==================== serial_port_controller
serial_port_controller, cells colored by class:
Bar = 20 µm. Fill, decap, tap and diode cells in gray.
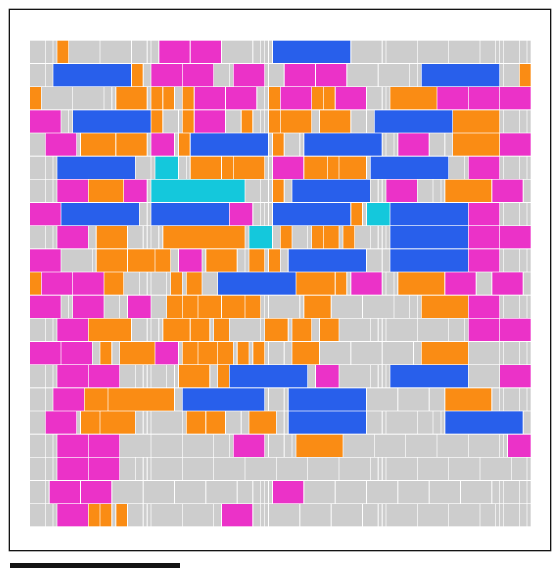

$ cat config.mk
export PLATFORM = sky130hd
export DESIGN_NAME = serial_port_controller
export DESIGN_NICKNAME = d
export VERILOG_FILES = /design/src/rtl/cpu_pkg.sv /design/src/rtl/serial_port_controller.sv
export SDC_FILE = /design/constraint.sdc
export NUM_CORES = 1
export LEC_CHECK = 0
export CORE_MARGIN = 2
export CORE_UTILIZATION = 38
export DETAILED_ROUTE_END_ITERATION = 16
export GPL_ROUTABILITY_DRIVEN = 0
export PLACE_DENSITY = 0.8
export SYNTH_ARGS = -nofsm -noshare
export SYNTH_HDL_FRONTEND = slang
export SYNTH_SLANG_ARGS = --single-unit
$ cat constraint.sdc
create_clock -name CLK -period 2.35 [get_ports CLK]
set_clock_uncertainty 0.05 [all_clocks]
set_input_delay 0.3525 -clock CLK [delete_from_list [all_inputs] [get_ports CLK]]
set_output_delay 0.3525 -clock CLK [all_outputs]
set_load 0.01 [all_outputs]
$ cat src/rtl/cpu_pkg.sv
// cpu_pkg: shared CPU bus definitions: UART window addresses, status bit layout, serial port FSM states.
package cpu_pkg;
  typedef enum logic [2:0] {
    S_IDLE,
    S_RD_LOW,
    S_WR_LOW,
    S_WR_WAIT_TBRE,
    S_WR_WAIT_TSRE,
    S_DONE
  } sp_state_t;
  localparam logic [15:0] UART_DATA_ADDR = 16'hBF00;
  localparam logic [15:0] UART_STAT_ADDR = 16'hBF01;
  localparam int STAT_WR_READY = 0;
  localparam int STAT_RD_READY = 1;
endpackage

$ cat src/rtl/serial_port_controller.sv
// serial_port_controller: turns single-cycle CPU requests on the UART window into timed rdn/wrn strobes.
module serial_port_controller
  import cpu_pkg::*;
#(
  parameter int unsigned RD_PULSE  = 2,
  parameter int unsigned WR_PULSE  = 2,
  parameter logic [15:0] DATA_ADDR = UART_DATA_ADDR,
  parameter logic [15:0] STAT_ADDR = UART_STAT_ADDR
) (
  input  logic        CLK,
  input  logic        RST,
  input  logic        reqRead,
  input  logic        reqWrite,
  input  logic [15:0] address,
  input  logic [15:0] dataIn,
  output logic [15:0] dataOut,
  output logic        busy,
  output logic        done,
  input  logic [7:0]  uartDataIn,
  output logic [7:0]  uartDataOut,
  output logic        uartDataOE,
  input  logic        data_ready,
  input  logic        tbre,
  input  logic        tsre,
  output logic        rdn,
  output logic        wrn
);
  sp_state_t   r_state, w_nxt;
  logic [3:0]  r_cnt, w_cnt;
  logic [15:0] r_dout, w_dout, w_status;
  logic [7:0]  r_uout, w_uout;
  logic        r_oe, w_oe;
  logic        w_data_hit, w_in_win, w_unused;
  assign w_data_hit = address == DATA_ADDR;
  assign w_in_win   = w_data_hit || address == STAT_ADDR;
  assign w_unused   = ^dataIn[15:8];
  always_comb begin
    w_status = '0;
    w_status[STAT_RD_READY] = data_ready;
    w_status[STAT_WR_READY] = tbre & tsre;
  end
  always_comb begin
    w_nxt  = r_state;
    w_cnt  = r_cnt == 4'd0 ? 4'd0 : 4'(r_cnt - 4'd1);
    w_dout = r_dout;
    w_uout = r_uout;
    w_oe   = r_oe;
    case (r_state)
      S_IDLE: begin
        if (reqWrite) begin
          w_nxt  = w_data_hit ? S_WR_LOW : S_DONE;
          w_cnt  = 4'(WR_PULSE - 1);
          w_uout = w_data_hit ? dataIn[7:0] : r_uout;
          w_oe   = w_data_hit;
          w_dout = w_in_win ? r_dout : '0;
        end else if (reqRead) begin
          w_nxt  = w_data_hit ? S_RD_LOW : S_DONE;
          w_cnt  = 4'(RD_PULSE - 1);
          w_dout = address == STAT_ADDR ? w_status : w_data_hit ? r_dout : '0;
        end
      end
      S_RD_LOW: begin
        w_nxt  = r_cnt == 4'd0 ? S_DONE : S_RD_LOW;
        w_dout = r_cnt == 4'd0 ? {8'h00, uartDataIn} : r_dout;
      end
      S_WR_LOW: w_nxt = r_cnt == 4'd0 ? S_WR_WAIT_TBRE : S_WR_LOW;
      // Bus stays driven for one cycle after wrn rises to give the UART hold time.
      S_WR_WAIT_TBRE: begin
        w_oe  = 1'b0;
        w_nxt = tbre ? S_WR_WAIT_TSRE : S_WR_WAIT_TBRE;
      end
      S_WR_WAIT_TSRE: w_nxt = tsre ? S_DONE : S_WR_WAIT_TSRE;
      default: w_nxt = S_IDLE;
    endcase
  end
  always_ff @(posedge CLK or negedge RST) begin
    if (!RST) begin
      r_state <= S_IDLE;
      r_cnt   <= '0;
      r_dout  <= '0;
      r_uout  <= '0;
      r_oe    <= 1'b0;
    end else begin
      r_state <= w_nxt;
      r_cnt   <= w_cnt;
      r_dout  <= w_dout;
      r_uout  <= w_uout;
      r_oe    <= w_oe;
    end
  end
  assign rdn         = r_state != S_RD_LOW;
  assign wrn         = r_state != S_WR_LOW;
  assign done        = r_state == S_DONE;
  assign busy        = r_state != S_IDLE && r_state != S_DONE;
  assign dataOut     = r_dout;
  assign uartDataOut = r_uout;
  assign uartDataOE  = r_oe;
endmodule

==================== uart_tx_param
$ cat src/rtl/uart_pkg.sv
// Shared types and helpers for the parametrised UART transmitter.
package uart_pkg;

    // Widest data word a frame may carry; the parity helper is sized to it.
    localparam int MAX_DATA_W = 9;

    typedef enum logic [2:0] {
        IDLE,
        START,
        DATA,
        PARITY,
        STOP
    } tx_state_e;

    // Per-frame line configuration, captured when a word leaves the FIFO.
    typedef struct packed {
        logic par_en;
        logic par_odd;
        logic two_stop;
    } frame_cfg_t;

    // Parity bit for a word (zero-extended, so narrower words are unaffected).
    function automatic logic parity_bit(input logic [MAX_DATA_W-1:0] d, input logic odd);
        return (^d) ^ odd;
    endfunction

endpackage

$ cat src/rtl/uart_tx_fifo.sv
// Small synchronous FIFO buffering words ahead of the serialiser.
module uart_tx_fifo #(
    parameter int W     = 8,
    parameter int DEPTH = 4
) (
    input  logic                     clk,
    input  logic                     rst_n,
    input  logic                     push,
    input  logic [W-1:0]             din,
    input  logic                     pop,
    output logic [W-1:0]             dout,
    output logic [$clog2(DEPTH):0]   count,
    output logic                     full,
    output logic                     empty
);
    localparam int AW = $clog2(DEPTH);
    localparam int CW = AW + 1;

    logic [W-1:0]  mem_q [DEPTH];
    logic [AW-1:0] wr_q, rd_q;
    logic [CW-1:0] cnt_q;
    logic          push_ok, pop_ok;

    assign full    = (cnt_q == CW'(DEPTH));
    assign empty   = (cnt_q == '0);
    assign push_ok = push && !full;
    assign pop_ok  = pop && !empty;
    assign dout    = mem_q[rd_q];
    assign count   = cnt_q;

    // Storage write; contents need no reset since the count gates reads.
    always_ff @(posedge clk) begin
        if (push_ok) mem_q[wr_q] <= din;
    end

    // Pointers wrap naturally at DEPTH (power of two); count separates full from empty.
    always_ff @(posedge clk or negedge rst_n) begin
        if (!rst_n) begin
            wr_q  <= '0;
            rd_q  <= '0;
            cnt_q <= '0;
        end else begin
            if (push_ok) wr_q <= wr_q + AW'(1);
            if (pop_ok)  rd_q <= rd_q + AW'(1);
            case ({push_ok, pop_ok})
                2'b10:   cnt_q <= cnt_q + CW'(1);
                2'b01:   cnt_q <= cnt_q - CW'(1);
                default: cnt_q <= cnt_q;
            endcase
        end
    end

endmodule

$ cat src/rtl/uart_tx_param.sv
// Parametrised UART transmitter: valid/ready FIFO front end, registered serial output.
module uart_tx_param
    import uart_pkg::*;
#(
    parameter int DATA_W       = 8,
    parameter int CLKS_PER_BIT = 16,
    parameter int FIFO_DEPTH   = 4
) (
    input  logic                          clk,
    input  logic                          rst_n,
    input  logic [DATA_W-1:0]             s_data,
    input  logic                          s_valid,
    output logic                          s_ready,
    input  logic                          par_en,
    input  logic                          par_odd,
    input  logic                          two_stop,
    output logic                          tx_out,
    output logic                          busy,
    output logic [$clog2(FIFO_DEPTH):0]   fifo_count
);
    localparam int BW = $clog2(CLKS_PER_BIT);
    localparam int IW = $clog2(DATA_W);
    localparam logic [BW-1:0] BAUD_LAST = BW'(CLKS_PER_BIT - 1);
    localparam logic [IW-1:0] IDX_LAST  = IW'(DATA_W - 1);

    tx_state_e         state_q;
    frame_cfg_t        cfg_q, cfg_d;
    logic [DATA_W-1:0] shift_q;
    logic              par_q;
    logic              tx_q;
    logic [BW-1:0]     baud_q;
    logic [IW-1:0]     idx_q;

    logic [DATA_W-1:0] head;
    logic              full, empty, push, pop;
    logic              baud_done, stop_done;

    assign cfg_d     = '{par_en: par_en, par_odd: par_odd, two_stop: two_stop};
    assign baud_done = (baud_q == BAUD_LAST);
    // With two stop bits idx_q marks the second stop period.
    assign stop_done = baud_done && (!cfg_q.two_stop || idx_q != '0);
    assign push      = s_valid && !full;
    // Pop either from idle or at the very last stop cycle, so frames run back to back.
    assign pop       = !empty && ((state_q == IDLE) || (state_q == STOP && stop_done));

    uart_tx_fifo #(.W(DATA_W), .DEPTH(FIFO_DEPTH)) u_fifo (
        .clk   (clk),
        .rst_n (rst_n),
        .push  (push),
        .din   (s_data),
        .pop   (pop),
        .dout  (head),
        .count (fifo_count),
        .full  (full),
        .empty (empty)
    );

    assign s_ready = !full;
    assign tx_out  = tx_q;
    assign busy    = (state_q != IDLE) || (fifo_count != '0);

    // Frame sequencer: walks start/data/parity/stop and drives the registered line.
    always_ff @(posedge clk or negedge rst_n) begin
        if (!rst_n) begin
            state_q <= IDLE;
            cfg_q   <= '0;
            shift_q <= '0;
            par_q   <= 1'b0;
            tx_q    <= 1'b1;
            baud_q  <= '0;
            idx_q   <= '0;
        end else begin
            baud_q <= baud_q + BW'(1);
            case (state_q)
                IDLE: baud_q <= '0;
                START: if (baud_done) begin
                    state_q <= DATA;
                    tx_q    <= shift_q[0];
                    baud_q  <= '0;
                    idx_q   <= '0;
                end
                DATA: if (baud_done) begin
                    baud_q <= '0;
                    if (idx_q == IDX_LAST) begin
                        if (cfg_q.par_en) begin
                            state_q <= PARITY;
                            tx_q    <= par_q;
                        end else begin
                            state_q <= STOP;
                            tx_q    <= 1'b1;
                            idx_q   <= '0;
                        end
                    end else begin
                        idx_q   <= idx_q + IW'(1);
                        tx_q    <= shift_q[1];
                        shift_q <= shift_q >> 1;
                    end
                end
                PARITY: if (baud_done) begin
                    state_q <= STOP;
                    tx_q    <= 1'b1;
                    baud_q  <= '0;
                    idx_q   <= '0;
                end
                STOP: if (baud_done) begin
                    baud_q <= '0;
                    if (stop_done) state_q <= IDLE;
                    else           idx_q   <= idx_q + IW'(1);
                end
                default: state_q <= IDLE;
            endcase
            // Loading a new word overrides the idle/stop outcome above.
            if (pop) begin
                state_q <= START;
                shift_q <= head;
                cfg_q   <= cfg_d;
                par_q   <= parity_bit(MAX_DATA_W'(head), par_odd);
                tx_q    <= 1'b0;
                baud_q  <= '0;
                idx_q   <= '0;
            end
        end
    end

endmodule

$ cat config.mk
export PLATFORM = sky130hd
export DESIGN_NAME = uart_tx_param
export DESIGN_NICKNAME = d
export VERILOG_FILES = /design/src/rtl/uart_pkg.sv /design/src/rtl/uart_tx_fifo.sv /design/src/rtl/uart_tx_param.sv
export SDC_FILE = /design/constraint.sdc
export NUM_CORES = 1
export LEC_CHECK = 0
export CAP_MARGIN = 20
export CORE_ASPECT_RATIO = 0.5
export CORE_MARGIN = 4
export CORE_UTILIZATION = 35
export CTS_CLUSTER_DIAMETER = 30
export DETAILED_ROUTE_END_ITERATION = 16
export GPL_TIMING_DRIVEN = 1
export SYNTH_ARGS = -nofsm -noshare
export SYNTH_HDL_FRONTEND = slang
export SYNTH_HIERARCHICAL = 1
export SYNTH_SLANG_ARGS = --single-unit
$ cat constraint.sdc
create_clock -name clk -period 3.5 [get_ports clk]
set_clock_uncertainty 0.05 [all_clocks]
set_input_delay 0.875 -clock clk [delete_from_list [all_inputs] [get_ports clk]]
set_output_delay 0.875 -clock clk [all_outputs]
set_load 0.01 [all_outputs]
uart_tx_param, cell density map:
14 x 7 tiles, from black (low) to pale yellow (high), 0 to 100% covered.
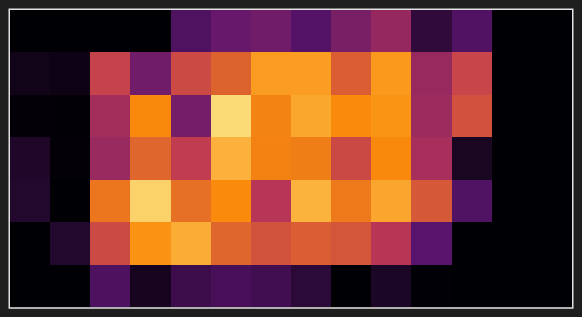
- densest ninth of the die: center
- nearly empty tiles: 30%
- emptiest ninth of the die: lower right
- mean over tiles: 34%
- fullest tile: 92%
- tiles over 75% full: 12%
Placeable Area: 0.00809 mm²
FP Util: 36.4%

uart_tx_param, register map, names as in the netlist:
Bar = 50 µm. Other sequential cells in the stronger gray, the rest of the logic in the fainter gray.
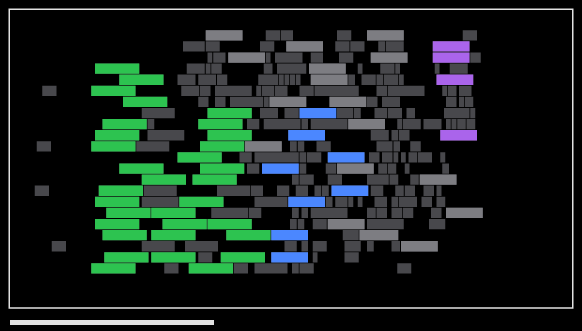
- u_fifo/mem_q: green (flops 32)
- baud_q: purple (flops 4; where upper right)
- shift_q: blue (flops 8)
- not colored: 17
FF+latch area: 0.00169 mm²
Core Util, Final: 44.1%

==> CHANGELOG.md, uart_tx_param <==
## Flow update

* Levels on crit path at 12
* WL per Instance at 14.6 µm
* # DRC at 0
* Vias/cell at approximately 4.9
* GP Congestion at 0.784
* Pwr Density at 983 mW/mm²
* WHS at 0.436 ns
* Least-Margin Pin Slew at roughly 0.6 ns
* Number of I/O pins at 20
* Fmax at approximately 350 MHz
* Seq power at roughly 1.2 mW
* Critical Path AT at ~3.1 ns
* Async S/R FF share, synth at roughly 48%
* Tool Warnings at 30
* Mapped Cells at approximately 210
* Worst r2r src: baud_q[0]
* Outcome: finished clean
* TritonCTS clock tree: built
* Post CTS Setup Buffer Count at 0
* Post-CTS resize count at 0
## uart_tx_param: layout make-up
type	count	share of cell area, %
Multi-Input combinational cell	131	32.6
Timing Repair Buffer	22	5.96
Sequential cell	61	47.3
Tap cell	112	3.93
Inverter	11	1.16
Clock buffer	9	6.31
Clock inverter	7	2.73
## uart_tx_param: sequential cells by signal, indices dropped and copies added (netlist names)
register,flops
baud_q,4
cfg_q,2
idx_q,3
par_q,1
shift_q,8
state_q,3
tx_out,1
u_fifo/count,3
u_fifo/mem_q,32
u_fifo/rd_q,2
u_fifo/wr_q,2
serial_port_controller, metal layers overlaid:
Bar = 20 µm. Two of the layers only.
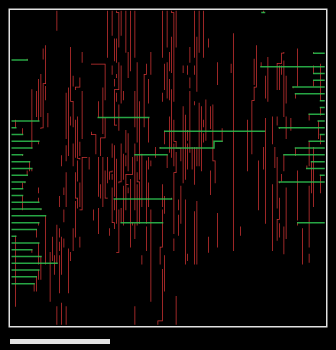
- M2: red (wire length 1,530 µm)
- M3: green (wire length 260 µm)
gr usage total: 16.1%
via count: 1,115
WL per Instance: 13.2 µm
Total Wirelength: 3050 µm

Notes on 'cells colored by class' of serial_port_controller above:
- registers: blue (cells 24)
- remaining buffers and delay cells: magenta (cells 67)
- remaining logic cells: orange (cells 90)
- clock drivers and dummy loads: cyan (cells 4)
Rows: 21
Seq area share: 29.6%

==> CHANGELOG.md, serial_port_controller <==
## Flow update

* Outcome: finished clean
* Num CTS Buffers at 3
* Fa+ha+maj area frac at less than 1%
* FP Util at between 30% and 40%
* XOR/XNOR Area Share at about 1.3%
* Simple share at approximately 17%
* Mi-comb count at roughly 80
* Period utilization at a little over nine tenths
* Post-CTS resize count at 0
* DR pass1 iterations at 4
* Maximum vdd drop at between 0.7 and 0.8 mV
* Clock sinks at 24
* HP Class: in2async
* Placed cells at 227
* Dominant Register Cell: dfrtp_1
* # Taps at 46
* Die y size at 63.4 µm
* Post CTS Setup Buffer Count at 0
* Chip width at roughly 63 µm
* P_leak at approximately 0.9 nW
* Comb group at between 800 and 900 µW
* Pwr Density at 859 mW/mm²
* Worst setup margin at ~0.13 ns
* Placeable Area at 0.00336 mm²
* Final Cell Area at between 0.002 and 0.0025 mm²
* Net Sw Frac at between 30% and 40%
* RSZ-0062 raised after global routing: false
* Worst-path cell chain: nor2b_1, or3_1, clkdlybuf4s50_1
* Layout area overhead at 51.7%
* Share of cells above drive strength 1 at between 15 and 20%
* Non-filler instance count after layout at around 230
serial_port_controller: Yosys cell counts (2+ instances only):
cell type  count  share of area [%]
a21oi_1        2               0.75
a22o_2         2                1.5
buf_4          8                4.5
clkbuf_1       4                1.1
dfrtp_1       24                 45
inv_1         10                2.8
mux2_2         2                1.7
mux2_4         8                9.0
mux2i_1        6                4.5
nand2_1       11                3.1
nor2_1         5                1.4
nor2b_1        4                1.9
nor3_1         3                1.1
nor3b_1        2                1.1
o21ai_0        5                1.9
xnor2_1        2                1.3

==================== exec_pipe_core
exec_pipe_core, register map, names as in the netlist:
Bar = 50 µm. Other sequential cells in the stronger gray, the rest of the logic in the fainter gray.
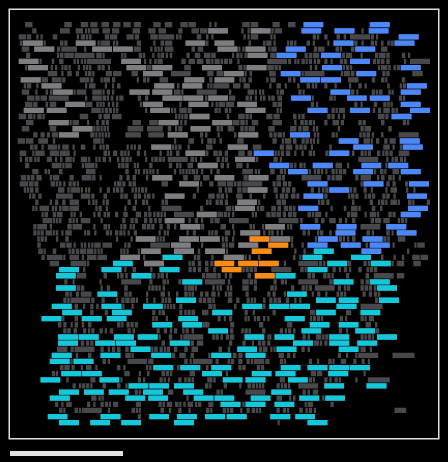

`config.mk`:
```
export PLATFORM = sky130hd
export DESIGN_NAME = exec_pipe_core
export DESIGN_NICKNAME = d
export VERILOG_FILES = /design/src/rtl/exec_pipe_pkg.sv /design/src/rtl/exec_pipe_alu.sv /design/src/rtl/exec_pipe_core.sv
export SDC_FILE = /design/constraint.sdc
export NUM_CORES = 1
export LEC_CHECK = 0
export ABC_AREA = 1
export CORE_MARGIN = 3
export CORE_UTILIZATION = 45
export DETAILED_ROUTE_END_ITERATION = 10
export GPL_TIMING_DRIVEN = 0
export HOLD_SLACK_MARGIN = 0.15
export PLACE_DENSITY_LB_ADDON = 0.1
export SLEW_MARGIN = 15
export SYNTH_ARGS = -nofsm -noshare
export SYNTH_HDL_FRONTEND = slang
export SYNTH_SLANG_ARGS = --single-unit
```
`constraint.sdc`:
```
create_clock -name clk -period 10.7 [get_ports clk]
set_clock_uncertainty 0.05 [all_clocks]
set_input_delay 2.14 -clock clk [delete_from_list [all_inputs] [get_ports clk]]
set_output_delay 2.14 -clock clk [all_outputs]
set_load 0.005 [all_outputs]
```
`src/rtl/exec_pipe_pkg.sv`:
```
// Shared opcode encodings and decode helpers for the exec_pipe in-order core.
package exec_pipe_pkg;

  localparam int unsigned OpcodeW = 4;
  typedef logic [OpcodeW-1:0] opcode_t;

  localparam opcode_t OpNop   = 4'h0;
  localparam opcode_t OpAdd   = 4'h1;
  localparam opcode_t OpSub   = 4'h2;
  localparam opcode_t OpAnd   = 4'h3;
  localparam opcode_t OpOr    = 4'h4;
  localparam opcode_t OpXor   = 4'h5;
  localparam opcode_t OpSlt   = 4'h6;
  localparam opcode_t OpShl   = 4'h7;
  localparam opcode_t OpShr   = 4'h8;
  localparam opcode_t OpAddi  = 4'h9;
  localparam opcode_t OpLoad  = 4'ha;
  localparam opcode_t OpStore = 4'hb;
  localparam opcode_t OpBeq   = 4'hc;
  localparam opcode_t OpBne   = 4'hd;
  localparam opcode_t OpJmp   = 4'he;
  localparam opcode_t OpHalt  = 4'hf;

  typedef enum logic [2:0] {
    AluAdd, AluSub, AluAnd, AluOr, AluXor, AluSlt, AluShl, AluShr
  } alu_op_e;

  function automatic logic is_load(input opcode_t op);
    return op == OpLoad;
  endfunction

  function automatic logic is_store(input opcode_t op);
    return op == OpStore;
  endfunction

  function automatic logic is_branch(input opcode_t op);
    return (op == OpBeq) || (op == OpBne) || (op == OpJmp);
  endfunction

  // ALU ops, ADDI and LOAD are the only register writers.
  function automatic logic writes_rd(input opcode_t op);
    return (op >= OpAdd) && (op <= OpLoad);
  endfunction

  function automatic logic uses_rs1(input opcode_t op);
    return (op >= OpAdd) && (op <= OpBne);
  endfunction

  // Shifts take their amount from imm, so they do not read rs2.
  function automatic logic uses_rs2(input opcode_t op);
    return ((op >= OpAdd) && (op <= OpSlt)) || is_store(op) || (op == OpBeq) || (op == OpBne);
  endfunction

  function automatic logic uses_imm(input opcode_t op);
    return (op == OpAddi) || is_load(op) || is_store(op);
  endfunction

  function automatic alu_op_e alu_sel(input opcode_t op);
    case (op)
      OpSub, OpBeq, OpBne: return AluSub;
      OpAnd:               return AluAnd;
      OpOr:                return AluOr;
      OpXor:               return AluXor;
      OpSlt:               return AluSlt;
      OpShl:               return AluShl;
      OpShr:               return AluShr;
      default:             return AluAdd;
    endcase
  endfunction

endpackage

```
`src/rtl/exec_pipe_alu.sv`:
```
// Combinational ALU with an equality flag used for branch resolution.
module exec_pipe_alu
  import exec_pipe_pkg::*;
#(
  parameter int unsigned DATA_W  = 8,
  parameter int unsigned SHAMT_W = $clog2(DATA_W)
) (
  input  alu_op_e             op_i,
  input  logic [DATA_W-1:0]   a_i,
  input  logic [DATA_W-1:0]   b_i,
  input  logic [SHAMT_W-1:0]  shamt_i,
  output logic [DATA_W-1:0]   result_o,
  output logic                eq_o
);

  assign eq_o = (a_i == b_i);

  always_comb begin
    result_o = '0;
    unique case (op_i)
      AluAdd:  result_o = a_i + b_i;
      AluSub:  result_o = a_i - b_i;
      AluAnd:  result_o = a_i & b_i;
      AluOr:   result_o = a_i | b_i;
      AluXor:  result_o = a_i ^ b_i;
      AluSlt:  result_o = {{(DATA_W-1){1'b0}}, $signed(a_i) < $signed(b_i)};
      AluShl:  result_o = a_i << shamt_i;
      AluShr:  result_o = a_i >> shamt_i;
      default: result_o = '0;
    endcase
  end

endmodule

```
`src/rtl/exec_pipe_core.sv`:
```
// Four-stage (ID/EX/MEM/WB) in-order core with internal RF, DMEM, forwarding and
// load-use interlock; branches resolve in EX and redirect upstream fetch.
module exec_pipe_core
  import exec_pipe_pkg::*;
#(
  parameter int unsigned DATA_W   = 8,
  parameter int unsigned RADDR_W  = 3,
  parameter int unsigned PC_W     = 8,
  parameter int unsigned DMEM_AW  = 4,
  parameter bit          ZERO_REG = 1'b1
) (
  input  logic               clk,
  input  logic               reset,
  input  logic               in_valid,
  output logic               in_ready,
  input  logic [3:0]         in_opcode,
  input  logic [RADDR_W-1:0] in_rd,
  input  logic [RADDR_W-1:0] in_rs1,
  input  logic [RADDR_W-1:0] in_rs2,
  input  logic [DATA_W-1:0]  in_imm,
  input  logic [PC_W-1:0]    in_pc,
  output logic               redirect_valid,
  output logic [PC_W-1:0]    redirect_pc,
  output logic               retire_valid,
  output logic [RADDR_W-1:0] retire_rd,
  output logic [DATA_W-1:0]  retire_data,
  output logic               halted
);

  localparam int unsigned NumRegs   = 2**RADDR_W;
  localparam int unsigned DmemDepth = 2**DMEM_AW;
  localparam int unsigned ShW       = $clog2(DATA_W);

  logic [DATA_W-1:0] rf_q   [NumRegs];
  logic [DATA_W-1:0] dmem_q [DmemDepth];

  logic               ex_valid_q;
  opcode_t            ex_op_q;
  logic [RADDR_W-1:0] ex_rd_q, ex_rs1_q, ex_rs2_q;
  logic [DATA_W-1:0]  ex_a_q, ex_b_q, ex_imm_q;
  logic [PC_W-1:0]    ex_pc_q;

  logic               mem_valid_q;
  opcode_t            mem_op_q;
  logic [RADDR_W-1:0] mem_rd_q;
  logic [DATA_W-1:0]  mem_result_q, mem_sdata_q;

  logic               wb_valid_q;
  opcode_t            wb_op_q;
  logic [RADDR_W-1:0] wb_rd_q;
  logic [DATA_W-1:0]  wb_data_q;

  logic halt_seen_q, halted_q;

  function automatic logic is_zero_reg(input logic [RADDR_W-1:0] r);
    return ZERO_REG && (r == '0);
  endfunction

  // WB write, also the source for ID bypass and MEM/WB forwarding.
  logic rf_we;
  assign rf_we = wb_valid_q && writes_rd(wb_op_q) && !is_zero_reg(wb_rd_q);

  logic [DATA_W-1:0] id_a, id_b;
  always_comb begin
    id_a = rf_q[in_rs1];
    if (is_zero_reg(in_rs1))                id_a = '0;
    else if (rf_we && (wb_rd_q == in_rs1)) id_a = wb_data_q;
    id_b = rf_q[in_rs2];
    if (is_zero_reg(in_rs2))                id_b = '0;
    else if (rf_we && (wb_rd_q == in_rs2)) id_b = wb_data_q;
  end

  logic load_use, accept;
  assign load_use = ex_valid_q && is_load(ex_op_q) && !is_zero_reg(ex_rd_q) &&
                    ((uses_rs1(in_opcode) && (ex_rd_q == in_rs1)) ||
                     (uses_rs2(in_opcode) && (ex_rd_q == in_rs2)));
  assign in_ready = reset && !load_use && !redirect_valid && !halt_seen_q;
  assign accept   = in_valid && in_ready;

  // EX operand forwarding; a LOAD in MEM has no data yet and is covered by the interlock.
  logic fwd_mem_ok;
  logic [DATA_W-1:0] op_a, op_b, alu_b, alu_result;
  logic alu_eq;
  assign fwd_mem_ok = mem_valid_q && writes_rd(mem_op_q) && !is_load(mem_op_q) &&
                      !is_zero_reg(mem_rd_q);

  always_comb begin
    op_a = ex_a_q;
    if (fwd_mem_ok && (mem_rd_q == ex_rs1_q))  op_a = mem_result_q;
    else if (rf_we && (wb_rd_q == ex_rs1_q))   op_a = wb_data_q;
    op_b = ex_b_q;
    if (fwd_mem_ok && (mem_rd_q == ex_rs2_q))  op_b = mem_result_q;
    else if (rf_we && (wb_rd_q == ex_rs2_q))   op_b = wb_data_q;
  end

  assign alu_b = uses_imm(ex_op_q) ? ex_imm_q : op_b;

  alu_op_e alu_op;
  assign alu_op = alu_sel(ex_op_q);

  exec_pipe_alu #(
    .DATA_W (DATA_W)
  ) u_alu (
    .op_i     (alu_op),
    .a_i      (op_a),
    .b_i      (alu_b),
    .shamt_i  (ex_imm_q[ShW-1:0]),
    .result_o (alu_result),
    .eq_o     (alu_eq)
  );

  logic taken;
  logic [PC_W-1:0] br_target;
  always_comb begin
    taken = 1'b0;
    if (is_branch(ex_op_q)) begin
      case (ex_op_q)
        OpBeq:   taken = alu_eq;
        OpBne:   taken = !alu_eq;
        default: taken = 1'b1;
      endcase
    end
  end

  assign br_target      = ex_pc_q + PC_W'($signed(ex_imm_q));
  assign redirect_valid = ex_valid_q && taken;
  assign redirect_pc    = redirect_valid ? br_target : '0;

  logic [DMEM_AW-1:0] dmem_addr;
  logic [DATA_W-1:0]  wb_data_d;
  assign dmem_addr = mem_result_q[DMEM_AW-1:0];

  always_comb begin
    wb_data_d = '0;
    if (writes_rd(mem_op_q)) wb_data_d = is_load(mem_op_q) ? dmem_q[dmem_addr] : mem_result_q;
  end

  always_ff @(posedge clk or negedge reset) begin
    if (!reset) begin
      ex_valid_q   <= 1'b0;
      ex_op_q      <= OpNop;
      ex_rd_q      <= '0;
      ex_rs1_q     <= '0;
      ex_rs2_q     <= '0;
      ex_a_q       <= '0;
      ex_b_q       <= '0;
      ex_imm_q     <= '0;
      ex_pc_q      <= '0;
      mem_valid_q  <= 1'b0;
      mem_op_q     <= OpNop;
      mem_rd_q     <= '0;
      mem_result_q <= '0;
      mem_sdata_q  <= '0;
      wb_valid_q   <= 1'b0;
      wb_op_q      <= OpNop;
      wb_rd_q      <= '0;
      wb_data_q    <= '0;
      halt_seen_q  <= 1'b0;
      halted_q     <= 1'b0;
    end else begin
      ex_valid_q <= accept;
      if (accept) begin
        ex_op_q  <= in_opcode;
        ex_rd_q  <= in_rd;
        ex_rs1_q <= in_rs1;
        ex_rs2_q <= in_rs2;
        ex_a_q   <= id_a;
        ex_b_q   <= id_b;
        ex_imm_q <= in_imm;
        ex_pc_q  <= in_pc;
      end
      mem_valid_q  <= ex_valid_q;
      mem_op_q     <= ex_op_q;
      mem_rd_q     <= ex_rd_q;
      mem_result_q <= alu_result;
      mem_sdata_q  <= op_b;
      wb_valid_q   <= mem_valid_q;
      wb_op_q      <= mem_op_q;
      wb_rd_q      <= writes_rd(mem_op_q) ? mem_rd_q : '0;
      wb_data_q    <= wb_data_d;
      if (accept && (in_opcode == OpHalt))        halt_seen_q <= 1'b1;
      if (mem_valid_q && (mem_op_q == OpHalt))    halted_q    <= 1'b1;
    end
  end

  always_ff @(posedge clk or negedge reset) begin
    if (!reset) begin
      for (int i = 0; i < NumRegs; i++) rf_q[i] <= '0;
    end else if (rf_we) begin
      rf_q[wb_rd_q] <= wb_data_q;
    end
  end

  always_ff @(posedge clk or negedge reset) begin
    if (!reset) begin
      for (int i = 0; i < DmemDepth; i++) dmem_q[i] <= '0;
    end else if (mem_valid_q && is_store(mem_op_q)) begin
      dmem_q[dmem_addr] <= mem_sdata_q;
    end
  end

  assign retire_valid = wb_valid_q;
  assign retire_rd    = wb_valid_q ? wb_rd_q : '0;
  assign retire_data  = wb_valid_q ? wb_data_q : '0;
  assign halted       = halted_q;

endmodule

```
==================== seq_lock_fsm_flat
### config.mk
export PLATFORM = sky130hd
export DESIGN_NAME = seq_lock_fsm_flat
export DESIGN_NICKNAME = d
export VERILOG_FILES = /design/src/rtl/seq_lock_if.sv /design/src/rtl/seq_lock_fsm.sv /design/src/flat_wrapper.sv
export SDC_FILE = /design/constraint.sdc
export NUM_CORES = 1
export LEC_CHECK = 0
export ABC_AREA = 1
export CAP_MARGIN = 40
export CELL_PAD_IN_SITES_DETAIL_PLACEMENT = 1
export CELL_PAD_IN_SITES_GLOBAL_PLACEMENT = 1
export CORE_ASPECT_RATIO = 0.9
export CORE_UTILIZATION = 45
export CTS_CLUSTER_SIZE = 25
export DETAILED_ROUTE_END_ITERATION = 10
export DONT_BUFFER_PORTS = 1
export MAX_ROUTING_LAYER = met4
export PLACE_DENSITY = 0.78
export SETUP_SLACK_MARGIN = 0.1
export SLEW_MARGIN = 20
export SYNTH_ARGS = -nofsm -noshare
export SYNTH_HDL_FRONTEND = slang
export SYNTH_SLANG_ARGS = --single-unit
export TNS_END_PERCENT = 1
### constraint.sdc
create_clock -name clk -period 2.15 [get_ports clk]
set_clock_uncertainty 0.05 [all_clocks]
set_input_delay 0.43 -clock clk [delete_from_list [all_inputs] [get_ports clk]]
set_output_delay 0.43 -clock clk [all_outputs]
set_load 0.03 [all_outputs]
### src/rtl/seq_lock_if.sv
// Button-sequence lock bus: button code in, lock status out.
// The DUT binds the slave side; the driver binds the master side.
interface seq_lock_if #(
    parameter int NUM_BTN  = 3,
    parameter int SEQ_LEN  = 4,
    parameter int MAX_FAIL = 3
);
    localparam int IW = (SEQ_LEN > 1) ? $clog2(SEQ_LEN) : 1;
    localparam int FW = $clog2(MAX_FAIL + 1);

    logic [NUM_BTN:1] b;
    logic             outp;
    logic             alarm;
    logic [1:0]       state;
    logic [IW-1:0]    idx;
    logic [FW-1:0]    fail_cnt;

    modport master (
        output b,
        input  outp, alarm, state, idx, fail_cnt
    );

    modport slave (
        input  b,
        output outp, alarm, state, idx, fail_cnt
    );
endinterface

### src/rtl/seq_lock_fsm.sv
// Programmable button-sequence lock with timeout, fail count and alarm.
// Define LOCK_AUTOCLEAR_EN to let ALARM clear itself after ALARM_CYCLES.
module seq_lock_fsm #(
    parameter int NUM_BTN      = 3,
    parameter int SEQ_LEN      = 4,
    parameter logic [NUM_BTN*SEQ_LEN-1:0] SEQ_CODE = 12'hD51,
    parameter int TIMEOUT      = 15,
    parameter int OPEN_CYCLES  = 8,
    parameter int MAX_FAIL     = 3,
    parameter int ALARM_CYCLES = 64
) (
    input  logic     clk,
    input  logic     rst,
    seq_lock_if.slave bus
);
    localparam int IW = (SEQ_LEN > 1) ? $clog2(SEQ_LEN) : 1;
    localparam int FW = $clog2(MAX_FAIL + 1);
    localparam int T0 = (TIMEOUT > OPEN_CYCLES) ? TIMEOUT : OPEN_CYCLES;
`ifdef LOCK_AUTOCLEAR_EN
    localparam int TMAX = (T0 > ALARM_CYCLES) ? T0 : ALARM_CYCLES;
`else
    localparam int TMAX = T0;
`endif
    localparam int TW = $clog2(TMAX + 1);

    typedef enum logic [1:0] {
        IDLE  = 2'd0,
        ARMED = 2'd1,
        OPEN  = 2'd2,
        ALARM = 2'd3
    } state_t;

    state_t           state_q;
    logic [NUM_BTN:1] b_r_q;
    logic [NUM_BTN:1] b_prev_q;
    logic [IW-1:0]    idx_q;
    logic [FW-1:0]    fail_q;
    logic [TW-1:0]    tm_q;
    logic             outp_q;
    logic             alarm_q;

    logic [NUM_BTN-1:0] step [SEQ_LEN];
    logic               ev;
    logic [FW-1:0]      fail_d;
    logic               fail_hit;

    for (genvar g = 0; g < SEQ_LEN; g++) begin : g_step
        assign step[g] = SEQ_CODE[g*NUM_BTN +: NUM_BTN];
    end

    // A press is a nonzero code arriving straight after an all-released cycle.
    assign ev       = (b_prev_q == '0) && (b_r_q != '0);
    assign fail_hit = (fail_q >= FW'(MAX_FAIL - 1));
    assign fail_d   = fail_hit ? FW'(MAX_FAIL) : fail_q + 1'b1;

    always_ff @(posedge clk or posedge rst) begin
        if (rst) begin
            state_q  <= IDLE;
            b_r_q    <= '0;
            b_prev_q <= '0;
            idx_q    <= '0;
            fail_q   <= '0;
            tm_q     <= '0;
            outp_q   <= 1'b0;
            alarm_q  <= 1'b0;
        end else begin
            b_r_q    <= bus.b;
            b_prev_q <= b_r_q;
            unique case (state_q)
                IDLE: begin
                    if (ev) begin
                        tm_q <= '0;
                        if (b_r_q == step[0]) begin
                            state_q <= ARMED;
                            idx_q   <= IW'(1);
                        end else begin
                            fail_q  <= fail_d;
                            state_q <= fail_hit ? ALARM : IDLE;
                            alarm_q <= fail_hit;
                            idx_q   <= '0;
                        end
                    end
                end
                ARMED: begin
                    if (ev) begin
                        tm_q <= '0;
                        if (b_r_q == step[idx_q]) begin
                            if (idx_q == IW'(SEQ_LEN - 1)) begin
                                state_q <= OPEN;
                                outp_q  <= 1'b1;
                                idx_q   <= '0;
                                fail_q  <= '0;
                            end else begin
                                idx_q <= idx_q + 1'b1;
                            end
                        end else begin
                            fail_q  <= fail_d;
                            state_q <= fail_hit ? ALARM : IDLE;
                            alarm_q <= fail_hit;
                            idx_q   <= '0;
                        end
                    end else if (tm_q == TW'(TIMEOUT - 1)) begin
                        state_q <= IDLE;
                        idx_q   <= '0;
                        tm_q    <= '0;
                    end else begin
                        tm_q <= tm_q + 1'b1;
                    end
                end
                OPEN: begin
                    if (tm_q == TW'(OPEN_CYCLES - 1)) begin
                        state_q <= IDLE;
                        outp_q  <= 1'b0;
                        tm_q    <= '0;
                    end else begin
                        tm_q <= tm_q + 1'b1;
                    end
                end
                ALARM: begin
`ifdef LOCK_AUTOCLEAR_EN
                    if (tm_q == TW'(ALARM_CYCLES - 1)) begin
                        state_q <= IDLE;
                        alarm_q <= 1'b0;
                        fail_q  <= '0;
                        idx_q   <= '0;
                        tm_q    <= '0;
                    end else begin
                        tm_q <= tm_q + 1'b1;
                    end
`else
                    alarm_q <= 1'b1;
`endif
                end
            endcase
        end
    end

    assign bus.outp     = outp_q;
    assign bus.alarm    = alarm_q;
    assign bus.state    = state_q;
    assign bus.idx      = idx_q;
    assign bus.fail_cnt = fail_q;
endmodule

### src/flat_wrapper.sv
// flat-port wrapper written by rule: the top's interface ports become plain ports
module seq_lock_fsm_flat 
#(
    parameter int NUM_BTN      = 3,
    parameter int SEQ_LEN      = 4,
    parameter logic [NUM_BTN*SEQ_LEN-1:0] SEQ_CODE = 12'hD51,
    parameter int TIMEOUT      = 15,
    parameter int OPEN_CYCLES  = 8,
    parameter int MAX_FAIL     = 3,
    parameter int ALARM_CYCLES = 64
)
  (clk, rst, bus_b, bus_outp, bus_alarm, bus_state, bus_idx, bus_fail_cnt);
  seq_lock_if #(.NUM_BTN(NUM_BTN), .SEQ_LEN(SEQ_LEN), .MAX_FAIL(MAX_FAIL)) bus_i ();
  input  logic clk;
  input  logic rst;
  input wire logic [$bits(bus_i.b)-1:0] bus_b;
  output wire logic [$bits(bus_i.outp)-1:0] bus_outp;
  output wire logic [$bits(bus_i.alarm)-1:0] bus_alarm;
  output wire logic [$bits(bus_i.state)-1:0] bus_state;
  output wire logic [$bits(bus_i.idx)-1:0] bus_idx;
  output wire logic [$bits(bus_i.fail_cnt)-1:0] bus_fail_cnt;
  assign bus_i.b = bus_b;
  assign bus_outp = bus_i.outp;
  assign bus_alarm = bus_i.alarm;
  assign bus_state = bus_i.state;
  assign bus_idx = bus_i.idx;
  assign bus_fail_cnt = bus_i.fail_cnt;
  seq_lock_fsm #(.NUM_BTN(NUM_BTN), .SEQ_LEN(SEQ_LEN), .SEQ_CODE(SEQ_CODE), .TIMEOUT(TIMEOUT), .OPEN_CYCLES(OPEN_CYCLES), .MAX_FAIL(MAX_FAIL), .ALARM_CYCLES(ALARM_CYCLES)) u_core (.clk(clk), .rst(rst), .bus(bus_i));
endmodule
==================== leds_racer_race_engine_flat
[config.mk]
export PLATFORM = sky130hd
export DESIGN_NAME = leds_racer_race_engine_flat
export DESIGN_NICKNAME = d
export VERILOG_FILES = /design/src/rtl/leds_racer_race_engine_if.sv /design/src/rtl/leds_racer_race_engine.sv /design/src/flat_wrapper.sv
export SDC_FILE = /design/constraint.sdc
export NUM_CORES = 1
export LEC_CHECK = 0
export CAP_MARGIN = 5
export CORE_MARGIN = 5
export CORE_UTILIZATION = 40
export DETAILED_ROUTE_END_ITERATION = 16
export GPL_ROUTABILITY_DRIVEN = 0
export PLACE_DENSITY = 0.7
export SYNTH_ARGS = -nofsm -noshare
export SYNTH_HDL_FRONTEND = slang
export SYNTH_SLANG_ARGS = --single-unit
[constraint.sdc]
create_clock -name clk -period 2.66 [get_ports clk]
set_clock_uncertainty 0.2 [all_clocks]
set_input_delay 0.532 -clock clk [delete_from_list [all_inputs] [get_ports clk]]
set_output_delay 0.532 -clock clk [all_outputs]
set_load 0.05 [all_outputs]
[src/rtl/leds_racer_race_engine_if.sv]
// leds_racer_race_engine_if: player buttons, race outputs and renderer frame handshake
interface leds_racer_race_engine_if #(
  parameter int NB_PLAYERS = 4,
  parameter int NB_LEDS = 49
);
  localparam int POS_W = $clog2(NB_LEDS);
  localparam int ID_W = $clog2(NB_PLAYERS);
  logic [NB_PLAYERS-1:0] BTNS;
  logic FRAME_ACK;
  logic [NB_PLAYERS*POS_W-1:0] POSITIONS;
  logic [1:0] GAME_STATE;
  logic WINNER_VALID;
  logic [ID_W-1:0] WINNER_ID;
  logic UPDATE_FRAME;
  modport master (
    input BTNS, FRAME_ACK,
    output POSITIONS, GAME_STATE, WINNER_VALID, WINNER_ID, UPDATE_FRAME
  );
  modport slave (
    output BTNS, FRAME_ACK,
    input POSITIONS, GAME_STATE, WINNER_VALID, WINNER_ID, UPDATE_FRAME
  );
endinterface

[src/rtl/leds_racer_race_engine.sv]
// leds_racer_race_engine: debounced N-player LED race with wait/race/finished FSM and frame request handshake
module leds_racer_race_engine #(
  parameter int NB_PLAYERS = 4,
  parameter int NB_LEDS = 49,
  parameter int DEBOUNCE_CYCLES = 4,
  parameter int POS_W = $clog2(NB_LEDS),
  parameter int ID_W = $clog2(NB_PLAYERS)
) (
  input logic clk,
  input logic FORCE_RESET,
  leds_racer_race_engine_if.master bus
);
  localparam int CNT_W = $clog2(DEBOUNCE_CYCLES + 1);
  localparam logic [1:0] S_WAIT = 2'd0;
  localparam logic [1:0] S_RACE = 2'd1;
  localparam logic [1:0] S_FIN = 2'd2;
  localparam logic [POS_W-1:0] LAST = POS_W'(NB_LEDS - 1);
  logic [NB_PLAYERS-1:0] sync1, sync2, stable, stable_d, press, adv;
  logic [CNT_W-1:0] cnt [NB_PLAYERS];
  logic [POS_W-1:0] pos [NB_PLAYERS];
  logic [POS_W-1:0] pos_nx [NB_PLAYERS];
  logic [1:0] state, state_nx;
  logic [ID_W-1:0] win, win_nx, fid;
  logic found, restart, moved, chg, upd;
  // press fires one cycle after the stable level rises, so a held button yields a single event
  always_ff @(posedge clk) begin
    if (FORCE_RESET) begin
      sync1 <= '0;
      sync2 <= '0;
      stable <= '0;
      stable_d <= '0;
      press <= '0;
      for (int i = 0; i < NB_PLAYERS; i++) cnt[i] <= '0;
    end else begin
      sync1 <= bus.BTNS;
      sync2 <= sync1;
      stable_d <= stable;
      press <= stable & ~stable_d;
      for (int i = 0; i < NB_PLAYERS; i++) begin
        if (sync2[i] == stable[i]) cnt[i] <= '0;
        else if (cnt[i] == CNT_W'(DEBOUNCE_CYCLES - 1)) begin
          cnt[i] <= '0;
          stable[i] <= ~stable[i];
        end else cnt[i] <= cnt[i] + 1'b1;
      end
    end
  end
  always_ff @(posedge clk) begin
    if (FORCE_RESET) begin
      state <= S_WAIT;
      win <= '0;
      upd <= 1'b1;
      for (int i = 0; i < NB_PLAYERS; i++) pos[i] <= '0;
    end else begin
      state <= state_nx;
      win <= win_nx;
      upd <= chg | (upd & ~bus.FRAME_ACK);
      for (int i = 0; i < NB_PLAYERS; i++) pos[i] <= pos_nx[i];
    end
  end
  // descending scan leaves the lowest finishing index in fid on a tie
  always_comb begin
    adv = (state == S_WAIT || state == S_RACE) ? press : '0;
    restart = state == S_FIN && press[win];
    found = 1'b0;
    fid = '0;
    moved = 1'b0;
    for (int i = NB_PLAYERS - 1; i >= 0; i--) begin
      pos_nx[i] = restart ? '0 : (pos[i] == LAST) ? pos[i] : pos[i] + POS_W'(adv[i]);
      moved = moved | (pos_nx[i] != pos[i]);
      if (adv[i] && pos_nx[i] == LAST) begin
        found = 1'b1;
        fid = ID_W'(i);
      end
    end
  end
  always_comb begin
    state_nx = state == S_WAIT ? (found ? S_FIN : (|press ? S_RACE : S_WAIT)) :
               state == S_RACE ? (found ? S_FIN : S_RACE) :
               state == S_FIN  ? (restart ? S_WAIT : S_FIN) : S_WAIT;
    win_nx = found ? fid : win;
    chg = moved | (state_nx != state) | (win_nx != win);
  end
  always_comb begin
    bus.POSITIONS = '0;
    for (int i = 0; i < NB_PLAYERS; i++) bus.POSITIONS[i*POS_W +: POS_W] = pos[i];
    bus.GAME_STATE = state;
    bus.WINNER_VALID = state == S_FIN;
    bus.WINNER_ID = win;
    bus.UPDATE_FRAME = upd;
  end
endmodule

[src/flat_wrapper.sv]
// flat-port wrapper written by rule: the top's interface ports become plain ports
module leds_racer_race_engine_flat 
#(
  parameter int NB_PLAYERS = 4,
  parameter int NB_LEDS = 49,
  parameter int DEBOUNCE_CYCLES = 4,
  parameter int POS_W = $clog2(NB_LEDS),
  parameter int ID_W = $clog2(NB_PLAYERS)
)
  (clk, FORCE_RESET, bus_BTNS, bus_FRAME_ACK, bus_POSITIONS, bus_GAME_STATE, bus_WINNER_VALID, bus_WINNER_ID, bus_UPDATE_FRAME);
  leds_racer_race_engine_if #(.NB_PLAYERS(NB_PLAYERS), .NB_LEDS(NB_LEDS)) bus_i ();
  input logic clk;
  input logic FORCE_RESET;
  input wire logic [$bits(bus_i.BTNS)-1:0] bus_BTNS;
  input wire logic [$bits(bus_i.FRAME_ACK)-1:0] bus_FRAME_ACK;
  output wire logic [$bits(bus_i.POSITIONS)-1:0] bus_POSITIONS;
  output wire logic [$bits(bus_i.GAME_STATE)-1:0] bus_GAME_STATE;
  output wire logic [$bits(bus_i.WINNER_VALID)-1:0] bus_WINNER_VALID;
  output wire logic [$bits(bus_i.WINNER_ID)-1:0] bus_WINNER_ID;
  output wire logic [$bits(bus_i.UPDATE_FRAME)-1:0] bus_UPDATE_FRAME;
  assign bus_i.BTNS = bus_BTNS;
  assign bus_i.FRAME_ACK = bus_FRAME_ACK;
  assign bus_POSITIONS = bus_i.POSITIONS;
  assign bus_GAME_STATE = bus_i.GAME_STATE;
  assign bus_WINNER_VALID = bus_i.WINNER_VALID;
  assign bus_WINNER_ID = bus_i.WINNER_ID;
  assign bus_UPDATE_FRAME = bus_i.UPDATE_FRAME;
  leds_racer_race_engine #(.NB_PLAYERS(NB_PLAYERS), .NB_LEDS(NB_LEDS), .DEBOUNCE_CYCLES(DEBOUNCE_CYCLES), .POS_W(POS_W), .ID_W(ID_W)) u_core (.clk(clk), .FORCE_RESET(FORCE_RESET), .bus(bus_i));
endmodule

==> layout pictures side by side <==
Cells colored by class.
(a)
Bar = 50 µm. Fill, decap, tap and diode cells in gray.
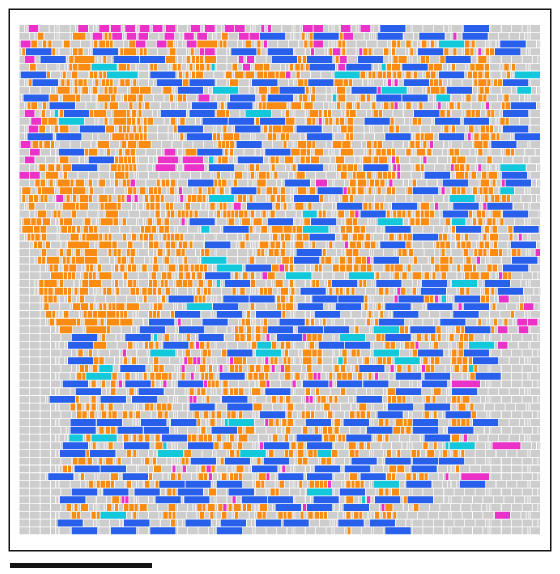
(b)
Bar = 20 µm. Fill, decap, tap and diode cells in gray.
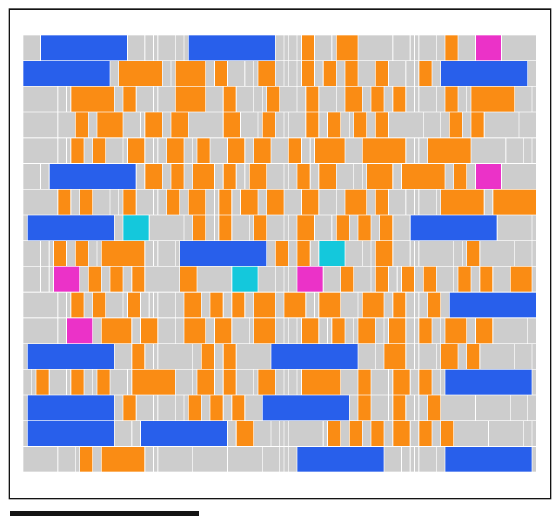
(c)
Bar = 20 µm. Fill, decap, tap and diode cells in gray.
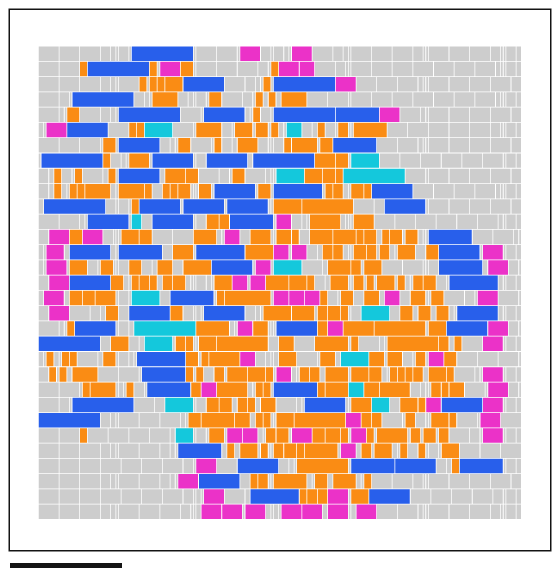
leds_racer_race_engine_flat -> (c)
seq_lock_fsm_flat -> (b)
exec_pipe_core -> (a)
- most cells: (a)

Key to (c):
- clock drivers and dummy loads: cyan (cells 16)
- registers: blue (cells 61)
- remaining logic cells: orange (cells 256)
- remaining buffers and delay cells: magenta (cells 60)

leds_racer_race_engine_flat, register map, names as in the netlist:
Bar = 20 µm. Other sequential cells in the stronger gray, the rest of the logic in the fainter gray.
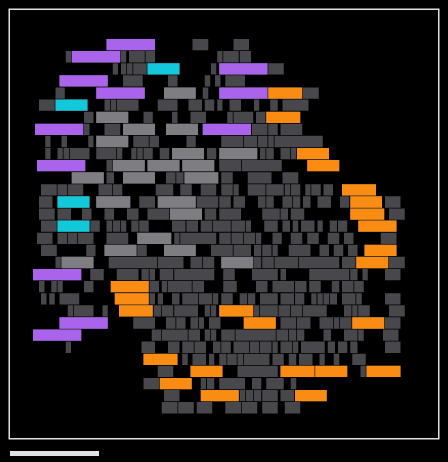
- u_core.pos: orange (flops 24)
- u_core.cnt: purple (flops 12)
- u_core.sync1: cyan (flops 4)
- not colored: 21
Seq area share: 33.6%
FF+latch area: 0.00138 mm²

==> CHANGELOG.md, leds_racer_race_engine_flat <==
## Flow update

* Most frequent cells in the layout: nor2_1 (39), clkdlybuf4s50_1 (35), dfxtp_1 (31)
* CP max FO at 5
* Clock sinks at 61
* Simple share at roughly 27%
* Hold Vio Cnt, Final at 0
* P_leak at about 1.6 nW
* Outcome: finished clean
* CTS Root Cell: clkbuf_8
* Async S/R FF share, synth at 0%
* Comb group at 77.0 µW
* Levels on crit path at 9
* Placed cells at between 400 and 500
* Clk slew on worst S/H paths at about 0.07 ns
* Hold endpoint: u_core.press[3]
* Dominant Register Cell: dfxtp_1
* HP Class: reg2reg
* Slew margin rel. at 65.9%
* Mapped Cells at approximately 310
* Worst path max stage delay at about 0.5 ns
* Non-filler instance count after layout at ~490
* HPWL after DPL at slightly above 5000 µm
* Setup_tns at 0 ns
* Fmax at around 380 MHz
* Rows at 31
* Area leader, netlist: dfxtp_1
* Switching pwr at between 400 and 500 µW
* Synth logic family: simple AND/OR/NAND/NOR gates
* Top cell category: combinational gates
* Reg2Reg Capture Point: u_core.bus.UPDATE_FRAME
* WHS at 0.174 ns
* Logic area at about 0.0018 mm²
* Synth cell types at between 50 and 60
* Non-Clock Inverter Count at 15
* Vias in the first global route at about 2,500
* Clock power share at ~47%
* Pre-CTS setup slack at -0.0933 ns
* RSZ-0062 raised after global routing: true
* Worst reg-to-reg setup slack at ~0.028 ns
* Post-synth regs at about 61
* Placeable Area at 0.00725 mm²
[leds_racer_race_engine_flat: sequential cells by signal, indices dropped and copies added (netlist names), 2 cells and up]
name,cells
u_core.stable,4
u_core.bus.GAME_STATE,2
u_core.bus.WINNER_ID,2
u_core.cnt,12
u_core.sync1,4
u_core.stable_d,4
u_core.sync2,4
u_core.pos,24
u_core.press,4
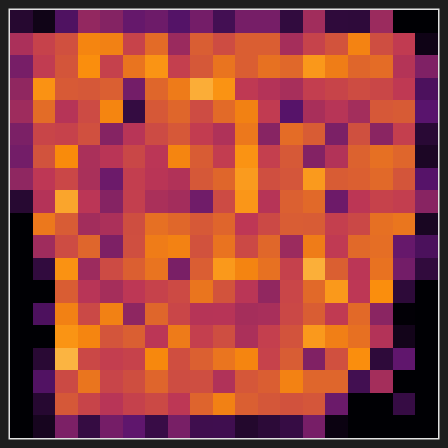
exec_pipe_core: cell density map
19 x 19 tiles, from black (low) to pale yellow (high), 0 to 100% covered.
- nearly empty tiles: 7.8%
- tiles over 75% full: 5.5%
- mean over tiles: 47%
- emptiest ninth of the die: lower right
- fullest tile: 84%
Core Util, Final: 53.1%
Placeable Area: 0.0329 mm²
FP Util: 46.3%

exec_pipe_core, track usage over the die:
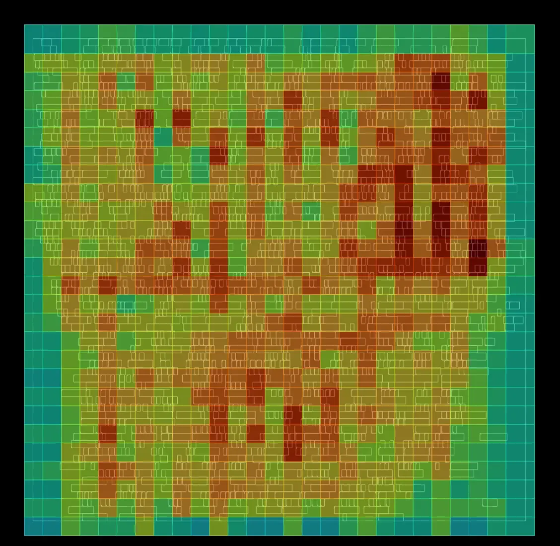
GRT Max-Usage Layer: met2
met3 usage: 3.41%
GR met2 Demand/Resource: 41.5%
gr usage total: 27.1%

Notes on 'register map, names as in the netlist' of exec_pipe_core above:
- wb_data_q: orange (flops 8; where center)
- rf_q: blue (flops 64)
- dmem_q: cyan (flops 128)
FF+latch area: 0.00701 mm²
Seq power: 1.06 mW
Seq area share: 40.1%

==> CHANGELOG.md, exec_pipe_core <==
## Flow update

* Nets at between 2,000 and 2,500
* Pwr Density at approximately 130 mW/mm²
* Post-synthesis sequential area ratio at 45.9%
* Number of I/O pins at roughly 55
* DRT iter0 DRCs at 1,526
* Post CTS Setup Buffer Count at 0
* Rows at approximately 66
* Most frequent cells in the layout: nand2_1 (411), dfrtp_1 (280), o21ai_0 (263)
* Synth top area share at a little under half
* Flops at ~280
* Outcome: finished clean
* Critical Path End Type: primary output
* WP data required at approximately 8.5 ns
* Internal power at ~1.8 mW
* Post-Syn Area per Cell at 8.06 µm²
* Cell count listed in synth_stat.txt at between 1,500 and 2,000
* # Taps at approximately 440
* Clock power share at approximately half
* Top cell category: combinational gates
* Reg with most FFs: dmem_q
* Buffers outside the clock class at approximately 170
* Largest power group: the clock network
* Switching pwr at approximately 500 µW
* Most frequent cell after synthesis: nand2_1
* Layout clock area frac at under 10%
* Antenna Cells at 0
* GRT overflow at 0
[exec_pipe_core: kinds of logic after synthesis]
family | count (synthesis) | synth area share (%)
fa+ha+maj | 38 | 3.26
xor+xnor | 26 | 1.49
compound gates | 501 | 19.2
flops | 280 | 45.9
simple gates | 783 | 22.7
buf+inv | 264 | 7.37
[exec_pipe_core: through the flow]
step,worst slack [ns],hold slack [ns]
2_1_floorplan,5.41,0.313
3_3_place_gp,-5.49,0.366
3_5_place_dp,4.28,0.371
4_1_cts,3.74,0.387
5_1_grt,3.32,0.390
6_report,3.75,0.376
seq_lock_fsm_flat, cell density map:
11 x 10 tiles, from black (low) to pale yellow (high), 0 to 100% covered.
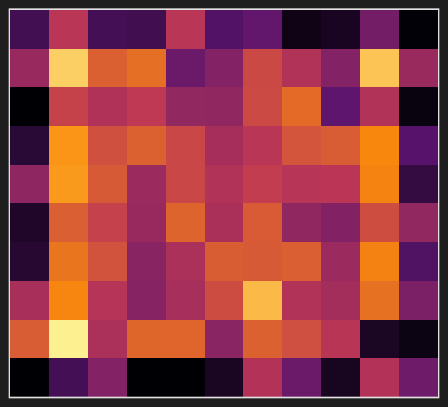
- mean over tiles: 43%
- nearly empty tiles: 4.5%
- fullest tile: 97%
Core Util, Final: 52.3%
FP Util: 49.0%
Placeable Area: 0.00251 mm²

==> CHANGELOG.md, seq_lock_fsm_flat <==
## Flow update

* WP data required at approximately 2.3 ns
* Syn. warnings at 0
* Worst reg-to-reg setup slack at ~0.42 ns
* CTS Root Cell: clkbuf_4
* Slew margin rel. at approximately 51%
* Regs by FF count: u_core.tm_q x4, u_core.b_prev_q x3, u_core.b_r_q x3
* First-pass GRT wire length at around 5400 µm
* GRT overflow at 0
* Setup_tns at 0 ns
* H-tree Lvls at 1
* Max FFs per register at 4
* Syn Nets at between 150 and 200
* Post CTS Setup Buffer Count at 0
* Fin. max-slew vios at 0
* Worst setup path endpoint: u_core.bus.state[0]
* Largest power group: combinational logic
* CP max FO at 6
* Vias/cell at about 5.4
* # DRC at 2
* Outcome: finished, violations left
* Routed wl met2 at between 1500 and 2000 µm
* Layout area overhead at 6.82%
* Worst r2r src: u_core.bus.state[1]
* WL per Instance at roughly 15 µm
* Flip-flops with a built-in enable at 0
* Placed cells at roughly 200
* Post-synthesis sequential area ratio at between 30% and 40%
* Share of cells above drive strength 1 at about 11%
* Least-Margin Pin Slew at around 0.74 ns
* Failing checks: DRC
* Synth cell count leaders: nand2_1 (52), inv_1 (23), dfrtp_1 (18)
* Met3 Wirelength at roughly 140 µm
* Late-Pin Clk Latency at around 0.29 ns
* Cell count listed in synth_stat.txt at about 170
* Gr usage total at 25.3%
* Area leader, netlist: dfrtp_1
* Non-filler instance count after layout at 205
seq_lock_fsm_flat: cells in the final DEF (no fill, tap or decap), drive strengths merged, types with 2 or more instances in the layout:
cell type,instances
ha,11
nand2,56
inv,23
nor2,17
nand4,2
nand3,14
clkbuf,3
o21ai,14
or2,2
buf,5
dfrtp,18
xor2,2
a21oi,5
seq_lock_fsm_flat: worst max-delay path: stages, from the launching register on:
cell	delay [ns]
dfrtp_1	0.40
inv_1	0.08
ha_1	0.30
inv_1	0.10
nor2_1	0.22
nand3_1	0.15
clkinv_1	0.11
nand2_1	0.06
nand2_1	0.08
nand2_1	0.05
nand2_1	0.07

==================== data_path_pipe
<file path="config.mk">
export PLATFORM = sky130hd
export DESIGN_NAME = data_path_pipe
export DESIGN_NICKNAME = d
export VERILOG_FILES = /design/src/rtl/data_path_pipe.sv
export SDC_FILE = /design/constraint.sdc
export NUM_CORES = 1
export LEC_CHECK = 0
export CORE_MARGIN = 4
export CORE_UTILIZATION = 60
export DETAILED_ROUTE_END_ITERATION = 8
export PLACE_DENSITY = 0.79
export SYNTH_ARGS = -nofsm -noshare
export SYNTH_HDL_FRONTEND = slang
export SYNTH_SLANG_ARGS = --single-unit
</file>
<file path="constraint.sdc">
create_clock -name clk -period 5.25 [get_ports clk]
set_input_delay 0.7875 -clock clk [delete_from_list [all_inputs] [get_ports clk]]
set_output_delay 0.7875 -clock clk [all_outputs]
set_load 0.05 [all_outputs]
</file>
<file path="src/rtl/data_path_pipe.sv">
`default_nettype none
// ============================================================================
// Module  : data_path_pipe
// Brief   : Two-stage datapath with register file, ALU, writeback register,
//           a valid/ready data-memory port and a saturating stall counter.
//           Optional writeback forwarding: define DATA_PATH_FWD_EN.
// Revision: 1.0 - initial release
// ============================================================================
module data_path_pipe #(
  parameter  int DATA_W  = 8,
  parameter  int REG_CNT = 16,
  parameter  int ADDR_W  = 8,
  localparam int ID_W    = $clog2(REG_CNT)
) (
  input  logic              clk,
  input  logic              rst_n,
  input  logic              issue_valid,
  output logic              issue_ready,
  input  logic [ID_W-1:0]   dst_id,
  input  logic [ID_W-1:0]   src1_id,
  input  logic [ID_W-1:0]   src2_id,
  input  logic [DATA_W-1:0] imm,
  input  logic [2:0]        alu_cmd,
  input  logic [1:0]        dst_sel,
  input  logic              reg_wr_en,
  input  logic [1:0]        mem_op,
  output logic              dmem_req_valid,
  input  logic              dmem_req_ready,
  output logic              dmem_req_we,
  output logic [ADDR_W-1:0] dmem_req_addr,
  output logic [DATA_W-1:0] dmem_req_wdata,
  input  logic              dmem_rsp_valid,
  input  logic [DATA_W-1:0] dmem_rsp_data,
  input  logic [ID_W-1:0]   dbg_rd_id,
  output logic [DATA_W-1:0] dbg_rd_data,
  output logic [15:0]       stall_cnt
);

  typedef enum logic [1:0] {
    S_RUN = 2'd0,
    S_REQ = 2'd1,
    S_RSP = 2'd2
  } state_t;

  localparam logic [15:0] c_stall_max = 16'hFFFF;

  state_t              r_state;
  logic [DATA_W-1:0]   r_rf [REG_CNT];
  logic                r_w_valid;
  logic                r_w_we;
  logic [ID_W-1:0]     r_w_dst;
  logic [DATA_W-1:0]   r_w_data;
  logic                r_req_valid;
  logic                r_req_we;
  logic [ADDR_W-1:0]   r_req_addr;
  logic [DATA_W-1:0]   r_req_wdata;
  logic [ID_W-1:0]     r_hold_dst;
  logic                r_hold_wr;
  logic [15:0]         r_stall_cnt;

  logic                w_w_live;
  logic                w_hit1;
  logic                w_hit2;
  logic                w_hazard;
  logic [DATA_W-1:0]   w_a;
  logic [DATA_W-1:0]   w_b;
  logic [DATA_W-1:0]   w_alu;
  logic [DATA_W-1:0]   w_dst_val;
  logic                w_accept;
  logic                w_is_mem;
  logic [2:0]          w_shamt;

  assign w_w_live = r_w_valid && r_w_we;
  assign w_hit1   = w_w_live && (src1_id == r_w_dst);
  assign w_hit2   = w_w_live && (src2_id == r_w_dst);

`ifdef DATA_PATH_FWD_EN
  assign w_a      = w_hit1 ? r_w_data : r_rf[src1_id];
  assign w_b      = w_hit2 ? r_w_data : r_rf[src2_id];
  assign w_hazard = 1'b0;
`else
  // Without forwarding, a source matching the pending write waits one cycle
  // so it is read from the register file after the write lands.
  assign w_a      = r_rf[src1_id];
  assign w_b      = r_rf[src2_id];
  assign w_hazard = w_hit1 || w_hit2;
`endif

  assign issue_ready = rst_n && (r_state == S_RUN) && !w_hazard;
  assign w_accept    = issue_valid && issue_ready;
  assign w_is_mem    = (mem_op == 2'd1) || (mem_op == 2'd2);
  assign w_shamt     = imm[2:0];

  always_comb begin
    w_alu = '0;
    case (alu_cmd)
      3'd0:    w_alu = w_a + w_b;
      3'd1:    w_alu = w_a - w_b;
      3'd2:    w_alu = w_a & w_b;
      3'd3:    w_alu = w_a | w_b;
      3'd4:    w_alu = w_a ^ w_b;
      3'd5:    w_alu = w_a << w_shamt;
      3'd6:    w_alu = w_a >> w_shamt;
      default: w_alu = w_b;
    endcase
  end

  always_comb begin
    w_dst_val = w_alu;
    case (dst_sel)
      2'd1:    w_dst_val = imm;
      2'd2:    w_dst_val = dmem_rsp_data;
      default: w_dst_val = w_alu;
    endcase
  end

  always_ff @(posedge clk) begin
    if (!rst_n) begin
      for (int i = 0; i < REG_CNT; i++) r_rf[i] <= '0;
    end else if (w_w_live) begin
      r_rf[r_w_dst] <= r_w_data;
    end
  end

  always_ff @(posedge clk) begin
    if (!rst_n) begin
      r_state     <= S_RUN;
      r_w_valid   <= 1'b0;
      r_w_we      <= 1'b0;
      r_w_dst     <= '0;
      r_w_data    <= '0;
      r_req_valid <= 1'b0;
      r_req_we    <= 1'b0;
      r_req_addr  <= '0;
      r_req_wdata <= '0;
      r_hold_dst  <= '0;
      r_hold_wr   <= 1'b0;
    end else begin
      r_w_valid <= 1'b0;
      case (r_state)
        S_RUN: begin
          if (w_accept) begin
            if (w_is_mem) begin
              r_req_valid <= 1'b1;
              r_req_we    <= (mem_op == 2'd2);
              r_req_addr  <= ADDR_W'(w_a + imm);
              r_req_wdata <= w_b;
              r_hold_dst  <= dst_id;
              r_hold_wr   <= reg_wr_en;
              r_state     <= S_REQ;
            end else begin
              r_w_valid <= 1'b1;
              r_w_we    <= reg_wr_en;
              r_w_dst   <= dst_id;
              r_w_data  <= w_dst_val;
            end
          end
        end
        S_REQ: begin
          if (dmem_req_ready) begin
            r_req_valid <= 1'b0;
            r_state     <= r_req_we ? S_RUN : S_RSP;
          end
        end
        S_RSP: begin
          if (dmem_rsp_valid) begin
            r_w_valid <= 1'b1;
            r_w_we    <= r_hold_wr;
            r_w_dst   <= r_hold_dst;
            r_w_data  <= dmem_rsp_data;
            r_state   <= S_RUN;
          end
        end
        default: r_state <= S_RUN;
      endcase
    end
  end

  always_ff @(posedge clk) begin
    if (!rst_n) begin
      r_stall_cnt <= '0;
    end else if (issue_valid && !issue_ready && (r_stall_cnt != c_stall_max)) begin
      r_stall_cnt <= r_stall_cnt + 16'd1;
    end
  end

  assign dmem_req_valid = r_req_valid;
  assign dmem_req_we    = r_req_we;
  assign dmem_req_addr  = r_req_addr;
  assign dmem_req_wdata = r_req_wdata;
  assign dbg_rd_data    = r_rf[dbg_rd_id];
  assign stall_cnt      = r_stall_cnt;

endmodule
`default_nettype wire

</file>
==================== serial_mult_ctrl_flat
**src/rtl/serial_mult_ctrl_if.sv**
```systemverilog
// Handshake and operand/result bundle for the bit-serial multiplier.
// The host drives start/A/B through the master modport; the multiplier
// returns the product and the busy/done status through the slave modport.
interface serial_mult_ctrl_if #(
  parameter int N = 3
);
  logic           start;
  logic [N-1:0]   A;
  logic [N-1:0]   B;
  logic [2*N-1:0] P;
  logic           busy;
  logic           done;

  modport master (output start, A, B, input P, busy, done);
  modport slave  (input start, A, B, output P, busy, done);
endinterface

```
**src/rtl/serial_mult_ctrl.sv**
```systemverilog
// Bit-serial shift-and-add unsigned multiplier.
// A single full adder is time-shared: each iteration ripples the (gated)
// multiplicand into the HI accumulator one bit per cycle, then one shift
// cycle moves the finished low bit into LO. An N x N product therefore takes
// N*(N+1) busy cycles, followed by a one-cycle done pulse.

module full_adder (
  input  logic a,
  input  logic b,
  input  logic cin,
  output logic s,
  output logic cout
);
  assign s    = a ^ b ^ cin;
  assign cout = (a & b) | (a & cin) | (b & cin);
endmodule

module serial_mult_ctrl #(
  parameter int N = 3
) (
  input logic               clk,
  input logic               rst,
  serial_mult_ctrl_if.slave bus
);

  localparam int KW = $clog2(N);
  localparam logic [KW-1:0] K_LAST = KW'(N - 1);

  typedef enum logic [1:0] {
    IDLE  = 2'd0,
    ADD   = 2'd1,
    SHIFT = 2'd2,
    DONE  = 2'd3
  } state_t;

  state_t        state_q;
  state_t        state_d;
  logic [N-1:0]  m_q;
  logic [N-1:0]  hi_q;
  logic [N-1:0]  lo_q;
  logic          c_q;
  logic [KW-1:0] k_q;
  logic [KW-1:0] it_q;

  logic fa_a;
  logic fa_b;
  logic fa_s;
  logic fa_cout;

  // The only adder in the block: bit k of the accumulator plus bit k of the
  // multiplicand, gated by the current multiplier bit, plus the running carry.
  assign fa_a = hi_q[k_q];
  assign fa_b = m_q[k_q] & lo_q[0];

  full_adder u_fa (
    .a    (fa_a),
    .b    (fa_b),
    .cin  (c_q),
    .s    (fa_s),
    .cout (fa_cout)
  );

  // State register; async reset returns to IDLE from anywhere.
  always_ff @(posedge clk or posedge rst) begin
    if (rst) begin
      state_q <= IDLE;
    end else begin
      state_q <= state_d;
    end
  end

  // Next-state decode; start only matters in IDLE and is never queued.
  always_comb begin
    state_d = state_q;
    case (state_q)
      IDLE:    if (bus.start) state_d = ADD;
      ADD:     if (k_q == K_LAST) state_d = SHIFT;
      SHIFT:   state_d = (it_q == K_LAST) ? DONE : ADD;
      DONE:    state_d = IDLE;
      default: state_d = IDLE;
    endcase
  end

  // Datapath: operand load, serial add, shift; everything clears on reset so
  // no partial product survives an aborted operation.
  always_ff @(posedge clk or posedge rst) begin
    if (rst) begin
      m_q  <= '0;
      hi_q <= '0;
      lo_q <= '0;
      c_q  <= 1'b0;
      k_q  <= '0;
      it_q <= '0;
    end else begin
      case (state_q)
        IDLE: begin
          if (bus.start) begin
            m_q  <= bus.A;
            lo_q <= bus.B;
            hi_q <= '0;
            c_q  <= 1'b0;
            k_q  <= '0;
            it_q <= '0;
          end
        end
        ADD: begin
          hi_q[k_q] <= fa_s;
          c_q       <= fa_cout;
          k_q       <= (k_q == K_LAST) ? '0 : k_q + KW'(1);
        end
        SHIFT: begin
          hi_q <= {c_q, hi_q[N-1:1]};
          lo_q <= {hi_q[0], lo_q[N-1:1]};
          c_q  <= 1'b0;
          if (it_q != K_LAST) it_q <= it_q + KW'(1);
        end
        default: ;
      endcase
    end
  end

  // Status is decoded from state alone so it never follows start combinationally.
  assign bus.P    = {hi_q, lo_q};
  assign bus.busy = (state_q == ADD) || (state_q == SHIFT);
  assign bus.done = (state_q == DONE);

endmodule

```
**src/flat_wrapper.sv**
```systemverilog
// flat-port wrapper written by rule: the top's interface ports become plain ports
module serial_mult_ctrl_flat 
#(
  parameter int N = 3
)
  (clk, rst, bus_start, bus_A, bus_B, bus_P, bus_busy, bus_done);
  serial_mult_ctrl_if #(.N(N)) bus_i ();
  input logic clk;
  input logic rst;
  input wire logic [$bits(bus_i.start)-1:0] bus_start;
  input wire logic [$bits(bus_i.A)-1:0] bus_A;
  input wire logic [$bits(bus_i.B)-1:0] bus_B;
  output wire logic [$bits(bus_i.P)-1:0] bus_P;
  output wire logic [$bits(bus_i.busy)-1:0] bus_busy;
  output wire logic [$bits(bus_i.done)-1:0] bus_done;
  assign bus_i.start = bus_start;
  assign bus_i.A = bus_A;
  assign bus_i.B = bus_B;
  assign bus_P = bus_i.P;
  assign bus_busy = bus_i.busy;
  assign bus_done = bus_i.done;
  serial_mult_ctrl #(.N(N)) u_core (.clk(clk), .rst(rst), .bus(bus_i));
endmodule
```
**config.mk**
```make
export PLATFORM = sky130hd
export DESIGN_NAME = serial_mult_ctrl_flat
export DESIGN_NICKNAME = d
export VERILOG_FILES = /design/src/rtl/serial_mult_ctrl_if.sv /design/src/rtl/serial_mult_ctrl.sv /design/src/flat_wrapper.sv
export SDC_FILE = /design/constraint.sdc
export NUM_CORES = 1
export LEC_CHECK = 0
export CAP_MARGIN = 25
export CELL_PAD_IN_SITES_DETAIL_PLACEMENT = 0
export CELL_PAD_IN_SITES_GLOBAL_PLACEMENT = 1
export CORE_ASPECT_RATIO = 1.25
export CORE_MARGIN = 4
export CORE_UTILIZATION = 31
export CTS_CLUSTER_SIZE = 12
export DETAILED_ROUTE_END_ITERATION = 10
export PLACE_DENSITY_LB_ADDON = 0.1
export SLEW_MARGIN = 10
export SYNTH_ARGS = -nofsm -noshare
export SYNTH_HDL_FRONTEND = slang
export SYNTH_SLANG_ARGS = --single-unit
```
**constraint.sdc**
```tcl
create_clock -name clk -period 2.19 [get_ports clk]
set_input_delay 0.5475 -clock clk [delete_from_list [all_inputs] [get_ports clk]]
set_output_delay 0.5475 -clock clk [all_outputs]
set_load 0.05 [all_outputs]
```
==================== mem_bank_arbiter
$ cat config.mk
export PLATFORM = sky130hd
export DESIGN_NAME = mem_bank_arbiter
export DESIGN_NICKNAME = d
export VERILOG_FILES = /design/src/rtl/mem_bank_arbiter.sv
export SDC_FILE = /design/constraint.sdc
export NUM_CORES = 1
export LEC_CHECK = 0
export ABC_AREA = 1
export CORE_UTILIZATION = 30
export DETAILED_ROUTE_END_ITERATION = 8
export SYNTH_ARGS = -nofsm -noshare
export SYNTH_HDL_FRONTEND = slang
export SYNTH_SLANG_ARGS = --single-unit
$ cat constraint.sdc
create_clock -name clk_i -period 2.4 [get_ports clk_i]
set_input_delay 0.24 -clock clk_i [delete_from_list [all_inputs] [get_ports clk_i]]
set_output_delay 0.24 -clock clk_i [all_outputs]
set_load 0.1 [all_outputs]
$ cat src/rtl/mem_bank_arbiter.sv
// mem_bank_arbiter
//   Round-robin arbiter in front of one data-memory bank. Each cycle it picks at
//   most one requester and drives the bank pins from registers. One cycle later
//   it returns a response pulse to that requester, with the read data when the
//   access was a read.
//
// Ports
//   clk_i, rst_ni       system clock (rising edge), async active-low reset
//   req_i/wr_i          per-requester request level / write(1) or read(0)
//   addr_i/wdata_i      packed per-requester address and write data
//   gnt_o               one-hot grant, high in the cycle the access is on the bank
//   rsp_valid_o         one-hot completion pulse, one cycle after gnt_o
//   rsp_data_o          data from the most recent completed read
//   mem_*_o             registered bank pins (Address/WriteData/MemWrite/MemRead)
//   mem_read_data_i     bank ReadData (combinational, valid while mem_read_o)
//
// state | meaning
// IDLE  | no access on the bank this cycle
// ISSUE | one registered access is on the bank this cycle
module mem_bank_arbiter #(
  parameter int NREQ = 4,
  parameter int AW   = 8,
  parameter int DW   = 8
) (
  input  logic             clk_i,
  input  logic             rst_ni,
  input  logic [NREQ-1:0]  req_i,
  input  logic [NREQ-1:0]  wr_i,
  input  logic [NREQ*AW-1:0] addr_i,
  input  logic [NREQ*DW-1:0] wdata_i,
  output logic [NREQ-1:0]  gnt_o,
  output logic [NREQ-1:0]  rsp_valid_o,
  output logic [DW-1:0]    rsp_data_o,
  output logic [AW-1:0]    mem_address_o,
  output logic [DW-1:0]    mem_write_data_o,
  output logic             mem_write_o,
  output logic             mem_read_o,
  input  logic [DW-1:0]    mem_read_data_i
);

  localparam int PW = (NREQ > 1) ? $clog2(NREQ) : 1;

  typedef enum logic {IDLE = 1'b0, ISSUE = 1'b1} state_e;

  state_e            state_q, state_d;
  logic [PW-1:0]     ptr_q, ptr_d;
  logic [NREQ-1:0]   gnt_q, gnt_d;
  logic [NREQ-1:0]   rsp_valid_q, rsp_valid_d;
  logic [DW-1:0]     rsp_data_q, rsp_data_d;
  logic [AW-1:0]     mem_addr_q, mem_addr_d;
  logic [DW-1:0]     mem_wdata_q, mem_wdata_d;
  logic              mem_write_q, mem_write_d;
  logic              mem_read_q, mem_read_d;

  logic [NREQ-1:0]   eligible;
  logic              found;
  logic [PW-1:0]     win;
  logic [AW-1:0]     addr_arr [NREQ];
  logic [DW-1:0]     wdata_arr [NREQ];

  for (genvar g = 0; g < NREQ; g++) begin : g_unpack
    assign addr_arr[g]  = addr_i[g*AW +: AW];
    assign wdata_arr[g] = wdata_i[g*DW +: DW];
  end

  // State register
  always_ff @(posedge clk_i or negedge rst_ni) begin
    if (!rst_ni) begin
      state_q     <= IDLE;
      ptr_q       <= '0;
      gnt_q       <= '0;
      rsp_valid_q <= '0;
      rsp_data_q  <= '0;
      mem_addr_q  <= '0;
      mem_wdata_q <= '0;
      mem_write_q <= 1'b0;
      mem_read_q  <= 1'b0;
    end else begin
      state_q     <= state_d;
      ptr_q       <= ptr_d;
      gnt_q       <= gnt_d;
      rsp_valid_q <= rsp_valid_d;
      rsp_data_q  <= rsp_data_d;
      mem_addr_q  <= mem_addr_d;
      mem_wdata_q <= mem_wdata_d;
      mem_write_q <= mem_write_d;
      mem_read_q  <= mem_read_d;
    end
  end

  // Next state: round-robin search starting at ptr_q. The requester being
  // granted right now still holds its Req, so it is masked out; a held Req
  // becomes eligible again at the following edge.
  always_comb begin
    eligible = req_i & ~gnt_q;
    found    = 1'b0;
    win      = '0;
    for (int k = 0; k < NREQ; k++) begin
      int idx;
      logic [PW-1:0] idx_p;
      idx = int'(ptr_q) + k;
      if (idx >= NREQ) idx = idx - NREQ;
      idx_p = PW'(idx);
      if (!found && eligible[idx_p]) begin
        found = 1'b1;
        win   = idx_p;
      end
    end
    state_d = found ? ISSUE : IDLE;
    ptr_d   = ptr_q;
    if (found) ptr_d = (int'(win) == NREQ - 1) ? '0 : win + PW'(1);
  end

  // Outputs: next values of the registered pins and the response path
  always_comb begin
    gnt_d       = '0;
    mem_write_d = 1'b0;
    mem_read_d  = 1'b0;
    mem_addr_d  = mem_addr_q;
    mem_wdata_d = mem_wdata_q;
    if (state_d == ISSUE) begin
      gnt_d[win]  = 1'b1;
      mem_addr_d  = addr_arr[win];
      mem_wdata_d = wdata_arr[win];
      mem_write_d = wr_i[win];
      mem_read_d  = ~wr_i[win];
    end
    rsp_valid_d = gnt_q;
    // Bank read data is valid during the ISSUE cycle; capture it as that
    // cycle ends. Writes leave the last read data in place.
    rsp_data_d  = (state_q == ISSUE && mem_read_q) ? mem_read_data_i : rsp_data_q;
  end

  assign gnt_o            = gnt_q;
  assign rsp_valid_o      = rsp_valid_q;
  assign rsp_data_o       = rsp_data_q;
  assign mem_address_o    = mem_addr_q;
  assign mem_write_data_o = mem_wdata_q;
  assign mem_write_o      = mem_write_q;
  assign mem_read_o       = mem_read_q;

endmodule

==================== pwm_duty_uart_rx
**src/rtl/pwm_duty_uart_rx.sv**
```systemverilog
// UART 8N1 receiver that holds the last good byte as the PWM duty word.
// Ports: clk, rst_i (sync, active-high), ena, rx_i -> duty_o, duty_valid_o,
//        frame_err_o (one-cycle pulses), busy_o (frame in progress).
module pwm_duty_uart_rx #(
    parameter int width        = 8,
    parameter int CLKS_PER_BIT = 1042
) (
    input  logic             clk,
    input  logic             rst_i,
    input  logic             ena,
    input  logic             rx_i,
    output logic [width-1:0] duty_o,
    output logic             duty_valid_o,
    output logic             frame_err_o,
    output logic             busy_o
);

    localparam int IW = (width > 1) ? $clog2(width) : 1;
    localparam logic [15:0]   HALF_M1 = 16'(CLKS_PER_BIT / 2 - 1);
    localparam logic [15:0]   BIT_M1  = 16'(CLKS_PER_BIT - 1);
    localparam logic [IW-1:0] LAST    = IW'(width - 1);

    typedef enum logic [2:0] {
        IDLE,
        START,
        DATA,
        STOP,
        BREAK
    } state_t;

    state_t           state_q;
    logic [15:0]      cnt_q;
    logic [IW-1:0]    idx_q;
    logic [width-1:0] shift_q;
    logic [width-1:0] duty_q;
    logic             valid_q;
    logic             err_q;
    logic             rx_meta_q;
    logic             rx_s_q;

    // Two-flop synchronizer; runs regardless of ena
    always_ff @(posedge clk) begin
        if (rst_i) begin
            rx_meta_q <= 1'b1;
            rx_s_q    <= 1'b1;
        end else begin
            rx_meta_q <= rx_i;
            rx_s_q    <= rx_meta_q;
        end
    end

    always_ff @(posedge clk) begin
        if (rst_i) begin
            state_q <= IDLE;
            cnt_q   <= '0;
            idx_q   <= '0;
            shift_q <= '0;
            duty_q  <= '0;
            valid_q <= 1'b0;
            err_q   <= 1'b0;
        end else if (!ena) begin
            state_q <= IDLE;
            cnt_q   <= '0;
            idx_q   <= '0;
            valid_q <= 1'b0;
            err_q   <= 1'b0;
        end else begin
            valid_q <= 1'b0;
            err_q   <= 1'b0;
            unique case (state_q)
                IDLE: begin
                    cnt_q <= '0;
                    if (!rx_s_q) begin
                        state_q <= START;
                    end
                end
                START: begin
                    if (cnt_q == HALF_M1) begin
                        cnt_q <= '0;
                        idx_q <= '0;
                        // A start bit gone high by mid-bit is a glitch
                        state_q <= rx_s_q ? IDLE : DATA;
                    end else begin
                        cnt_q <= cnt_q + 16'd1;
                    end
                end
                DATA: begin
                    if (cnt_q == BIT_M1) begin
                        cnt_q   <= '0;
                        shift_q <= {rx_s_q, shift_q[width-1:1]};
                        if (idx_q == LAST) begin
                            state_q <= STOP;
                        end else begin
                            idx_q <= idx_q + 1'b1;
                        end
                    end else begin
                        cnt_q <= cnt_q + 16'd1;
                    end
                end
                STOP: begin
                    if (cnt_q == BIT_M1) begin
                        cnt_q <= '0;
                        if (rx_s_q) begin
                            duty_q  <= shift_q;
                            valid_q <= 1'b1;
                            state_q <= IDLE;
                        end else begin
                            err_q   <= 1'b1;
                            state_q <= BREAK;
                        end
                    end else begin
                        cnt_q <= cnt_q + 16'd1;
                    end
                end
                BREAK: begin
                    // Hold off until the line returns high
                    cnt_q <= '0;
                    if (rx_s_q) begin
                        state_q <= IDLE;
                    end
                end
                default: begin
                    state_q <= IDLE;
                    cnt_q   <= '0;
                end
            endcase
        end
    end

    assign duty_o       = duty_q;
    assign duty_valid_o = valid_q;
    assign frame_err_o  = err_q;
    assign busy_o       = (state_q != IDLE);

endmodule

```
**config.mk**
```make
export PLATFORM = sky130hd
export DESIGN_NAME = pwm_duty_uart_rx
export DESIGN_NICKNAME = d
export VERILOG_FILES = /design/src/rtl/pwm_duty_uart_rx.sv
export SDC_FILE = /design/constraint.sdc
export NUM_CORES = 1
export LEC_CHECK = 0
export CORE_MARGIN = 5
export CORE_UTILIZATION = 55
export CTS_BUF_LIST = sky130_fd_sc_hd__clkbuf_2 sky130_fd_sc_hd__clkbuf_4 sky130_fd_sc_hd__clkbuf_8
export DETAILED_ROUTE_END_ITERATION = 7
export HOLD_SLACK_MARGIN = 0.05
export PLACE_DENSITY_LB_ADDON = 0.12
export RECOVER_POWER = 100
export REMOVE_ABC_BUFFERS = 1
export SKIP_CTS_REPAIR_TIMING = 1
export SYNTH_ARGS = -nofsm -noshare
export SYNTH_HDL_FRONTEND = slang
export SYNTH_SLANG_ARGS = --single-unit
```
**constraint.sdc**
```tcl
create_clock -name clk -period 2.1 [get_ports clk]
set_input_delay 0.21 -clock clk [delete_from_list [all_inputs] [get_ports clk]]
set_output_delay 0.21 -clock clk [all_outputs]
set_load 0.03 [all_outputs]
```

==> screenshots <==
Track usage over the die.
Plate I
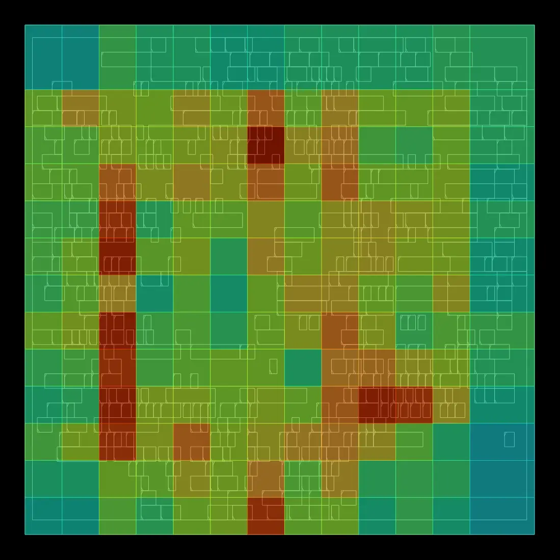
Plate II
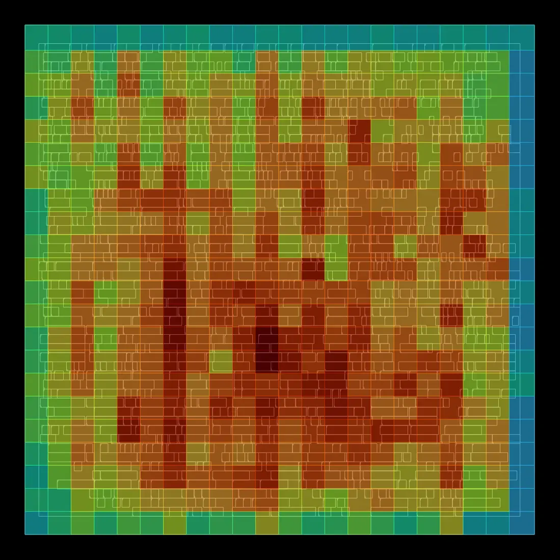
Plate III
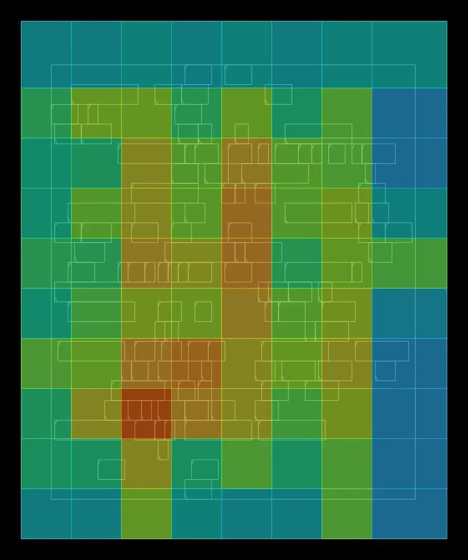
Plate III is serial_mult_ctrl_flat.
Plate I is mem_bank_arbiter.
Plate II is data_path_pipe.

serial_mult_ctrl_flat, metal layers overlaid:
Bar = 20 µm. Two of the layers only.
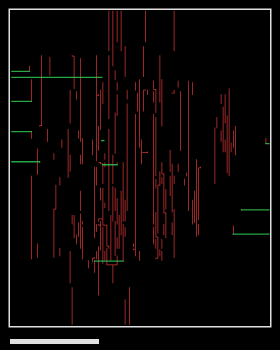
- M2: red (wire length 1,010 µm)
- M3: green (wire length 63.9 µm)
gr usage total: 11.1%
via count: 764
Total Wirelength: 2040 µm

==> CHANGELOG.md, serial_mult_ctrl_flat <==
## Flow update

* Outcome: finished clean
* Post CTS Setup Buffer Count at 0
* Hold endpoint: u_core.m_q[0]
* Mi-comb count at approximately 70
* Buffer and inverter count on the worst path at 1
* Synth cell types at 36
* Post-Syn Area per Cell at 10.0 µm²
* Top cell category: combinational gates
* Post-CTS resize count at 0
* Clock sinks at 16
* HPWL after DPL at 1550 µm
* Critical path class: reg2out
* Fin. max-slew vios at 0
* CLK BUF at 3
* Worst setup margin at just over 0.08 ns
* GR met2 Demand/Resource at 17.3%
* WP data required at ~1.6 ns
* Async S/R FF share, synth at 100%
* Late-Pin Clk Latency at about 0.28 ns
* Flip-flops with a built-in enable at 0
* WL per Instance at roughly 14 µm
* Most frequent cell after synthesis: dfrtp_1
* Non-Clock Inverter Count at 9
* Cell count listed in synth_stat.txt at ~99
* Least-Margin Pin Slew at about 0.61 ns
* Syn Nets at around 120
* Reg2Reg Capture Point: u_core.hi_q[0]
* WHS Path Cells at 1
* Met1 Routed Length at 955 µm
* Hold Buf Count CTS at 0
* Simple share at between 10% and 20%
* Pre-CTS setup slack at between 0.09 and 0.1 ns
* Slew margin rel. at 59.4%
* Worst reg-to-reg setup slack at ~0.19 ns
==> serial_mult_ctrl_flat: placed cells by master (no fill, tap or decap), types with 4 or more instances in the layout <==
| master | n |
|---|---|
| a22o_1 | 4 |
| clkdlybuf4s50_1 | 14 |
| ha_1 | 6 |
| inv_1 | 9 |
| mux2i_1 | 5 |
| dfrtp_1 | 15 |
| o21ai_0 | 4 |
| nand2_1 | 11 |
==> serial_mult_ctrl_flat: cells by family after synthesis <==
kind of cell	Yosys count
AND-OR/OR-AND	25
adder cells (fa/ha/maj)	7
flip-flops	16
buffers and inverters	13
AND/OR/NAND/NOR	30
multiplexers	8
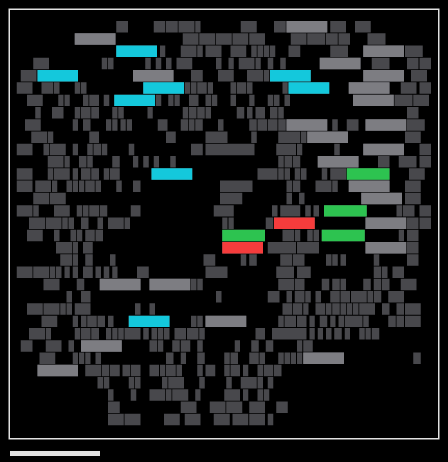
mem_bank_arbiter: register map, names as in the netlist
Bar = 20 µm. Other sequential cells in the stronger gray, the rest of the logic in the fainter gray.
- mem_address_o: cyan (flops 8)
- gnt_o: green (flops 4; where middle right)
- ptr_q: red (flops 2)
- not colored: 23
Core Util, Final: 46.5%
Seq area share: 24.2%

==> CHANGELOG.md, mem_bank_arbiter <==
## Flow update

* Worst reg-to-reg setup slack at 0.20 ns
* Flip-flops with a built-in enable at 0
* # Taps at between 100 and 150
* Worst setup path endpoint: ptr_q[1]
* Clk slew on worst S/H paths at 0.08 ns
* GR met2 Demand/Resource at a little over a quarter
* Least-Margin Pin Slew at approximately 0.87 ns
* Die Area at 0.00899 mm²
* Area after DPL at 0.00372 mm²
* WP data required at around 2.6 ns
* Post-synth regs at 37
* Reg2Reg Capture Point: ptr_q[1]
* H-tree Lvls at 2
* FP Util at 31.3%
* GRT Max-Usage Layer: met2
* Routing usage on met1 at approximately a fifth
* Syn. warnings at 0
* Outcome: finished clean
==> mem_bank_arbiter: placed cells by master (no fill, tap or decap) <==
cell type / n
a21oi_1: 1
buf_12: 1
buf_2: 1
buf_4: 39
bufinv_16: 1
clkbuf_8: 5
clkdlybuf4s50_1: 80
clkinv_4: 1
clkinvlp_4: 1
dfrtp_1: 33
dfrtp_2: 4
ha_1: 4
inv_1: 80
inv_2: 2
inv_4: 1
mux2_2: 8
nand2_1: 125
nand2_2: 5
nand2_4: 2
nand3_1: 49
nand3_2: 3
nand3_4: 1
nand4_1: 35
nand4_4: 1
nor2_1: 5
o21ai_0: 2
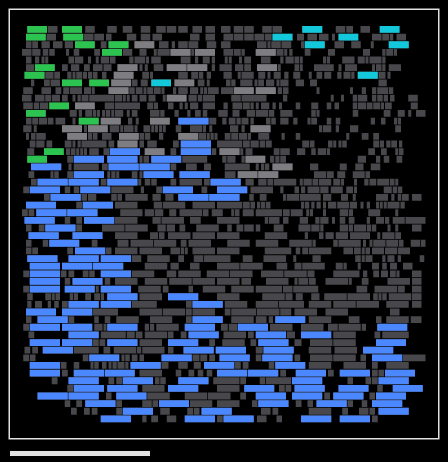
data_path_pipe: register map, names as in the netlist
Bar = 50 µm. Other sequential cells in the stronger gray, the rest of the logic in the fainter gray.
- dmem_req_wdata: cyan (flops 8)
- r_rf: blue (flops 128)
- stall_cnt: green (flops 16; where upper left)
Seq area share: 35.0%
Core Util, Final: 69.5%

==> CHANGELOG.md, data_path_pipe <==
## Flow update

* Setup violation total in the final timing report at 0
* Synth cell types at 69
* Late-Pin Clk Latency at 0.44 ns
* Fill cells at between 1,500 and 2,000
* Final Cell Area at between 0.01 and 0.015 mm²
* Nets at approximately 1,200
* Final worst path period need at between 4 and 5 ns
* Register-to-Register Path Depth at 18
* Worst setup margin at 0.867 ns
* Area leader, netlist: edfxtp_1
* HPWL after DPL at approximately 29,000 µm
* Fa+ha+maj area frac at ~4%
* # Taps at around 270
* Clk_skew at approximately 0.017 ns
* Chip width at roughly 150 µm
* WHS at 0.468 ns
* Critical path class: in2reg
* Non-filler instance count after layout at approximately 1,400
* Met3 usage at a little under an eighth
* Placed cells at approximately 1,400
* Dominant Register Cell: edfxtp_1
* Routing usage on met1 at between 40 and 50%
* Outcome: finished clean
* Total Wirelength at around 40,000 µm
* GRT Max-Usage Layer: met2
* Hold endpoint: dmem_req_wdata[3]
* Hold Vio Cnt, Final at 0
* Initial antenna violation count at 0
* Slew margin rel. at 20.1%
* CP Launch Type: primary input
* Die y size at between 150 and 200 µm
* Max clock buf depth at 2
* Simple share at between 15 and 20%
[data_path_pipe: sequential cells by signal (all words and copies together), names as in the netlist, 2 cells and up]
name and cells:
r_rf 128, stall_cnt 16, r_w_dst 4, r_state 2, r_hold_dst 4, r_w_data 8
dmem_req_wdata 8, dmem_req_addr 8
[data_path_pipe: critical path: stages]
cell and delay [ns]:
clkdlybuf4s50_1 0.73, buf_4 0.36, mux4_2 0.55, mux2_2 0.29
o21ai_0 0.30, inv_1 0.24, ha_1 0.35, a21o_1 0.20
a31oi_1 0.19, xnor3_1 0.41, nor4_1 0.17, o31a_1 0.16
pwm_duty_uart_rx, register map, names as in the netlist:
Bar = 20 µm. Other sequential cells in the stronger gray, the rest of the logic in the fainter gray.
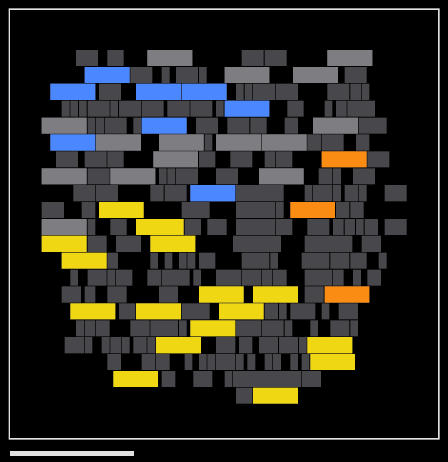
- shift_q: blue (flops 8)
- cnt_q: yellow (flops 16)
- state_q: orange (flops 3)
- not colored: 15
FF+latch area: 842 µm²

pwm_duty_uart_rx, metal layers overlaid:
Bar = 20 µm. Two of the layers only.
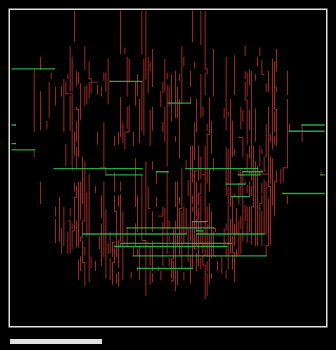
- M2: red (wire length 1,970 µm)
- M3: green (wire length 261 µm)
gr usage total: 18.0%
Total Wirelength: 3850 µm
via count: 1,479

==> CHANGELOG.md, pwm_duty_uart_rx <==
## Flow update

* Die y size at between 60 and 70 µm
* Slew margin rel. at 70.6%
* Mapped Cells at just under 200
* Outcome: finished clean
* CTS Root Cell: clkbuf_4
* Reg2Reg Capture Point: state_q[2]
* CP max stage cell: or4bb_1
* Async S/R FF share, synth at 0%
* HP Class: reg2reg
* Hold path startpoint: rx_meta_q
* Most used logic cell in the final layout: dfxtp_1
* MaxCap Viol Count at 0
* FP Util at 56.8%
* Area after DPL at 0.00211 mm²
* TritonCTS clock tree: built
* AO/OA Area Share at just over 4%
* Clk slew on worst S/H paths at ~0.13 ns
* Number of I/O pins at 15
* XOR/XNOR Area Share at between 6 and 7%
* Syn. warnings at 0
* Fin. max-slew vios at 0
* Flops at 42
* Worst-path cell chain: or4bb_1, nor4_4, o22a_2, nand2_1, a31o_1
* Dominant Register Cell: dfxtp_1
* Flip-flops with a built-in enable at 0
## pwm_duty_uart_rx: state kept, by name, summed over array words and instances (netlist names)
| signal | cells |
|---|---|
| rx_s_q | 1 |
| shift_q | 8 |
| cnt_q | 16 |
| state_q | 3 |
| duty_valid_o | 1 |
| idx_q | 3 |
| rx_meta_q | 1 |
| frame_err_o | 1 |
| duty_o | 8 |
## pwm_duty_uart_rx: metal layers
metal	GRT usage, %	vias to the layer above	part of all wire [%]
li1	-	724	-
met1	20.5	706	40
met2	30.7	41	51
met3	3.73	8	6.8
met4	10.7	0	1.6
met5	0	-	0

==================== lsu
lsu, metal layers overlaid:
Bar = 50 µm. Two of the layers only.
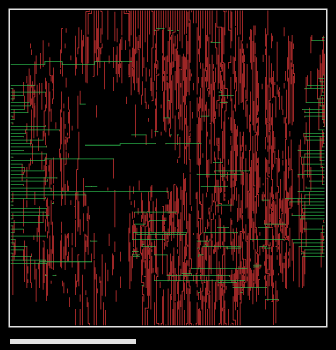

$ cat config.mk
export PLATFORM = sky130hd
export DESIGN_NAME = lsu
export DESIGN_NICKNAME = d
export VERILOG_FILES = /design/src/rtl/lsu.sv
export SDC_FILE = /design/constraint.sdc
export NUM_CORES = 1
export LEC_CHECK = 0
export CORE_MARGIN = 5
export CORE_UTILIZATION = 40
export DETAILED_ROUTE_END_ITERATION = 8
export PLACE_DENSITY = 0.89
export SYNTH_ARGS = -nofsm -noshare
export SYNTH_HDL_FRONTEND = slang
export SYNTH_SLANG_ARGS = --single-unit
$ cat constraint.sdc
create_clock -name clk -period 2.15 [get_ports clk]
set_clock_uncertainty 0.15 [all_clocks]
set_input_delay 0.645 -clock clk [delete_from_list [all_inputs] [get_ports clk]]
set_output_delay 0.645 -clock clk [all_outputs]
set_load 0.1 [all_outputs]
$ cat src/rtl/lsu.sv
// Load/store unit: one outstanding data-memory access, byte-lane shift and load extension.
// Optional misaligned-access fault when LSU_MISALIGN_CHECK_EN is defined.
module lsu (
    input  logic        clk,
    input  logic        rst_n,
    input  logic        req_valid,
    output logic        req_ready,
    input  logic        req_wen,
    input  logic [31:0] req_addr,
    input  logic [3:0]  req_wmask,
    input  logic [31:0] req_wdata,
    input  logic [2:0]  req_funct3,
    output logic        dmem_req,
    output logic        dmem_we,
    output logic [31:0] dmem_addr,
    output logic [3:0]  dmem_wmask,
    output logic [31:0] dmem_wdata,
    input  logic        dmem_gnt,
    input  logic        dmem_rvalid,
    input  logic [31:0] dmem_rdata,
    output logic        resp_valid,
    output logic [31:0] resp_rdata,
    output logic        resp_fault
);

    typedef enum logic [1:0] {IDLE, REQ, WAIT, RESP} state_t;

    state_t      r_state;
    state_t      w_next;
    logic [31:0] r_addr;
    logic [31:0] r_wdata;
    logic [31:0] r_rdata;
    logic [3:0]  r_wmask;
    logic [2:0]  r_funct3;
    logic        r_wen;
    logic        r_fault;
    logic        w_accept;
    logic        w_misalign;
    logic [31:0] w_x;
    logic [31:0] w_ext;

    assign w_accept = (r_state == IDLE) && req_valid;

`ifdef LSU_MISALIGN_CHECK_EN
    // funct3[1:0]: 00 byte, 01 half, anything else is treated as a word
    always_comb begin
        w_misalign = 1'b0;
        unique case (1'b1)
            (req_funct3[1:0] == 2'b00): w_misalign = 1'b0;
            (req_funct3[1:0] == 2'b01): w_misalign = req_addr[0];
            default:                    w_misalign = |req_addr[1:0];
        endcase
    end
`else
    assign w_misalign = 1'b0;
`endif

    always_ff @(posedge clk or negedge rst_n) begin
        if (!rst_n) begin
            r_state <= IDLE;
        end else begin
            r_state <= w_next;
        end
    end

    always_comb begin
        w_next = r_state;
        case (r_state)
            IDLE:    if (req_valid) w_next = w_misalign ? RESP : REQ;
            REQ:     if (dmem_gnt) w_next = WAIT;
            WAIT:    if (dmem_rvalid) w_next = RESP;
            RESP:    w_next = IDLE;
            default: w_next = IDLE;
        endcase
    end

    assign w_x = dmem_rdata >> {r_addr[1:0], 3'b000};

    always_comb begin
        w_ext = w_x;
        unique case (1'b1)
            (r_funct3 == 3'b000): w_ext = {{24{w_x[7]}}, w_x[7:0]};
            (r_funct3 == 3'b100): w_ext = {24'd0, w_x[7:0]};
            (r_funct3 == 3'b001): w_ext = {{16{w_x[15]}}, w_x[15:0]};
            (r_funct3 == 3'b101): w_ext = {16'd0, w_x[15:0]};
            default:              w_ext = w_x;
        endcase
    end

    // r_rdata/r_fault are only non-zero while in RESP
    always_ff @(posedge clk or negedge rst_n) begin
        if (!rst_n) begin
            r_addr   <= '0;
            r_wdata  <= '0;
            r_wmask  <= '0;
            r_funct3 <= '0;
            r_wen    <= 1'b0;
            r_rdata  <= '0;
            r_fault  <= 1'b0;
        end else if (w_accept) begin
            r_addr   <= req_addr;
            r_wdata  <= req_wdata;
            r_wmask  <= req_wmask;
            r_funct3 <= req_funct3;
            r_wen    <= req_wen;
            r_rdata  <= '0;
            r_fault  <= w_misalign;
        end else if (r_state == WAIT && dmem_rvalid) begin
            r_rdata  <= r_wen ? 32'd0 : w_ext;
        end else if (r_state == RESP) begin
            r_rdata  <= '0;
            r_fault  <= 1'b0;
        end
    end

    assign req_ready  = (r_state == IDLE);
    assign dmem_req   = (r_state == REQ);
    assign resp_valid = (r_state == RESP);
    assign resp_fault = r_fault;
    assign resp_rdata = r_rdata;
    assign dmem_we    = r_wen;
    assign dmem_addr  = {r_addr[31:2], 2'b00};
    assign dmem_wmask = r_wen ? r_wmask : 4'b0000;
    assign dmem_wdata = r_wdata << {r_addr[1:0], 3'b000};

endmodule
==================== traffic_light_monitor
**src/rtl/traffic_pkg.sv**
```systemverilog
// Shared colour encodings, tracker states, fault codes and light indices for the
// T-intersection light monitor.
package traffic_pkg;

  localparam logic [2:0] RED = 3'b100;
  localparam logic [2:0] YEL = 3'b010;
  localparam logic [2:0] GRN = 3'b001;

  typedef enum logic [1:0] {
    ST_INIT,
    ST_RED,
    ST_GRN,
    ST_YEL
  } trk_state_e;

  localparam logic [2:0] FC_NONE      = 3'd0;
  localparam logic [2:0] FC_ENC       = 3'd1;
  localparam logic [2:0] FC_TRANS     = 3'd2;
  localparam logic [2:0] FC_CONFLICT  = 3'd3;
  localparam logic [2:0] FC_YEL_SHORT = 3'd4;
  localparam logic [2:0] FC_YEL_LONG  = 3'd5;
  localparam logic [2:0] FC_GRN_LONG  = 3'd6;

  localparam logic [1:0] LI_M1 = 2'd0;
  localparam logic [1:0] LI_M2 = 2'd1;
  localparam logic [1:0] LI_MT = 2'd2;
  localparam logic [1:0] LI_S  = 2'd3;

  // A lamp showing GREEN or YELLOW still lets traffic into the junction.
  function automatic logic is_active(input logic [2:0] colour);
    return (colour == GRN) || (colour == YEL);
  endfunction

  function automatic logic [1:0] first_idx(input logic [3:0] v);
    if (v[0]) return 2'd0;
    if (v[1]) return 2'd1;
    if (v[2]) return 2'd2;
    return 2'd3;
  endfunction

endpackage

```
**src/rtl/light_track.sv**
```systemverilog
// Per-lamp colour-sequence tracker with saturating dwell counter; raises one-cycle
// violation flags for the sample currently on light_i.
module light_track
  import traffic_pkg::*;
#(
  parameter int YEL_MIN   = 2,
  parameter int YEL_MAX   = 3,
  parameter int GREEN_MAX = 7,
  parameter int CNT_W     = 4
) (
  input  logic       clk,
  input  logic       rst,
  input  logic [2:0] light_i,
  output logic       bad_enc_o,
  output logic       bad_trans_o,
  output logic       yel_short_o,
  output logic       yel_long_o,
  output logic       grn_long_o
);

  localparam logic [CNT_W-1:0] DWELL_ONE   = CNT_W'(1);
  localparam logic [CNT_W-1:0] DWELL_SAT   = '1;
  localparam logic [CNT_W-1:0] YEL_MIN_C   = CNT_W'(YEL_MIN);
  localparam logic [CNT_W-1:0] YEL_MAX_C   = CNT_W'(YEL_MAX);
  localparam logic [CNT_W-1:0] GREEN_MAX_C = CNT_W'(GREEN_MAX);

  trk_state_e       state_q, state_d, colour;
  logic [CNT_W-1:0] dwell_q, dwell_d;
  logic             legal;

  always_comb begin
    // NOTE: every combinational output gets a default first so no latch is inferred.
    legal  = 1'b1;
    colour = ST_INIT;
    case (light_i)
      RED:     colour = ST_RED;
      YEL:     colour = ST_YEL;
      GRN:     colour = ST_GRN;
      default: legal  = 1'b0;
    endcase
  end

  always_comb begin
    state_d     = state_q;
    dwell_d     = dwell_q;
    bad_trans_o = 1'b0;
    yel_short_o = 1'b0;
    yel_long_o  = 1'b0;
    grn_long_o  = 1'b0;
    // An illegal encoding freezes both state and dwell until a legal colour returns.
    if (legal) begin
      state_d = colour;
      if (state_q == ST_INIT) begin
        dwell_d = DWELL_ONE;
      end else if (colour == state_q) begin
        if (dwell_q != DWELL_SAT) dwell_d = dwell_q + 1'b1;
        yel_long_o = (state_q == ST_YEL) && (dwell_q == YEL_MAX_C);
        grn_long_o = (state_q == ST_GRN) && (dwell_q == GREEN_MAX_C);
      end else begin
        dwell_d     = DWELL_ONE;
        bad_trans_o = !((state_q == ST_RED && colour == ST_GRN) ||
                        (state_q == ST_GRN && colour == ST_YEL) ||
                        (state_q == ST_YEL && colour == ST_RED));
        yel_short_o = (state_q == ST_YEL) && (dwell_q < YEL_MIN_C);
      end
    end
  end

  assign bad_enc_o = !legal;

  always_ff @(posedge clk) begin
    // NOTE: sequential state uses non-blocking assignments so every register sees pre-edge values.
    if (rst) begin
      state_q <= ST_INIT;
      dwell_q <= '0;
    end else begin
      state_q <= state_d;
      dwell_q <= dwell_d;
    end
  end

endmodule

```
**src/rtl/traffic_light_monitor.sv**
```systemverilog
// Passive checker beside the intersection controller: four lamp trackers, conflict
// detection, lowest-code priority, sticky first-fault capture, all-red and S-phase count.
module traffic_light_monitor
  import traffic_pkg::*;
#(
  parameter int YEL_MIN   = 2,
  parameter int YEL_MAX   = 3,
  parameter int GREEN_MAX = 7,
  parameter int CNT_W     = 4
) (
  input  logic       clk,
  input  logic       rst,
  input  logic [2:0] light_M1,
  input  logic [2:0] light_M2,
  input  logic [2:0] light_MT,
  input  logic [2:0] light_S,
  output logic       fault,
  output logic [2:0] fault_code,
  output logic [1:0] fault_light,
  output logic       all_red,
  output logic [7:0] cycle_cnt
);

  logic [3:0][2:0] lamp;
  logic [3:0]      enc_v, trans_v, conf_v, ys_v, yl_v, gl_v;
  logic [2:0]      viol_code, pend_code_q, fault_code_q;
  logic [1:0]      viol_light, pend_light_q, fault_light_q;
  logic            fault_q, all_red_q, s_grn_q;
  logic [7:0]      cycle_cnt_q;

  assign lamp[LI_M1] = light_M1;
  assign lamp[LI_M2] = light_M2;
  assign lamp[LI_MT] = light_MT;
  assign lamp[LI_S]  = light_S;

  for (genvar i = 0; i < 4; i++) begin : g_trk
    light_track #(
      .YEL_MIN  (YEL_MIN),
      .YEL_MAX  (YEL_MAX),
      .GREEN_MAX(GREEN_MAX),
      .CNT_W    (CNT_W)
    ) u_trk (
      .clk        (clk),
      .rst        (rst),
      .light_i    (lamp[i]),
      .bad_enc_o  (enc_v[i]),
      .bad_trans_o(trans_v[i]),
      .yel_short_o(ys_v[i]),
      .yel_long_o (yl_v[i]),
      .grn_long_o (gl_v[i])
    );
  end

  // Conflicts are blamed on S when it is involved, otherwise on the turn lamp.
  always_comb begin
    conf_v = '0;
    if (is_active(light_S) &&
        (is_active(light_M1) || is_active(light_M2) || is_active(light_MT)))
      conf_v[LI_S] = 1'b1;
    else if (is_active(light_MT) && is_active(light_M1))
      conf_v[LI_MT] = 1'b1;
  end

  always_comb begin
    viol_code  = FC_NONE;
    viol_light = LI_M1;
    if (|enc_v) begin
      viol_code = FC_ENC;       viol_light = first_idx(enc_v);
    end else if (|trans_v) begin
      viol_code = FC_TRANS;     viol_light = first_idx(trans_v);
    end else if (|conf_v) begin
      viol_code = FC_CONFLICT;  viol_light = first_idx(conf_v);
    end else if (|ys_v) begin
      viol_code = FC_YEL_SHORT; viol_light = first_idx(ys_v);
    end else if (|yl_v) begin
      viol_code = FC_YEL_LONG;  viol_light = first_idx(yl_v);
    end else if (|gl_v) begin
      viol_code = FC_GRN_LONG;  viol_light = first_idx(gl_v);
    end
  end

  // Violations are staged one cycle before the sticky capture.
  always_ff @(posedge clk) begin
    if (rst) begin
      pend_code_q   <= FC_NONE;
      pend_light_q  <= LI_M1;
      fault_q       <= 1'b0;
      fault_code_q  <= FC_NONE;
      fault_light_q <= LI_M1;
      all_red_q     <= 1'b0;
      s_grn_q       <= 1'b0;
      cycle_cnt_q   <= '0;
    end else begin
      pend_code_q  <= viol_code;
      pend_light_q <= viol_light;
      if (!fault_q && pend_code_q != FC_NONE) begin
        fault_q       <= 1'b1;
        fault_code_q  <= pend_code_q;
        fault_light_q <= pend_light_q;
      end
      all_red_q <= (light_M1 == RED) && (light_M2 == RED) &&
                   (light_MT == RED) && (light_S == RED);
      if (light_S == GRN)                           s_grn_q <= 1'b1;
      else if (light_S == RED || light_S == YEL)    s_grn_q <= 1'b0;
      if (s_grn_q && light_S == YEL) cycle_cnt_q <= cycle_cnt_q + 8'd1;
    end
  end

  assign fault       = fault_q;
  assign fault_code  = fault_code_q;
  assign fault_light = fault_light_q;
  assign all_red     = all_red_q;
  assign cycle_cnt   = cycle_cnt_q;

endmodule

```
**config.mk**
```make
export PLATFORM = sky130hd
export DESIGN_NAME = traffic_light_monitor
export DESIGN_NICKNAME = d
export VERILOG_FILES = /design/src/rtl/traffic_pkg.sv /design/src/rtl/light_track.sv /design/src/rtl/traffic_light_monitor.sv
export SDC_FILE = /design/constraint.sdc
export NUM_CORES = 1
export LEC_CHECK = 0
export CELL_PAD_IN_SITES_DETAIL_PLACEMENT = 0
export CELL_PAD_IN_SITES_GLOBAL_PLACEMENT = 1
export CORE_AREA = 2 2 72 142
export CTS_CLUSTER_SIZE = 25
export DETAILED_ROUTE_END_ITERATION = 10
export DIE_AREA = 0 0 74 144
export PLACE_DENSITY = 0.69
export RECOVER_POWER = 50
export SLEW_MARGIN = 40
export SYNTH_ARGS = -nofsm -noshare
export SYNTH_HDL_FRONTEND = slang
export SYNTH_HIERARCHICAL = 1
export SYNTH_SLANG_ARGS = --single-unit
```
**constraint.sdc**
```tcl
create_clock -name clk -period 2.9 [get_ports clk]
set_input_delay 0.58 -clock clk [delete_from_list [all_inputs] [get_ports clk]]
set_output_delay 0.58 -clock clk [all_outputs]
set_load 0.01 [all_outputs]
```
==================== truth_table_prober_flat
<file path="src/rtl/truth_probe_pkg.sv">
// Shared types and sizes for the truth-table prober: FSM states, vector index and table widths.
// Pure declarations; no logic, no latency, no flow control.
package truth_probe_pkg;

  localparam int IDX_W = 3;
  localparam int TBL_W = 8;
  localparam int CNT_W = 4;

  typedef enum logic [1:0] {
    IDLE   = 2'd0,
    SETTLE = 2'd1,
    SAMPLE = 2'd2,
    DONE   = 2'd3
  } state_e;

  typedef logic [IDX_W-1:0] idx_t;
  typedef logic [TBL_W-1:0] tbl_t;

  localparam idx_t IDX_LAST = idx_t'(TBL_W - 1);

endpackage

</file>
<file path="src/rtl/truth_table_prober_if.sv">
// Control, result and probe signals of the prober; the slave side is the prober itself.
// Plain wires; start is only honoured while the prober is idle (no handshake beyond busy).
interface truth_table_prober_if;
  import truth_probe_pkg::*;

  logic start;
  tbl_t expected;
  logic probe_a;
  logic probe_b;
  logic probe_c;
  logic probe_y;
  logic busy;
  logic done;
  tbl_t table_out;
  tbl_t mismatch_mask;
  logic mismatch;

  modport master (
    output start, expected, probe_y,
    input  probe_a, probe_b, probe_c, busy, done, table_out, mismatch_mask, mismatch
  );

  modport slave (
    input  start, expected, probe_y,
    output probe_a, probe_b, probe_c, busy, done, table_out, mismatch_mask, mismatch
  );

endinterface

</file>
<file path="src/rtl/truth_table_prober_settle_timer.sv">
// Counts CYCLES enabled cycles after a clear; expired is high during the last of them.
// No flow control; clear wins over enable and the count saturates at the last value.
module settle_timer
  import truth_probe_pkg::*;
#(
  parameter int unsigned CYCLES = 1
) (
  input  logic clk,
  input  logic reset,
  input  logic clear,
  input  logic enable,
  output logic expired
);

  localparam logic [CNT_W-1:0] LAST = CNT_W'(CYCLES - 1);

  logic [CNT_W-1:0] cnt_q;
  logic [CNT_W-1:0] cnt_d;

  assign expired = enable && (cnt_q == LAST);

  always_comb begin
    cnt_d = cnt_q;
    if (clear) begin
      cnt_d = '0;
    end else if (enable && !expired) begin
      cnt_d = cnt_q + CNT_W'(1);
    end
  end

  always_ff @(posedge clk or posedge reset) begin
    if (reset) begin
      cnt_q <= '0;
    end else begin
      cnt_q <= cnt_d;
    end
  end

endmodule

</file>
<file path="src/rtl/truth_table_prober.sv">
// Sweeps all 8 input vectors of a 3-input function, records its truth table and diffs it against a golden one.
// Done 8*(SETTLE_CYCLES+1)+1 cycles after start; start is ignored while busy.
module truth_table_prober
  import truth_probe_pkg::*;
#(
  parameter int unsigned SETTLE_CYCLES = 1
) (
  input logic                 clk,
  input logic                 reset,
  truth_table_prober_if.slave pif
);

  state_e state_q, state_d;
  idx_t   idx_q,   idx_d;
  tbl_t   exp_q,   exp_d;
  tbl_t   table_q, table_d;
  tbl_t   mask_q,  mask_d;

  logic tmr_clear;
  logic tmr_en;
  logic tmr_expired;
  logic probing;

  // Timer runs only inside SETTLE, so every vector gets a fresh settle window.
  assign tmr_en    = (state_q == SETTLE);
  assign tmr_clear = (state_q != SETTLE);

  settle_timer #(
    .CYCLES (SETTLE_CYCLES)
  ) u_settle_timer (
    .clk     (clk),
    .reset   (reset),
    .clear   (tmr_clear),
    .enable  (tmr_en),
    .expired (tmr_expired)
  );

  always_comb begin
    state_d = state_q;
    idx_d   = idx_q;
    exp_d   = exp_q;
    table_d = table_q;
    mask_d  = mask_q;

    case (state_q)
      IDLE: begin
        if (pif.start) begin
          state_d = SETTLE;
          idx_d   = '0;
          exp_d   = pif.expected;
          table_d = '0;
          mask_d  = '0;
        end
      end
      SETTLE: begin
        if (tmr_expired) begin
          state_d = SAMPLE;
        end
      end
      SAMPLE: begin
        table_d[idx_q] = pif.probe_y;
        if (idx_q == IDX_LAST) begin
          state_d = DONE;
          mask_d  = table_d ^ exp_q;
        end else begin
          idx_d   = idx_q + idx_t'(1);
          state_d = SETTLE;
        end
      end
      DONE: begin
        state_d = IDLE;
      end
      default: begin
        state_d = IDLE;
      end
    endcase
  end

  always_ff @(posedge clk or posedge reset) begin
    if (reset) begin
      state_q <= IDLE;
      idx_q   <= '0;
      exp_q   <= '0;
      table_q <= '0;
      mask_q  <= '0;
    end else begin
      state_q <= state_d;
      idx_q   <= idx_d;
      exp_q   <= exp_d;
      table_q <= table_d;
      mask_q  <= mask_d;
    end
  end

  assign probing           = (state_q == SETTLE) || (state_q == SAMPLE);
  assign pif.probe_b       = probing & idx_q[2];
  assign pif.probe_a       = probing & idx_q[1];
  assign pif.probe_c       = probing & idx_q[0];
  assign pif.busy          = (state_q != IDLE);
  assign pif.done          = (state_q == DONE);
  assign pif.table_out     = table_q;
  assign pif.mismatch_mask = mask_q;
  assign pif.mismatch      = |mask_q;

endmodule

</file>
<file path="src/flat_wrapper.sv">
// flat-port wrapper written by rule: the top's interface ports become plain ports
module truth_table_prober_flat import truth_probe_pkg::*;
#(
  parameter int unsigned SETTLE_CYCLES = 1
)
  (clk, reset, pif_start, pif_expected, pif_probe_y, pif_probe_a, pif_probe_b, pif_probe_c, pif_busy, pif_done, pif_table_out, pif_mismatch_mask, pif_mismatch);
  truth_table_prober_if pif_i ();
  input logic clk;
  input logic reset;
  input wire logic [$bits(pif_i.start)-1:0] pif_start;
  input wire logic [$bits(pif_i.expected)-1:0] pif_expected;
  input wire logic [$bits(pif_i.probe_y)-1:0] pif_probe_y;
  output wire logic [$bits(pif_i.probe_a)-1:0] pif_probe_a;
  output wire logic [$bits(pif_i.probe_b)-1:0] pif_probe_b;
  output wire logic [$bits(pif_i.probe_c)-1:0] pif_probe_c;
  output wire logic [$bits(pif_i.busy)-1:0] pif_busy;
  output wire logic [$bits(pif_i.done)-1:0] pif_done;
  output wire logic [$bits(pif_i.table_out)-1:0] pif_table_out;
  output wire logic [$bits(pif_i.mismatch_mask)-1:0] pif_mismatch_mask;
  output wire logic [$bits(pif_i.mismatch)-1:0] pif_mismatch;
  assign pif_i.start = pif_start;
  assign pif_i.expected = pif_expected;
  assign pif_i.probe_y = pif_probe_y;
  assign pif_probe_a = pif_i.probe_a;
  assign pif_probe_b = pif_i.probe_b;
  assign pif_probe_c = pif_i.probe_c;
  assign pif_busy = pif_i.busy;
  assign pif_done = pif_i.done;
  assign pif_table_out = pif_i.table_out;
  assign pif_mismatch_mask = pif_i.mismatch_mask;
  assign pif_mismatch = pif_i.mismatch;
  truth_table_prober #(.SETTLE_CYCLES(SETTLE_CYCLES)) u_core (.clk(clk), .reset(reset), .pif(pif_i));
endmodule
</file>
<file path="config.mk">
export PLATFORM = sky130hd
export DESIGN_NAME = truth_table_prober_flat
export DESIGN_NICKNAME = d
export VERILOG_FILES = /design/src/rtl/truth_probe_pkg.sv /design/src/rtl/truth_table_prober_if.sv /design/src/rtl/truth_table_prober_settle_timer.sv /design/src/rtl/truth_table_prober.sv /design/src/flat_wrapper.sv
export SDC_FILE = /design/constraint.sdc
export NUM_CORES = 1
export LEC_CHECK = 0
export ABC_AREA = 1
export CAP_MARGIN = 25
export CELL_PAD_IN_SITES_DETAIL_PLACEMENT = 0
export CELL_PAD_IN_SITES_GLOBAL_PLACEMENT = 1
export CORE_ASPECT_RATIO = 1.2
export CORE_UTILIZATION = 41
export DETAILED_ROUTE_END_ITERATION = 10
export HOLD_SLACK_MARGIN = 0.1
export PLACE_DENSITY_LB_ADDON = 0.1
export REMOVE_ABC_BUFFERS = 1
export SETUP_SLACK_MARGIN = 0.1
export SYNTH_ARGS = -nofsm -noshare
export SYNTH_HDL_FRONTEND = slang
export SYNTH_SLANG_ARGS = --single-unit
</file>
<file path="constraint.sdc">
create_clock -name clk -period 3.25 [get_ports clk]
set_input_delay 0.65 -clock clk [delete_from_list [all_inputs] [get_ports clk]]
set_output_delay 0.65 -clock clk [all_outputs]
set_load 0.02 [all_outputs]
</file>
==================== mult64_arbiter
--- src/rtl/mult64_arbiter.sv ---
// mult64_arbiter: round-robin sharing of one pipelined 64x64 multiplier; per-requester req/rsp valid-ready, registered mul_a/mul_b out, mul_result in, idle and op_count status
module mult64_arbiter #(
  parameter int NREQ = 4,
  parameter int MUL_LAT = 3,
  parameter int IDW = 2
) (
  input  logic                clk,
  input  logic                reset,
  input  logic [NREQ-1:0]     req_valid,
  output logic [NREQ-1:0]     req_ready,
  input  logic [NREQ*64-1:0]  req_a,
  input  logic [NREQ*64-1:0]  req_b,
  output logic [NREQ-1:0]     rsp_valid,
  input  logic [NREQ-1:0]     rsp_ready,
  output logic [NREQ*128-1:0] rsp_data,
  output logic [63:0]         mul_a,
  output logic [63:0]         mul_b,
  input  logic [127:0]        mul_result,
  output logic                idle,
  output logic [31:0]         op_count
);
  logic [IDW-1:0] ptr_q, ptr_d, gid, j, fid;
  logic [NREQ-1:0] inflight_q, inflight_d, rsp_valid_q, rsp_valid_d, elig, grant, rsp_set;
  logic [NREQ-1:0][127:0] rsp_data_q, rsp_data_d;
  logic [NREQ-1:0][63:0] a_v, b_v;
  logic [63:0] mul_a_q, mul_a_d, mul_b_q, mul_b_d;
  logic [31:0] op_count_q, op_count_d;
  logic [MUL_LAT:0] tag_v_q, tag_v_d;
  logic [MUL_LAT:0][IDW-1:0] tag_id_q, tag_id_d;
  logic acc, fin;
  assign a_v = req_a;
  assign b_v = req_b;
  assign elig = req_valid & ~(inflight_q | rsp_valid_q);
  assign fin = tag_v_q[MUL_LAT];
  assign fid = tag_id_q[MUL_LAT];
  assign rsp_set = fin ? NREQ'(1) << fid : '0;
  assign acc = |grant;
  always_comb begin
    grant = '0;
    gid = '0;
    j = '0;
    for (int k = NREQ - 1; k >= 0; k--) begin
      j = IDW'((int'(ptr_q) + k) % NREQ);
      if (elig[j]) begin
        grant = '0;
        grant[j] = 1'b1;
        gid = j;
      end
    end
  end
  always_comb begin
    ptr_d = acc ? IDW'((int'(gid) + 1) % NREQ) : ptr_q;
    mul_a_d = acc ? a_v[gid] : mul_a_q;
    mul_b_d = acc ? b_v[gid] : mul_b_q;
    op_count_d = op_count_q + {31'd0, acc};
    tag_v_d = {tag_v_q[MUL_LAT-1:0], acc};
    tag_id_d = {tag_id_q[MUL_LAT-1:0], gid};
    inflight_d = (inflight_q | grant) & ~rsp_set;
    rsp_valid_d = (rsp_valid_q & ~rsp_ready) | rsp_set;
    rsp_data_d = rsp_data_q;
    if (fin) rsp_data_d[fid] = mul_result;
  end
  always_ff @(posedge clk) begin
    if (!reset) begin
      ptr_q <= '0;
      inflight_q <= '0;
      rsp_valid_q <= '0;
      rsp_data_q <= '0;
      mul_a_q <= '0;
      mul_b_q <= '0;
      op_count_q <= '0;
      tag_v_q <= '0;
      tag_id_q <= '0;
    end else begin
      ptr_q <= ptr_d;
      inflight_q <= inflight_d;
      rsp_valid_q <= rsp_valid_d;
      rsp_data_q <= rsp_data_d;
      mul_a_q <= mul_a_d;
      mul_b_q <= mul_b_d;
      op_count_q <= op_count_d;
      tag_v_q <= tag_v_d;
      tag_id_q <= tag_id_d;
    end
  end
  assign req_ready = grant;
  assign rsp_valid = rsp_valid_q;
  assign rsp_data = rsp_data_q;
  assign mul_a = mul_a_q;
  assign mul_b = mul_b_q;
  assign op_count = op_count_q;
  assign idle = ~|(inflight_q | rsp_valid_q);
endmodule

--- config.mk ---
export PLATFORM = sky130hd
export DESIGN_NAME = mult64_arbiter
export DESIGN_NICKNAME = d
export VERILOG_FILES = /design/src/rtl/mult64_arbiter.sv
export SDC_FILE = /design/constraint.sdc
export NUM_CORES = 2
export LEC_CHECK = 0
export ABC_AREA = 0
export CORE_AREA = 2 2 521 523
export CTS_CLUSTER_SIZE = 40
export DETAILED_ROUTE_END_ITERATION = 8
export DIE_AREA = 0 0 523 525
export SYNTH_ARGS = -nofsm -noshare
export SYNTH_HDL_FRONTEND = slang
export SYNTH_SLANG_ARGS = --single-unit
--- constraint.sdc ---
create_clock -name clk -period 14.25 [get_ports clk]
set_clock_uncertainty 0.15 [all_clocks]
set_input_delay 1.425 -clock clk [delete_from_list [all_inputs] [get_ports clk]]
set_output_delay 1.425 -clock clk [all_outputs]
set_load 0.02 [all_outputs]
lsu, track usage over the die:
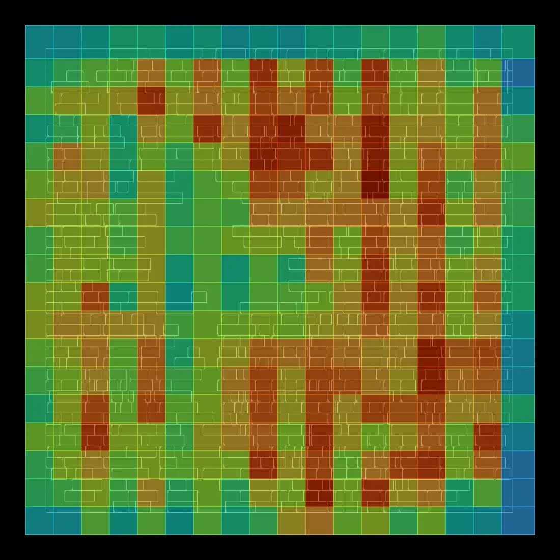
Core Util, Final: 74.5%
GR met2 Demand/Resource: 37.8%
routing usage on met1: 26.6%
WL per Instance: 21.3 µm
gr usage total: 22.3%

About 'metal layers overlaid' of lsu:
- M3: green (wire length 1,340 µm)
- M2: red (wire length 9,370 µm)
Total Wirelength: 17,800 µm
via count: 4,535

==> CHANGELOG.md, lsu <==
## Flow update

* CLK BUF at 10
* Met1 Routed Length at between 6000 and 7000 µm
* Vias in the first global route at 5,034
* FP Util at around two fifths
* Critical path class: reg2out
* Met3 Wirelength at around 1300 µm
* Non-clock buffering overhead at a little under two fifths
* Fin. max-slew vios at 0
* Area leader, netlist: dfrtp_1
* Initial antenna violation count at 0
* Rows at 42
* GRT overflow at 0
* Worst setup margin at -0.332 ns
* RSZ-0062 raised after global routing: true
* Comb/total area at between 20% and 30%
* Outcome: finished, violations left
* Number of I/O pins at roughly 210
* Late-Pin Clk Latency at approximately 0.34 ns
* Setup_tns at -8.58 ns
* Layout clock area frac at under 10%
* Setup violation total in the final timing report at 46
* Failing checks: setup timing
* Critical Path End Type: primary output
* Layout area overhead at 83.7%
* Flops at approximately 110
* Least-Margin Pin Slew at around 0.57 ns
* Post-CTS resize count at 39
* Syn. warnings at 0
* Worst r2r src: r_addr[0]
* Placed cells at between 800 and 900
* Reg2Reg Capture Point: resp_rdata[19]
## lsu: cell families (layout without fill, tap and decap cells)
family | Yosys count | after routing | share of synthesized area, %
adder cells (fa/ha/maj) | 4 | 4 | 0.939
buffers and inverters | 68 | 280 | 7.49
flip-flops | 106 | 106 | 49.8
AND/OR/NAND/NOR | 72 | 72 | 7.42
AND-OR/OR-AND | 83 | 83 | 11.2
other | 1 | 3 | 0.0704
multiplexers | 112 | 112 | 23.2
## lsu: registers in the layout, summed over array words and instances, names as in the netlist
name and count:
r_funct3 3, dmem_we 1, r_state 2, resp_rdata 32
r_wdata 32, r_wmask 4, r_addr 32
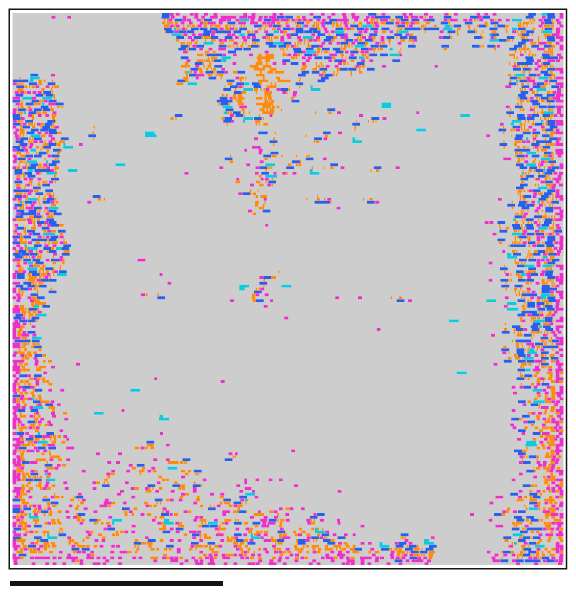
mult64_arbiter: cells colored by class
Bar = 200 µm. Fill, decap, tap and diode cells in gray.
- registers: blue (cells 694)
- remaining logic cells: orange (cells 2,534)
- clock drivers and dummy loads: cyan (cells 158)
- remaining buffers and delay cells: magenta (cells 1,377)
Placeable Area: 0.269 mm²
Seq area share: 28.3%
Final Cell Area: 0.0491 mm²

==> CHANGELOG.md, mult64_arbiter <==
## Flow update

* DR pass1 iterations at 6
* GRT overflow at 0
* Outcome: finished clean
* Synth top area share at between 40% and 50%
* Dominant Register Cell: dfxtp_1
* Placed cells at roughly 8,200
* Least-Margin Pin Slew at roughly 1.2 ns
* RSZ-0062 raised after global routing: false
* GRT Max-Usage Layer: met2
* Synth cell types at approximately 48
* Period utilization at around two fifths
* Die Area at about 0.27 mm²
* Area after DPL at ~0.046 mm²
* Met3 usage at a little over 4%
* Routed wl met2 at just under 100,000 µm
* Area leader, netlist: dfxtp_1
* Vias/cell at ~3.8
* Worst setup margin at about 8.4 ns
* Critical Path AT at ~6.3 ns
* Synth logic family: AND-OR/OR-AND gates
* Syn. warnings at 0
* Synth cell count leaders: nand2_1 (1,167), dfxtp_1 (694), a21oi_1 (657)
==> mult64_arbiter: cell type report <==
type	count	area, µm²	share of cell area, %
antenna	24	60.1	0.122
inverter	6	30.0	0.0612
sequential	694	13900	28.3
clock buffer	126	2640	5.38
clock inverter	32	318	0.647
multi-input combinational	2528	14000	28.5
timing repair buffer	1377	13700	27.9
tap	3570	4470	9.10
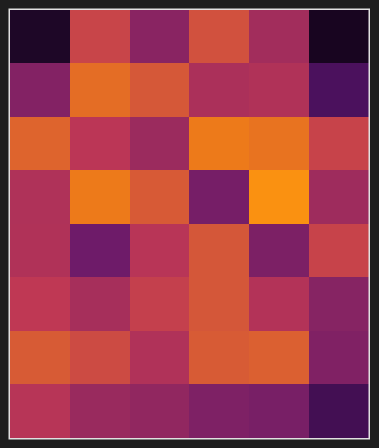
truth_table_prober_flat: cell density map
6 x 8 tiles, from black (low) to pale yellow (high), 0 to 100% covered.
- tiles over 75% full: 2.1%
- mean over tiles: 47%
- fullest tile: 76%
Core Util, Final: 53.4%
FP Util: 42.8%
Placeable Area: 0.00429 mm²

==> CHANGELOG.md, truth_table_prober_flat <==
## Flow update

* Outcome: finished clean
* Chip width at about 63 µm
* Flip-flops with a built-in enable at 0
* Synth cell types at 21
* Dominant Register Cell: dfrtp_1
* Synthesized cell area at ~0.0018 mm²
* Hold endpoint: u_core.pif.mismatch_mask[2]
* CP max FO at 5
* Number of I/O port buffers at 33
* MaxCap Viol Count at 0
* Buffer and inverter count on the worst path at 3
* Final worst path period need at about 2.5 ns
* Initial antenna violation count at 0
* H-tree Lvls at 2
* Mi-comb count at about 160
* Family with the most delay on the worst path: buffers and inverters
* Hold path startpoint: u_core.pif.mismatch_mask[2]
* HPWL after DPL at 3120 µm
* Via count at around 1,600
* Comb/total area at 35.9%
* Layout area overhead at 24.8%
* Critical path class: reg2out
* Vias in the first global route at roughly 1,600
* WL per Instance at roughly 14 µm
* Clk slew on worst S/H paths at approximately 0.070 ns
* Hold Buf Count CTS at 0
* Post-Syn Area per Cell at roughly 8.0 µm²
==> truth_table_prober_flat: registers in the layout (all words and copies together) (netlist names) <==
| register | cells |
|---|---|
| u_core.pif.table_out | 8 |
| u_core.idx_q | 3 |
| u_core.state_q | 2 |
| u_core.u_settle_timer.cnt_q | 4 |
| u_core.exp_q | 8 |
| u_core.pif.mismatch_mask | 8 |
traffic_light_monitor, metal layers overlaid:
Bar = 20 µm. Two of the layers only.
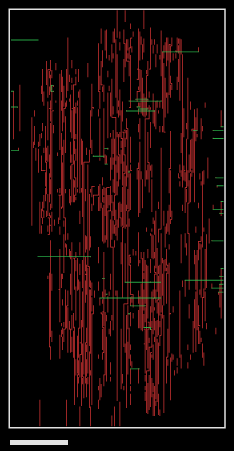
- M2: red (wire length 5,200 µm)
- M3: green (wire length 173 µm)
WL per Instance: 14.4 µm
via count: 3,281
Total Wirelength: 8890 µm

traffic_light_monitor, cells colored by class:
Bar = 20 µm. Fill, decap, tap and diode cells in gray.
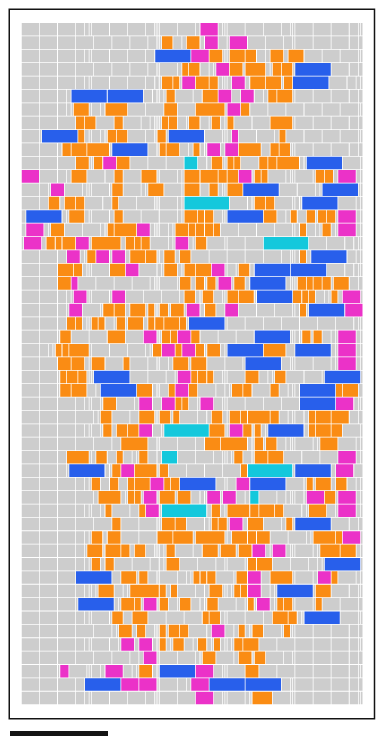
- registers: blue (cells 45)
- clock drivers and dummy loads: cyan (cells 8)
- remaining buffers and delay cells: magenta (cells 86)
- remaining logic cells: orange (cells 346)
Placeable Area: 0.00964 mm²
Core Util, Final: 43.0%
Seq area share: 21.8%

==> CHANGELOG.md, traffic_light_monitor <==
## Flow update

* Top cell category: combinational gates
* Flip-flops with a built-in enable at 0
* WHS Path Cells at 2
* Critical Path End Type: flop
* Fmax at roughly 370 MHz
* Clk_skew at between 0.003 and 0.004 ns
* CP max stage cell: clkdlybuf4s50_1
* CTS Root Cell: clkbuf_16
* Fa+ha+maj area frac at roughly 1.9%
* Synth logic family: simple AND/OR/NAND/NOR gates
* Outcome: finished clean
* Tool Warnings at 26
* Post-synthesis sequential area ratio at ~28%
* Worst Setup SP: light_M1[1]
* Setup_tns at 0 ns
* Number of I/O port buffers at 28
* GRT overflow at 0
* HP Class: reg2reg
* Worst-path cell chain: clkdlybuf4s50_1, o21ai_0, o2111ai_1, a2111oi_1, and3b_1, o31ai_1, a211o_1, nand2_1, a31oi_1
* Uppermost layer routed: met4
* Antenna Cells at 0
* Hold endpoint: fault_light[1]
* XOR/XNOR Area Share at 6.07%
* CLK BUF at 5
* Reg with most FFs: g_trk.u_trk/dwell_q
* Rows at just over 50
* Nets at slightly above 500
* Cell count listed in synth_stat.txt at 414
* Hold Vio Cnt, Final at 0
* Pre-CTS setup slack at -0.137 ns
* Met3 usage at between 2 and 3%
* Critical path class: in2reg
* Async S/R FF share, synth at 0%
* Levels on crit path at 9
* Met1 Routed Length at 3270 µm
-- traffic_light_monitor: worst min-delay path: cells and delay by family, from the launching register on --
family / cells / cell delay (ns)
AOI/OAI and AO/OA: 1 / 0.05
and+or+nand+nor: 1 / 0.06
DFF: 1 / 0.32
-- traffic_light_monitor: through the flow --
stage          std cells  instance area [µm²]  hold slack [ns]
2_1_floorplan        414                 3240            0.417
3_3_place_gp         609                 3990            0.451
3_5_place_dp         609                 3990            0.463
4_1_cts              617                 4140            0.473
5_1_grt              617                 4140            0.489
6_report             617                 4140            0.467

## Gallery

Register map, names as in the netlist.
picture 1
Bar = 50 µm. Other sequential cells in the stronger gray, the rest of the logic in the fainter gray.
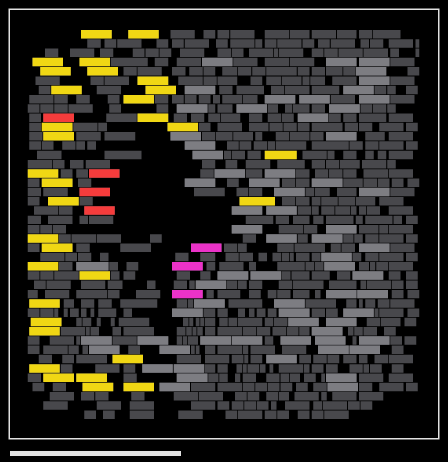
picture 2
Bar = 20 µm. Other sequential cells in the stronger gray, the rest of the logic in the fainter gray.
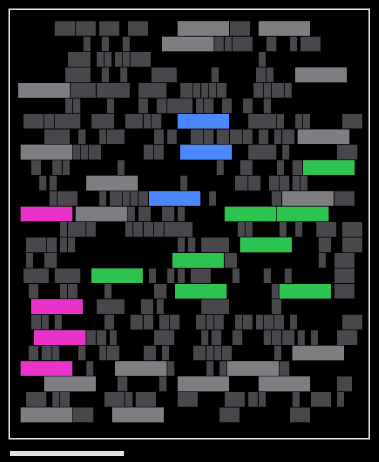
picture 3
Bar = 200 µm. Other sequential cells in the stronger gray, the rest of the logic in the fainter gray.
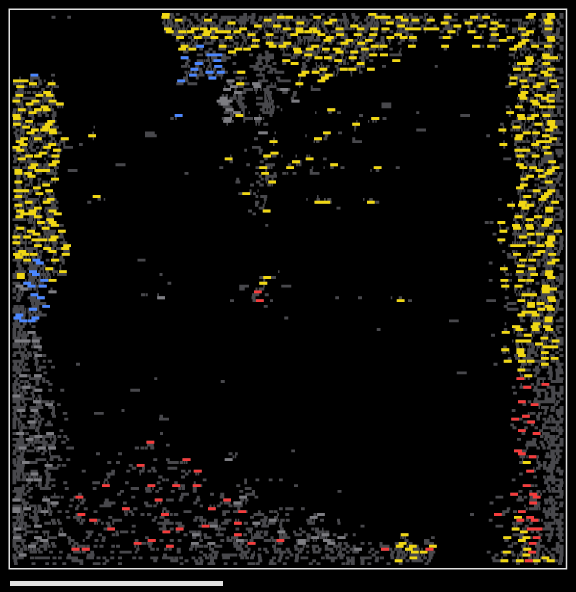
- most sequential cells: picture 3
- smallest die: picture 2
truth_table_prober_flat is picture 2.
mult64_arbiter is picture 3.
lsu is picture 1.

Key to picture 3:
- op_count: blue (flops 32)
- mul_b: red (flops 64; where a horizontal strip, bottom)
- rsp_data: yellow (flops 512)


==================== mips_mem_arbiter_flat
mips_mem_arbiter_flat, metal layers overlaid:
Bar = 20 µm. Two of the layers only.
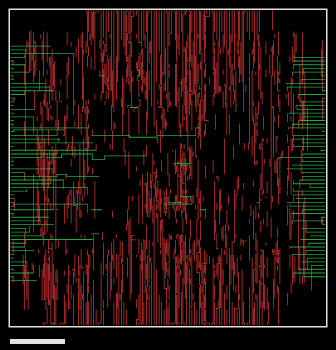

$ cat config.mk
export PLATFORM = sky130hd
export DESIGN_NAME = mips_mem_arbiter_flat
export DESIGN_NICKNAME = d
export VERILOG_FILES = /design/src/rtl/mips_arb_pkg.sv /design/src/rtl/mips_mem_arbiter_if.sv /design/src/rtl/arb_wait_counter.sv /design/src/rtl/mips_mem_arbiter.sv /design/src/flat_wrapper.sv
export SDC_FILE = /design/constraint.sdc
export NUM_CORES = 1
export LEC_CHECK = 0
export CORE_MARGIN = 5
export CORE_UTILIZATION = 43
export CTS_BUF_LIST = sky130_fd_sc_hd__clkbuf_2 sky130_fd_sc_hd__clkbuf_4 sky130_fd_sc_hd__clkbuf_8
export DETAILED_ROUTE_END_ITERATION = 7
export GPL_TIMING_DRIVEN = 0
export PLACE_DENSITY_LB_ADDON = 0.3
export SKIP_CTS_REPAIR_TIMING = 1
export SLEW_MARGIN = 20
export SYNTH_ARGS = -nofsm -noshare
export SYNTH_HDL_FRONTEND = slang
export SYNTH_SLANG_ARGS = --single-unit
$ cat constraint.sdc
create_clock -name clk -period 3.65 [get_ports clk]
set_input_delay 0.365 -clock clk [delete_from_list [all_inputs] [get_ports clk]]
set_output_delay 0.365 -clock clk [all_outputs]
set_load 0.01 [all_outputs]
$ cat src/rtl/mips_arb_pkg.sv
// Shared types for the MIPS fetch/data memory arbiter.
// No logic; state encoding, owner encoding and default constants only.
// Used by the arbiter top and its testbench.
package mips_arb_pkg;

    typedef enum logic [1:0] {
        IDLE   = 2'd0,
        I_WAIT = 2'd1,
        D_WAIT = 2'd2,
        RESP   = 2'd3
    } arb_state_t;

    typedef enum logic {
        OWN_INST = 1'b0,
        OWN_DATA = 1'b1
    } owner_t;

    localparam logic [31:0] ERR_DATA_DFLT = 32'hDEAD_BEEF;
    localparam int          CNT_W         = 8;

endpackage

$ cat src/rtl/mips_mem_arbiter_if.sv
// Bundle of requester-side and memory-side signals of the arbiter.
// master = arbiter view (owns the shared bus), slave = requesters + memory.
// Pure wiring; no latency, no flow control of its own.
interface mips_mem_arbiter_if;
    // instruction fetch port
    logic        inst_req;
    logic [31:0] inst_addr;
    logic [31:0] inst_rdata;
    logic        inst_ready;
    // data (MEM stage) port
    logic        data_req;
    logic [3:0]  data_wen;
    logic [31:0] data_addr;
    logic [31:0] data_wdata;
    logic [31:0] data_rdata;
    logic        data_ready;
    // shared memory bus
    logic        mem_req;
    logic [3:0]  mem_wen;
    logic [31:0] mem_addr;
    logic [31:0] mem_wdata;
    logic [31:0] mem_rdata;
    logic        mem_ack;
    logic        err;

    modport master (
        input  inst_req, inst_addr,
        input  data_req, data_wen, data_addr, data_wdata,
        input  mem_rdata, mem_ack,
        output inst_rdata, inst_ready,
        output data_rdata, data_ready,
        output mem_req, mem_wen, mem_addr, mem_wdata,
        output err
    );

    modport slave (
        output inst_req, inst_addr,
        output data_req, data_wen, data_addr, data_wdata,
        output mem_rdata, mem_ack,
        input  inst_rdata, inst_ready,
        input  data_rdata, data_ready,
        input  mem_req, mem_wen, mem_addr, mem_wdata,
        input  err
    );

endinterface

$ cat src/rtl/arb_wait_counter.sv
// Wait-state counter: counts memory wait cycles, flags count == limit.
// Latency: clear/increment take effect on the next rising edge; hit is combinational on count.
// No backpressure; caller stops enabling once hit is seen.
module arb_wait_counter #(
    parameter int W = 8
) (
    input  logic         clk,
    input  logic         rst,
    input  logic         i_clr,
    input  logic         i_en,
    input  logic [W-1:0] i_limit,
    output logic         o_hit
);

    logic [W-1:0] r_cnt;

    // clear on a new grant, otherwise count enabled wait cycles
    always_ff @(posedge clk or negedge rst) begin
        if (!rst) begin
            r_cnt <= '0;
        end else if (i_clr) begin
            r_cnt <= '0;
        end else if (i_en) begin
            r_cnt <= r_cnt + 1'b1;
        end
    end

    assign o_hit = (r_cnt == i_limit);

endmodule

$ cat src/rtl/mips_mem_arbiter.sv
// Arbitrates fetch and data ports onto one variable-latency memory bus (ARB_FAIR_EN: round-robin).
// Latency: req in N -> mem_req N+1 -> ready N+2 at the earliest, +1 per memory wait cycle.
// Backpressure: requesters stall until their one-cycle ready pulse; at most one access per 3 cycles.
module mips_mem_arbiter
    import mips_arb_pkg::*;
#(
    parameter int unsigned MAX_WAIT = 255,
    parameter logic [31:0] ERR_DATA = ERR_DATA_DFLT
) (
    input  logic                clk,
    input  logic                rst,
    mips_mem_arbiter_if.master  bus
);

    localparam logic [CNT_W-1:0] LP_LIMIT = MAX_WAIT[CNT_W-1:0];

    arb_state_t  r_state;
    arb_state_t  w_next;
    owner_t      r_owner;
    owner_t      w_grant_own;
    logic [31:0] r_addr;
    logic [3:0]  r_wen;
    logic [31:0] r_wdata;
    logic [31:0] r_resp;
    logic        r_err;

    logic        w_grant;
    logic        w_in_wait;
    logic        w_ack;
    logic        w_hit;
    logic        w_timeout;
    logic        w_cnt_en;

    logic        w_mem_req;
    logic        w_inst_ready;
    logic        w_data_ready;
    logic        w_err;

    assign w_grant   = (r_state == IDLE) && (bus.inst_req || bus.data_req);
    assign w_in_wait = (r_state == I_WAIT) || (r_state == D_WAIT);
    // acks outside a wait state are stale and dropped here
    assign w_ack     = w_in_wait && bus.mem_ack;
    // an ack on the limit cycle wins over the timeout
    assign w_timeout = w_in_wait && !bus.mem_ack && w_hit;
    assign w_cnt_en  = w_in_wait && !bus.mem_ack && !w_hit;

`ifdef ARB_FAIR_EN
    owner_t r_last;

    // round-robin pick: on contention grant whoever did not win last time
    always_comb begin
        w_grant_own = OWN_INST;
        if (bus.data_req && bus.inst_req) begin
            w_grant_own = (r_last == OWN_DATA) ? OWN_INST : OWN_DATA;
        end else if (bus.data_req) begin
            w_grant_own = OWN_DATA;
        end
    end

    // remember the grantee of every grant
    always_ff @(posedge clk or negedge rst) begin
        if (!rst) begin
            r_last <= OWN_INST;
        end else if (w_grant) begin
            r_last <= w_grant_own;
        end
    end
`else
    // fixed priority: the MEM-stage access is older, so data wins
    always_comb begin
        w_grant_own = bus.data_req ? OWN_DATA : OWN_INST;
    end
`endif

    arb_wait_counter #(.W(CNT_W)) u_wait_cnt (
        .clk     (clk),
        .rst     (rst),
        .i_clr   (w_grant),
        .i_en    (w_cnt_en),
        .i_limit (LP_LIMIT),
        .o_hit   (w_hit)
    );

    // state register
    always_ff @(posedge clk or negedge rst) begin
        if (!rst) begin
            r_state <= IDLE;
        end else begin
            r_state <= w_next;
        end
    end

    // next-state: grant only from IDLE, so RESP never re-grants a lingering request
    always_comb begin
        w_next = r_state;
        case (r_state)
            IDLE: begin
                if (w_grant) begin
                    w_next = (w_grant_own == OWN_DATA) ? D_WAIT : I_WAIT;
                end
            end
            I_WAIT, D_WAIT: begin
                if (w_ack || w_timeout) begin
                    w_next = RESP;
                end
            end
            RESP:    w_next = IDLE;
            default: w_next = IDLE;
        endcase
    end

    // outputs decoded from state and registers only
    always_comb begin
        w_mem_req    = w_in_wait;
        w_inst_ready = (r_state == RESP) && (r_owner == OWN_INST);
        w_data_ready = (r_state == RESP) && (r_owner == OWN_DATA);
        w_err        = (r_state == RESP) && r_err;
    end

    // latch the granted request, then capture the response or the timeout value
    always_ff @(posedge clk or negedge rst) begin
        if (!rst) begin
            r_owner <= OWN_INST;
            r_addr  <= '0;
            r_wen   <= '0;
            r_wdata <= '0;
            r_resp  <= '0;
            r_err   <= 1'b0;
        end else begin
            if (w_grant) begin
                r_owner <= w_grant_own;
                r_err   <= 1'b0;
                if (w_grant_own == OWN_DATA) begin
                    r_addr  <= bus.data_addr;
                    r_wen   <= bus.data_wen;
                    r_wdata <= bus.data_wdata;
                end else begin
                    r_addr  <= bus.inst_addr;
                    r_wen   <= '0;
                    r_wdata <= '0;
                end
            end
            if (w_ack) begin
                r_resp <= bus.mem_rdata;
                r_err  <= 1'b0;
            end else if (w_timeout) begin
                r_resp <= ERR_DATA;
                r_err  <= 1'b1;
            end
        end
    end

    assign bus.mem_req    = w_mem_req;
    assign bus.mem_wen    = r_wen;
    assign bus.mem_addr   = r_addr;
    assign bus.mem_wdata  = r_wdata;
    assign bus.inst_ready = w_inst_ready;
    assign bus.data_ready = w_data_ready;
    assign bus.inst_rdata = r_resp;
    assign bus.data_rdata = r_resp;
    assign bus.err        = w_err;

endmodule

$ cat src/flat_wrapper.sv
// flat-port wrapper written by rule: the top's interface ports become plain ports
module mips_mem_arbiter_flat import mips_arb_pkg::*;
#(
    parameter int unsigned MAX_WAIT = 255,
    parameter logic [31:0] ERR_DATA = ERR_DATA_DFLT
)
  (clk, rst, bus_inst_req, bus_inst_addr, bus_data_req, bus_data_wen, bus_data_addr, bus_data_wdata, bus_mem_rdata, bus_mem_ack, bus_inst_rdata, bus_inst_ready, bus_data_rdata, bus_data_ready, bus_mem_req, bus_mem_wen, bus_mem_addr, bus_mem_wdata, bus_err);
  mips_mem_arbiter_if bus_i ();
  input  logic clk;
  input  logic rst;
  input wire logic [$bits(bus_i.inst_req)-1:0] bus_inst_req;
  input wire logic [$bits(bus_i.inst_addr)-1:0] bus_inst_addr;
  input wire logic [$bits(bus_i.data_req)-1:0] bus_data_req;
  input wire logic [$bits(bus_i.data_wen)-1:0] bus_data_wen;
  input wire logic [$bits(bus_i.data_addr)-1:0] bus_data_addr;
  input wire logic [$bits(bus_i.data_wdata)-1:0] bus_data_wdata;
  input wire logic [$bits(bus_i.mem_rdata)-1:0] bus_mem_rdata;
  input wire logic [$bits(bus_i.mem_ack)-1:0] bus_mem_ack;
  output wire logic [$bits(bus_i.inst_rdata)-1:0] bus_inst_rdata;
  output wire logic [$bits(bus_i.inst_ready)-1:0] bus_inst_ready;
  output wire logic [$bits(bus_i.data_rdata)-1:0] bus_data_rdata;
  output wire logic [$bits(bus_i.data_ready)-1:0] bus_data_ready;
  output wire logic [$bits(bus_i.mem_req)-1:0] bus_mem_req;
  output wire logic [$bits(bus_i.mem_wen)-1:0] bus_mem_wen;
  output wire logic [$bits(bus_i.mem_addr)-1:0] bus_mem_addr;
  output wire logic [$bits(bus_i.mem_wdata)-1:0] bus_mem_wdata;
  output wire logic [$bits(bus_i.err)-1:0] bus_err;
  assign bus_i.inst_req = bus_inst_req;
  assign bus_i.inst_addr = bus_inst_addr;
  assign bus_i.data_req = bus_data_req;
  assign bus_i.data_wen = bus_data_wen;
  assign bus_i.data_addr = bus_data_addr;
  assign bus_i.data_wdata = bus_data_wdata;
  assign bus_i.mem_rdata = bus_mem_rdata;
  assign bus_i.mem_ack = bus_mem_ack;
  assign bus_inst_rdata = bus_i.inst_rdata;
  assign bus_inst_ready = bus_i.inst_ready;
  assign bus_data_rdata = bus_i.data_rdata;
  assign bus_data_ready = bus_i.data_ready;
  assign bus_mem_req = bus_i.mem_req;
  assign bus_mem_wen = bus_i.mem_wen;
  assign bus_mem_addr = bus_i.mem_addr;
  assign bus_mem_wdata = bus_i.mem_wdata;
  assign bus_err = bus_i.err;
  mips_mem_arbiter #(.MAX_WAIT(MAX_WAIT), .ERR_DATA(ERR_DATA)) u_core (.clk(clk), .rst(rst), .bus(bus_i));
endmodule
==================== mux8b_src_arb_flat
$ cat config.mk
export PLATFORM = sky130hd
export DESIGN_NAME = mux8b_src_arb_flat
export DESIGN_NICKNAME = d
export VERILOG_FILES = /design/src/rtl/mux8b_src_arb_pkg.sv /design/src/rtl/mux8b_src_arb_if.sv /design/src/rtl/mux8b_src_arb_rr_arb2.sv /design/src/rtl/mux8b_src_arb.sv /design/src/flat_wrapper.sv
export SDC_FILE = /design/constraint.sdc
export NUM_CORES = 1
export LEC_CHECK = 0
export ABC_CLOCK_PERIOD_IN_PS = 3300
export CORE_UTILIZATION = 40
export DETAILED_ROUTE_END_ITERATION = 16
export PLACE_DENSITY = 0.85
export SLEW_MARGIN = 20
export SYNTH_ARGS = -nofsm -noshare
export SYNTH_HDL_FRONTEND = slang
export SYNTH_SLANG_ARGS = --single-unit
export TNS_END_PERCENT = 30
$ cat constraint.sdc
create_clock -name clk -period 3.3 [get_ports clk]
set_input_delay 0.495 -clock clk [delete_from_list [all_inputs] [get_ports clk]]
set_output_delay 0.495 -clock clk [all_outputs]
set_load 0.05 [all_outputs]
$ cat src/rtl/mux8b_src_arb_pkg.sv
// -----------------------------------------------------------------------------
// mux8b_src_arb_pkg
//  Shared constants for the mux8b source arbiter.
//  SEL_A / SEL_B : values of Sel (and of rr_last) that name channel A / B.
//  state_t       : output-stage occupancy (ST_EMPTY / ST_FULL).
// -----------------------------------------------------------------------------
package mux8b_src_arb_pkg;

    localparam logic SEL_A = 1'b0;
    localparam logic SEL_B = 1'b1;

    localparam int WIDTH_DEFAULT = 8;

    typedef enum logic {
        ST_EMPTY = 1'b0,
        ST_FULL  = 1'b1
    } state_t;

endpackage

$ cat src/rtl/mux8b_src_arb_if.sv
// -----------------------------------------------------------------------------
// mux8b_src_arb_if
//  Bundle of the producer channels, the mux8b operand/select outputs and the
//  consumer handshake.
//  Signals:
//   a_in/a_valid/a_ready  channel A producer handshake
//   b_in/b_valid/b_ready  channel B producer handshake
//   A, B, Sel             registered operands and select towards mux8b
//   out_valid/out_ready   consumer handshake for the mux8b output F
//  Modports:
//   master : the arbiter (drives readies, operands, Sel, out_valid)
//   slave  : the environment (producers and consumer)
// -----------------------------------------------------------------------------
interface mux8b_src_arb_if #(
    parameter int WIDTH = 8
);

    logic [WIDTH-1:0] a_in;
    logic             a_valid;
    logic             a_ready;
    logic [WIDTH-1:0] b_in;
    logic             b_valid;
    logic             b_ready;
    logic [WIDTH-1:0] A;
    logic [WIDTH-1:0] B;
    logic             Sel;
    logic             out_valid;
    logic             out_ready;

    modport master (
        input  a_in, a_valid, b_in, b_valid, out_ready,
        output a_ready, b_ready, A, B, Sel, out_valid
    );

    modport slave (
        output a_in, a_valid, b_in, b_valid, out_ready,
        input  a_ready, b_ready, A, B, Sel, out_valid
    );

endinterface

$ cat src/rtl/mux8b_src_arb_rr_arb2.sv
// -----------------------------------------------------------------------------
// rr_arb2
//  Two-way round-robin arbiter, purely combinational.
//  Ports:
//   req[1:0] in   request per channel (bit 0 = A, bit 1 = B)
//   rr_last  in   channel granted by the last real transfer (SEL_A / SEL_B)
//   en       in   grant allowed this cycle
//   gnt[1:0] out  one-hot grant, or zero
// -----------------------------------------------------------------------------
module rr_arb2
    import mux8b_src_arb_pkg::*;
(
    input  logic [1:0] req,
    input  logic       rr_last,
    input  logic       en,
    output logic [1:0] gnt
);

    always_comb begin
        gnt = 2'b00;
        if (en) begin
            unique case (req)
                2'b01:   gnt = 2'b01;
                2'b10:   gnt = 2'b10;
                // Contention: the channel that did not win last time goes first.
                2'b11:   gnt = (rr_last == SEL_B) ? 2'b01 : 2'b10;
                default: gnt = 2'b00;
            endcase
        end
    end

endmodule

$ cat src/rtl/mux8b_src_arb.sv
// -----------------------------------------------------------------------------
// mux8b_src_arb
//  Source stage in front of mux8b. Arbitrates channels A and B round-robin,
//  captures the winning byte into the A or B operand register and sets Sel so
//  that mux8b's F shows the granted byte. A one-entry output stage
//  (out_valid/out_ready) lets the consumer of F stall the pipe.
//  Ports:
//   clk    in  rising-edge clock
//   rst_n  in  asynchronous active-low reset
//   bus    master modport of mux8b_src_arb_if (handshakes, A, B, Sel)
// -----------------------------------------------------------------------------
module mux8b_src_arb
    import mux8b_src_arb_pkg::*;
#(
    parameter int WIDTH = WIDTH_DEFAULT
)(
    input  logic           clk,
    input  logic           rst_n,
    mux8b_src_arb_if.master bus
);

    state_t           state_reg;
    state_t           state_next;
    logic [WIDTH-1:0] a_reg;
    logic [WIDTH-1:0] b_reg;
    logic             sel_reg;
    logic             rr_last_reg;

    logic             can_load;
    logic [1:0]       gnt;
    logic             xfer_a;
    logic             xfer_b;

    // The slot can take a new byte when empty, or when the held byte leaves now.
    assign can_load = (state_reg == ST_EMPTY) | bus.out_ready;

    rr_arb2 u_rr_arb2 (
        .req     ({bus.b_valid, bus.a_valid}),
        .rr_last (rr_last_reg),
        .en      (can_load),
        .gnt     (gnt)
    );

    // A grant is only issued for a valid request, so a grant is a transfer.
    assign xfer_a = gnt[0];
    assign xfer_b = gnt[1];

    assign bus.a_ready   = xfer_a;
    assign bus.b_ready   = xfer_b;
    assign bus.A         = a_reg;
    assign bus.B         = b_reg;
    assign bus.Sel       = sel_reg;
    assign bus.out_valid = (state_reg == ST_FULL);

    // State register
    always_ff @(posedge clk or negedge rst_n) begin
        if (!rst_n) begin
            state_reg <= ST_EMPTY;
        end else begin
            state_reg <= state_next;
        end
    end

    // Next-state logic
    always_comb begin
        state_next = state_reg;
        unique case (state_reg)
            ST_EMPTY: begin
                if (xfer_a | xfer_b) begin
                    state_next = ST_FULL;
                end
            end
            ST_FULL: begin
                // Without out_ready no grant can occur, so the slot holds.
                if (bus.out_ready) begin
                    state_next = (xfer_a | xfer_b) ? ST_FULL : ST_EMPTY;
                end
            end
            default: state_next = ST_EMPTY;
        endcase
    end

    // Operand, select and round-robin history. The operand of the channel
    // that did not transfer keeps its stale value; Sel alone marks validity.
    always_ff @(posedge clk or negedge rst_n) begin
        if (!rst_n) begin
            a_reg       <= '0;
            b_reg       <= '0;
            sel_reg     <= SEL_A;
            rr_last_reg <= SEL_B;
        end else begin
            if (xfer_a) begin
                a_reg       <= bus.a_in;
                sel_reg     <= SEL_A;
                rr_last_reg <= SEL_A;
            end else if (xfer_b) begin
                b_reg       <= bus.b_in;
                sel_reg     <= SEL_B;
                rr_last_reg <= SEL_B;
            end
        end
    end

endmodule
$ cat src/flat_wrapper.sv
// flat-port wrapper written by rule: the top's interface ports become plain ports
module mux8b_src_arb_flat import mux8b_src_arb_pkg::*;
#(
    parameter int WIDTH = WIDTH_DEFAULT
)
  (clk, rst_n, bus_a_in, bus_a_valid, bus_b_in, bus_b_valid, bus_out_ready, bus_a_ready, bus_b_ready, bus_A, bus_B, bus_Sel, bus_out_valid);
  mux8b_src_arb_if #(.WIDTH(WIDTH)) bus_i ();
  input  logic clk;
  input  logic rst_n;
  input wire logic [$bits(bus_i.a_in)-1:0] bus_a_in;
  input wire logic [$bits(bus_i.a_valid)-1:0] bus_a_valid;
  input wire logic [$bits(bus_i.b_in)-1:0] bus_b_in;
  input wire logic [$bits(bus_i.b_valid)-1:0] bus_b_valid;
  input wire logic [$bits(bus_i.out_ready)-1:0] bus_out_ready;
  output wire logic [$bits(bus_i.a_ready)-1:0] bus_a_ready;
  output wire logic [$bits(bus_i.b_ready)-1:0] bus_b_ready;
  output wire logic [$bits(bus_i.A)-1:0] bus_A;
  output wire logic [$bits(bus_i.B)-1:0] bus_B;
  output wire logic [$bits(bus_i.Sel)-1:0] bus_Sel;
  output wire logic [$bits(bus_i.out_valid)-1:0] bus_out_valid;
  assign bus_i.a_in = bus_a_in;
  assign bus_i.a_valid = bus_a_valid;
  assign bus_i.b_in = bus_b_in;
  assign bus_i.b_valid = bus_b_valid;
  assign bus_i.out_ready = bus_out_ready;
  assign bus_a_ready = bus_i.a_ready;
  assign bus_b_ready = bus_i.b_ready;
  assign bus_A = bus_i.A;
  assign bus_B = bus_i.B;
  assign bus_Sel = bus_i.Sel;
  assign bus_out_valid = bus_i.out_valid;
  mux8b_src_arb #(.WIDTH(WIDTH)) u_core (.clk(clk), .rst_n(rst_n), .bus(bus_i));
endmodule
==================== imem_boot_loader
<file path="src/rtl/imem_boot_loader.sv">
// Boot loader: assembles a big-endian byte stream into 32-bit words and
// writes them into instruction memory. The CPU is stalled while loading.
//
// Ports:
//   clk, rst1         clock and synchronous active-high reset
//   start             load request; base_addr and word_count are captured with it
//   abort             cancels the load in progress
//   byte_valid,
//   byte_data,
//   byte_ready        byte stream handshake
//   pc_addr           CPU fetch address, passed to im_addr when not busy
//   im_addr, im_din,
//   im_wea            instruction memory write port
//   cpu_stall, busy   high while receiving or writing
//   done, err         one-cycle pulses for completion and rejected start
//   words_written     words written in the current or last load
module imem_boot_loader #(
   parameter int IMSIZE = 8,
   parameter int IM_MAX = 256
) (
   input  logic              clk,
   input  logic              rst1,
   input  logic              start,
   input  logic [IMSIZE-1:0] base_addr,
   input  logic [IMSIZE:0]   word_count,
   input  logic              abort,
   input  logic              byte_valid,
   input  logic [7:0]        byte_data,
   output logic              byte_ready,
   input  logic [IMSIZE-1:0] pc_addr,
   output logic [IMSIZE-1:0] im_addr,
   output logic [31:0]       im_din,
   output logic              im_wea,
   output logic              cpu_stall,
   output logic              busy,
   output logic              done,
   output logic              err,
   output logic [IMSIZE:0]   words_written
);

   typedef enum logic [1:0] {
      IDLE  = 2'd0,
      RECV  = 2'd1,
      WRITE = 2'd2,
      DONE  = 2'd3
   } state_t;

   // One bit wider than word_count so an out-of-range count compares cleanly.
   localparam logic [IMSIZE+1:0] MAX_W = (IMSIZE+2)'(IM_MAX);
   localparam logic [IMSIZE:0]   ONE_W = (IMSIZE+1)'(1);

   state_t            state, state_n;
   logic [IMSIZE-1:0] ptr, ptr_n;
   logic [IMSIZE:0]   left, left_n;
   logic [IMSIZE:0]   ww, ww_n;
   logic [31:0]       word, word_n;
   logic [31:0]       din_q, din_n;
   logic [1:0]        bcnt, bcnt_n;
   logic              err_q, err_n;
   logic              cnt_ok;

   assign cnt_ok = (word_count != '0) && ({1'b0, word_count} <= MAX_W);

   always_ff @(posedge clk) begin
      if (rst1) begin
         state <= IDLE;
         ptr   <= '0;
         left  <= '0;
         ww    <= '0;
         word  <= '0;
         din_q <= '0;
         bcnt  <= '0;
         err_q <= 1'b0;
      end else begin
         state <= state_n;
         ptr   <= ptr_n;
         left  <= left_n;
         ww    <= ww_n;
         word  <= word_n;
         din_q <= din_n;
         bcnt  <= bcnt_n;
         err_q <= err_n;
      end
   end

   always_comb begin
      state_n = state;
      ptr_n   = ptr;
      left_n  = left;
      ww_n    = ww;
      word_n  = word;
      din_n   = din_q;
      bcnt_n  = bcnt;
      err_n   = 1'b0;
      unique case (state)
         IDLE: begin
            if (start) begin
               if (cnt_ok) begin
                  ptr_n   = base_addr;
                  left_n  = word_count;
                  ww_n    = '0;
                  bcnt_n  = '0;
                  state_n = RECV;
               end else begin
                  err_n = 1'b1;
               end
            end
         end
         RECV: begin
            // abort wins over a simultaneous 4th byte
            if (abort) begin
               bcnt_n  = '0;
               word_n  = '0;
               state_n = IDLE;
            end else if (byte_valid) begin
               word_n = {word[23:0], byte_data};
               bcnt_n = bcnt + 2'd1;
               if (bcnt == 2'd3) begin
                  state_n = WRITE;
               end
            end
         end
         WRITE: begin
            din_n  = word;
            ptr_n  = ptr + 1'b1;
            left_n = left - ONE_W;
            ww_n   = ww + ONE_W;
            if (abort) begin
               state_n = IDLE;
            end else if (left == ONE_W) begin
               state_n = DONE;
            end else begin
               state_n = RECV;
            end
         end
         DONE: begin
            state_n = IDLE;
         end
      endcase
   end

   assign busy          = (state == RECV) || (state == WRITE);
   assign cpu_stall     = busy;
   assign byte_ready    = (state == RECV);
   assign im_wea        = (state == WRITE);
   assign im_din        = im_wea ? word : din_q;
   assign im_addr       = busy ? ptr : pc_addr;
   assign done          = (state == DONE);
   assign err           = err_q;
   assign words_written = ww;

endmodule

</file>
<file path="config.mk">
export PLATFORM = sky130hd
export DESIGN_NAME = imem_boot_loader
export DESIGN_NICKNAME = d
export VERILOG_FILES = /design/src/rtl/imem_boot_loader.sv
export SDC_FILE = /design/constraint.sdc
export NUM_CORES = 1
export LEC_CHECK = 0
export CAP_MARGIN = 40
export CORE_AREA = 5 5 98 169
export CTS_BUF_LIST = sky130_fd_sc_hd__clkbuf_8
export CTS_CLUSTER_SIZE = 14
export DETAILED_ROUTE_END_ITERATION = 10
export DIE_AREA = 0 0 103 174
export HOLD_SLACK_MARGIN = 0.12
export PLACE_DENSITY = 0.51
export SETUP_SLACK_MARGIN = 0.02
export SYNTH_ARGS = -nofsm -noshare
export SYNTH_HDL_FRONTEND = slang
export SYNTH_SLANG_ARGS = --single-unit
</file>
<file path="constraint.sdc">
create_clock -name clk -period 2.1 [get_ports clk]
set_input_delay 0.42 -clock clk [delete_from_list [all_inputs] [get_ports clk]]
set_output_delay 0.42 -clock clk [all_outputs]
set_load 0.02 [all_outputs]
</file>
imem_boot_loader, cells colored by class:
Bar = 20 µm. Fill, decap, tap and diode cells in gray.
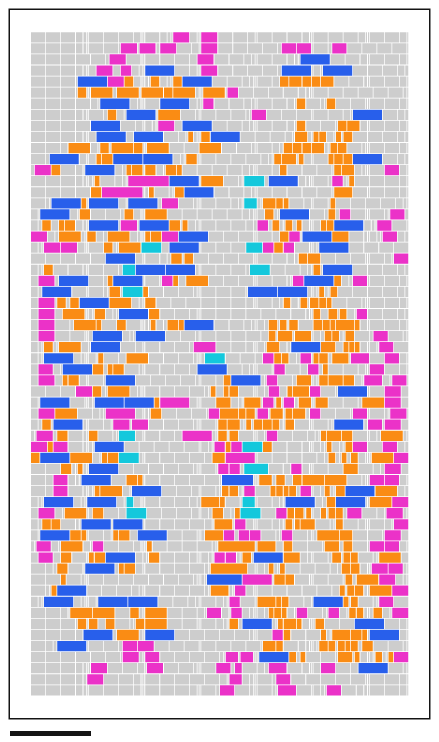
- remaining logic cells: orange (cells 352)
- registers: blue (cells 95)
- clock drivers and dummy loads: cyan (cells 16)
- remaining buffers and delay cells: magenta (cells 155)
Placeable Area: 0.0152 mm²
Core Util, Final: 42.8%
Seq area share: 29.4%

==> CHANGELOG.md, imem_boot_loader <==
## Flow update

* Post-synthesis sequential area ratio at between 40% and 50%
* Synth top area share at between 40% and 50%
* Vias/cell at between 4 and 5
* Setup violation total in the final timing report at 20
* HP Class: in2reg
* AO/OA Area Share at 15.9%
* DRT iter0 DRCs at 105
* Worst setup margin at -0.0491 ns
* Flops at around 95
* Hold Vio Cnt, Final at 0
* Top cell category: combinational gates
* Outcome: finished, violations left
* Pwr Density at between 500 and 600 mW/mm²
* FP Util at ~29%
* Syn Nets at about 530
* Fmax at 465 MHz
* Most frequent cells in the layout: dfxtp_1 (93), nor2_1 (52), buf_6 (49)
* Levels on crit path at 6
* Flop pwr share at about 49%
* Net Sw Frac at between 30% and 40%
* Failing checks: setup timing
* MaxCap Viol Count at 0
* Clk_skew at 0.0161 ns
==> imem_boot_loader: metal layers <==
metal	vias up	share of wire (%)	GRT usage, %
li1	1978	-	-
met1	1904	37	15.5
met2	96	56	28.8
met3	16	4.3	2.73
met4	0	2.5	5.83
met5	-	0	0
==> imem_boot_loader: power by group through the flow <==
stage	clock network (mW)	registers (mW)	logic, mW
2_1_floorplan	0	1.90	0.375
3_3_place_gp	0	1.91	0.688
3_5_place_dp	0	1.91	0.692
4_1_cts	1.28	1.87	0.780
5_1_grt	1.33	1.88	0.845
6_report	1.21	1.87	0.781
mux8b_src_arb_flat, cells colored by class:
Bar = 10 µm. Fill, decap, tap and diode cells in gray.
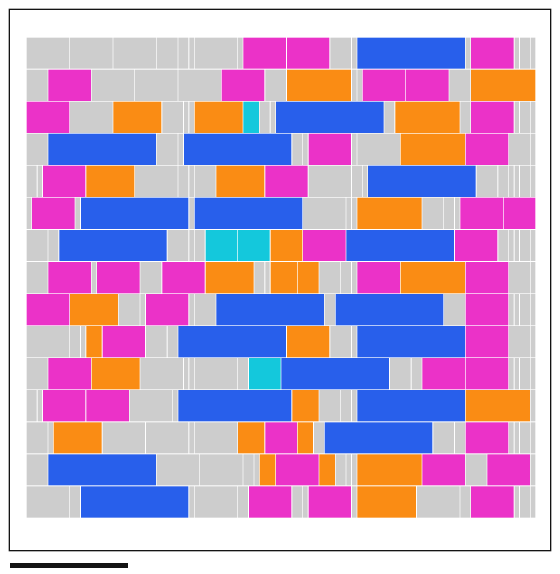
- remaining buffers and delay cells: magenta (cells 41)
- remaining logic cells: orange (cells 27)
- clock drivers and dummy loads: cyan (cells 4)
- registers: blue (cells 19)
Core Util, Final: 69.1%
Final Cell Area: 0.00122 mm²

==> CHANGELOG.md, mux8b_src_arb_flat <==
## Flow update

* TritonCTS clock tree: built
* Reg2Reg Capture Point: u_core.bus.B[2]
* Least-Margin Pin Slew at slightly above 0.8 ns
* Final worst path period need at 2.72 ns
* Internal power at 499 µW
* Number of I/O pins at roughly 41
* Period utilization at between 80% and 90%
* AO/OA Area Share at 2.44%
* Seq area share at between 30% and 40%
* CTS Root Cell: clkbuf_4
* Worst r2r src: u_core.rr_last_reg
* Buffer and inverter count on the worst path at 3
* Antenna Cells at 0
* GRT overflow at 0
* Fa+ha+maj area frac at 0%
* Seq power at around 320 µW
* CP max FO at 10
* Non-clock buffering overhead at about 33%
* Post CTS Setup Buffer Count at 0
* Outcome: finished clean
* Post-Syn Area per Cell at between 15 and 20 µm²
* Clk_skew at 0.00415 ns
* Post-synthesis sequential area ratio at between 60% and 70%
* Setup_tns at 0 ns
* DRT antenna net count at 0
* CLK BUF at 4
* Initial antenna violation count at 0
* Number of I/O port buffers at about 40
* Family with the most delay on the worst path: buffers and inverters
[mux8b_src_arb_flat: stage by stage]
stage               cell area (µm²)  cells  hold WS, ns  power, mW  util [%]
finish                         1220    116        0.506      0.834      69.1
detailed placement             1190    112        0.487      0.731      67.7
floorplan                       768     47        0.199      0.583         -
global placement               1190    112        0.472      0.724      67.7
CTS                            1220    116        0.510      0.842      69.1
global route                   1220    116        0.538      0.873      69.1
mips_mem_arbiter_flat, cells colored by class:
Bar = 20 µm. Fill, decap, tap and diode cells in gray.
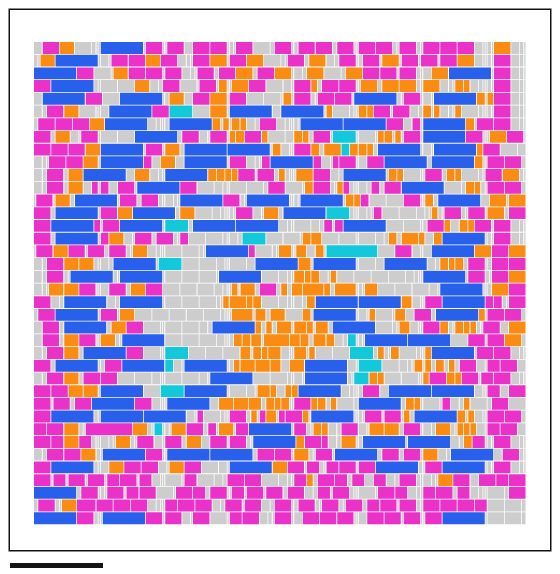
- remaining logic cells: orange (cells 249)
- registers: blue (cells 112)
- clock drivers and dummy loads: cyan (cells 16)
- remaining buffers and delay cells: magenta (cells 330)
Seq area share: 35.4%
Final Cell Area: 0.00791 mm²
Core Util, Final: 72.7%
Placeable Area: 0.0109 mm²
Rows: 38

Notes on 'metal layers overlaid' of mips_mem_arbiter_flat above:
- M2: red (wire length 7,570 µm)
- M3: green (wire length 1,280 µm)
gr usage total: 21.1%
via count: 4,221
Total Wirelength: 14,300 µm
WL per Instance: 16.9 µm

==> CHANGELOG.md, mips_mem_arbiter_flat <==
## Flow update

* Family with the most delay on the worst path: buffers and inverters
* Setup_tns at 0 ns
* Dominant Register Cell: dfrtp_1
* Initial antenna violation count at 0
* Hold path startpoint: bus_data_req
* Post-Syn Area per Cell at 11.5 µm²
* Setup violation total in the final timing report at 0
* CP max FO at 9
* Worst r2r src: u_core.r_state[0]
* Buffer and inverter count on the worst path at 2
* DRT iter0 DRCs at around 170
* Final Total Pwr at between 6 and 7 mW
* Period utilization at 60.5%
* First-pass GRT wire length at between 20,000 and 25,000 µm
* Largest net degree at the start of global routing at between 70 and 80
* Register-to-Register Path Depth at 7
* HP Class: in2reg
* Outcome: finished clean
* Most frequent cells in the layout: clkdlybuf4s50_1 (270), dfrtp_1 (112), nand2_1 (59)
* YS chip area at approximately 0.0048 mm²
* Logic pwr share at 54.3%
* Number of I/O port buffers at 271
* XOR/XNOR Area Share at less than 1%
* Nets at 842
* Net Sw Frac at 34.7%
* Share of cells above drive strength 1 at under 10%
* Simple share at between 9 and 10%
* Worst setup path endpoint: bus_mem_req
* Largest power group: combinational logic
* Number of I/O pins at 273
* Antenna Cells at 0
* Vias in the first global route at ~4,400
* Fmax at ~450 MHz
* Synth logic family: AND-OR/OR-AND gates
* WP data required at ~3.3 ns
* Worst setup margin at about 1.4 ns
* Cell count listed in synth_stat.txt at between 400 and 500
mips_mem_arbiter_flat: cell type report:
type                       count  area (µm²)
tap                          140         175
fill                         799        2970
inverter                       4        15.0
clock buffer                  10         138
sequential                   112        2800
buffer                        57         354
clock inverter                 6        58.8
timing repair buffer         273        2750
multi-input combinational    245        1620
mips_mem_arbiter_flat: registers in the layout (all words and copies together), names as in the netlist:
signal                   count
u_core.bus.mem_addr         32
u_core.u_wait_cnt.r_cnt      8
u_core.bus.mem_wdata        32
u_core.r_owner               1
u_core.r_state               2
u_core.bus.data_rdata       32
u_core.r_err                 1
u_core.bus.mem_wen           4

==> gallery <==
Cell density map.
image #1
12 x 12 tiles, from black (low) to pale yellow (high), 0 to 100% covered.
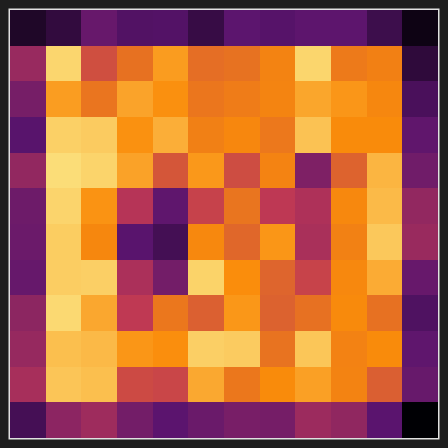
image #2
10 x 17 tiles, from black (low) to pale yellow (high), 0 to 100% covered.
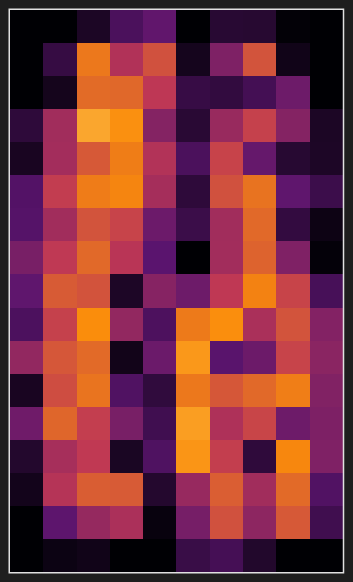
image #3
9 x 9 tiles, from black (low) to pale yellow (high), 0 to 100% covered.
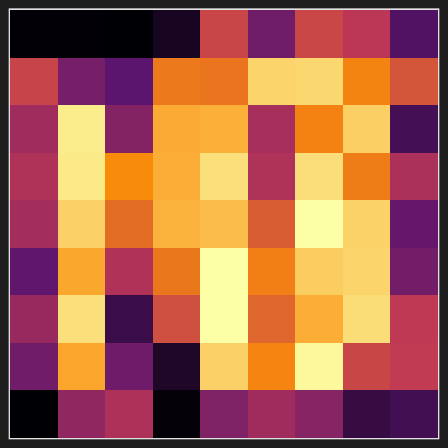
The one with the lowest utilization is image #2.
- image #1 = mips_mem_arbiter_flat
- image #3 = mux8b_src_arb_flat
- image #2 = imem_boot_loader

Key to image #2:
- mean over tiles: 35%
- tiles over 75% full: 4.1%
- fullest tile: 81%


==================== int_dispatch_ctrl
int_dispatch_ctrl, cell density map:
8 x 11 tiles, from black (low) to pale yellow (high), 0 to 100% covered.
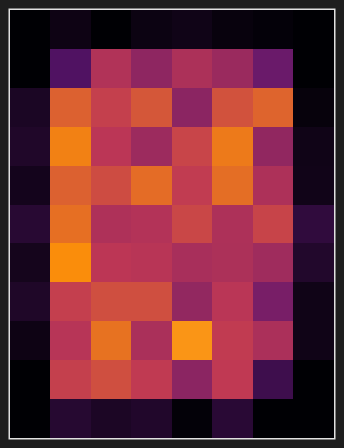

`src/rtl/int_ctrl_pkg.sv`:
```
`default_nettype none
// ============================================================================
// Module      : int_ctrl_pkg
// Description : Shared constants for the interrupt dispatch controller:
//               state encoding, default line count, and the helper that
//               sizes the nesting-depth counter.
// Revision    : 1.0 - initial release
// ============================================================================
package int_ctrl_pkg;

    // Default number of interrupt lines; bit 0 is the highest priority.
    localparam int DEFAULT_WIDTH = 8;

    // Sequencer state encoding.
    localparam int         STATE_W = 3;
    localparam logic [2:0] IDLE    = 3'd0;
    localparam logic [2:0] PUSH    = 3'd1;
    localparam logic [2:0] VECTOR  = 3'd2;
    localparam logic [2:0] POP     = 3'd3;
    localparam logic [2:0] RETI    = 3'd4;

    // Strict preemption allows at most one attended interrupt per line, so
    // the depth counter must hold the values 0..width inclusive.
    function automatic int depth_width(input int width);
        return $clog2(width + 1);
    endfunction

endpackage
`default_nettype wire

```
`src/rtl/max_priority_bit.sv`:
```
`default_nettype none
// ============================================================================
// Module      : max_priority_bit
// Description : Isolates the highest-priority (lowest-index) set bit of a
//               request vector as a one-hot value; zero in, zero out.
// Ports       : req   in  WIDTH  request vector
//               grant out WIDTH  one-hot lowest set bit of req
// Revision    : 1.0 - initial release
// ============================================================================
module max_priority_bit #(
    parameter int WIDTH = 8
) (
    input  logic [WIDTH-1:0] req,
    output logic [WIDTH-1:0] grant
);

    localparam logic [WIDTH-1:0] C_ONE = WIDTH'(1);

    // Two's complement trick: req & -req keeps only the lowest set bit.
    assign grant = req & (~req + C_ONE);

endmodule
`default_nettype wire

```
`src/rtl/int_dispatch_ctrl.sv`:
```
`default_nettype none
// ============================================================================
// Module      : int_dispatch_ctrl
// Description : Sequencing controller for interrupt_manager. Decides when a
//               pending interrupt is taken and when an attended one is
//               retired, drives the one-hot s_calli / s_reti update pulses,
//               handshakes PC save/restore with the return stack and stalls
//               the CPU while doing so.
// Ports       : clk, reset (async, active-high)
//               int_s / int_a     pending / attended lines from the manager
//               instr_boundary    CPU may be redirected this cycle
//               reti_inst         control unit decoded a reti
//               mask_we, mask_d   mask register write (1 enables a line)
//               gie_set, gie_clr  global enable control (clear wins)
//               push_ack, pop_ack return stack handshake completion
//               s_calli, s_reti   one-hot attend / retire pulses
//               irq_take          PC mux selects the manager's vector
//               pc_push, pc_pop   return stack requests
//               stall             holds the CPU
//               mask, gie, depth, spurious_reti  status
// Revision    : 1.0 - initial release
// ============================================================================
module int_dispatch_ctrl
    import int_ctrl_pkg::*;
#(
    parameter int WIDTH = DEFAULT_WIDTH
) (
    input  logic                          clk,
    input  logic                          reset,
    input  logic [WIDTH-1:0]              int_s,
    input  logic [WIDTH-1:0]              int_a,
    input  logic                          instr_boundary,
    input  logic                          reti_inst,
    input  logic                          mask_we,
    input  logic [WIDTH-1:0]              mask_d,
    input  logic                          gie_set,
    input  logic                          gie_clr,
    input  logic                          push_ack,
    input  logic                          pop_ack,
    output logic [WIDTH-1:0]              s_calli,
    output logic [WIDTH-1:0]              s_reti,
    output logic                          irq_take,
    output logic                          pc_push,
    output logic                          pc_pop,
    output logic                          stall,
    output logic [WIDTH-1:0]              mask,
    output logic                          gie,
    output logic [depth_width(WIDTH)-1:0] depth,
    output logic                          spurious_reti
);

    localparam int               DW          = depth_width(WIDTH);
    localparam logic [DW-1:0]    C_DEPTH_ONE = DW'(1);
    localparam logic [DW-1:0]    C_DEPTH_MAX = DW'(WIDTH);
    localparam logic [WIDTH-1:0] C_ONE       = WIDTH'(1);

    logic [STATE_W-1:0] r_state;
    logic [STATE_W-1:0] w_state_nxt;
    logic [WIDTH-1:0]   r_sel;
    logic [WIDTH-1:0]   r_la;
    logic [WIDTH-1:0]   r_mask;
    logic               r_gie;
    logic [DW-1:0]      r_depth;
    logic               r_spurious;

    logic [WIDTH-1:0]   w_la;
    logic [WIDTH-1:0]   w_prio_ok;
    logic [WIDTH-1:0]   w_elig;
    logic [WIDTH-1:0]   w_sel;
    logic               w_do_pop;
    logic               w_do_take;

    // Lowest attended line: the interrupt currently being serviced.
    max_priority_bit #(
        .WIDTH (WIDTH)
    ) u_la_pick (
        .req   (int_a),
        .grant (w_la)
    );

    // la - 1 sets every bit strictly below the attended line, i.e. exactly
    // the lines allowed to preempt it.
    assign w_prio_ok = (int_a == '0) ? '1 : (w_la - C_ONE);
    assign w_elig    = int_s & r_mask & ~int_a & w_prio_ok;

    max_priority_bit #(
        .WIDTH (WIDTH)
    ) u_sel_pick (
        .req   (w_elig),
        .grant (w_sel)
    );

    // A reti in IDLE always wins over taking a new interrupt.
    assign w_do_pop  = reti_inst && (r_depth != '0);
    assign w_do_take = !reti_inst && r_gie && instr_boundary && (w_elig != '0);

    always_comb begin
        w_state_nxt = r_state;
        case (r_state)
            IDLE: begin
                if (w_do_pop) begin
                    w_state_nxt = POP;
                end else if (w_do_take) begin
                    w_state_nxt = PUSH;
                end
            end
            PUSH: begin
                if (push_ack) begin
                    w_state_nxt = VECTOR;
                end
            end
            VECTOR:  w_state_nxt = IDLE;
            POP: begin
                if (pop_ack) begin
                    w_state_nxt = RETI;
                end
            end
            RETI:    w_state_nxt = IDLE;
            default: w_state_nxt = IDLE;
        endcase
    end

    always_ff @(posedge clk or posedge reset) begin
        if (reset) begin
            r_state    <= IDLE;
            r_sel      <= '0;
            r_la       <= '0;
            r_mask     <= '0;
            r_gie      <= 1'b0;
            r_depth    <= '0;
            r_spurious <= 1'b0;
        end else begin
            r_state <= w_state_nxt;

            if (r_state == IDLE) begin
                if (w_do_pop) begin
                    r_la <= w_la;
                end else if (w_do_take) begin
                    r_sel <= w_sel;
                end
                if (reti_inst && (r_depth == '0)) begin
                    r_spurious <= 1'b1;
                end
            end

            // Depth moves as the VECTOR / RETI cycle completes, so the next
            // IDLE cycle sees the same nesting level the manager reports.
            if (r_state == VECTOR) begin
                r_depth <= r_depth + C_DEPTH_ONE;
            end else if (r_state == RETI) begin
                r_depth <= r_depth - C_DEPTH_ONE;
            end

            if (mask_we) begin
                r_mask <= mask_d;
            end

            if (gie_clr) begin
                r_gie <= 1'b0;
            end else if (gie_set) begin
                r_gie <= 1'b1;
            end
        end
    end

    // Every output is a decode of registered state, so no ack reaches the
    // update pulses combinationally and reset clears them immediately.
    assign pc_push       = (r_state == PUSH);
    assign pc_pop        = (r_state == POP);
    assign irq_take      = (r_state == VECTOR);
    assign s_calli       = (r_state == VECTOR) ? r_sel : '0;
    assign s_reti        = (r_state == RETI)   ? r_la  : '0;
    assign stall         = (r_state != IDLE);
    assign mask          = r_mask;
    assign gie           = r_gie;
    assign depth         = r_depth;
    assign spurious_reti = r_spurious;

    // Strict preemption means the counter can never exceed WIDTH.
    a_depth_bound : assert property (
        @(posedge clk) disable iff (reset)
        (r_state == VECTOR) |-> (r_depth < C_DEPTH_MAX)
    );

endmodule
`default_nettype wire

```
`config.mk`:
```
export PLATFORM = sky130hd
export DESIGN_NAME = int_dispatch_ctrl
export DESIGN_NICKNAME = d
export VERILOG_FILES = /design/src/rtl/int_ctrl_pkg.sv /design/src/rtl/max_priority_bit.sv /design/src/rtl/int_dispatch_ctrl.sv
export SDC_FILE = /design/constraint.sdc
export NUM_CORES = 1
export LEC_CHECK = 0
export ABC_AREA = 1
export ABC_CLOCK_PERIOD_IN_PS = 2500
export CAP_MARGIN = 25
export CELL_PAD_IN_SITES_DETAIL_PLACEMENT = 1
export CELL_PAD_IN_SITES_GLOBAL_PLACEMENT = 1
export CORE_ASPECT_RATIO = 1.4
export CORE_MARGIN = 8
export CORE_UTILIZATION = 31
export CTS_BUF_LIST = sky130_fd_sc_hd__clkbuf_8 sky130_fd_sc_hd__clkbuf_16
export CTS_CLUSTER_DIAMETER = 200
export DETAILED_ROUTE_END_ITERATION = 8
export PLACE_DENSITY_LB_ADDON = 0.15
export RECOVER_POWER = 100
export SLEW_MARGIN = 10
export SYNTH_ARGS = -nofsm -noshare
export SYNTH_HDL_FRONTEND = slang
export SYNTH_SLANG_ARGS = --single-unit
```
`constraint.sdc`:
```
create_clock -name clk -period 2.5 [get_ports clk]
set_clock_uncertainty 0.05 [all_clocks]
set_input_delay 0.75 -clock clk [delete_from_list [all_inputs] [get_ports clk]]
set_output_delay 0.75 -clock clk [all_outputs]
set_load 0.05 [all_outputs]
```
==================== booth_r4_mul
**config.mk**
```make
export PLATFORM = sky130hd
export DESIGN_NAME = booth_r4_mul
export DESIGN_NICKNAME = d
export VERILOG_FILES = /design/src/rtl/booth_r4_mul.sv
export SDC_FILE = /design/constraint.sdc
export NUM_CORES = 1
export LEC_CHECK = 0
export CORE_MARGIN = 2
export CORE_UTILIZATION = 50
export CTS_CLUSTER_SIZE = 16
export DETAILED_ROUTE_END_ITERATION = 8
export PLACE_DENSITY = 0.74
export SLEW_MARGIN = 20
export SYNTH_ARGS = -nofsm -noshare
export SYNTH_HDL_FRONTEND = slang
export SYNTH_SLANG_ARGS = --single-unit
export TNS_END_PERCENT = 100
```
**constraint.sdc**
```tcl
create_clock -name clk -period 10.9 [get_ports clk]
set_input_delay 1.09 -clock clk [delete_from_list [all_inputs] [get_ports clk]]
set_output_delay 1.09 -clock clk [all_outputs]
set_load 0.01 [all_outputs]
```
**src/rtl/booth_r4_mul.sv**
```systemverilog
// booth_r4_mul: iterative radix-4 Booth multiplier with valid/ready handshakes.
// - Each operand is independently signed or unsigned.
// - Both operands are extended to N+2 bits, so all four mode combinations become
//   one signed multiply.
// - Two multiplier bits are retired per cycle over N/2+1 steps.
// - Optional feature: define BOOTH_R4_ZERO_BYPASS_EN to make zero operands skip
//   the iteration and complete one edge after accept.
// - N must be even and >= 4.
module booth_r4_mul #(
    parameter int N     = 32,
    parameter int CNT_W = $clog2(N/2+2)
) (
    input  logic             clk,
    input  logic             rst,
    input  logic             in_valid,
    output logic             in_ready,
    input  logic [N-1:0]     a,
    input  logic [N-1:0]     b,
    input  logic             a_signed,
    input  logic             b_signed,
    output logic             out_valid,
    input  logic             out_ready,
    output logic [2*N-1:0]   product,
    output logic             busy
);

    // Accumulator width leaves headroom for +/-2A of an (N+2)-bit multiplicand.
    localparam int AW = N + 4;
    // Multiplier width after extension; even, so the top triplet carries the sign.
    localparam int BW = N + 2;
    localparam logic [CNT_W-1:0] LAST_CNT = CNT_W'(N/2);

    typedef enum logic [1:0] {
        IDLE = 2'd0,
        RUN  = 2'd1,
        DONE = 2'd2
    } state_t;

    state_t state_q;
    state_t state_d;

    logic [CNT_W-1:0]      cnt_q;
    logic signed [AW-1:0]  mcand_q;
    logic signed [AW-1:0]  hi_q;
    logic [BW-1:0]         lo_q;
    logic                  bm1_q;

    logic                  accept;
    logic                  zero_op;
    logic                  last_step;
    logic signed [AW-1:0]  pp;
    logic signed [AW-1:0]  sum;
    logic signed [AW-1:0]  hi_nxt;
    logic [BW-1:0]         lo_nxt;
    logic                  bm1_nxt;
    logic [2*N-1:0]        acc_done;

    // Extend the multiplicand to accumulator width according to its mode.
    function automatic logic signed [AW-1:0] ext_mcand(input logic [N-1:0] v,
                                                       input logic sgn);
        ext_mcand = {{4{sgn & v[N-1]}}, v};
    endfunction

    // Extend the multiplier to N+2 bits; unsigned operands get a 0 sign bit.
    function automatic logic [BW-1:0] ext_mplier(input logic [N-1:0] v,
                                                 input logic sgn);
        ext_mplier = {{2{sgn & v[N-1]}}, v};
    endfunction

    // Radix-4 Booth recoding of one triplet {b[i+1], b[i], b[i-1]}.
    function automatic logic signed [AW-1:0] booth_pp(input logic [2:0] trip,
                                                      input logic signed [AW-1:0] m);
        case (trip)
            3'b001, 3'b010: booth_pp = m;
            3'b011:         booth_pp = m <<< 1;
            3'b100:         booth_pp = -(m <<< 1);
            3'b101, 3'b110: booth_pp = -m;
            default:        booth_pp = '0;
        endcase
    endfunction

    assign accept    = (state_q == IDLE) && in_valid;
    assign last_step = (cnt_q == LAST_CNT);

`ifdef BOOTH_R4_ZERO_BYPASS_EN
    // A zero operand makes the product trivially zero; no iteration needed.
    assign zero_op = (a == '0) || (b == '0);
`else
    assign zero_op = 1'b0;
`endif

    // One Booth step: add the recoded partial product, then shift the pair right by 2.
    always_comb begin
        pp      = booth_pp({lo_q[1:0], bm1_q}, mcand_q);
        sum     = hi_q + pp;
        hi_nxt  = sum >>> 2;
        lo_nxt  = {sum[1:0], lo_q[BW-1:2]};
        bm1_nxt = lo_q[1];
        // Low 2N bits of the (2N+6)-bit result after the final shift.
        acc_done = (2*N)'({hi_nxt, lo_nxt});
    end

    // State register; reset returns to IDLE and drops any partial result.
    always_ff @(posedge clk) begin
        if (!rst) begin
            state_q <= IDLE;
        end else begin
            state_q <= state_d;
        end
    end

    // Next-state logic and the handshake outputs decoded from the state.
    always_comb begin
        state_d   = state_q;
        in_ready  = 1'b0;
        out_valid = 1'b0;
        busy      = 1'b0;
        case (state_q)
            IDLE: begin
                in_ready = 1'b1;
                if (in_valid) begin
                    state_d = zero_op ? DONE : RUN;
                end
            end
            RUN: begin
                busy = 1'b1;
                if (last_step) begin
                    state_d = DONE;
                end
            end
            DONE: begin
                busy      = 1'b1;
                out_valid = 1'b1;
                if (out_ready) begin
                    state_d = IDLE;
                end
            end
            default: begin
                state_d = IDLE;
            end
        endcase
    end

    // Step counter: cleared on accept, advances once per RUN step.
    always_ff @(posedge clk) begin
        if (!rst) begin
            cnt_q <= '0;
        end else if (accept) begin
            cnt_q <= '0;
        end else if (state_q == RUN) begin
            cnt_q <= cnt_q + 1'b1;
        end
    end

    // Product register: loaded on the final step, held through DONE and IDLE.
    always_ff @(posedge clk) begin
        if (!rst) begin
            product <= '0;
        end else if (accept && zero_op) begin
            product <= '0;
        end else if ((state_q == RUN) && last_step) begin
            product <= acc_done;
        end
    end

    // Operand capture and accumulator update; the FSM decides when it matters.
    always_ff @(posedge clk) begin
        if (accept) begin
            mcand_q <= ext_mcand(a, a_signed);
            hi_q    <= '0;
            lo_q    <= ext_mplier(b, b_signed);
            bm1_q   <= 1'b0;
        end else if (state_q == RUN) begin
            hi_q    <= hi_nxt;
            lo_q    <= lo_nxt;
            bm1_q   <= bm1_nxt;
        end
    end

endmodule

```
==================== issue_queue_entry_allocator
$ cat src/rtl/issue_queue_entry_allocator.sv
// Free-list manager for issue queue entry indices: hands out up to ALLOC_WIDTH
// free indices per cycle and takes back up to RELEASE_WIDTH freed ones.
module issue_queue_entry_allocator #(
    parameter int unsigned ENTRY_NUM     = 16,
    parameter int unsigned INDEX_WIDTH   = 4,
    parameter int unsigned ALLOC_WIDTH   = 2,
    parameter int unsigned RELEASE_WIDTH = 2,
    parameter int unsigned COUNT_WIDTH   = 5
) (
    input  logic                                   clk,
    input  logic                                   rst,
    input  logic [ALLOC_WIDTH-1:0]                 allocate,
    output logic [ALLOC_WIDTH*INDEX_WIDTH-1:0]     allocatedPtr,
    output logic                                   allocatable,
    input  logic [RELEASE_WIDTH-1:0]               releaseValid,
    input  logic [RELEASE_WIDTH*INDEX_WIDTH-1:0]   releasePtr,
    input  logic                                   flush,
    output logic [COUNT_WIDTH-1:0]                 freeCount,
    output logic                                   allocError,
    output logic                                   releaseError
);

    localparam int unsigned SUM_WIDTH = COUNT_WIDTH + 1;

    logic [INDEX_WIDTH-1:0] freeList [ENTRY_NUM];
    logic [INDEX_WIDTH-1:0] head;
    logic [INDEX_WIDTH-1:0] tail;
    logic [COUNT_WIDTH-1:0] count;

    logic [COUNT_WIDTH-1:0] nAlloc;
    logic [COUNT_WIDTH-1:0] nRel;
    logic [INDEX_WIDTH-1:0] relSlot [RELEASE_WIDTH];
    logic [SUM_WIDTH-1:0]   countSum;
    logic                   relDrop;
    logic                   allocReject;

    // Zero-latency peek of the next ALLOC_WIDTH free indices
    always_comb begin
        allocatedPtr = '0;
        for (int unsigned i = 0; i < ALLOC_WIDTH; i++) begin
            allocatedPtr[i*INDEX_WIDTH +: INDEX_WIDTH] = freeList[head + INDEX_WIDTH'(i)];
        end
    end

    assign allocatable = (count >= COUNT_WIDTH'(ALLOC_WIDTH));
    assign freeCount   = count;

    // Lane accounting; set release lanes are compacted onto consecutive tail slots
    always_comb begin
        nAlloc      = '0;
        nRel        = '0;
        allocReject = (|allocate) & ~allocatable;
        for (int unsigned i = 0; i < ALLOC_WIDTH; i++) begin
            if (allocatable && allocate[i]) begin
                nAlloc = nAlloc + COUNT_WIDTH'(1);
            end
        end
        for (int unsigned j = 0; j < RELEASE_WIDTH; j++) begin
            relSlot[j] = tail + INDEX_WIDTH'(nRel);
            if (releaseValid[j]) begin
                nRel = nRel + COUNT_WIDTH'(1);
            end
        end
        countSum = SUM_WIDTH'(count) - SUM_WIDTH'(nAlloc) + SUM_WIDTH'(nRel);
        relDrop  = (countSum > SUM_WIDTH'(ENTRY_NUM));
    end

    always_ff @(posedge clk) begin
        if (rst) begin
            for (int unsigned k = 0; k < ENTRY_NUM; k++) begin
                freeList[k] <= INDEX_WIDTH'(k);
            end
            head         <= '0;
            tail         <= '0;
            count        <= COUNT_WIDTH'(ENTRY_NUM);
            allocError   <= 1'b0;
            releaseError <= 1'b0;
        end else if (flush) begin
            // Flush restores the free list but keeps the sticky error flags
            for (int unsigned k = 0; k < ENTRY_NUM; k++) begin
                freeList[k] <= INDEX_WIDTH'(k);
            end
            head  <= '0;
            tail  <= '0;
            count <= COUNT_WIDTH'(ENTRY_NUM);
        end else begin
            head <= head + INDEX_WIDTH'(nAlloc);
            if (allocReject) begin
                allocError <= 1'b1;
            end
            if (relDrop) begin
                releaseError <= 1'b1;
                count        <= count - nAlloc;
            end else begin
                for (int unsigned j = 0; j < RELEASE_WIDTH; j++) begin
                    if (releaseValid[j]) begin
                        freeList[relSlot[j]] <= releasePtr[j*INDEX_WIDTH +: INDEX_WIDTH];
                    end
                end
                tail  <= tail + INDEX_WIDTH'(nRel);
                count <= COUNT_WIDTH'(countSum);
            end
        end
    end

endmodule

$ cat config.mk
export PLATFORM = sky130hd
export DESIGN_NAME = issue_queue_entry_allocator
export DESIGN_NICKNAME = d
export VERILOG_FILES = /design/src/rtl/issue_queue_entry_allocator.sv
export SDC_FILE = /design/constraint.sdc
export NUM_CORES = 1
export LEC_CHECK = 0
export ABC_AREA = 1
export CORE_UTILIZATION = 66
export CTS_CLUSTER_SIZE = 12
export DETAILED_ROUTE_END_ITERATION = 6
export GPL_TIMING_DRIVEN = 1
export PLACE_DENSITY = 0.86
export SLEW_MARGIN = 15
export SYNTH_ARGS = -nofsm -noshare
export SYNTH_HDL_FRONTEND = slang
export SYNTH_SLANG_ARGS = --single-unit
$ cat constraint.sdc
create_clock -name clk -period 9.75 [get_ports clk]
set_input_delay 1.95 -clock clk [delete_from_list [all_inputs] [get_ports clk]]
set_output_delay 1.95 -clock clk [all_outputs]
set_load 0.01 [all_outputs]
==================== modmul_prod_seq
==> src/rtl/modmul_prod_seq.sv <==
// -----------------------------------------------------------------------------
// modmul_prod_seq
//
// Iterative shift-add multiplier producing the 24-bit raw product A*B that
// feeds the combinational mod-3329 reducer. It consumes RADIX_BITS bits of B
// per cycle, LSB slice first, so one product takes CYCLES = 12/RADIX_BITS
// accumulation cycles. Operands are taken with a valid/ready handshake, and the
// product is held with its tag until the downstream side accepts it.
//
// Ports:
//   clk        rising-edge clock
//   reset      synchronous, active-high reset; aborts any operation in flight
//   in_valid   operand pair valid
//   in_ready   block can accept an operand pair (IDLE only)
//   in_a       multiplicand A, 12 bits
//   in_b       multiplier B, 12 bits
//   in_tag     sideband tag, returned unchanged with the product
//   out_valid  product valid (OUT state)
//   out_ready  downstream accepts the product
//   out_c      product A*B, 24 bits; changes only on entry to OUT or on reset
//   out_tag    tag latched with the operands
//   busy       high while accumulating (MUL state)
// -----------------------------------------------------------------------------
module modmul_prod_seq #(
  parameter int RADIX_BITS = 1,
  parameter int TAG_W      = 8
) (
  input  logic             clk,
  input  logic             reset,
  input  logic             in_valid,
  output logic             in_ready,
  input  logic [11:0]      in_a,
  input  logic [11:0]      in_b,
  input  logic [TAG_W-1:0] in_tag,
  output logic             out_valid,
  input  logic             out_ready,
  output logic [23:0]      out_c,
  output logic [TAG_W-1:0] out_tag,
  output logic             busy
);

  // Only radices that divide 12 evenly give a whole number of cycles.
  if (!(RADIX_BITS == 1 || RADIX_BITS == 2 || RADIX_BITS == 3 ||
        RADIX_BITS == 4 || RADIX_BITS == 6 || RADIX_BITS == 12)) begin : g_bad_radix
    $error("modmul_prod_seq: RADIX_BITS must be one of 1, 2, 3, 4, 6, 12");
  end

  localparam int CYCLES = 12 / RADIX_BITS;
  localparam int CNT_W  = $clog2(CYCLES + 1);
  localparam logic [CNT_W-1:0] CNT_LAST = CNT_W'(CYCLES - 1);

  typedef enum logic [1:0] {
    S_IDLE,
    S_MUL,
    S_OUT
  } state_e;

  state_e             state_q, state_d;
  logic [CNT_W-1:0]   cnt_q, cnt_d;
  logic [23:0]        out_c_q, out_c_d;
  logic [TAG_W-1:0]   out_tag_q, out_tag_d;

  // Working operands: A is pre-shifted by cnt*RADIX_BITS and B is shifted
  // right, so the current slice is always B's low RADIX_BITS bits. This is the
  // same sum as indexing B[cnt*RADIX_BITS +: RADIX_BITS] without a variable
  // part-select or barrel shifter.
  logic [23:0]        a_sh_q, a_sh_d;
  logic [11:0]        b_sh_q, b_sh_d;
  logic [23:0]        acc_q, acc_d;
  logic [TAG_W-1:0]   tag_q, tag_d;

  logic [23:0]        pp;
  logic [23:0]        acc_sum;

  // Product never exceeds 4095*4095 = 0xFFE001, so 24 bits never overflow.
  assign pp      = a_sh_q * 24'(b_sh_q[RADIX_BITS-1:0]);
  assign acc_sum = acc_q + pp;

  always_comb begin
    // NOTE: every signal driven here gets a default first so no path leaves
    // it unassigned, which would otherwise infer a latch.
    state_d   = state_q;
    cnt_d     = cnt_q;
    out_c_d   = out_c_q;
    out_tag_d = out_tag_q;
    a_sh_d    = a_sh_q;
    b_sh_d    = b_sh_q;
    acc_d     = acc_q;
    tag_d     = tag_q;
    in_ready  = 1'b0;
    out_valid = 1'b0;
    busy      = 1'b0;

    unique case (state_q)
      S_IDLE: begin
        in_ready = 1'b1;
        if (in_valid) begin
          a_sh_d  = {12'd0, in_a};
          b_sh_d  = in_b;
          tag_d   = in_tag;
          acc_d   = '0;
          cnt_d   = '0;
          state_d = S_MUL;
        end
      end

      S_MUL: begin
        busy   = 1'b1;
        acc_d  = acc_sum;
        a_sh_d = a_sh_q << RADIX_BITS;
        b_sh_d = b_sh_q >> RADIX_BITS;
        cnt_d  = cnt_q + CNT_W'(1);
        if (cnt_q == CNT_LAST) begin
          // Result registers load only here, so out_c/out_tag stay put
          // through OUT and afterwards until the next product.
          out_c_d   = acc_sum;
          out_tag_d = tag_q;
          state_d   = S_OUT;
        end
      end

      S_OUT: begin
        out_valid = 1'b1;
        if (out_ready) state_d = S_IDLE;
      end

      default: state_d = S_IDLE;
    endcase
  end

  // Control and visible result registers: reset clears them so that no
  // partial product is ever presented after an abort.
  always_ff @(posedge clk) begin
    // NOTE: sequential state uses non-blocking assignments so every register
    // samples pre-edge values regardless of statement order.
    if (reset) begin
      state_q   <= S_IDLE;
      cnt_q     <= '0;
      out_c_q   <= '0;
      out_tag_q <= '0;
    end else begin
      state_q   <= state_d;
      cnt_q     <= cnt_d;
      out_c_q   <= out_c_d;
      out_tag_q <= out_tag_d;
    end
  end

  // NOTE: the working operand/accumulator registers carry no reset; they are
  // always reloaded on accept before being used, and are never visible.
  always_ff @(posedge clk) begin
    a_sh_q <= a_sh_d;
    b_sh_q <= b_sh_d;
    acc_q  <= acc_d;
    tag_q  <= tag_d;
  end

  assign out_c   = out_c_q;
  assign out_tag = out_tag_q;

endmodule

==> config.mk <==
export PLATFORM = sky130hd
export DESIGN_NAME = modmul_prod_seq
export DESIGN_NICKNAME = d
export VERILOG_FILES = /design/src/rtl/modmul_prod_seq.sv
export SDC_FILE = /design/constraint.sdc
export NUM_CORES = 1
export LEC_CHECK = 0
export CORE_MARGIN = 2
export CORE_UTILIZATION = 45
export CTS_CLUSTER_DIAMETER = 50
export DETAILED_ROUTE_END_ITERATION = 8
export DONT_BUFFER_PORTS = 1
export HOLD_SLACK_MARGIN = 0.08
export SLEW_MARGIN = 20
export SYNTH_ARGS = -nofsm -noshare
export SYNTH_HDL_FRONTEND = slang
export SYNTH_SLANG_ARGS = --single-unit
==> constraint.sdc <==
create_clock -name clk -period 3.35 [get_ports clk]
set_input_delay 0.67 -clock clk [delete_from_list [all_inputs] [get_ports clk]]
set_output_delay 0.67 -clock clk [all_outputs]
set_load 0.05 [all_outputs]
int_dispatch_ctrl, cells colored by class:
Bar = 20 µm. Fill, decap, tap and diode cells in gray.
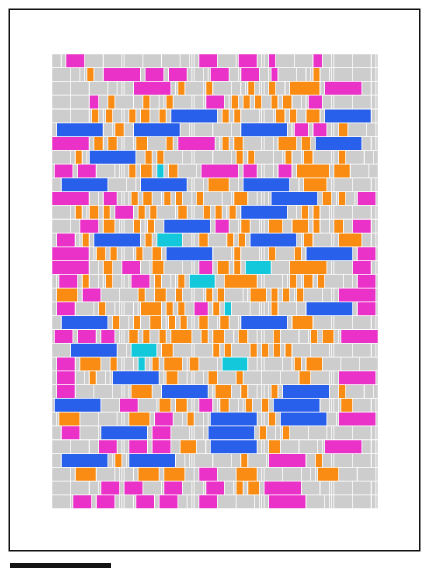
- registers: blue (cells 33)
- remaining logic cells: orange (cells 186)
- remaining buffers and delay cells: magenta (cells 78)
- clock drivers and dummy loads: cyan (cells 8)
Seq area share: 28.4%
Rows: 33
Final Cell Area: 0.00291 mm²
Placeable Area: 0.00578 mm²

Notes on 'cell density map' of int_dispatch_ctrl above:
- nearly empty tiles: 15%
- fullest tile: 77%
- mean over tiles: 33%
- emptiest ninth of the die: lower right
- densest ninth of the die: center
FP Util: 31.4%
Core Util, Final: 50.3%

==> CHANGELOG.md, int_dispatch_ctrl <==
## Flow update

* Outcome: finished clean
* Cell area leaders: dfrtp_1 (45%), nand2_1 (8.5%), inv_1 (7.9%)
* DRT iter0 DRCs at 35
* TritonCTS clock tree: built
* Met3 Wirelength at 293 µm
* Met3 usage at between 3 and 4%
* Via count at between 1,500 and 2,000
* Critical Path End Type: primary output
* Tool Warnings at 28
* Buffer and inverter count on the worst path at 2
* Logic area at ~840 µm²
* Gr usage total at a little over an eighth
* Number of I/O pins at ~67
* Worst setup margin at approximately 0.052 ns
* Share of cells above drive strength 1 at a little under a quarter
* Layout area overhead at 59.9%
* Area after DPL at ~0.0028 mm²
* Synth logic family: simple AND/OR/NAND/NOR gates
* Fin. max-slew vios at 0
* Critical path class: reg2out
* Hold path startpoint: r_sel[5]
-- int_dispatch_ctrl: flip-flops by register name, indices dropped and copies added, names as in the netlist --
register and cells:
spurious_reti 1, r_la 8, mask 8, gie 1, depth 4, r_sel 8
r_state 3
-- int_dispatch_ctrl: report_power, final --
group | leakage [nW] | switching, mW | internal (mW)
combinational | 0.859 | 0.782 | 0.430
clock | 0.0519 | 0.187 | 0.186
sequential | 0.421 | 0.0925 | 0.647
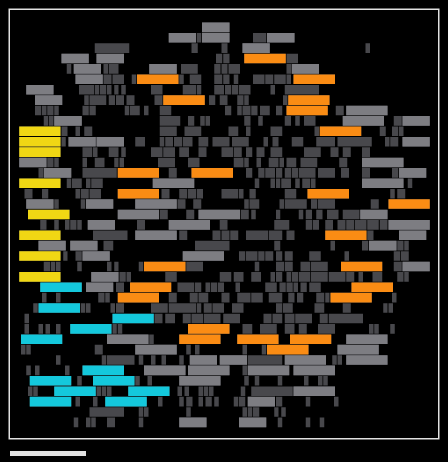
modmul_prod_seq: register map, names as in the netlist
Bar = 20 µm. Other sequential cells in the stronger gray, the rest of the logic in the fainter gray.
- b_sh_q: cyan (flops 12; where lower left)
- tag_q: yellow (flops 8; where middle left)
- acc_q: orange (flops 24)
- not colored: 62
Seq power: 1.56 mW
FF+latch area: 0.00280 mm²
Core Util, Final: 50.0%
Seq area share: 49.1%

==> CHANGELOG.md, modmul_prod_seq <==
## Flow update

* Outcome: finished clean
* # DRC at 0
* Worst r2r src: b_sh_q[0]
* Clk slew on worst S/H paths at around 0.07 ns
* Switching pwr at between 800 and 900 µW
* Buffers outside the clock class at 8
* Rows at 39
* # Taps at ~140
* WL per Instance at between 15 and 20 µm
* Syn Nets at a little under 600
* Uppermost layer routed: met4
* Most used logic cell in the final layout: nand2_1
* Synthesized cell area at ~0.0052 mm²
* Synth top area share at 38.9%
* Register-to-Register Path Depth at 10
* Vias in the first global route at ~3,800
* Initial antenna violation count at 0
* Dominant Register Cell: edfxtp_1
* Cell area leaders: edfxtp_1 (39%), dfxtp_1 (15%), nand2_1 (8.5%)
* Non-filler instance count after layout at 678
* DR pass1 iterations at 4
* Reg2Reg Capture Point: acc_q[16]
* Chip width at between 100 and 150 µm
* Period utilization at roughly nine tenths
* Max clock buf depth at 2
* Via count at ~3,700
* Final worst path period need at a little over 3 ns
* Top cell category: sequential cells
* Logic pwr share at roughly 18%
* CTS Root Cell: clkbuf_16
* Mapped Cells at 534
* Gr usage total at a little under a fifth
* Mi-comb count at between 300 and 400
* WHS Path Cells at 1
* MaxCap Viol Count at 0
* Comb group at around 570 µW
* Total Wirelength at 11,200 µm
* Tool Warnings at 26
-- modmul_prod_seq: critical path, stage by stage (launching register included) --
cell      delay [ns]
edfxtp_1        0.37
buf_4           0.21
and2_1          0.18
fa_1            0.44
a21o_1          0.19
a221o_1         0.39
a32o_1          0.32
a41oi_2         0.29
o21bai_1        0.13
xnor2_1         0.20
nor2_1          0.06
-- modmul_prod_seq: sequential cells by signal (all words and copies together), names as in the netlist --
register / count
tag_q: 8
cnt_q: 4
out_c: 24
out_tag: 8
state_q: 2
b_sh_q: 12
a_sh_q: 24
acc_q: 24
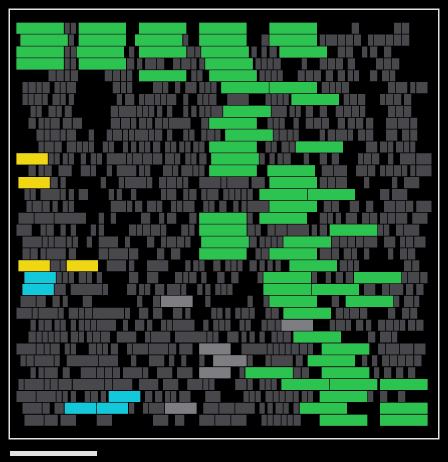
issue_queue_entry_allocator: register map, names as in the netlist
Bar = 20 µm. Other sequential cells in the stronger gray, the rest of the logic in the fainter gray.
- freeCount: cyan (flops 5; where lower left)
- freeList: green (flops 64)
- tail: yellow (flops 4; where middle left)
- not colored: 6
Core Util, Final: 74.2%
Seq area share: 34.0%
Seq power: 423 µW

==> CHANGELOG.md, issue_queue_entry_allocator <==
## Flow update

* Outcome: finished, violations left
* Failing checks: DRC
* Fa+ha+maj area frac at 5.96%
* Worst Setup SP: allocate[1]
* HP Class: reg2reg
* Flip-flops with a built-in enable at between 60 and 70
* Late-Pin Clk Latency at 0.36 ns
* Mapped Cells at approximately 860
* Setup_tns at 0 ns
* Clk_skew at between 0.01 and 0.015 ns
* DRT antenna net count at 0
* Largest power group: combinational logic
* Tool Warnings at 30
* Most frequent cells in the layout: nand2_1 (186), nor2_1 (94), inv_1 (90)
* # DRC at 3
* Family with the most delay on the worst path: simple AND/OR/NAND/NOR gates
* Synth top area share at between 30% and 40%
* Clock power share at 16.0%
* Synth cell count leaders: nand2_1 (186), nor2_1 (94), inv_1 (90)
* Num CTS Buffers at 9
* Pre-CTS setup slack at ~3.4 ns
* Register-to-Register Path Depth at 19
* Slew margin rel. at a little over a third
* Pwr Density at approximately 230 mW/mm²
* FP Util at about 69%
* Chip width at 98.0 µm
[issue_queue_entry_allocator: layer usage]
layer / vias to the layer above / global-route usage [%] / routed length (µm)
li1: 2903 / - / -
met2: 381 / 60.8 / 8040
met5: - / 0 / 0
met4: 0 / 14.5 / 456
met1: 2761 / 53.0 / 7300
met3: 45 / 6.37 / 1750
[issue_queue_entry_allocator: metrics by stage]
step	cell area [µm²]	hold WS [ns]
6_report	6530	0.488
5_1_grt	6530	0.515
4_1_cts	6530	0.489
3_5_place_dp	6340	0.467
3_3_place_gp	6330	0.458
2_1_floorplan	6080	0.477
booth_r4_mul, register map, names as in the netlist:
Bar = 50 µm. Other sequential cells in the stronger gray, the rest of the logic in the fainter gray.
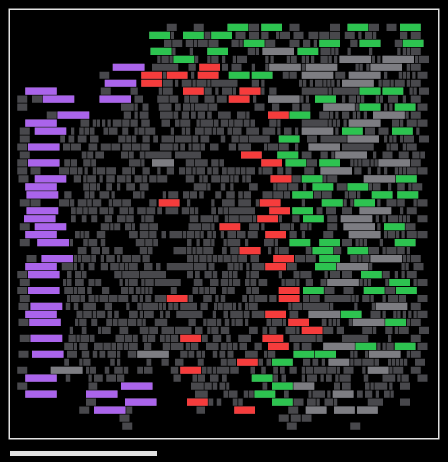
- product: green (flops 64)
- mcand_q: purple (flops 33; where a column on the left)
- hi_q: red (flops 34)
- not colored: 42
Seq area share: 33.9%
FF+latch area: 0.00414 mm²
Seq power: 857 µW

==> CHANGELOG.md, booth_r4_mul <==
## Flow update

* Outcome: finished clean
* Simple share at around a fifth
* Chip width at roughly 150 µm
* Placeable Area at between 0.015 and 0.02 mm²
* Top cell category: combinational gates
* Clk slew on worst S/H paths at roughly 0.070 ns
* Share of cells above drive strength 1 at under 10%
* Final Total Pwr at 2.56 mW
* CP Launch Type: flop
* Nets at approximately 1,400
* Post-synth regs at 173
* Clk_skew at 0.0112 ns
* Late-Pin Clk Latency at between 0.4 and 0.5 ns
* Synth cell count leaders: nand2_1 (246), dfxtp_1 (106), a21oi_1 (80)
* Logic area at 0.00562 mm²
* Flip-flops with a built-in enable at between 60 and 70
* Area after DPL at between 0.01 and 0.015 mm²
* Fin. max-slew vios at 0
* Met3 Wirelength at about 1800 µm
* CP max FO at 10
* WL per Instance at ~16 µm
* CLK BUF at 17
* Vias/cell at about 5.7
* Logic pwr share at roughly 42%
* GR met2 Demand/Resource at roughly 34%
* Mux frac, synth at 4.47%
* Syn Nets at about 1,300
* Hold path startpoint: product[50]
* Post-CTS resize count at 0
* CTS Root Cell: clkbuf_16
* Synth cell types at about 66
* Placed cells at ~1,500
* Clock power share at 24.2%
* Final worst path period need at 5.40 ns
* Final Cell Area at around 0.012 mm²
==> booth_r4_mul: state kept, by name, indices dropped and copies added (netlist names) <==
register / flops
product: 64
hi_q: 34
lo_q: 34
mcand_q: 33
cnt_q: 5
state_q: 2
bm1_q: 1
==> booth_r4_mul: path summary, 6_finish.rpt <==
kind	to	slack, ns	cells past startpoint
min reg2reg	product[50]	0.46	2
max reg2reg	hi_q[31]	5.50	19
max	hi_q[31]	5.50	19
min	product[50]	0.46	2


==> layout pictures side by side <==
Metal layers overlaid.
panel A
Bar = 50 µm. Two of the layers only.
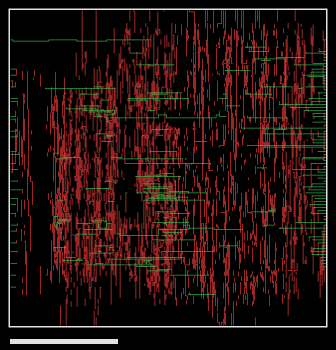
panel B
Bar = 20 µm. Two of the layers only.
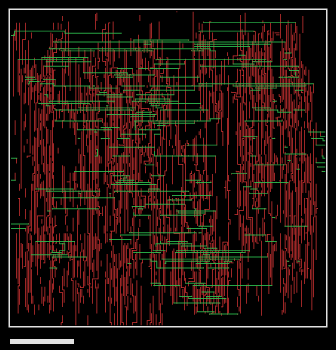
panel C
Bar = 20 µm. Two of the layers only.
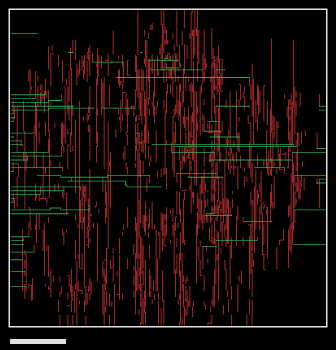
panel D
Bar = 50 µm. Two of the layers only.
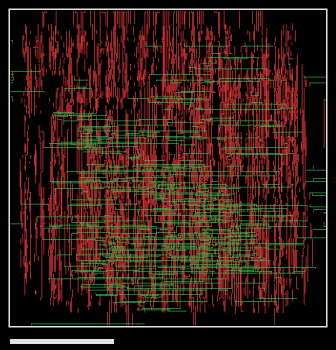
panel E
Bar = 10 µm. Two of the layers only.
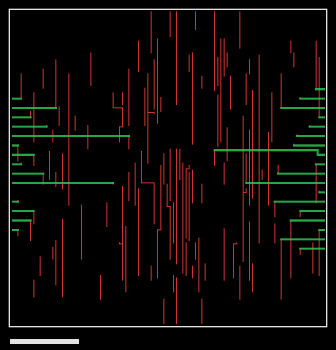
panel F
Bar = 20 µm. Two of the layers only.
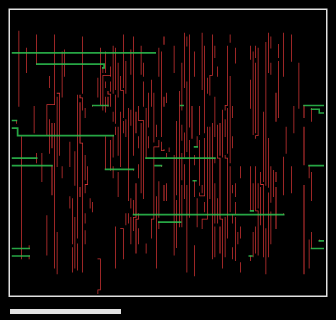
The one with the smallest die is panel E.
issue_queue_entry_allocator -> panel B
booth_r4_mul -> panel A
data_path_pipe -> panel D
seq_lock_fsm_flat -> panel F
mux8b_src_arb_flat -> panel E
modmul_prod_seq -> panel C

Key to panel D:
- M2: red (wire length 18,000 µm)
- M3: green (wire length 5,690 µm)


## Gallery

Cell density map.
shot_01.png
6 x 6 tiles, from black (low) to pale yellow (high), 0 to 100% covered.
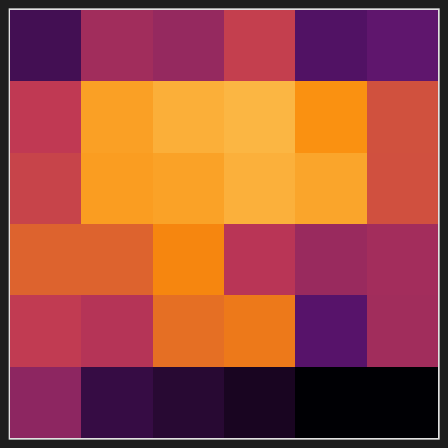
shot_02.png
26 x 26 tiles, from black (low) to pale yellow (high), 0 to 100% covered.
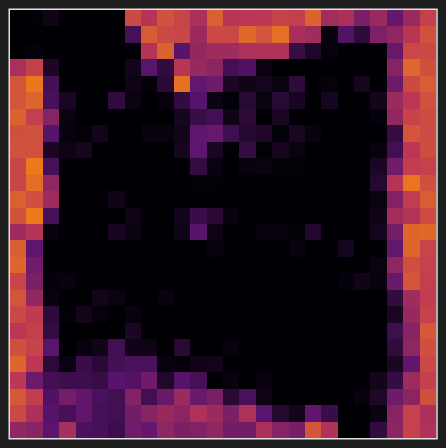
shot_03.png
7 x 7 tiles, from black (low) to pale yellow (high), 0 to 100% covered.
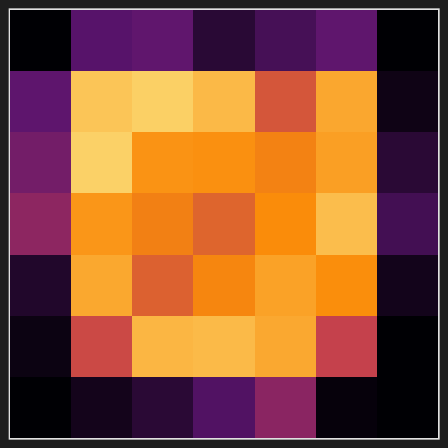
shot_04.png
6 x 7 tiles, from black (low) to pale yellow (high), 0 to 100% covered.
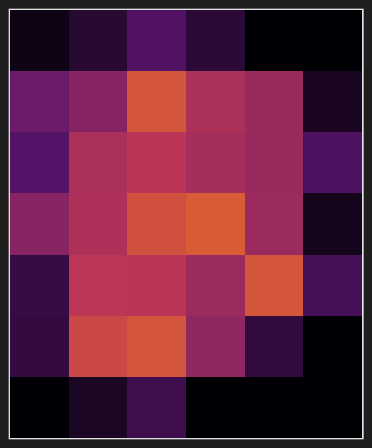
shot_05.png
13 x 13 tiles, from black (low) to pale yellow (high), 0 to 100% covered.
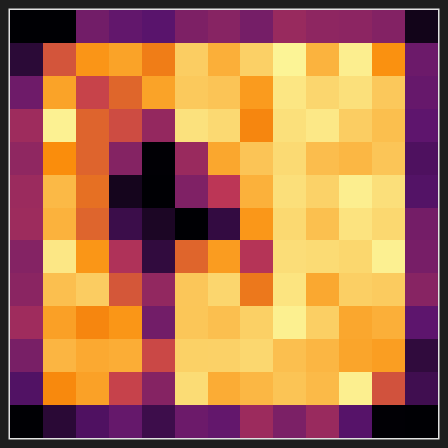
shot_06.png
11 x 11 tiles, from black (low) to pale yellow (high), 0 to 100% covered.
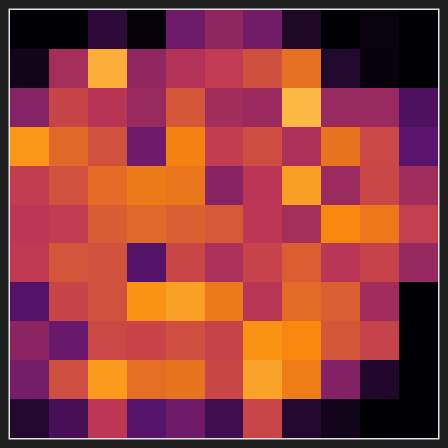
shot_04.png is serial_mult_ctrl_flat.
shot_02.png is mult64_arbiter.
shot_05.png is lsu.
shot_03.png is pwm_duty_uart_rx.
shot_06.png is modmul_prod_seq.
shot_01.png is serial_port_controller.
The one with the lowest utilization is shot_02.png.

No activity file was given, so power comes from the tool's default toggle rates.
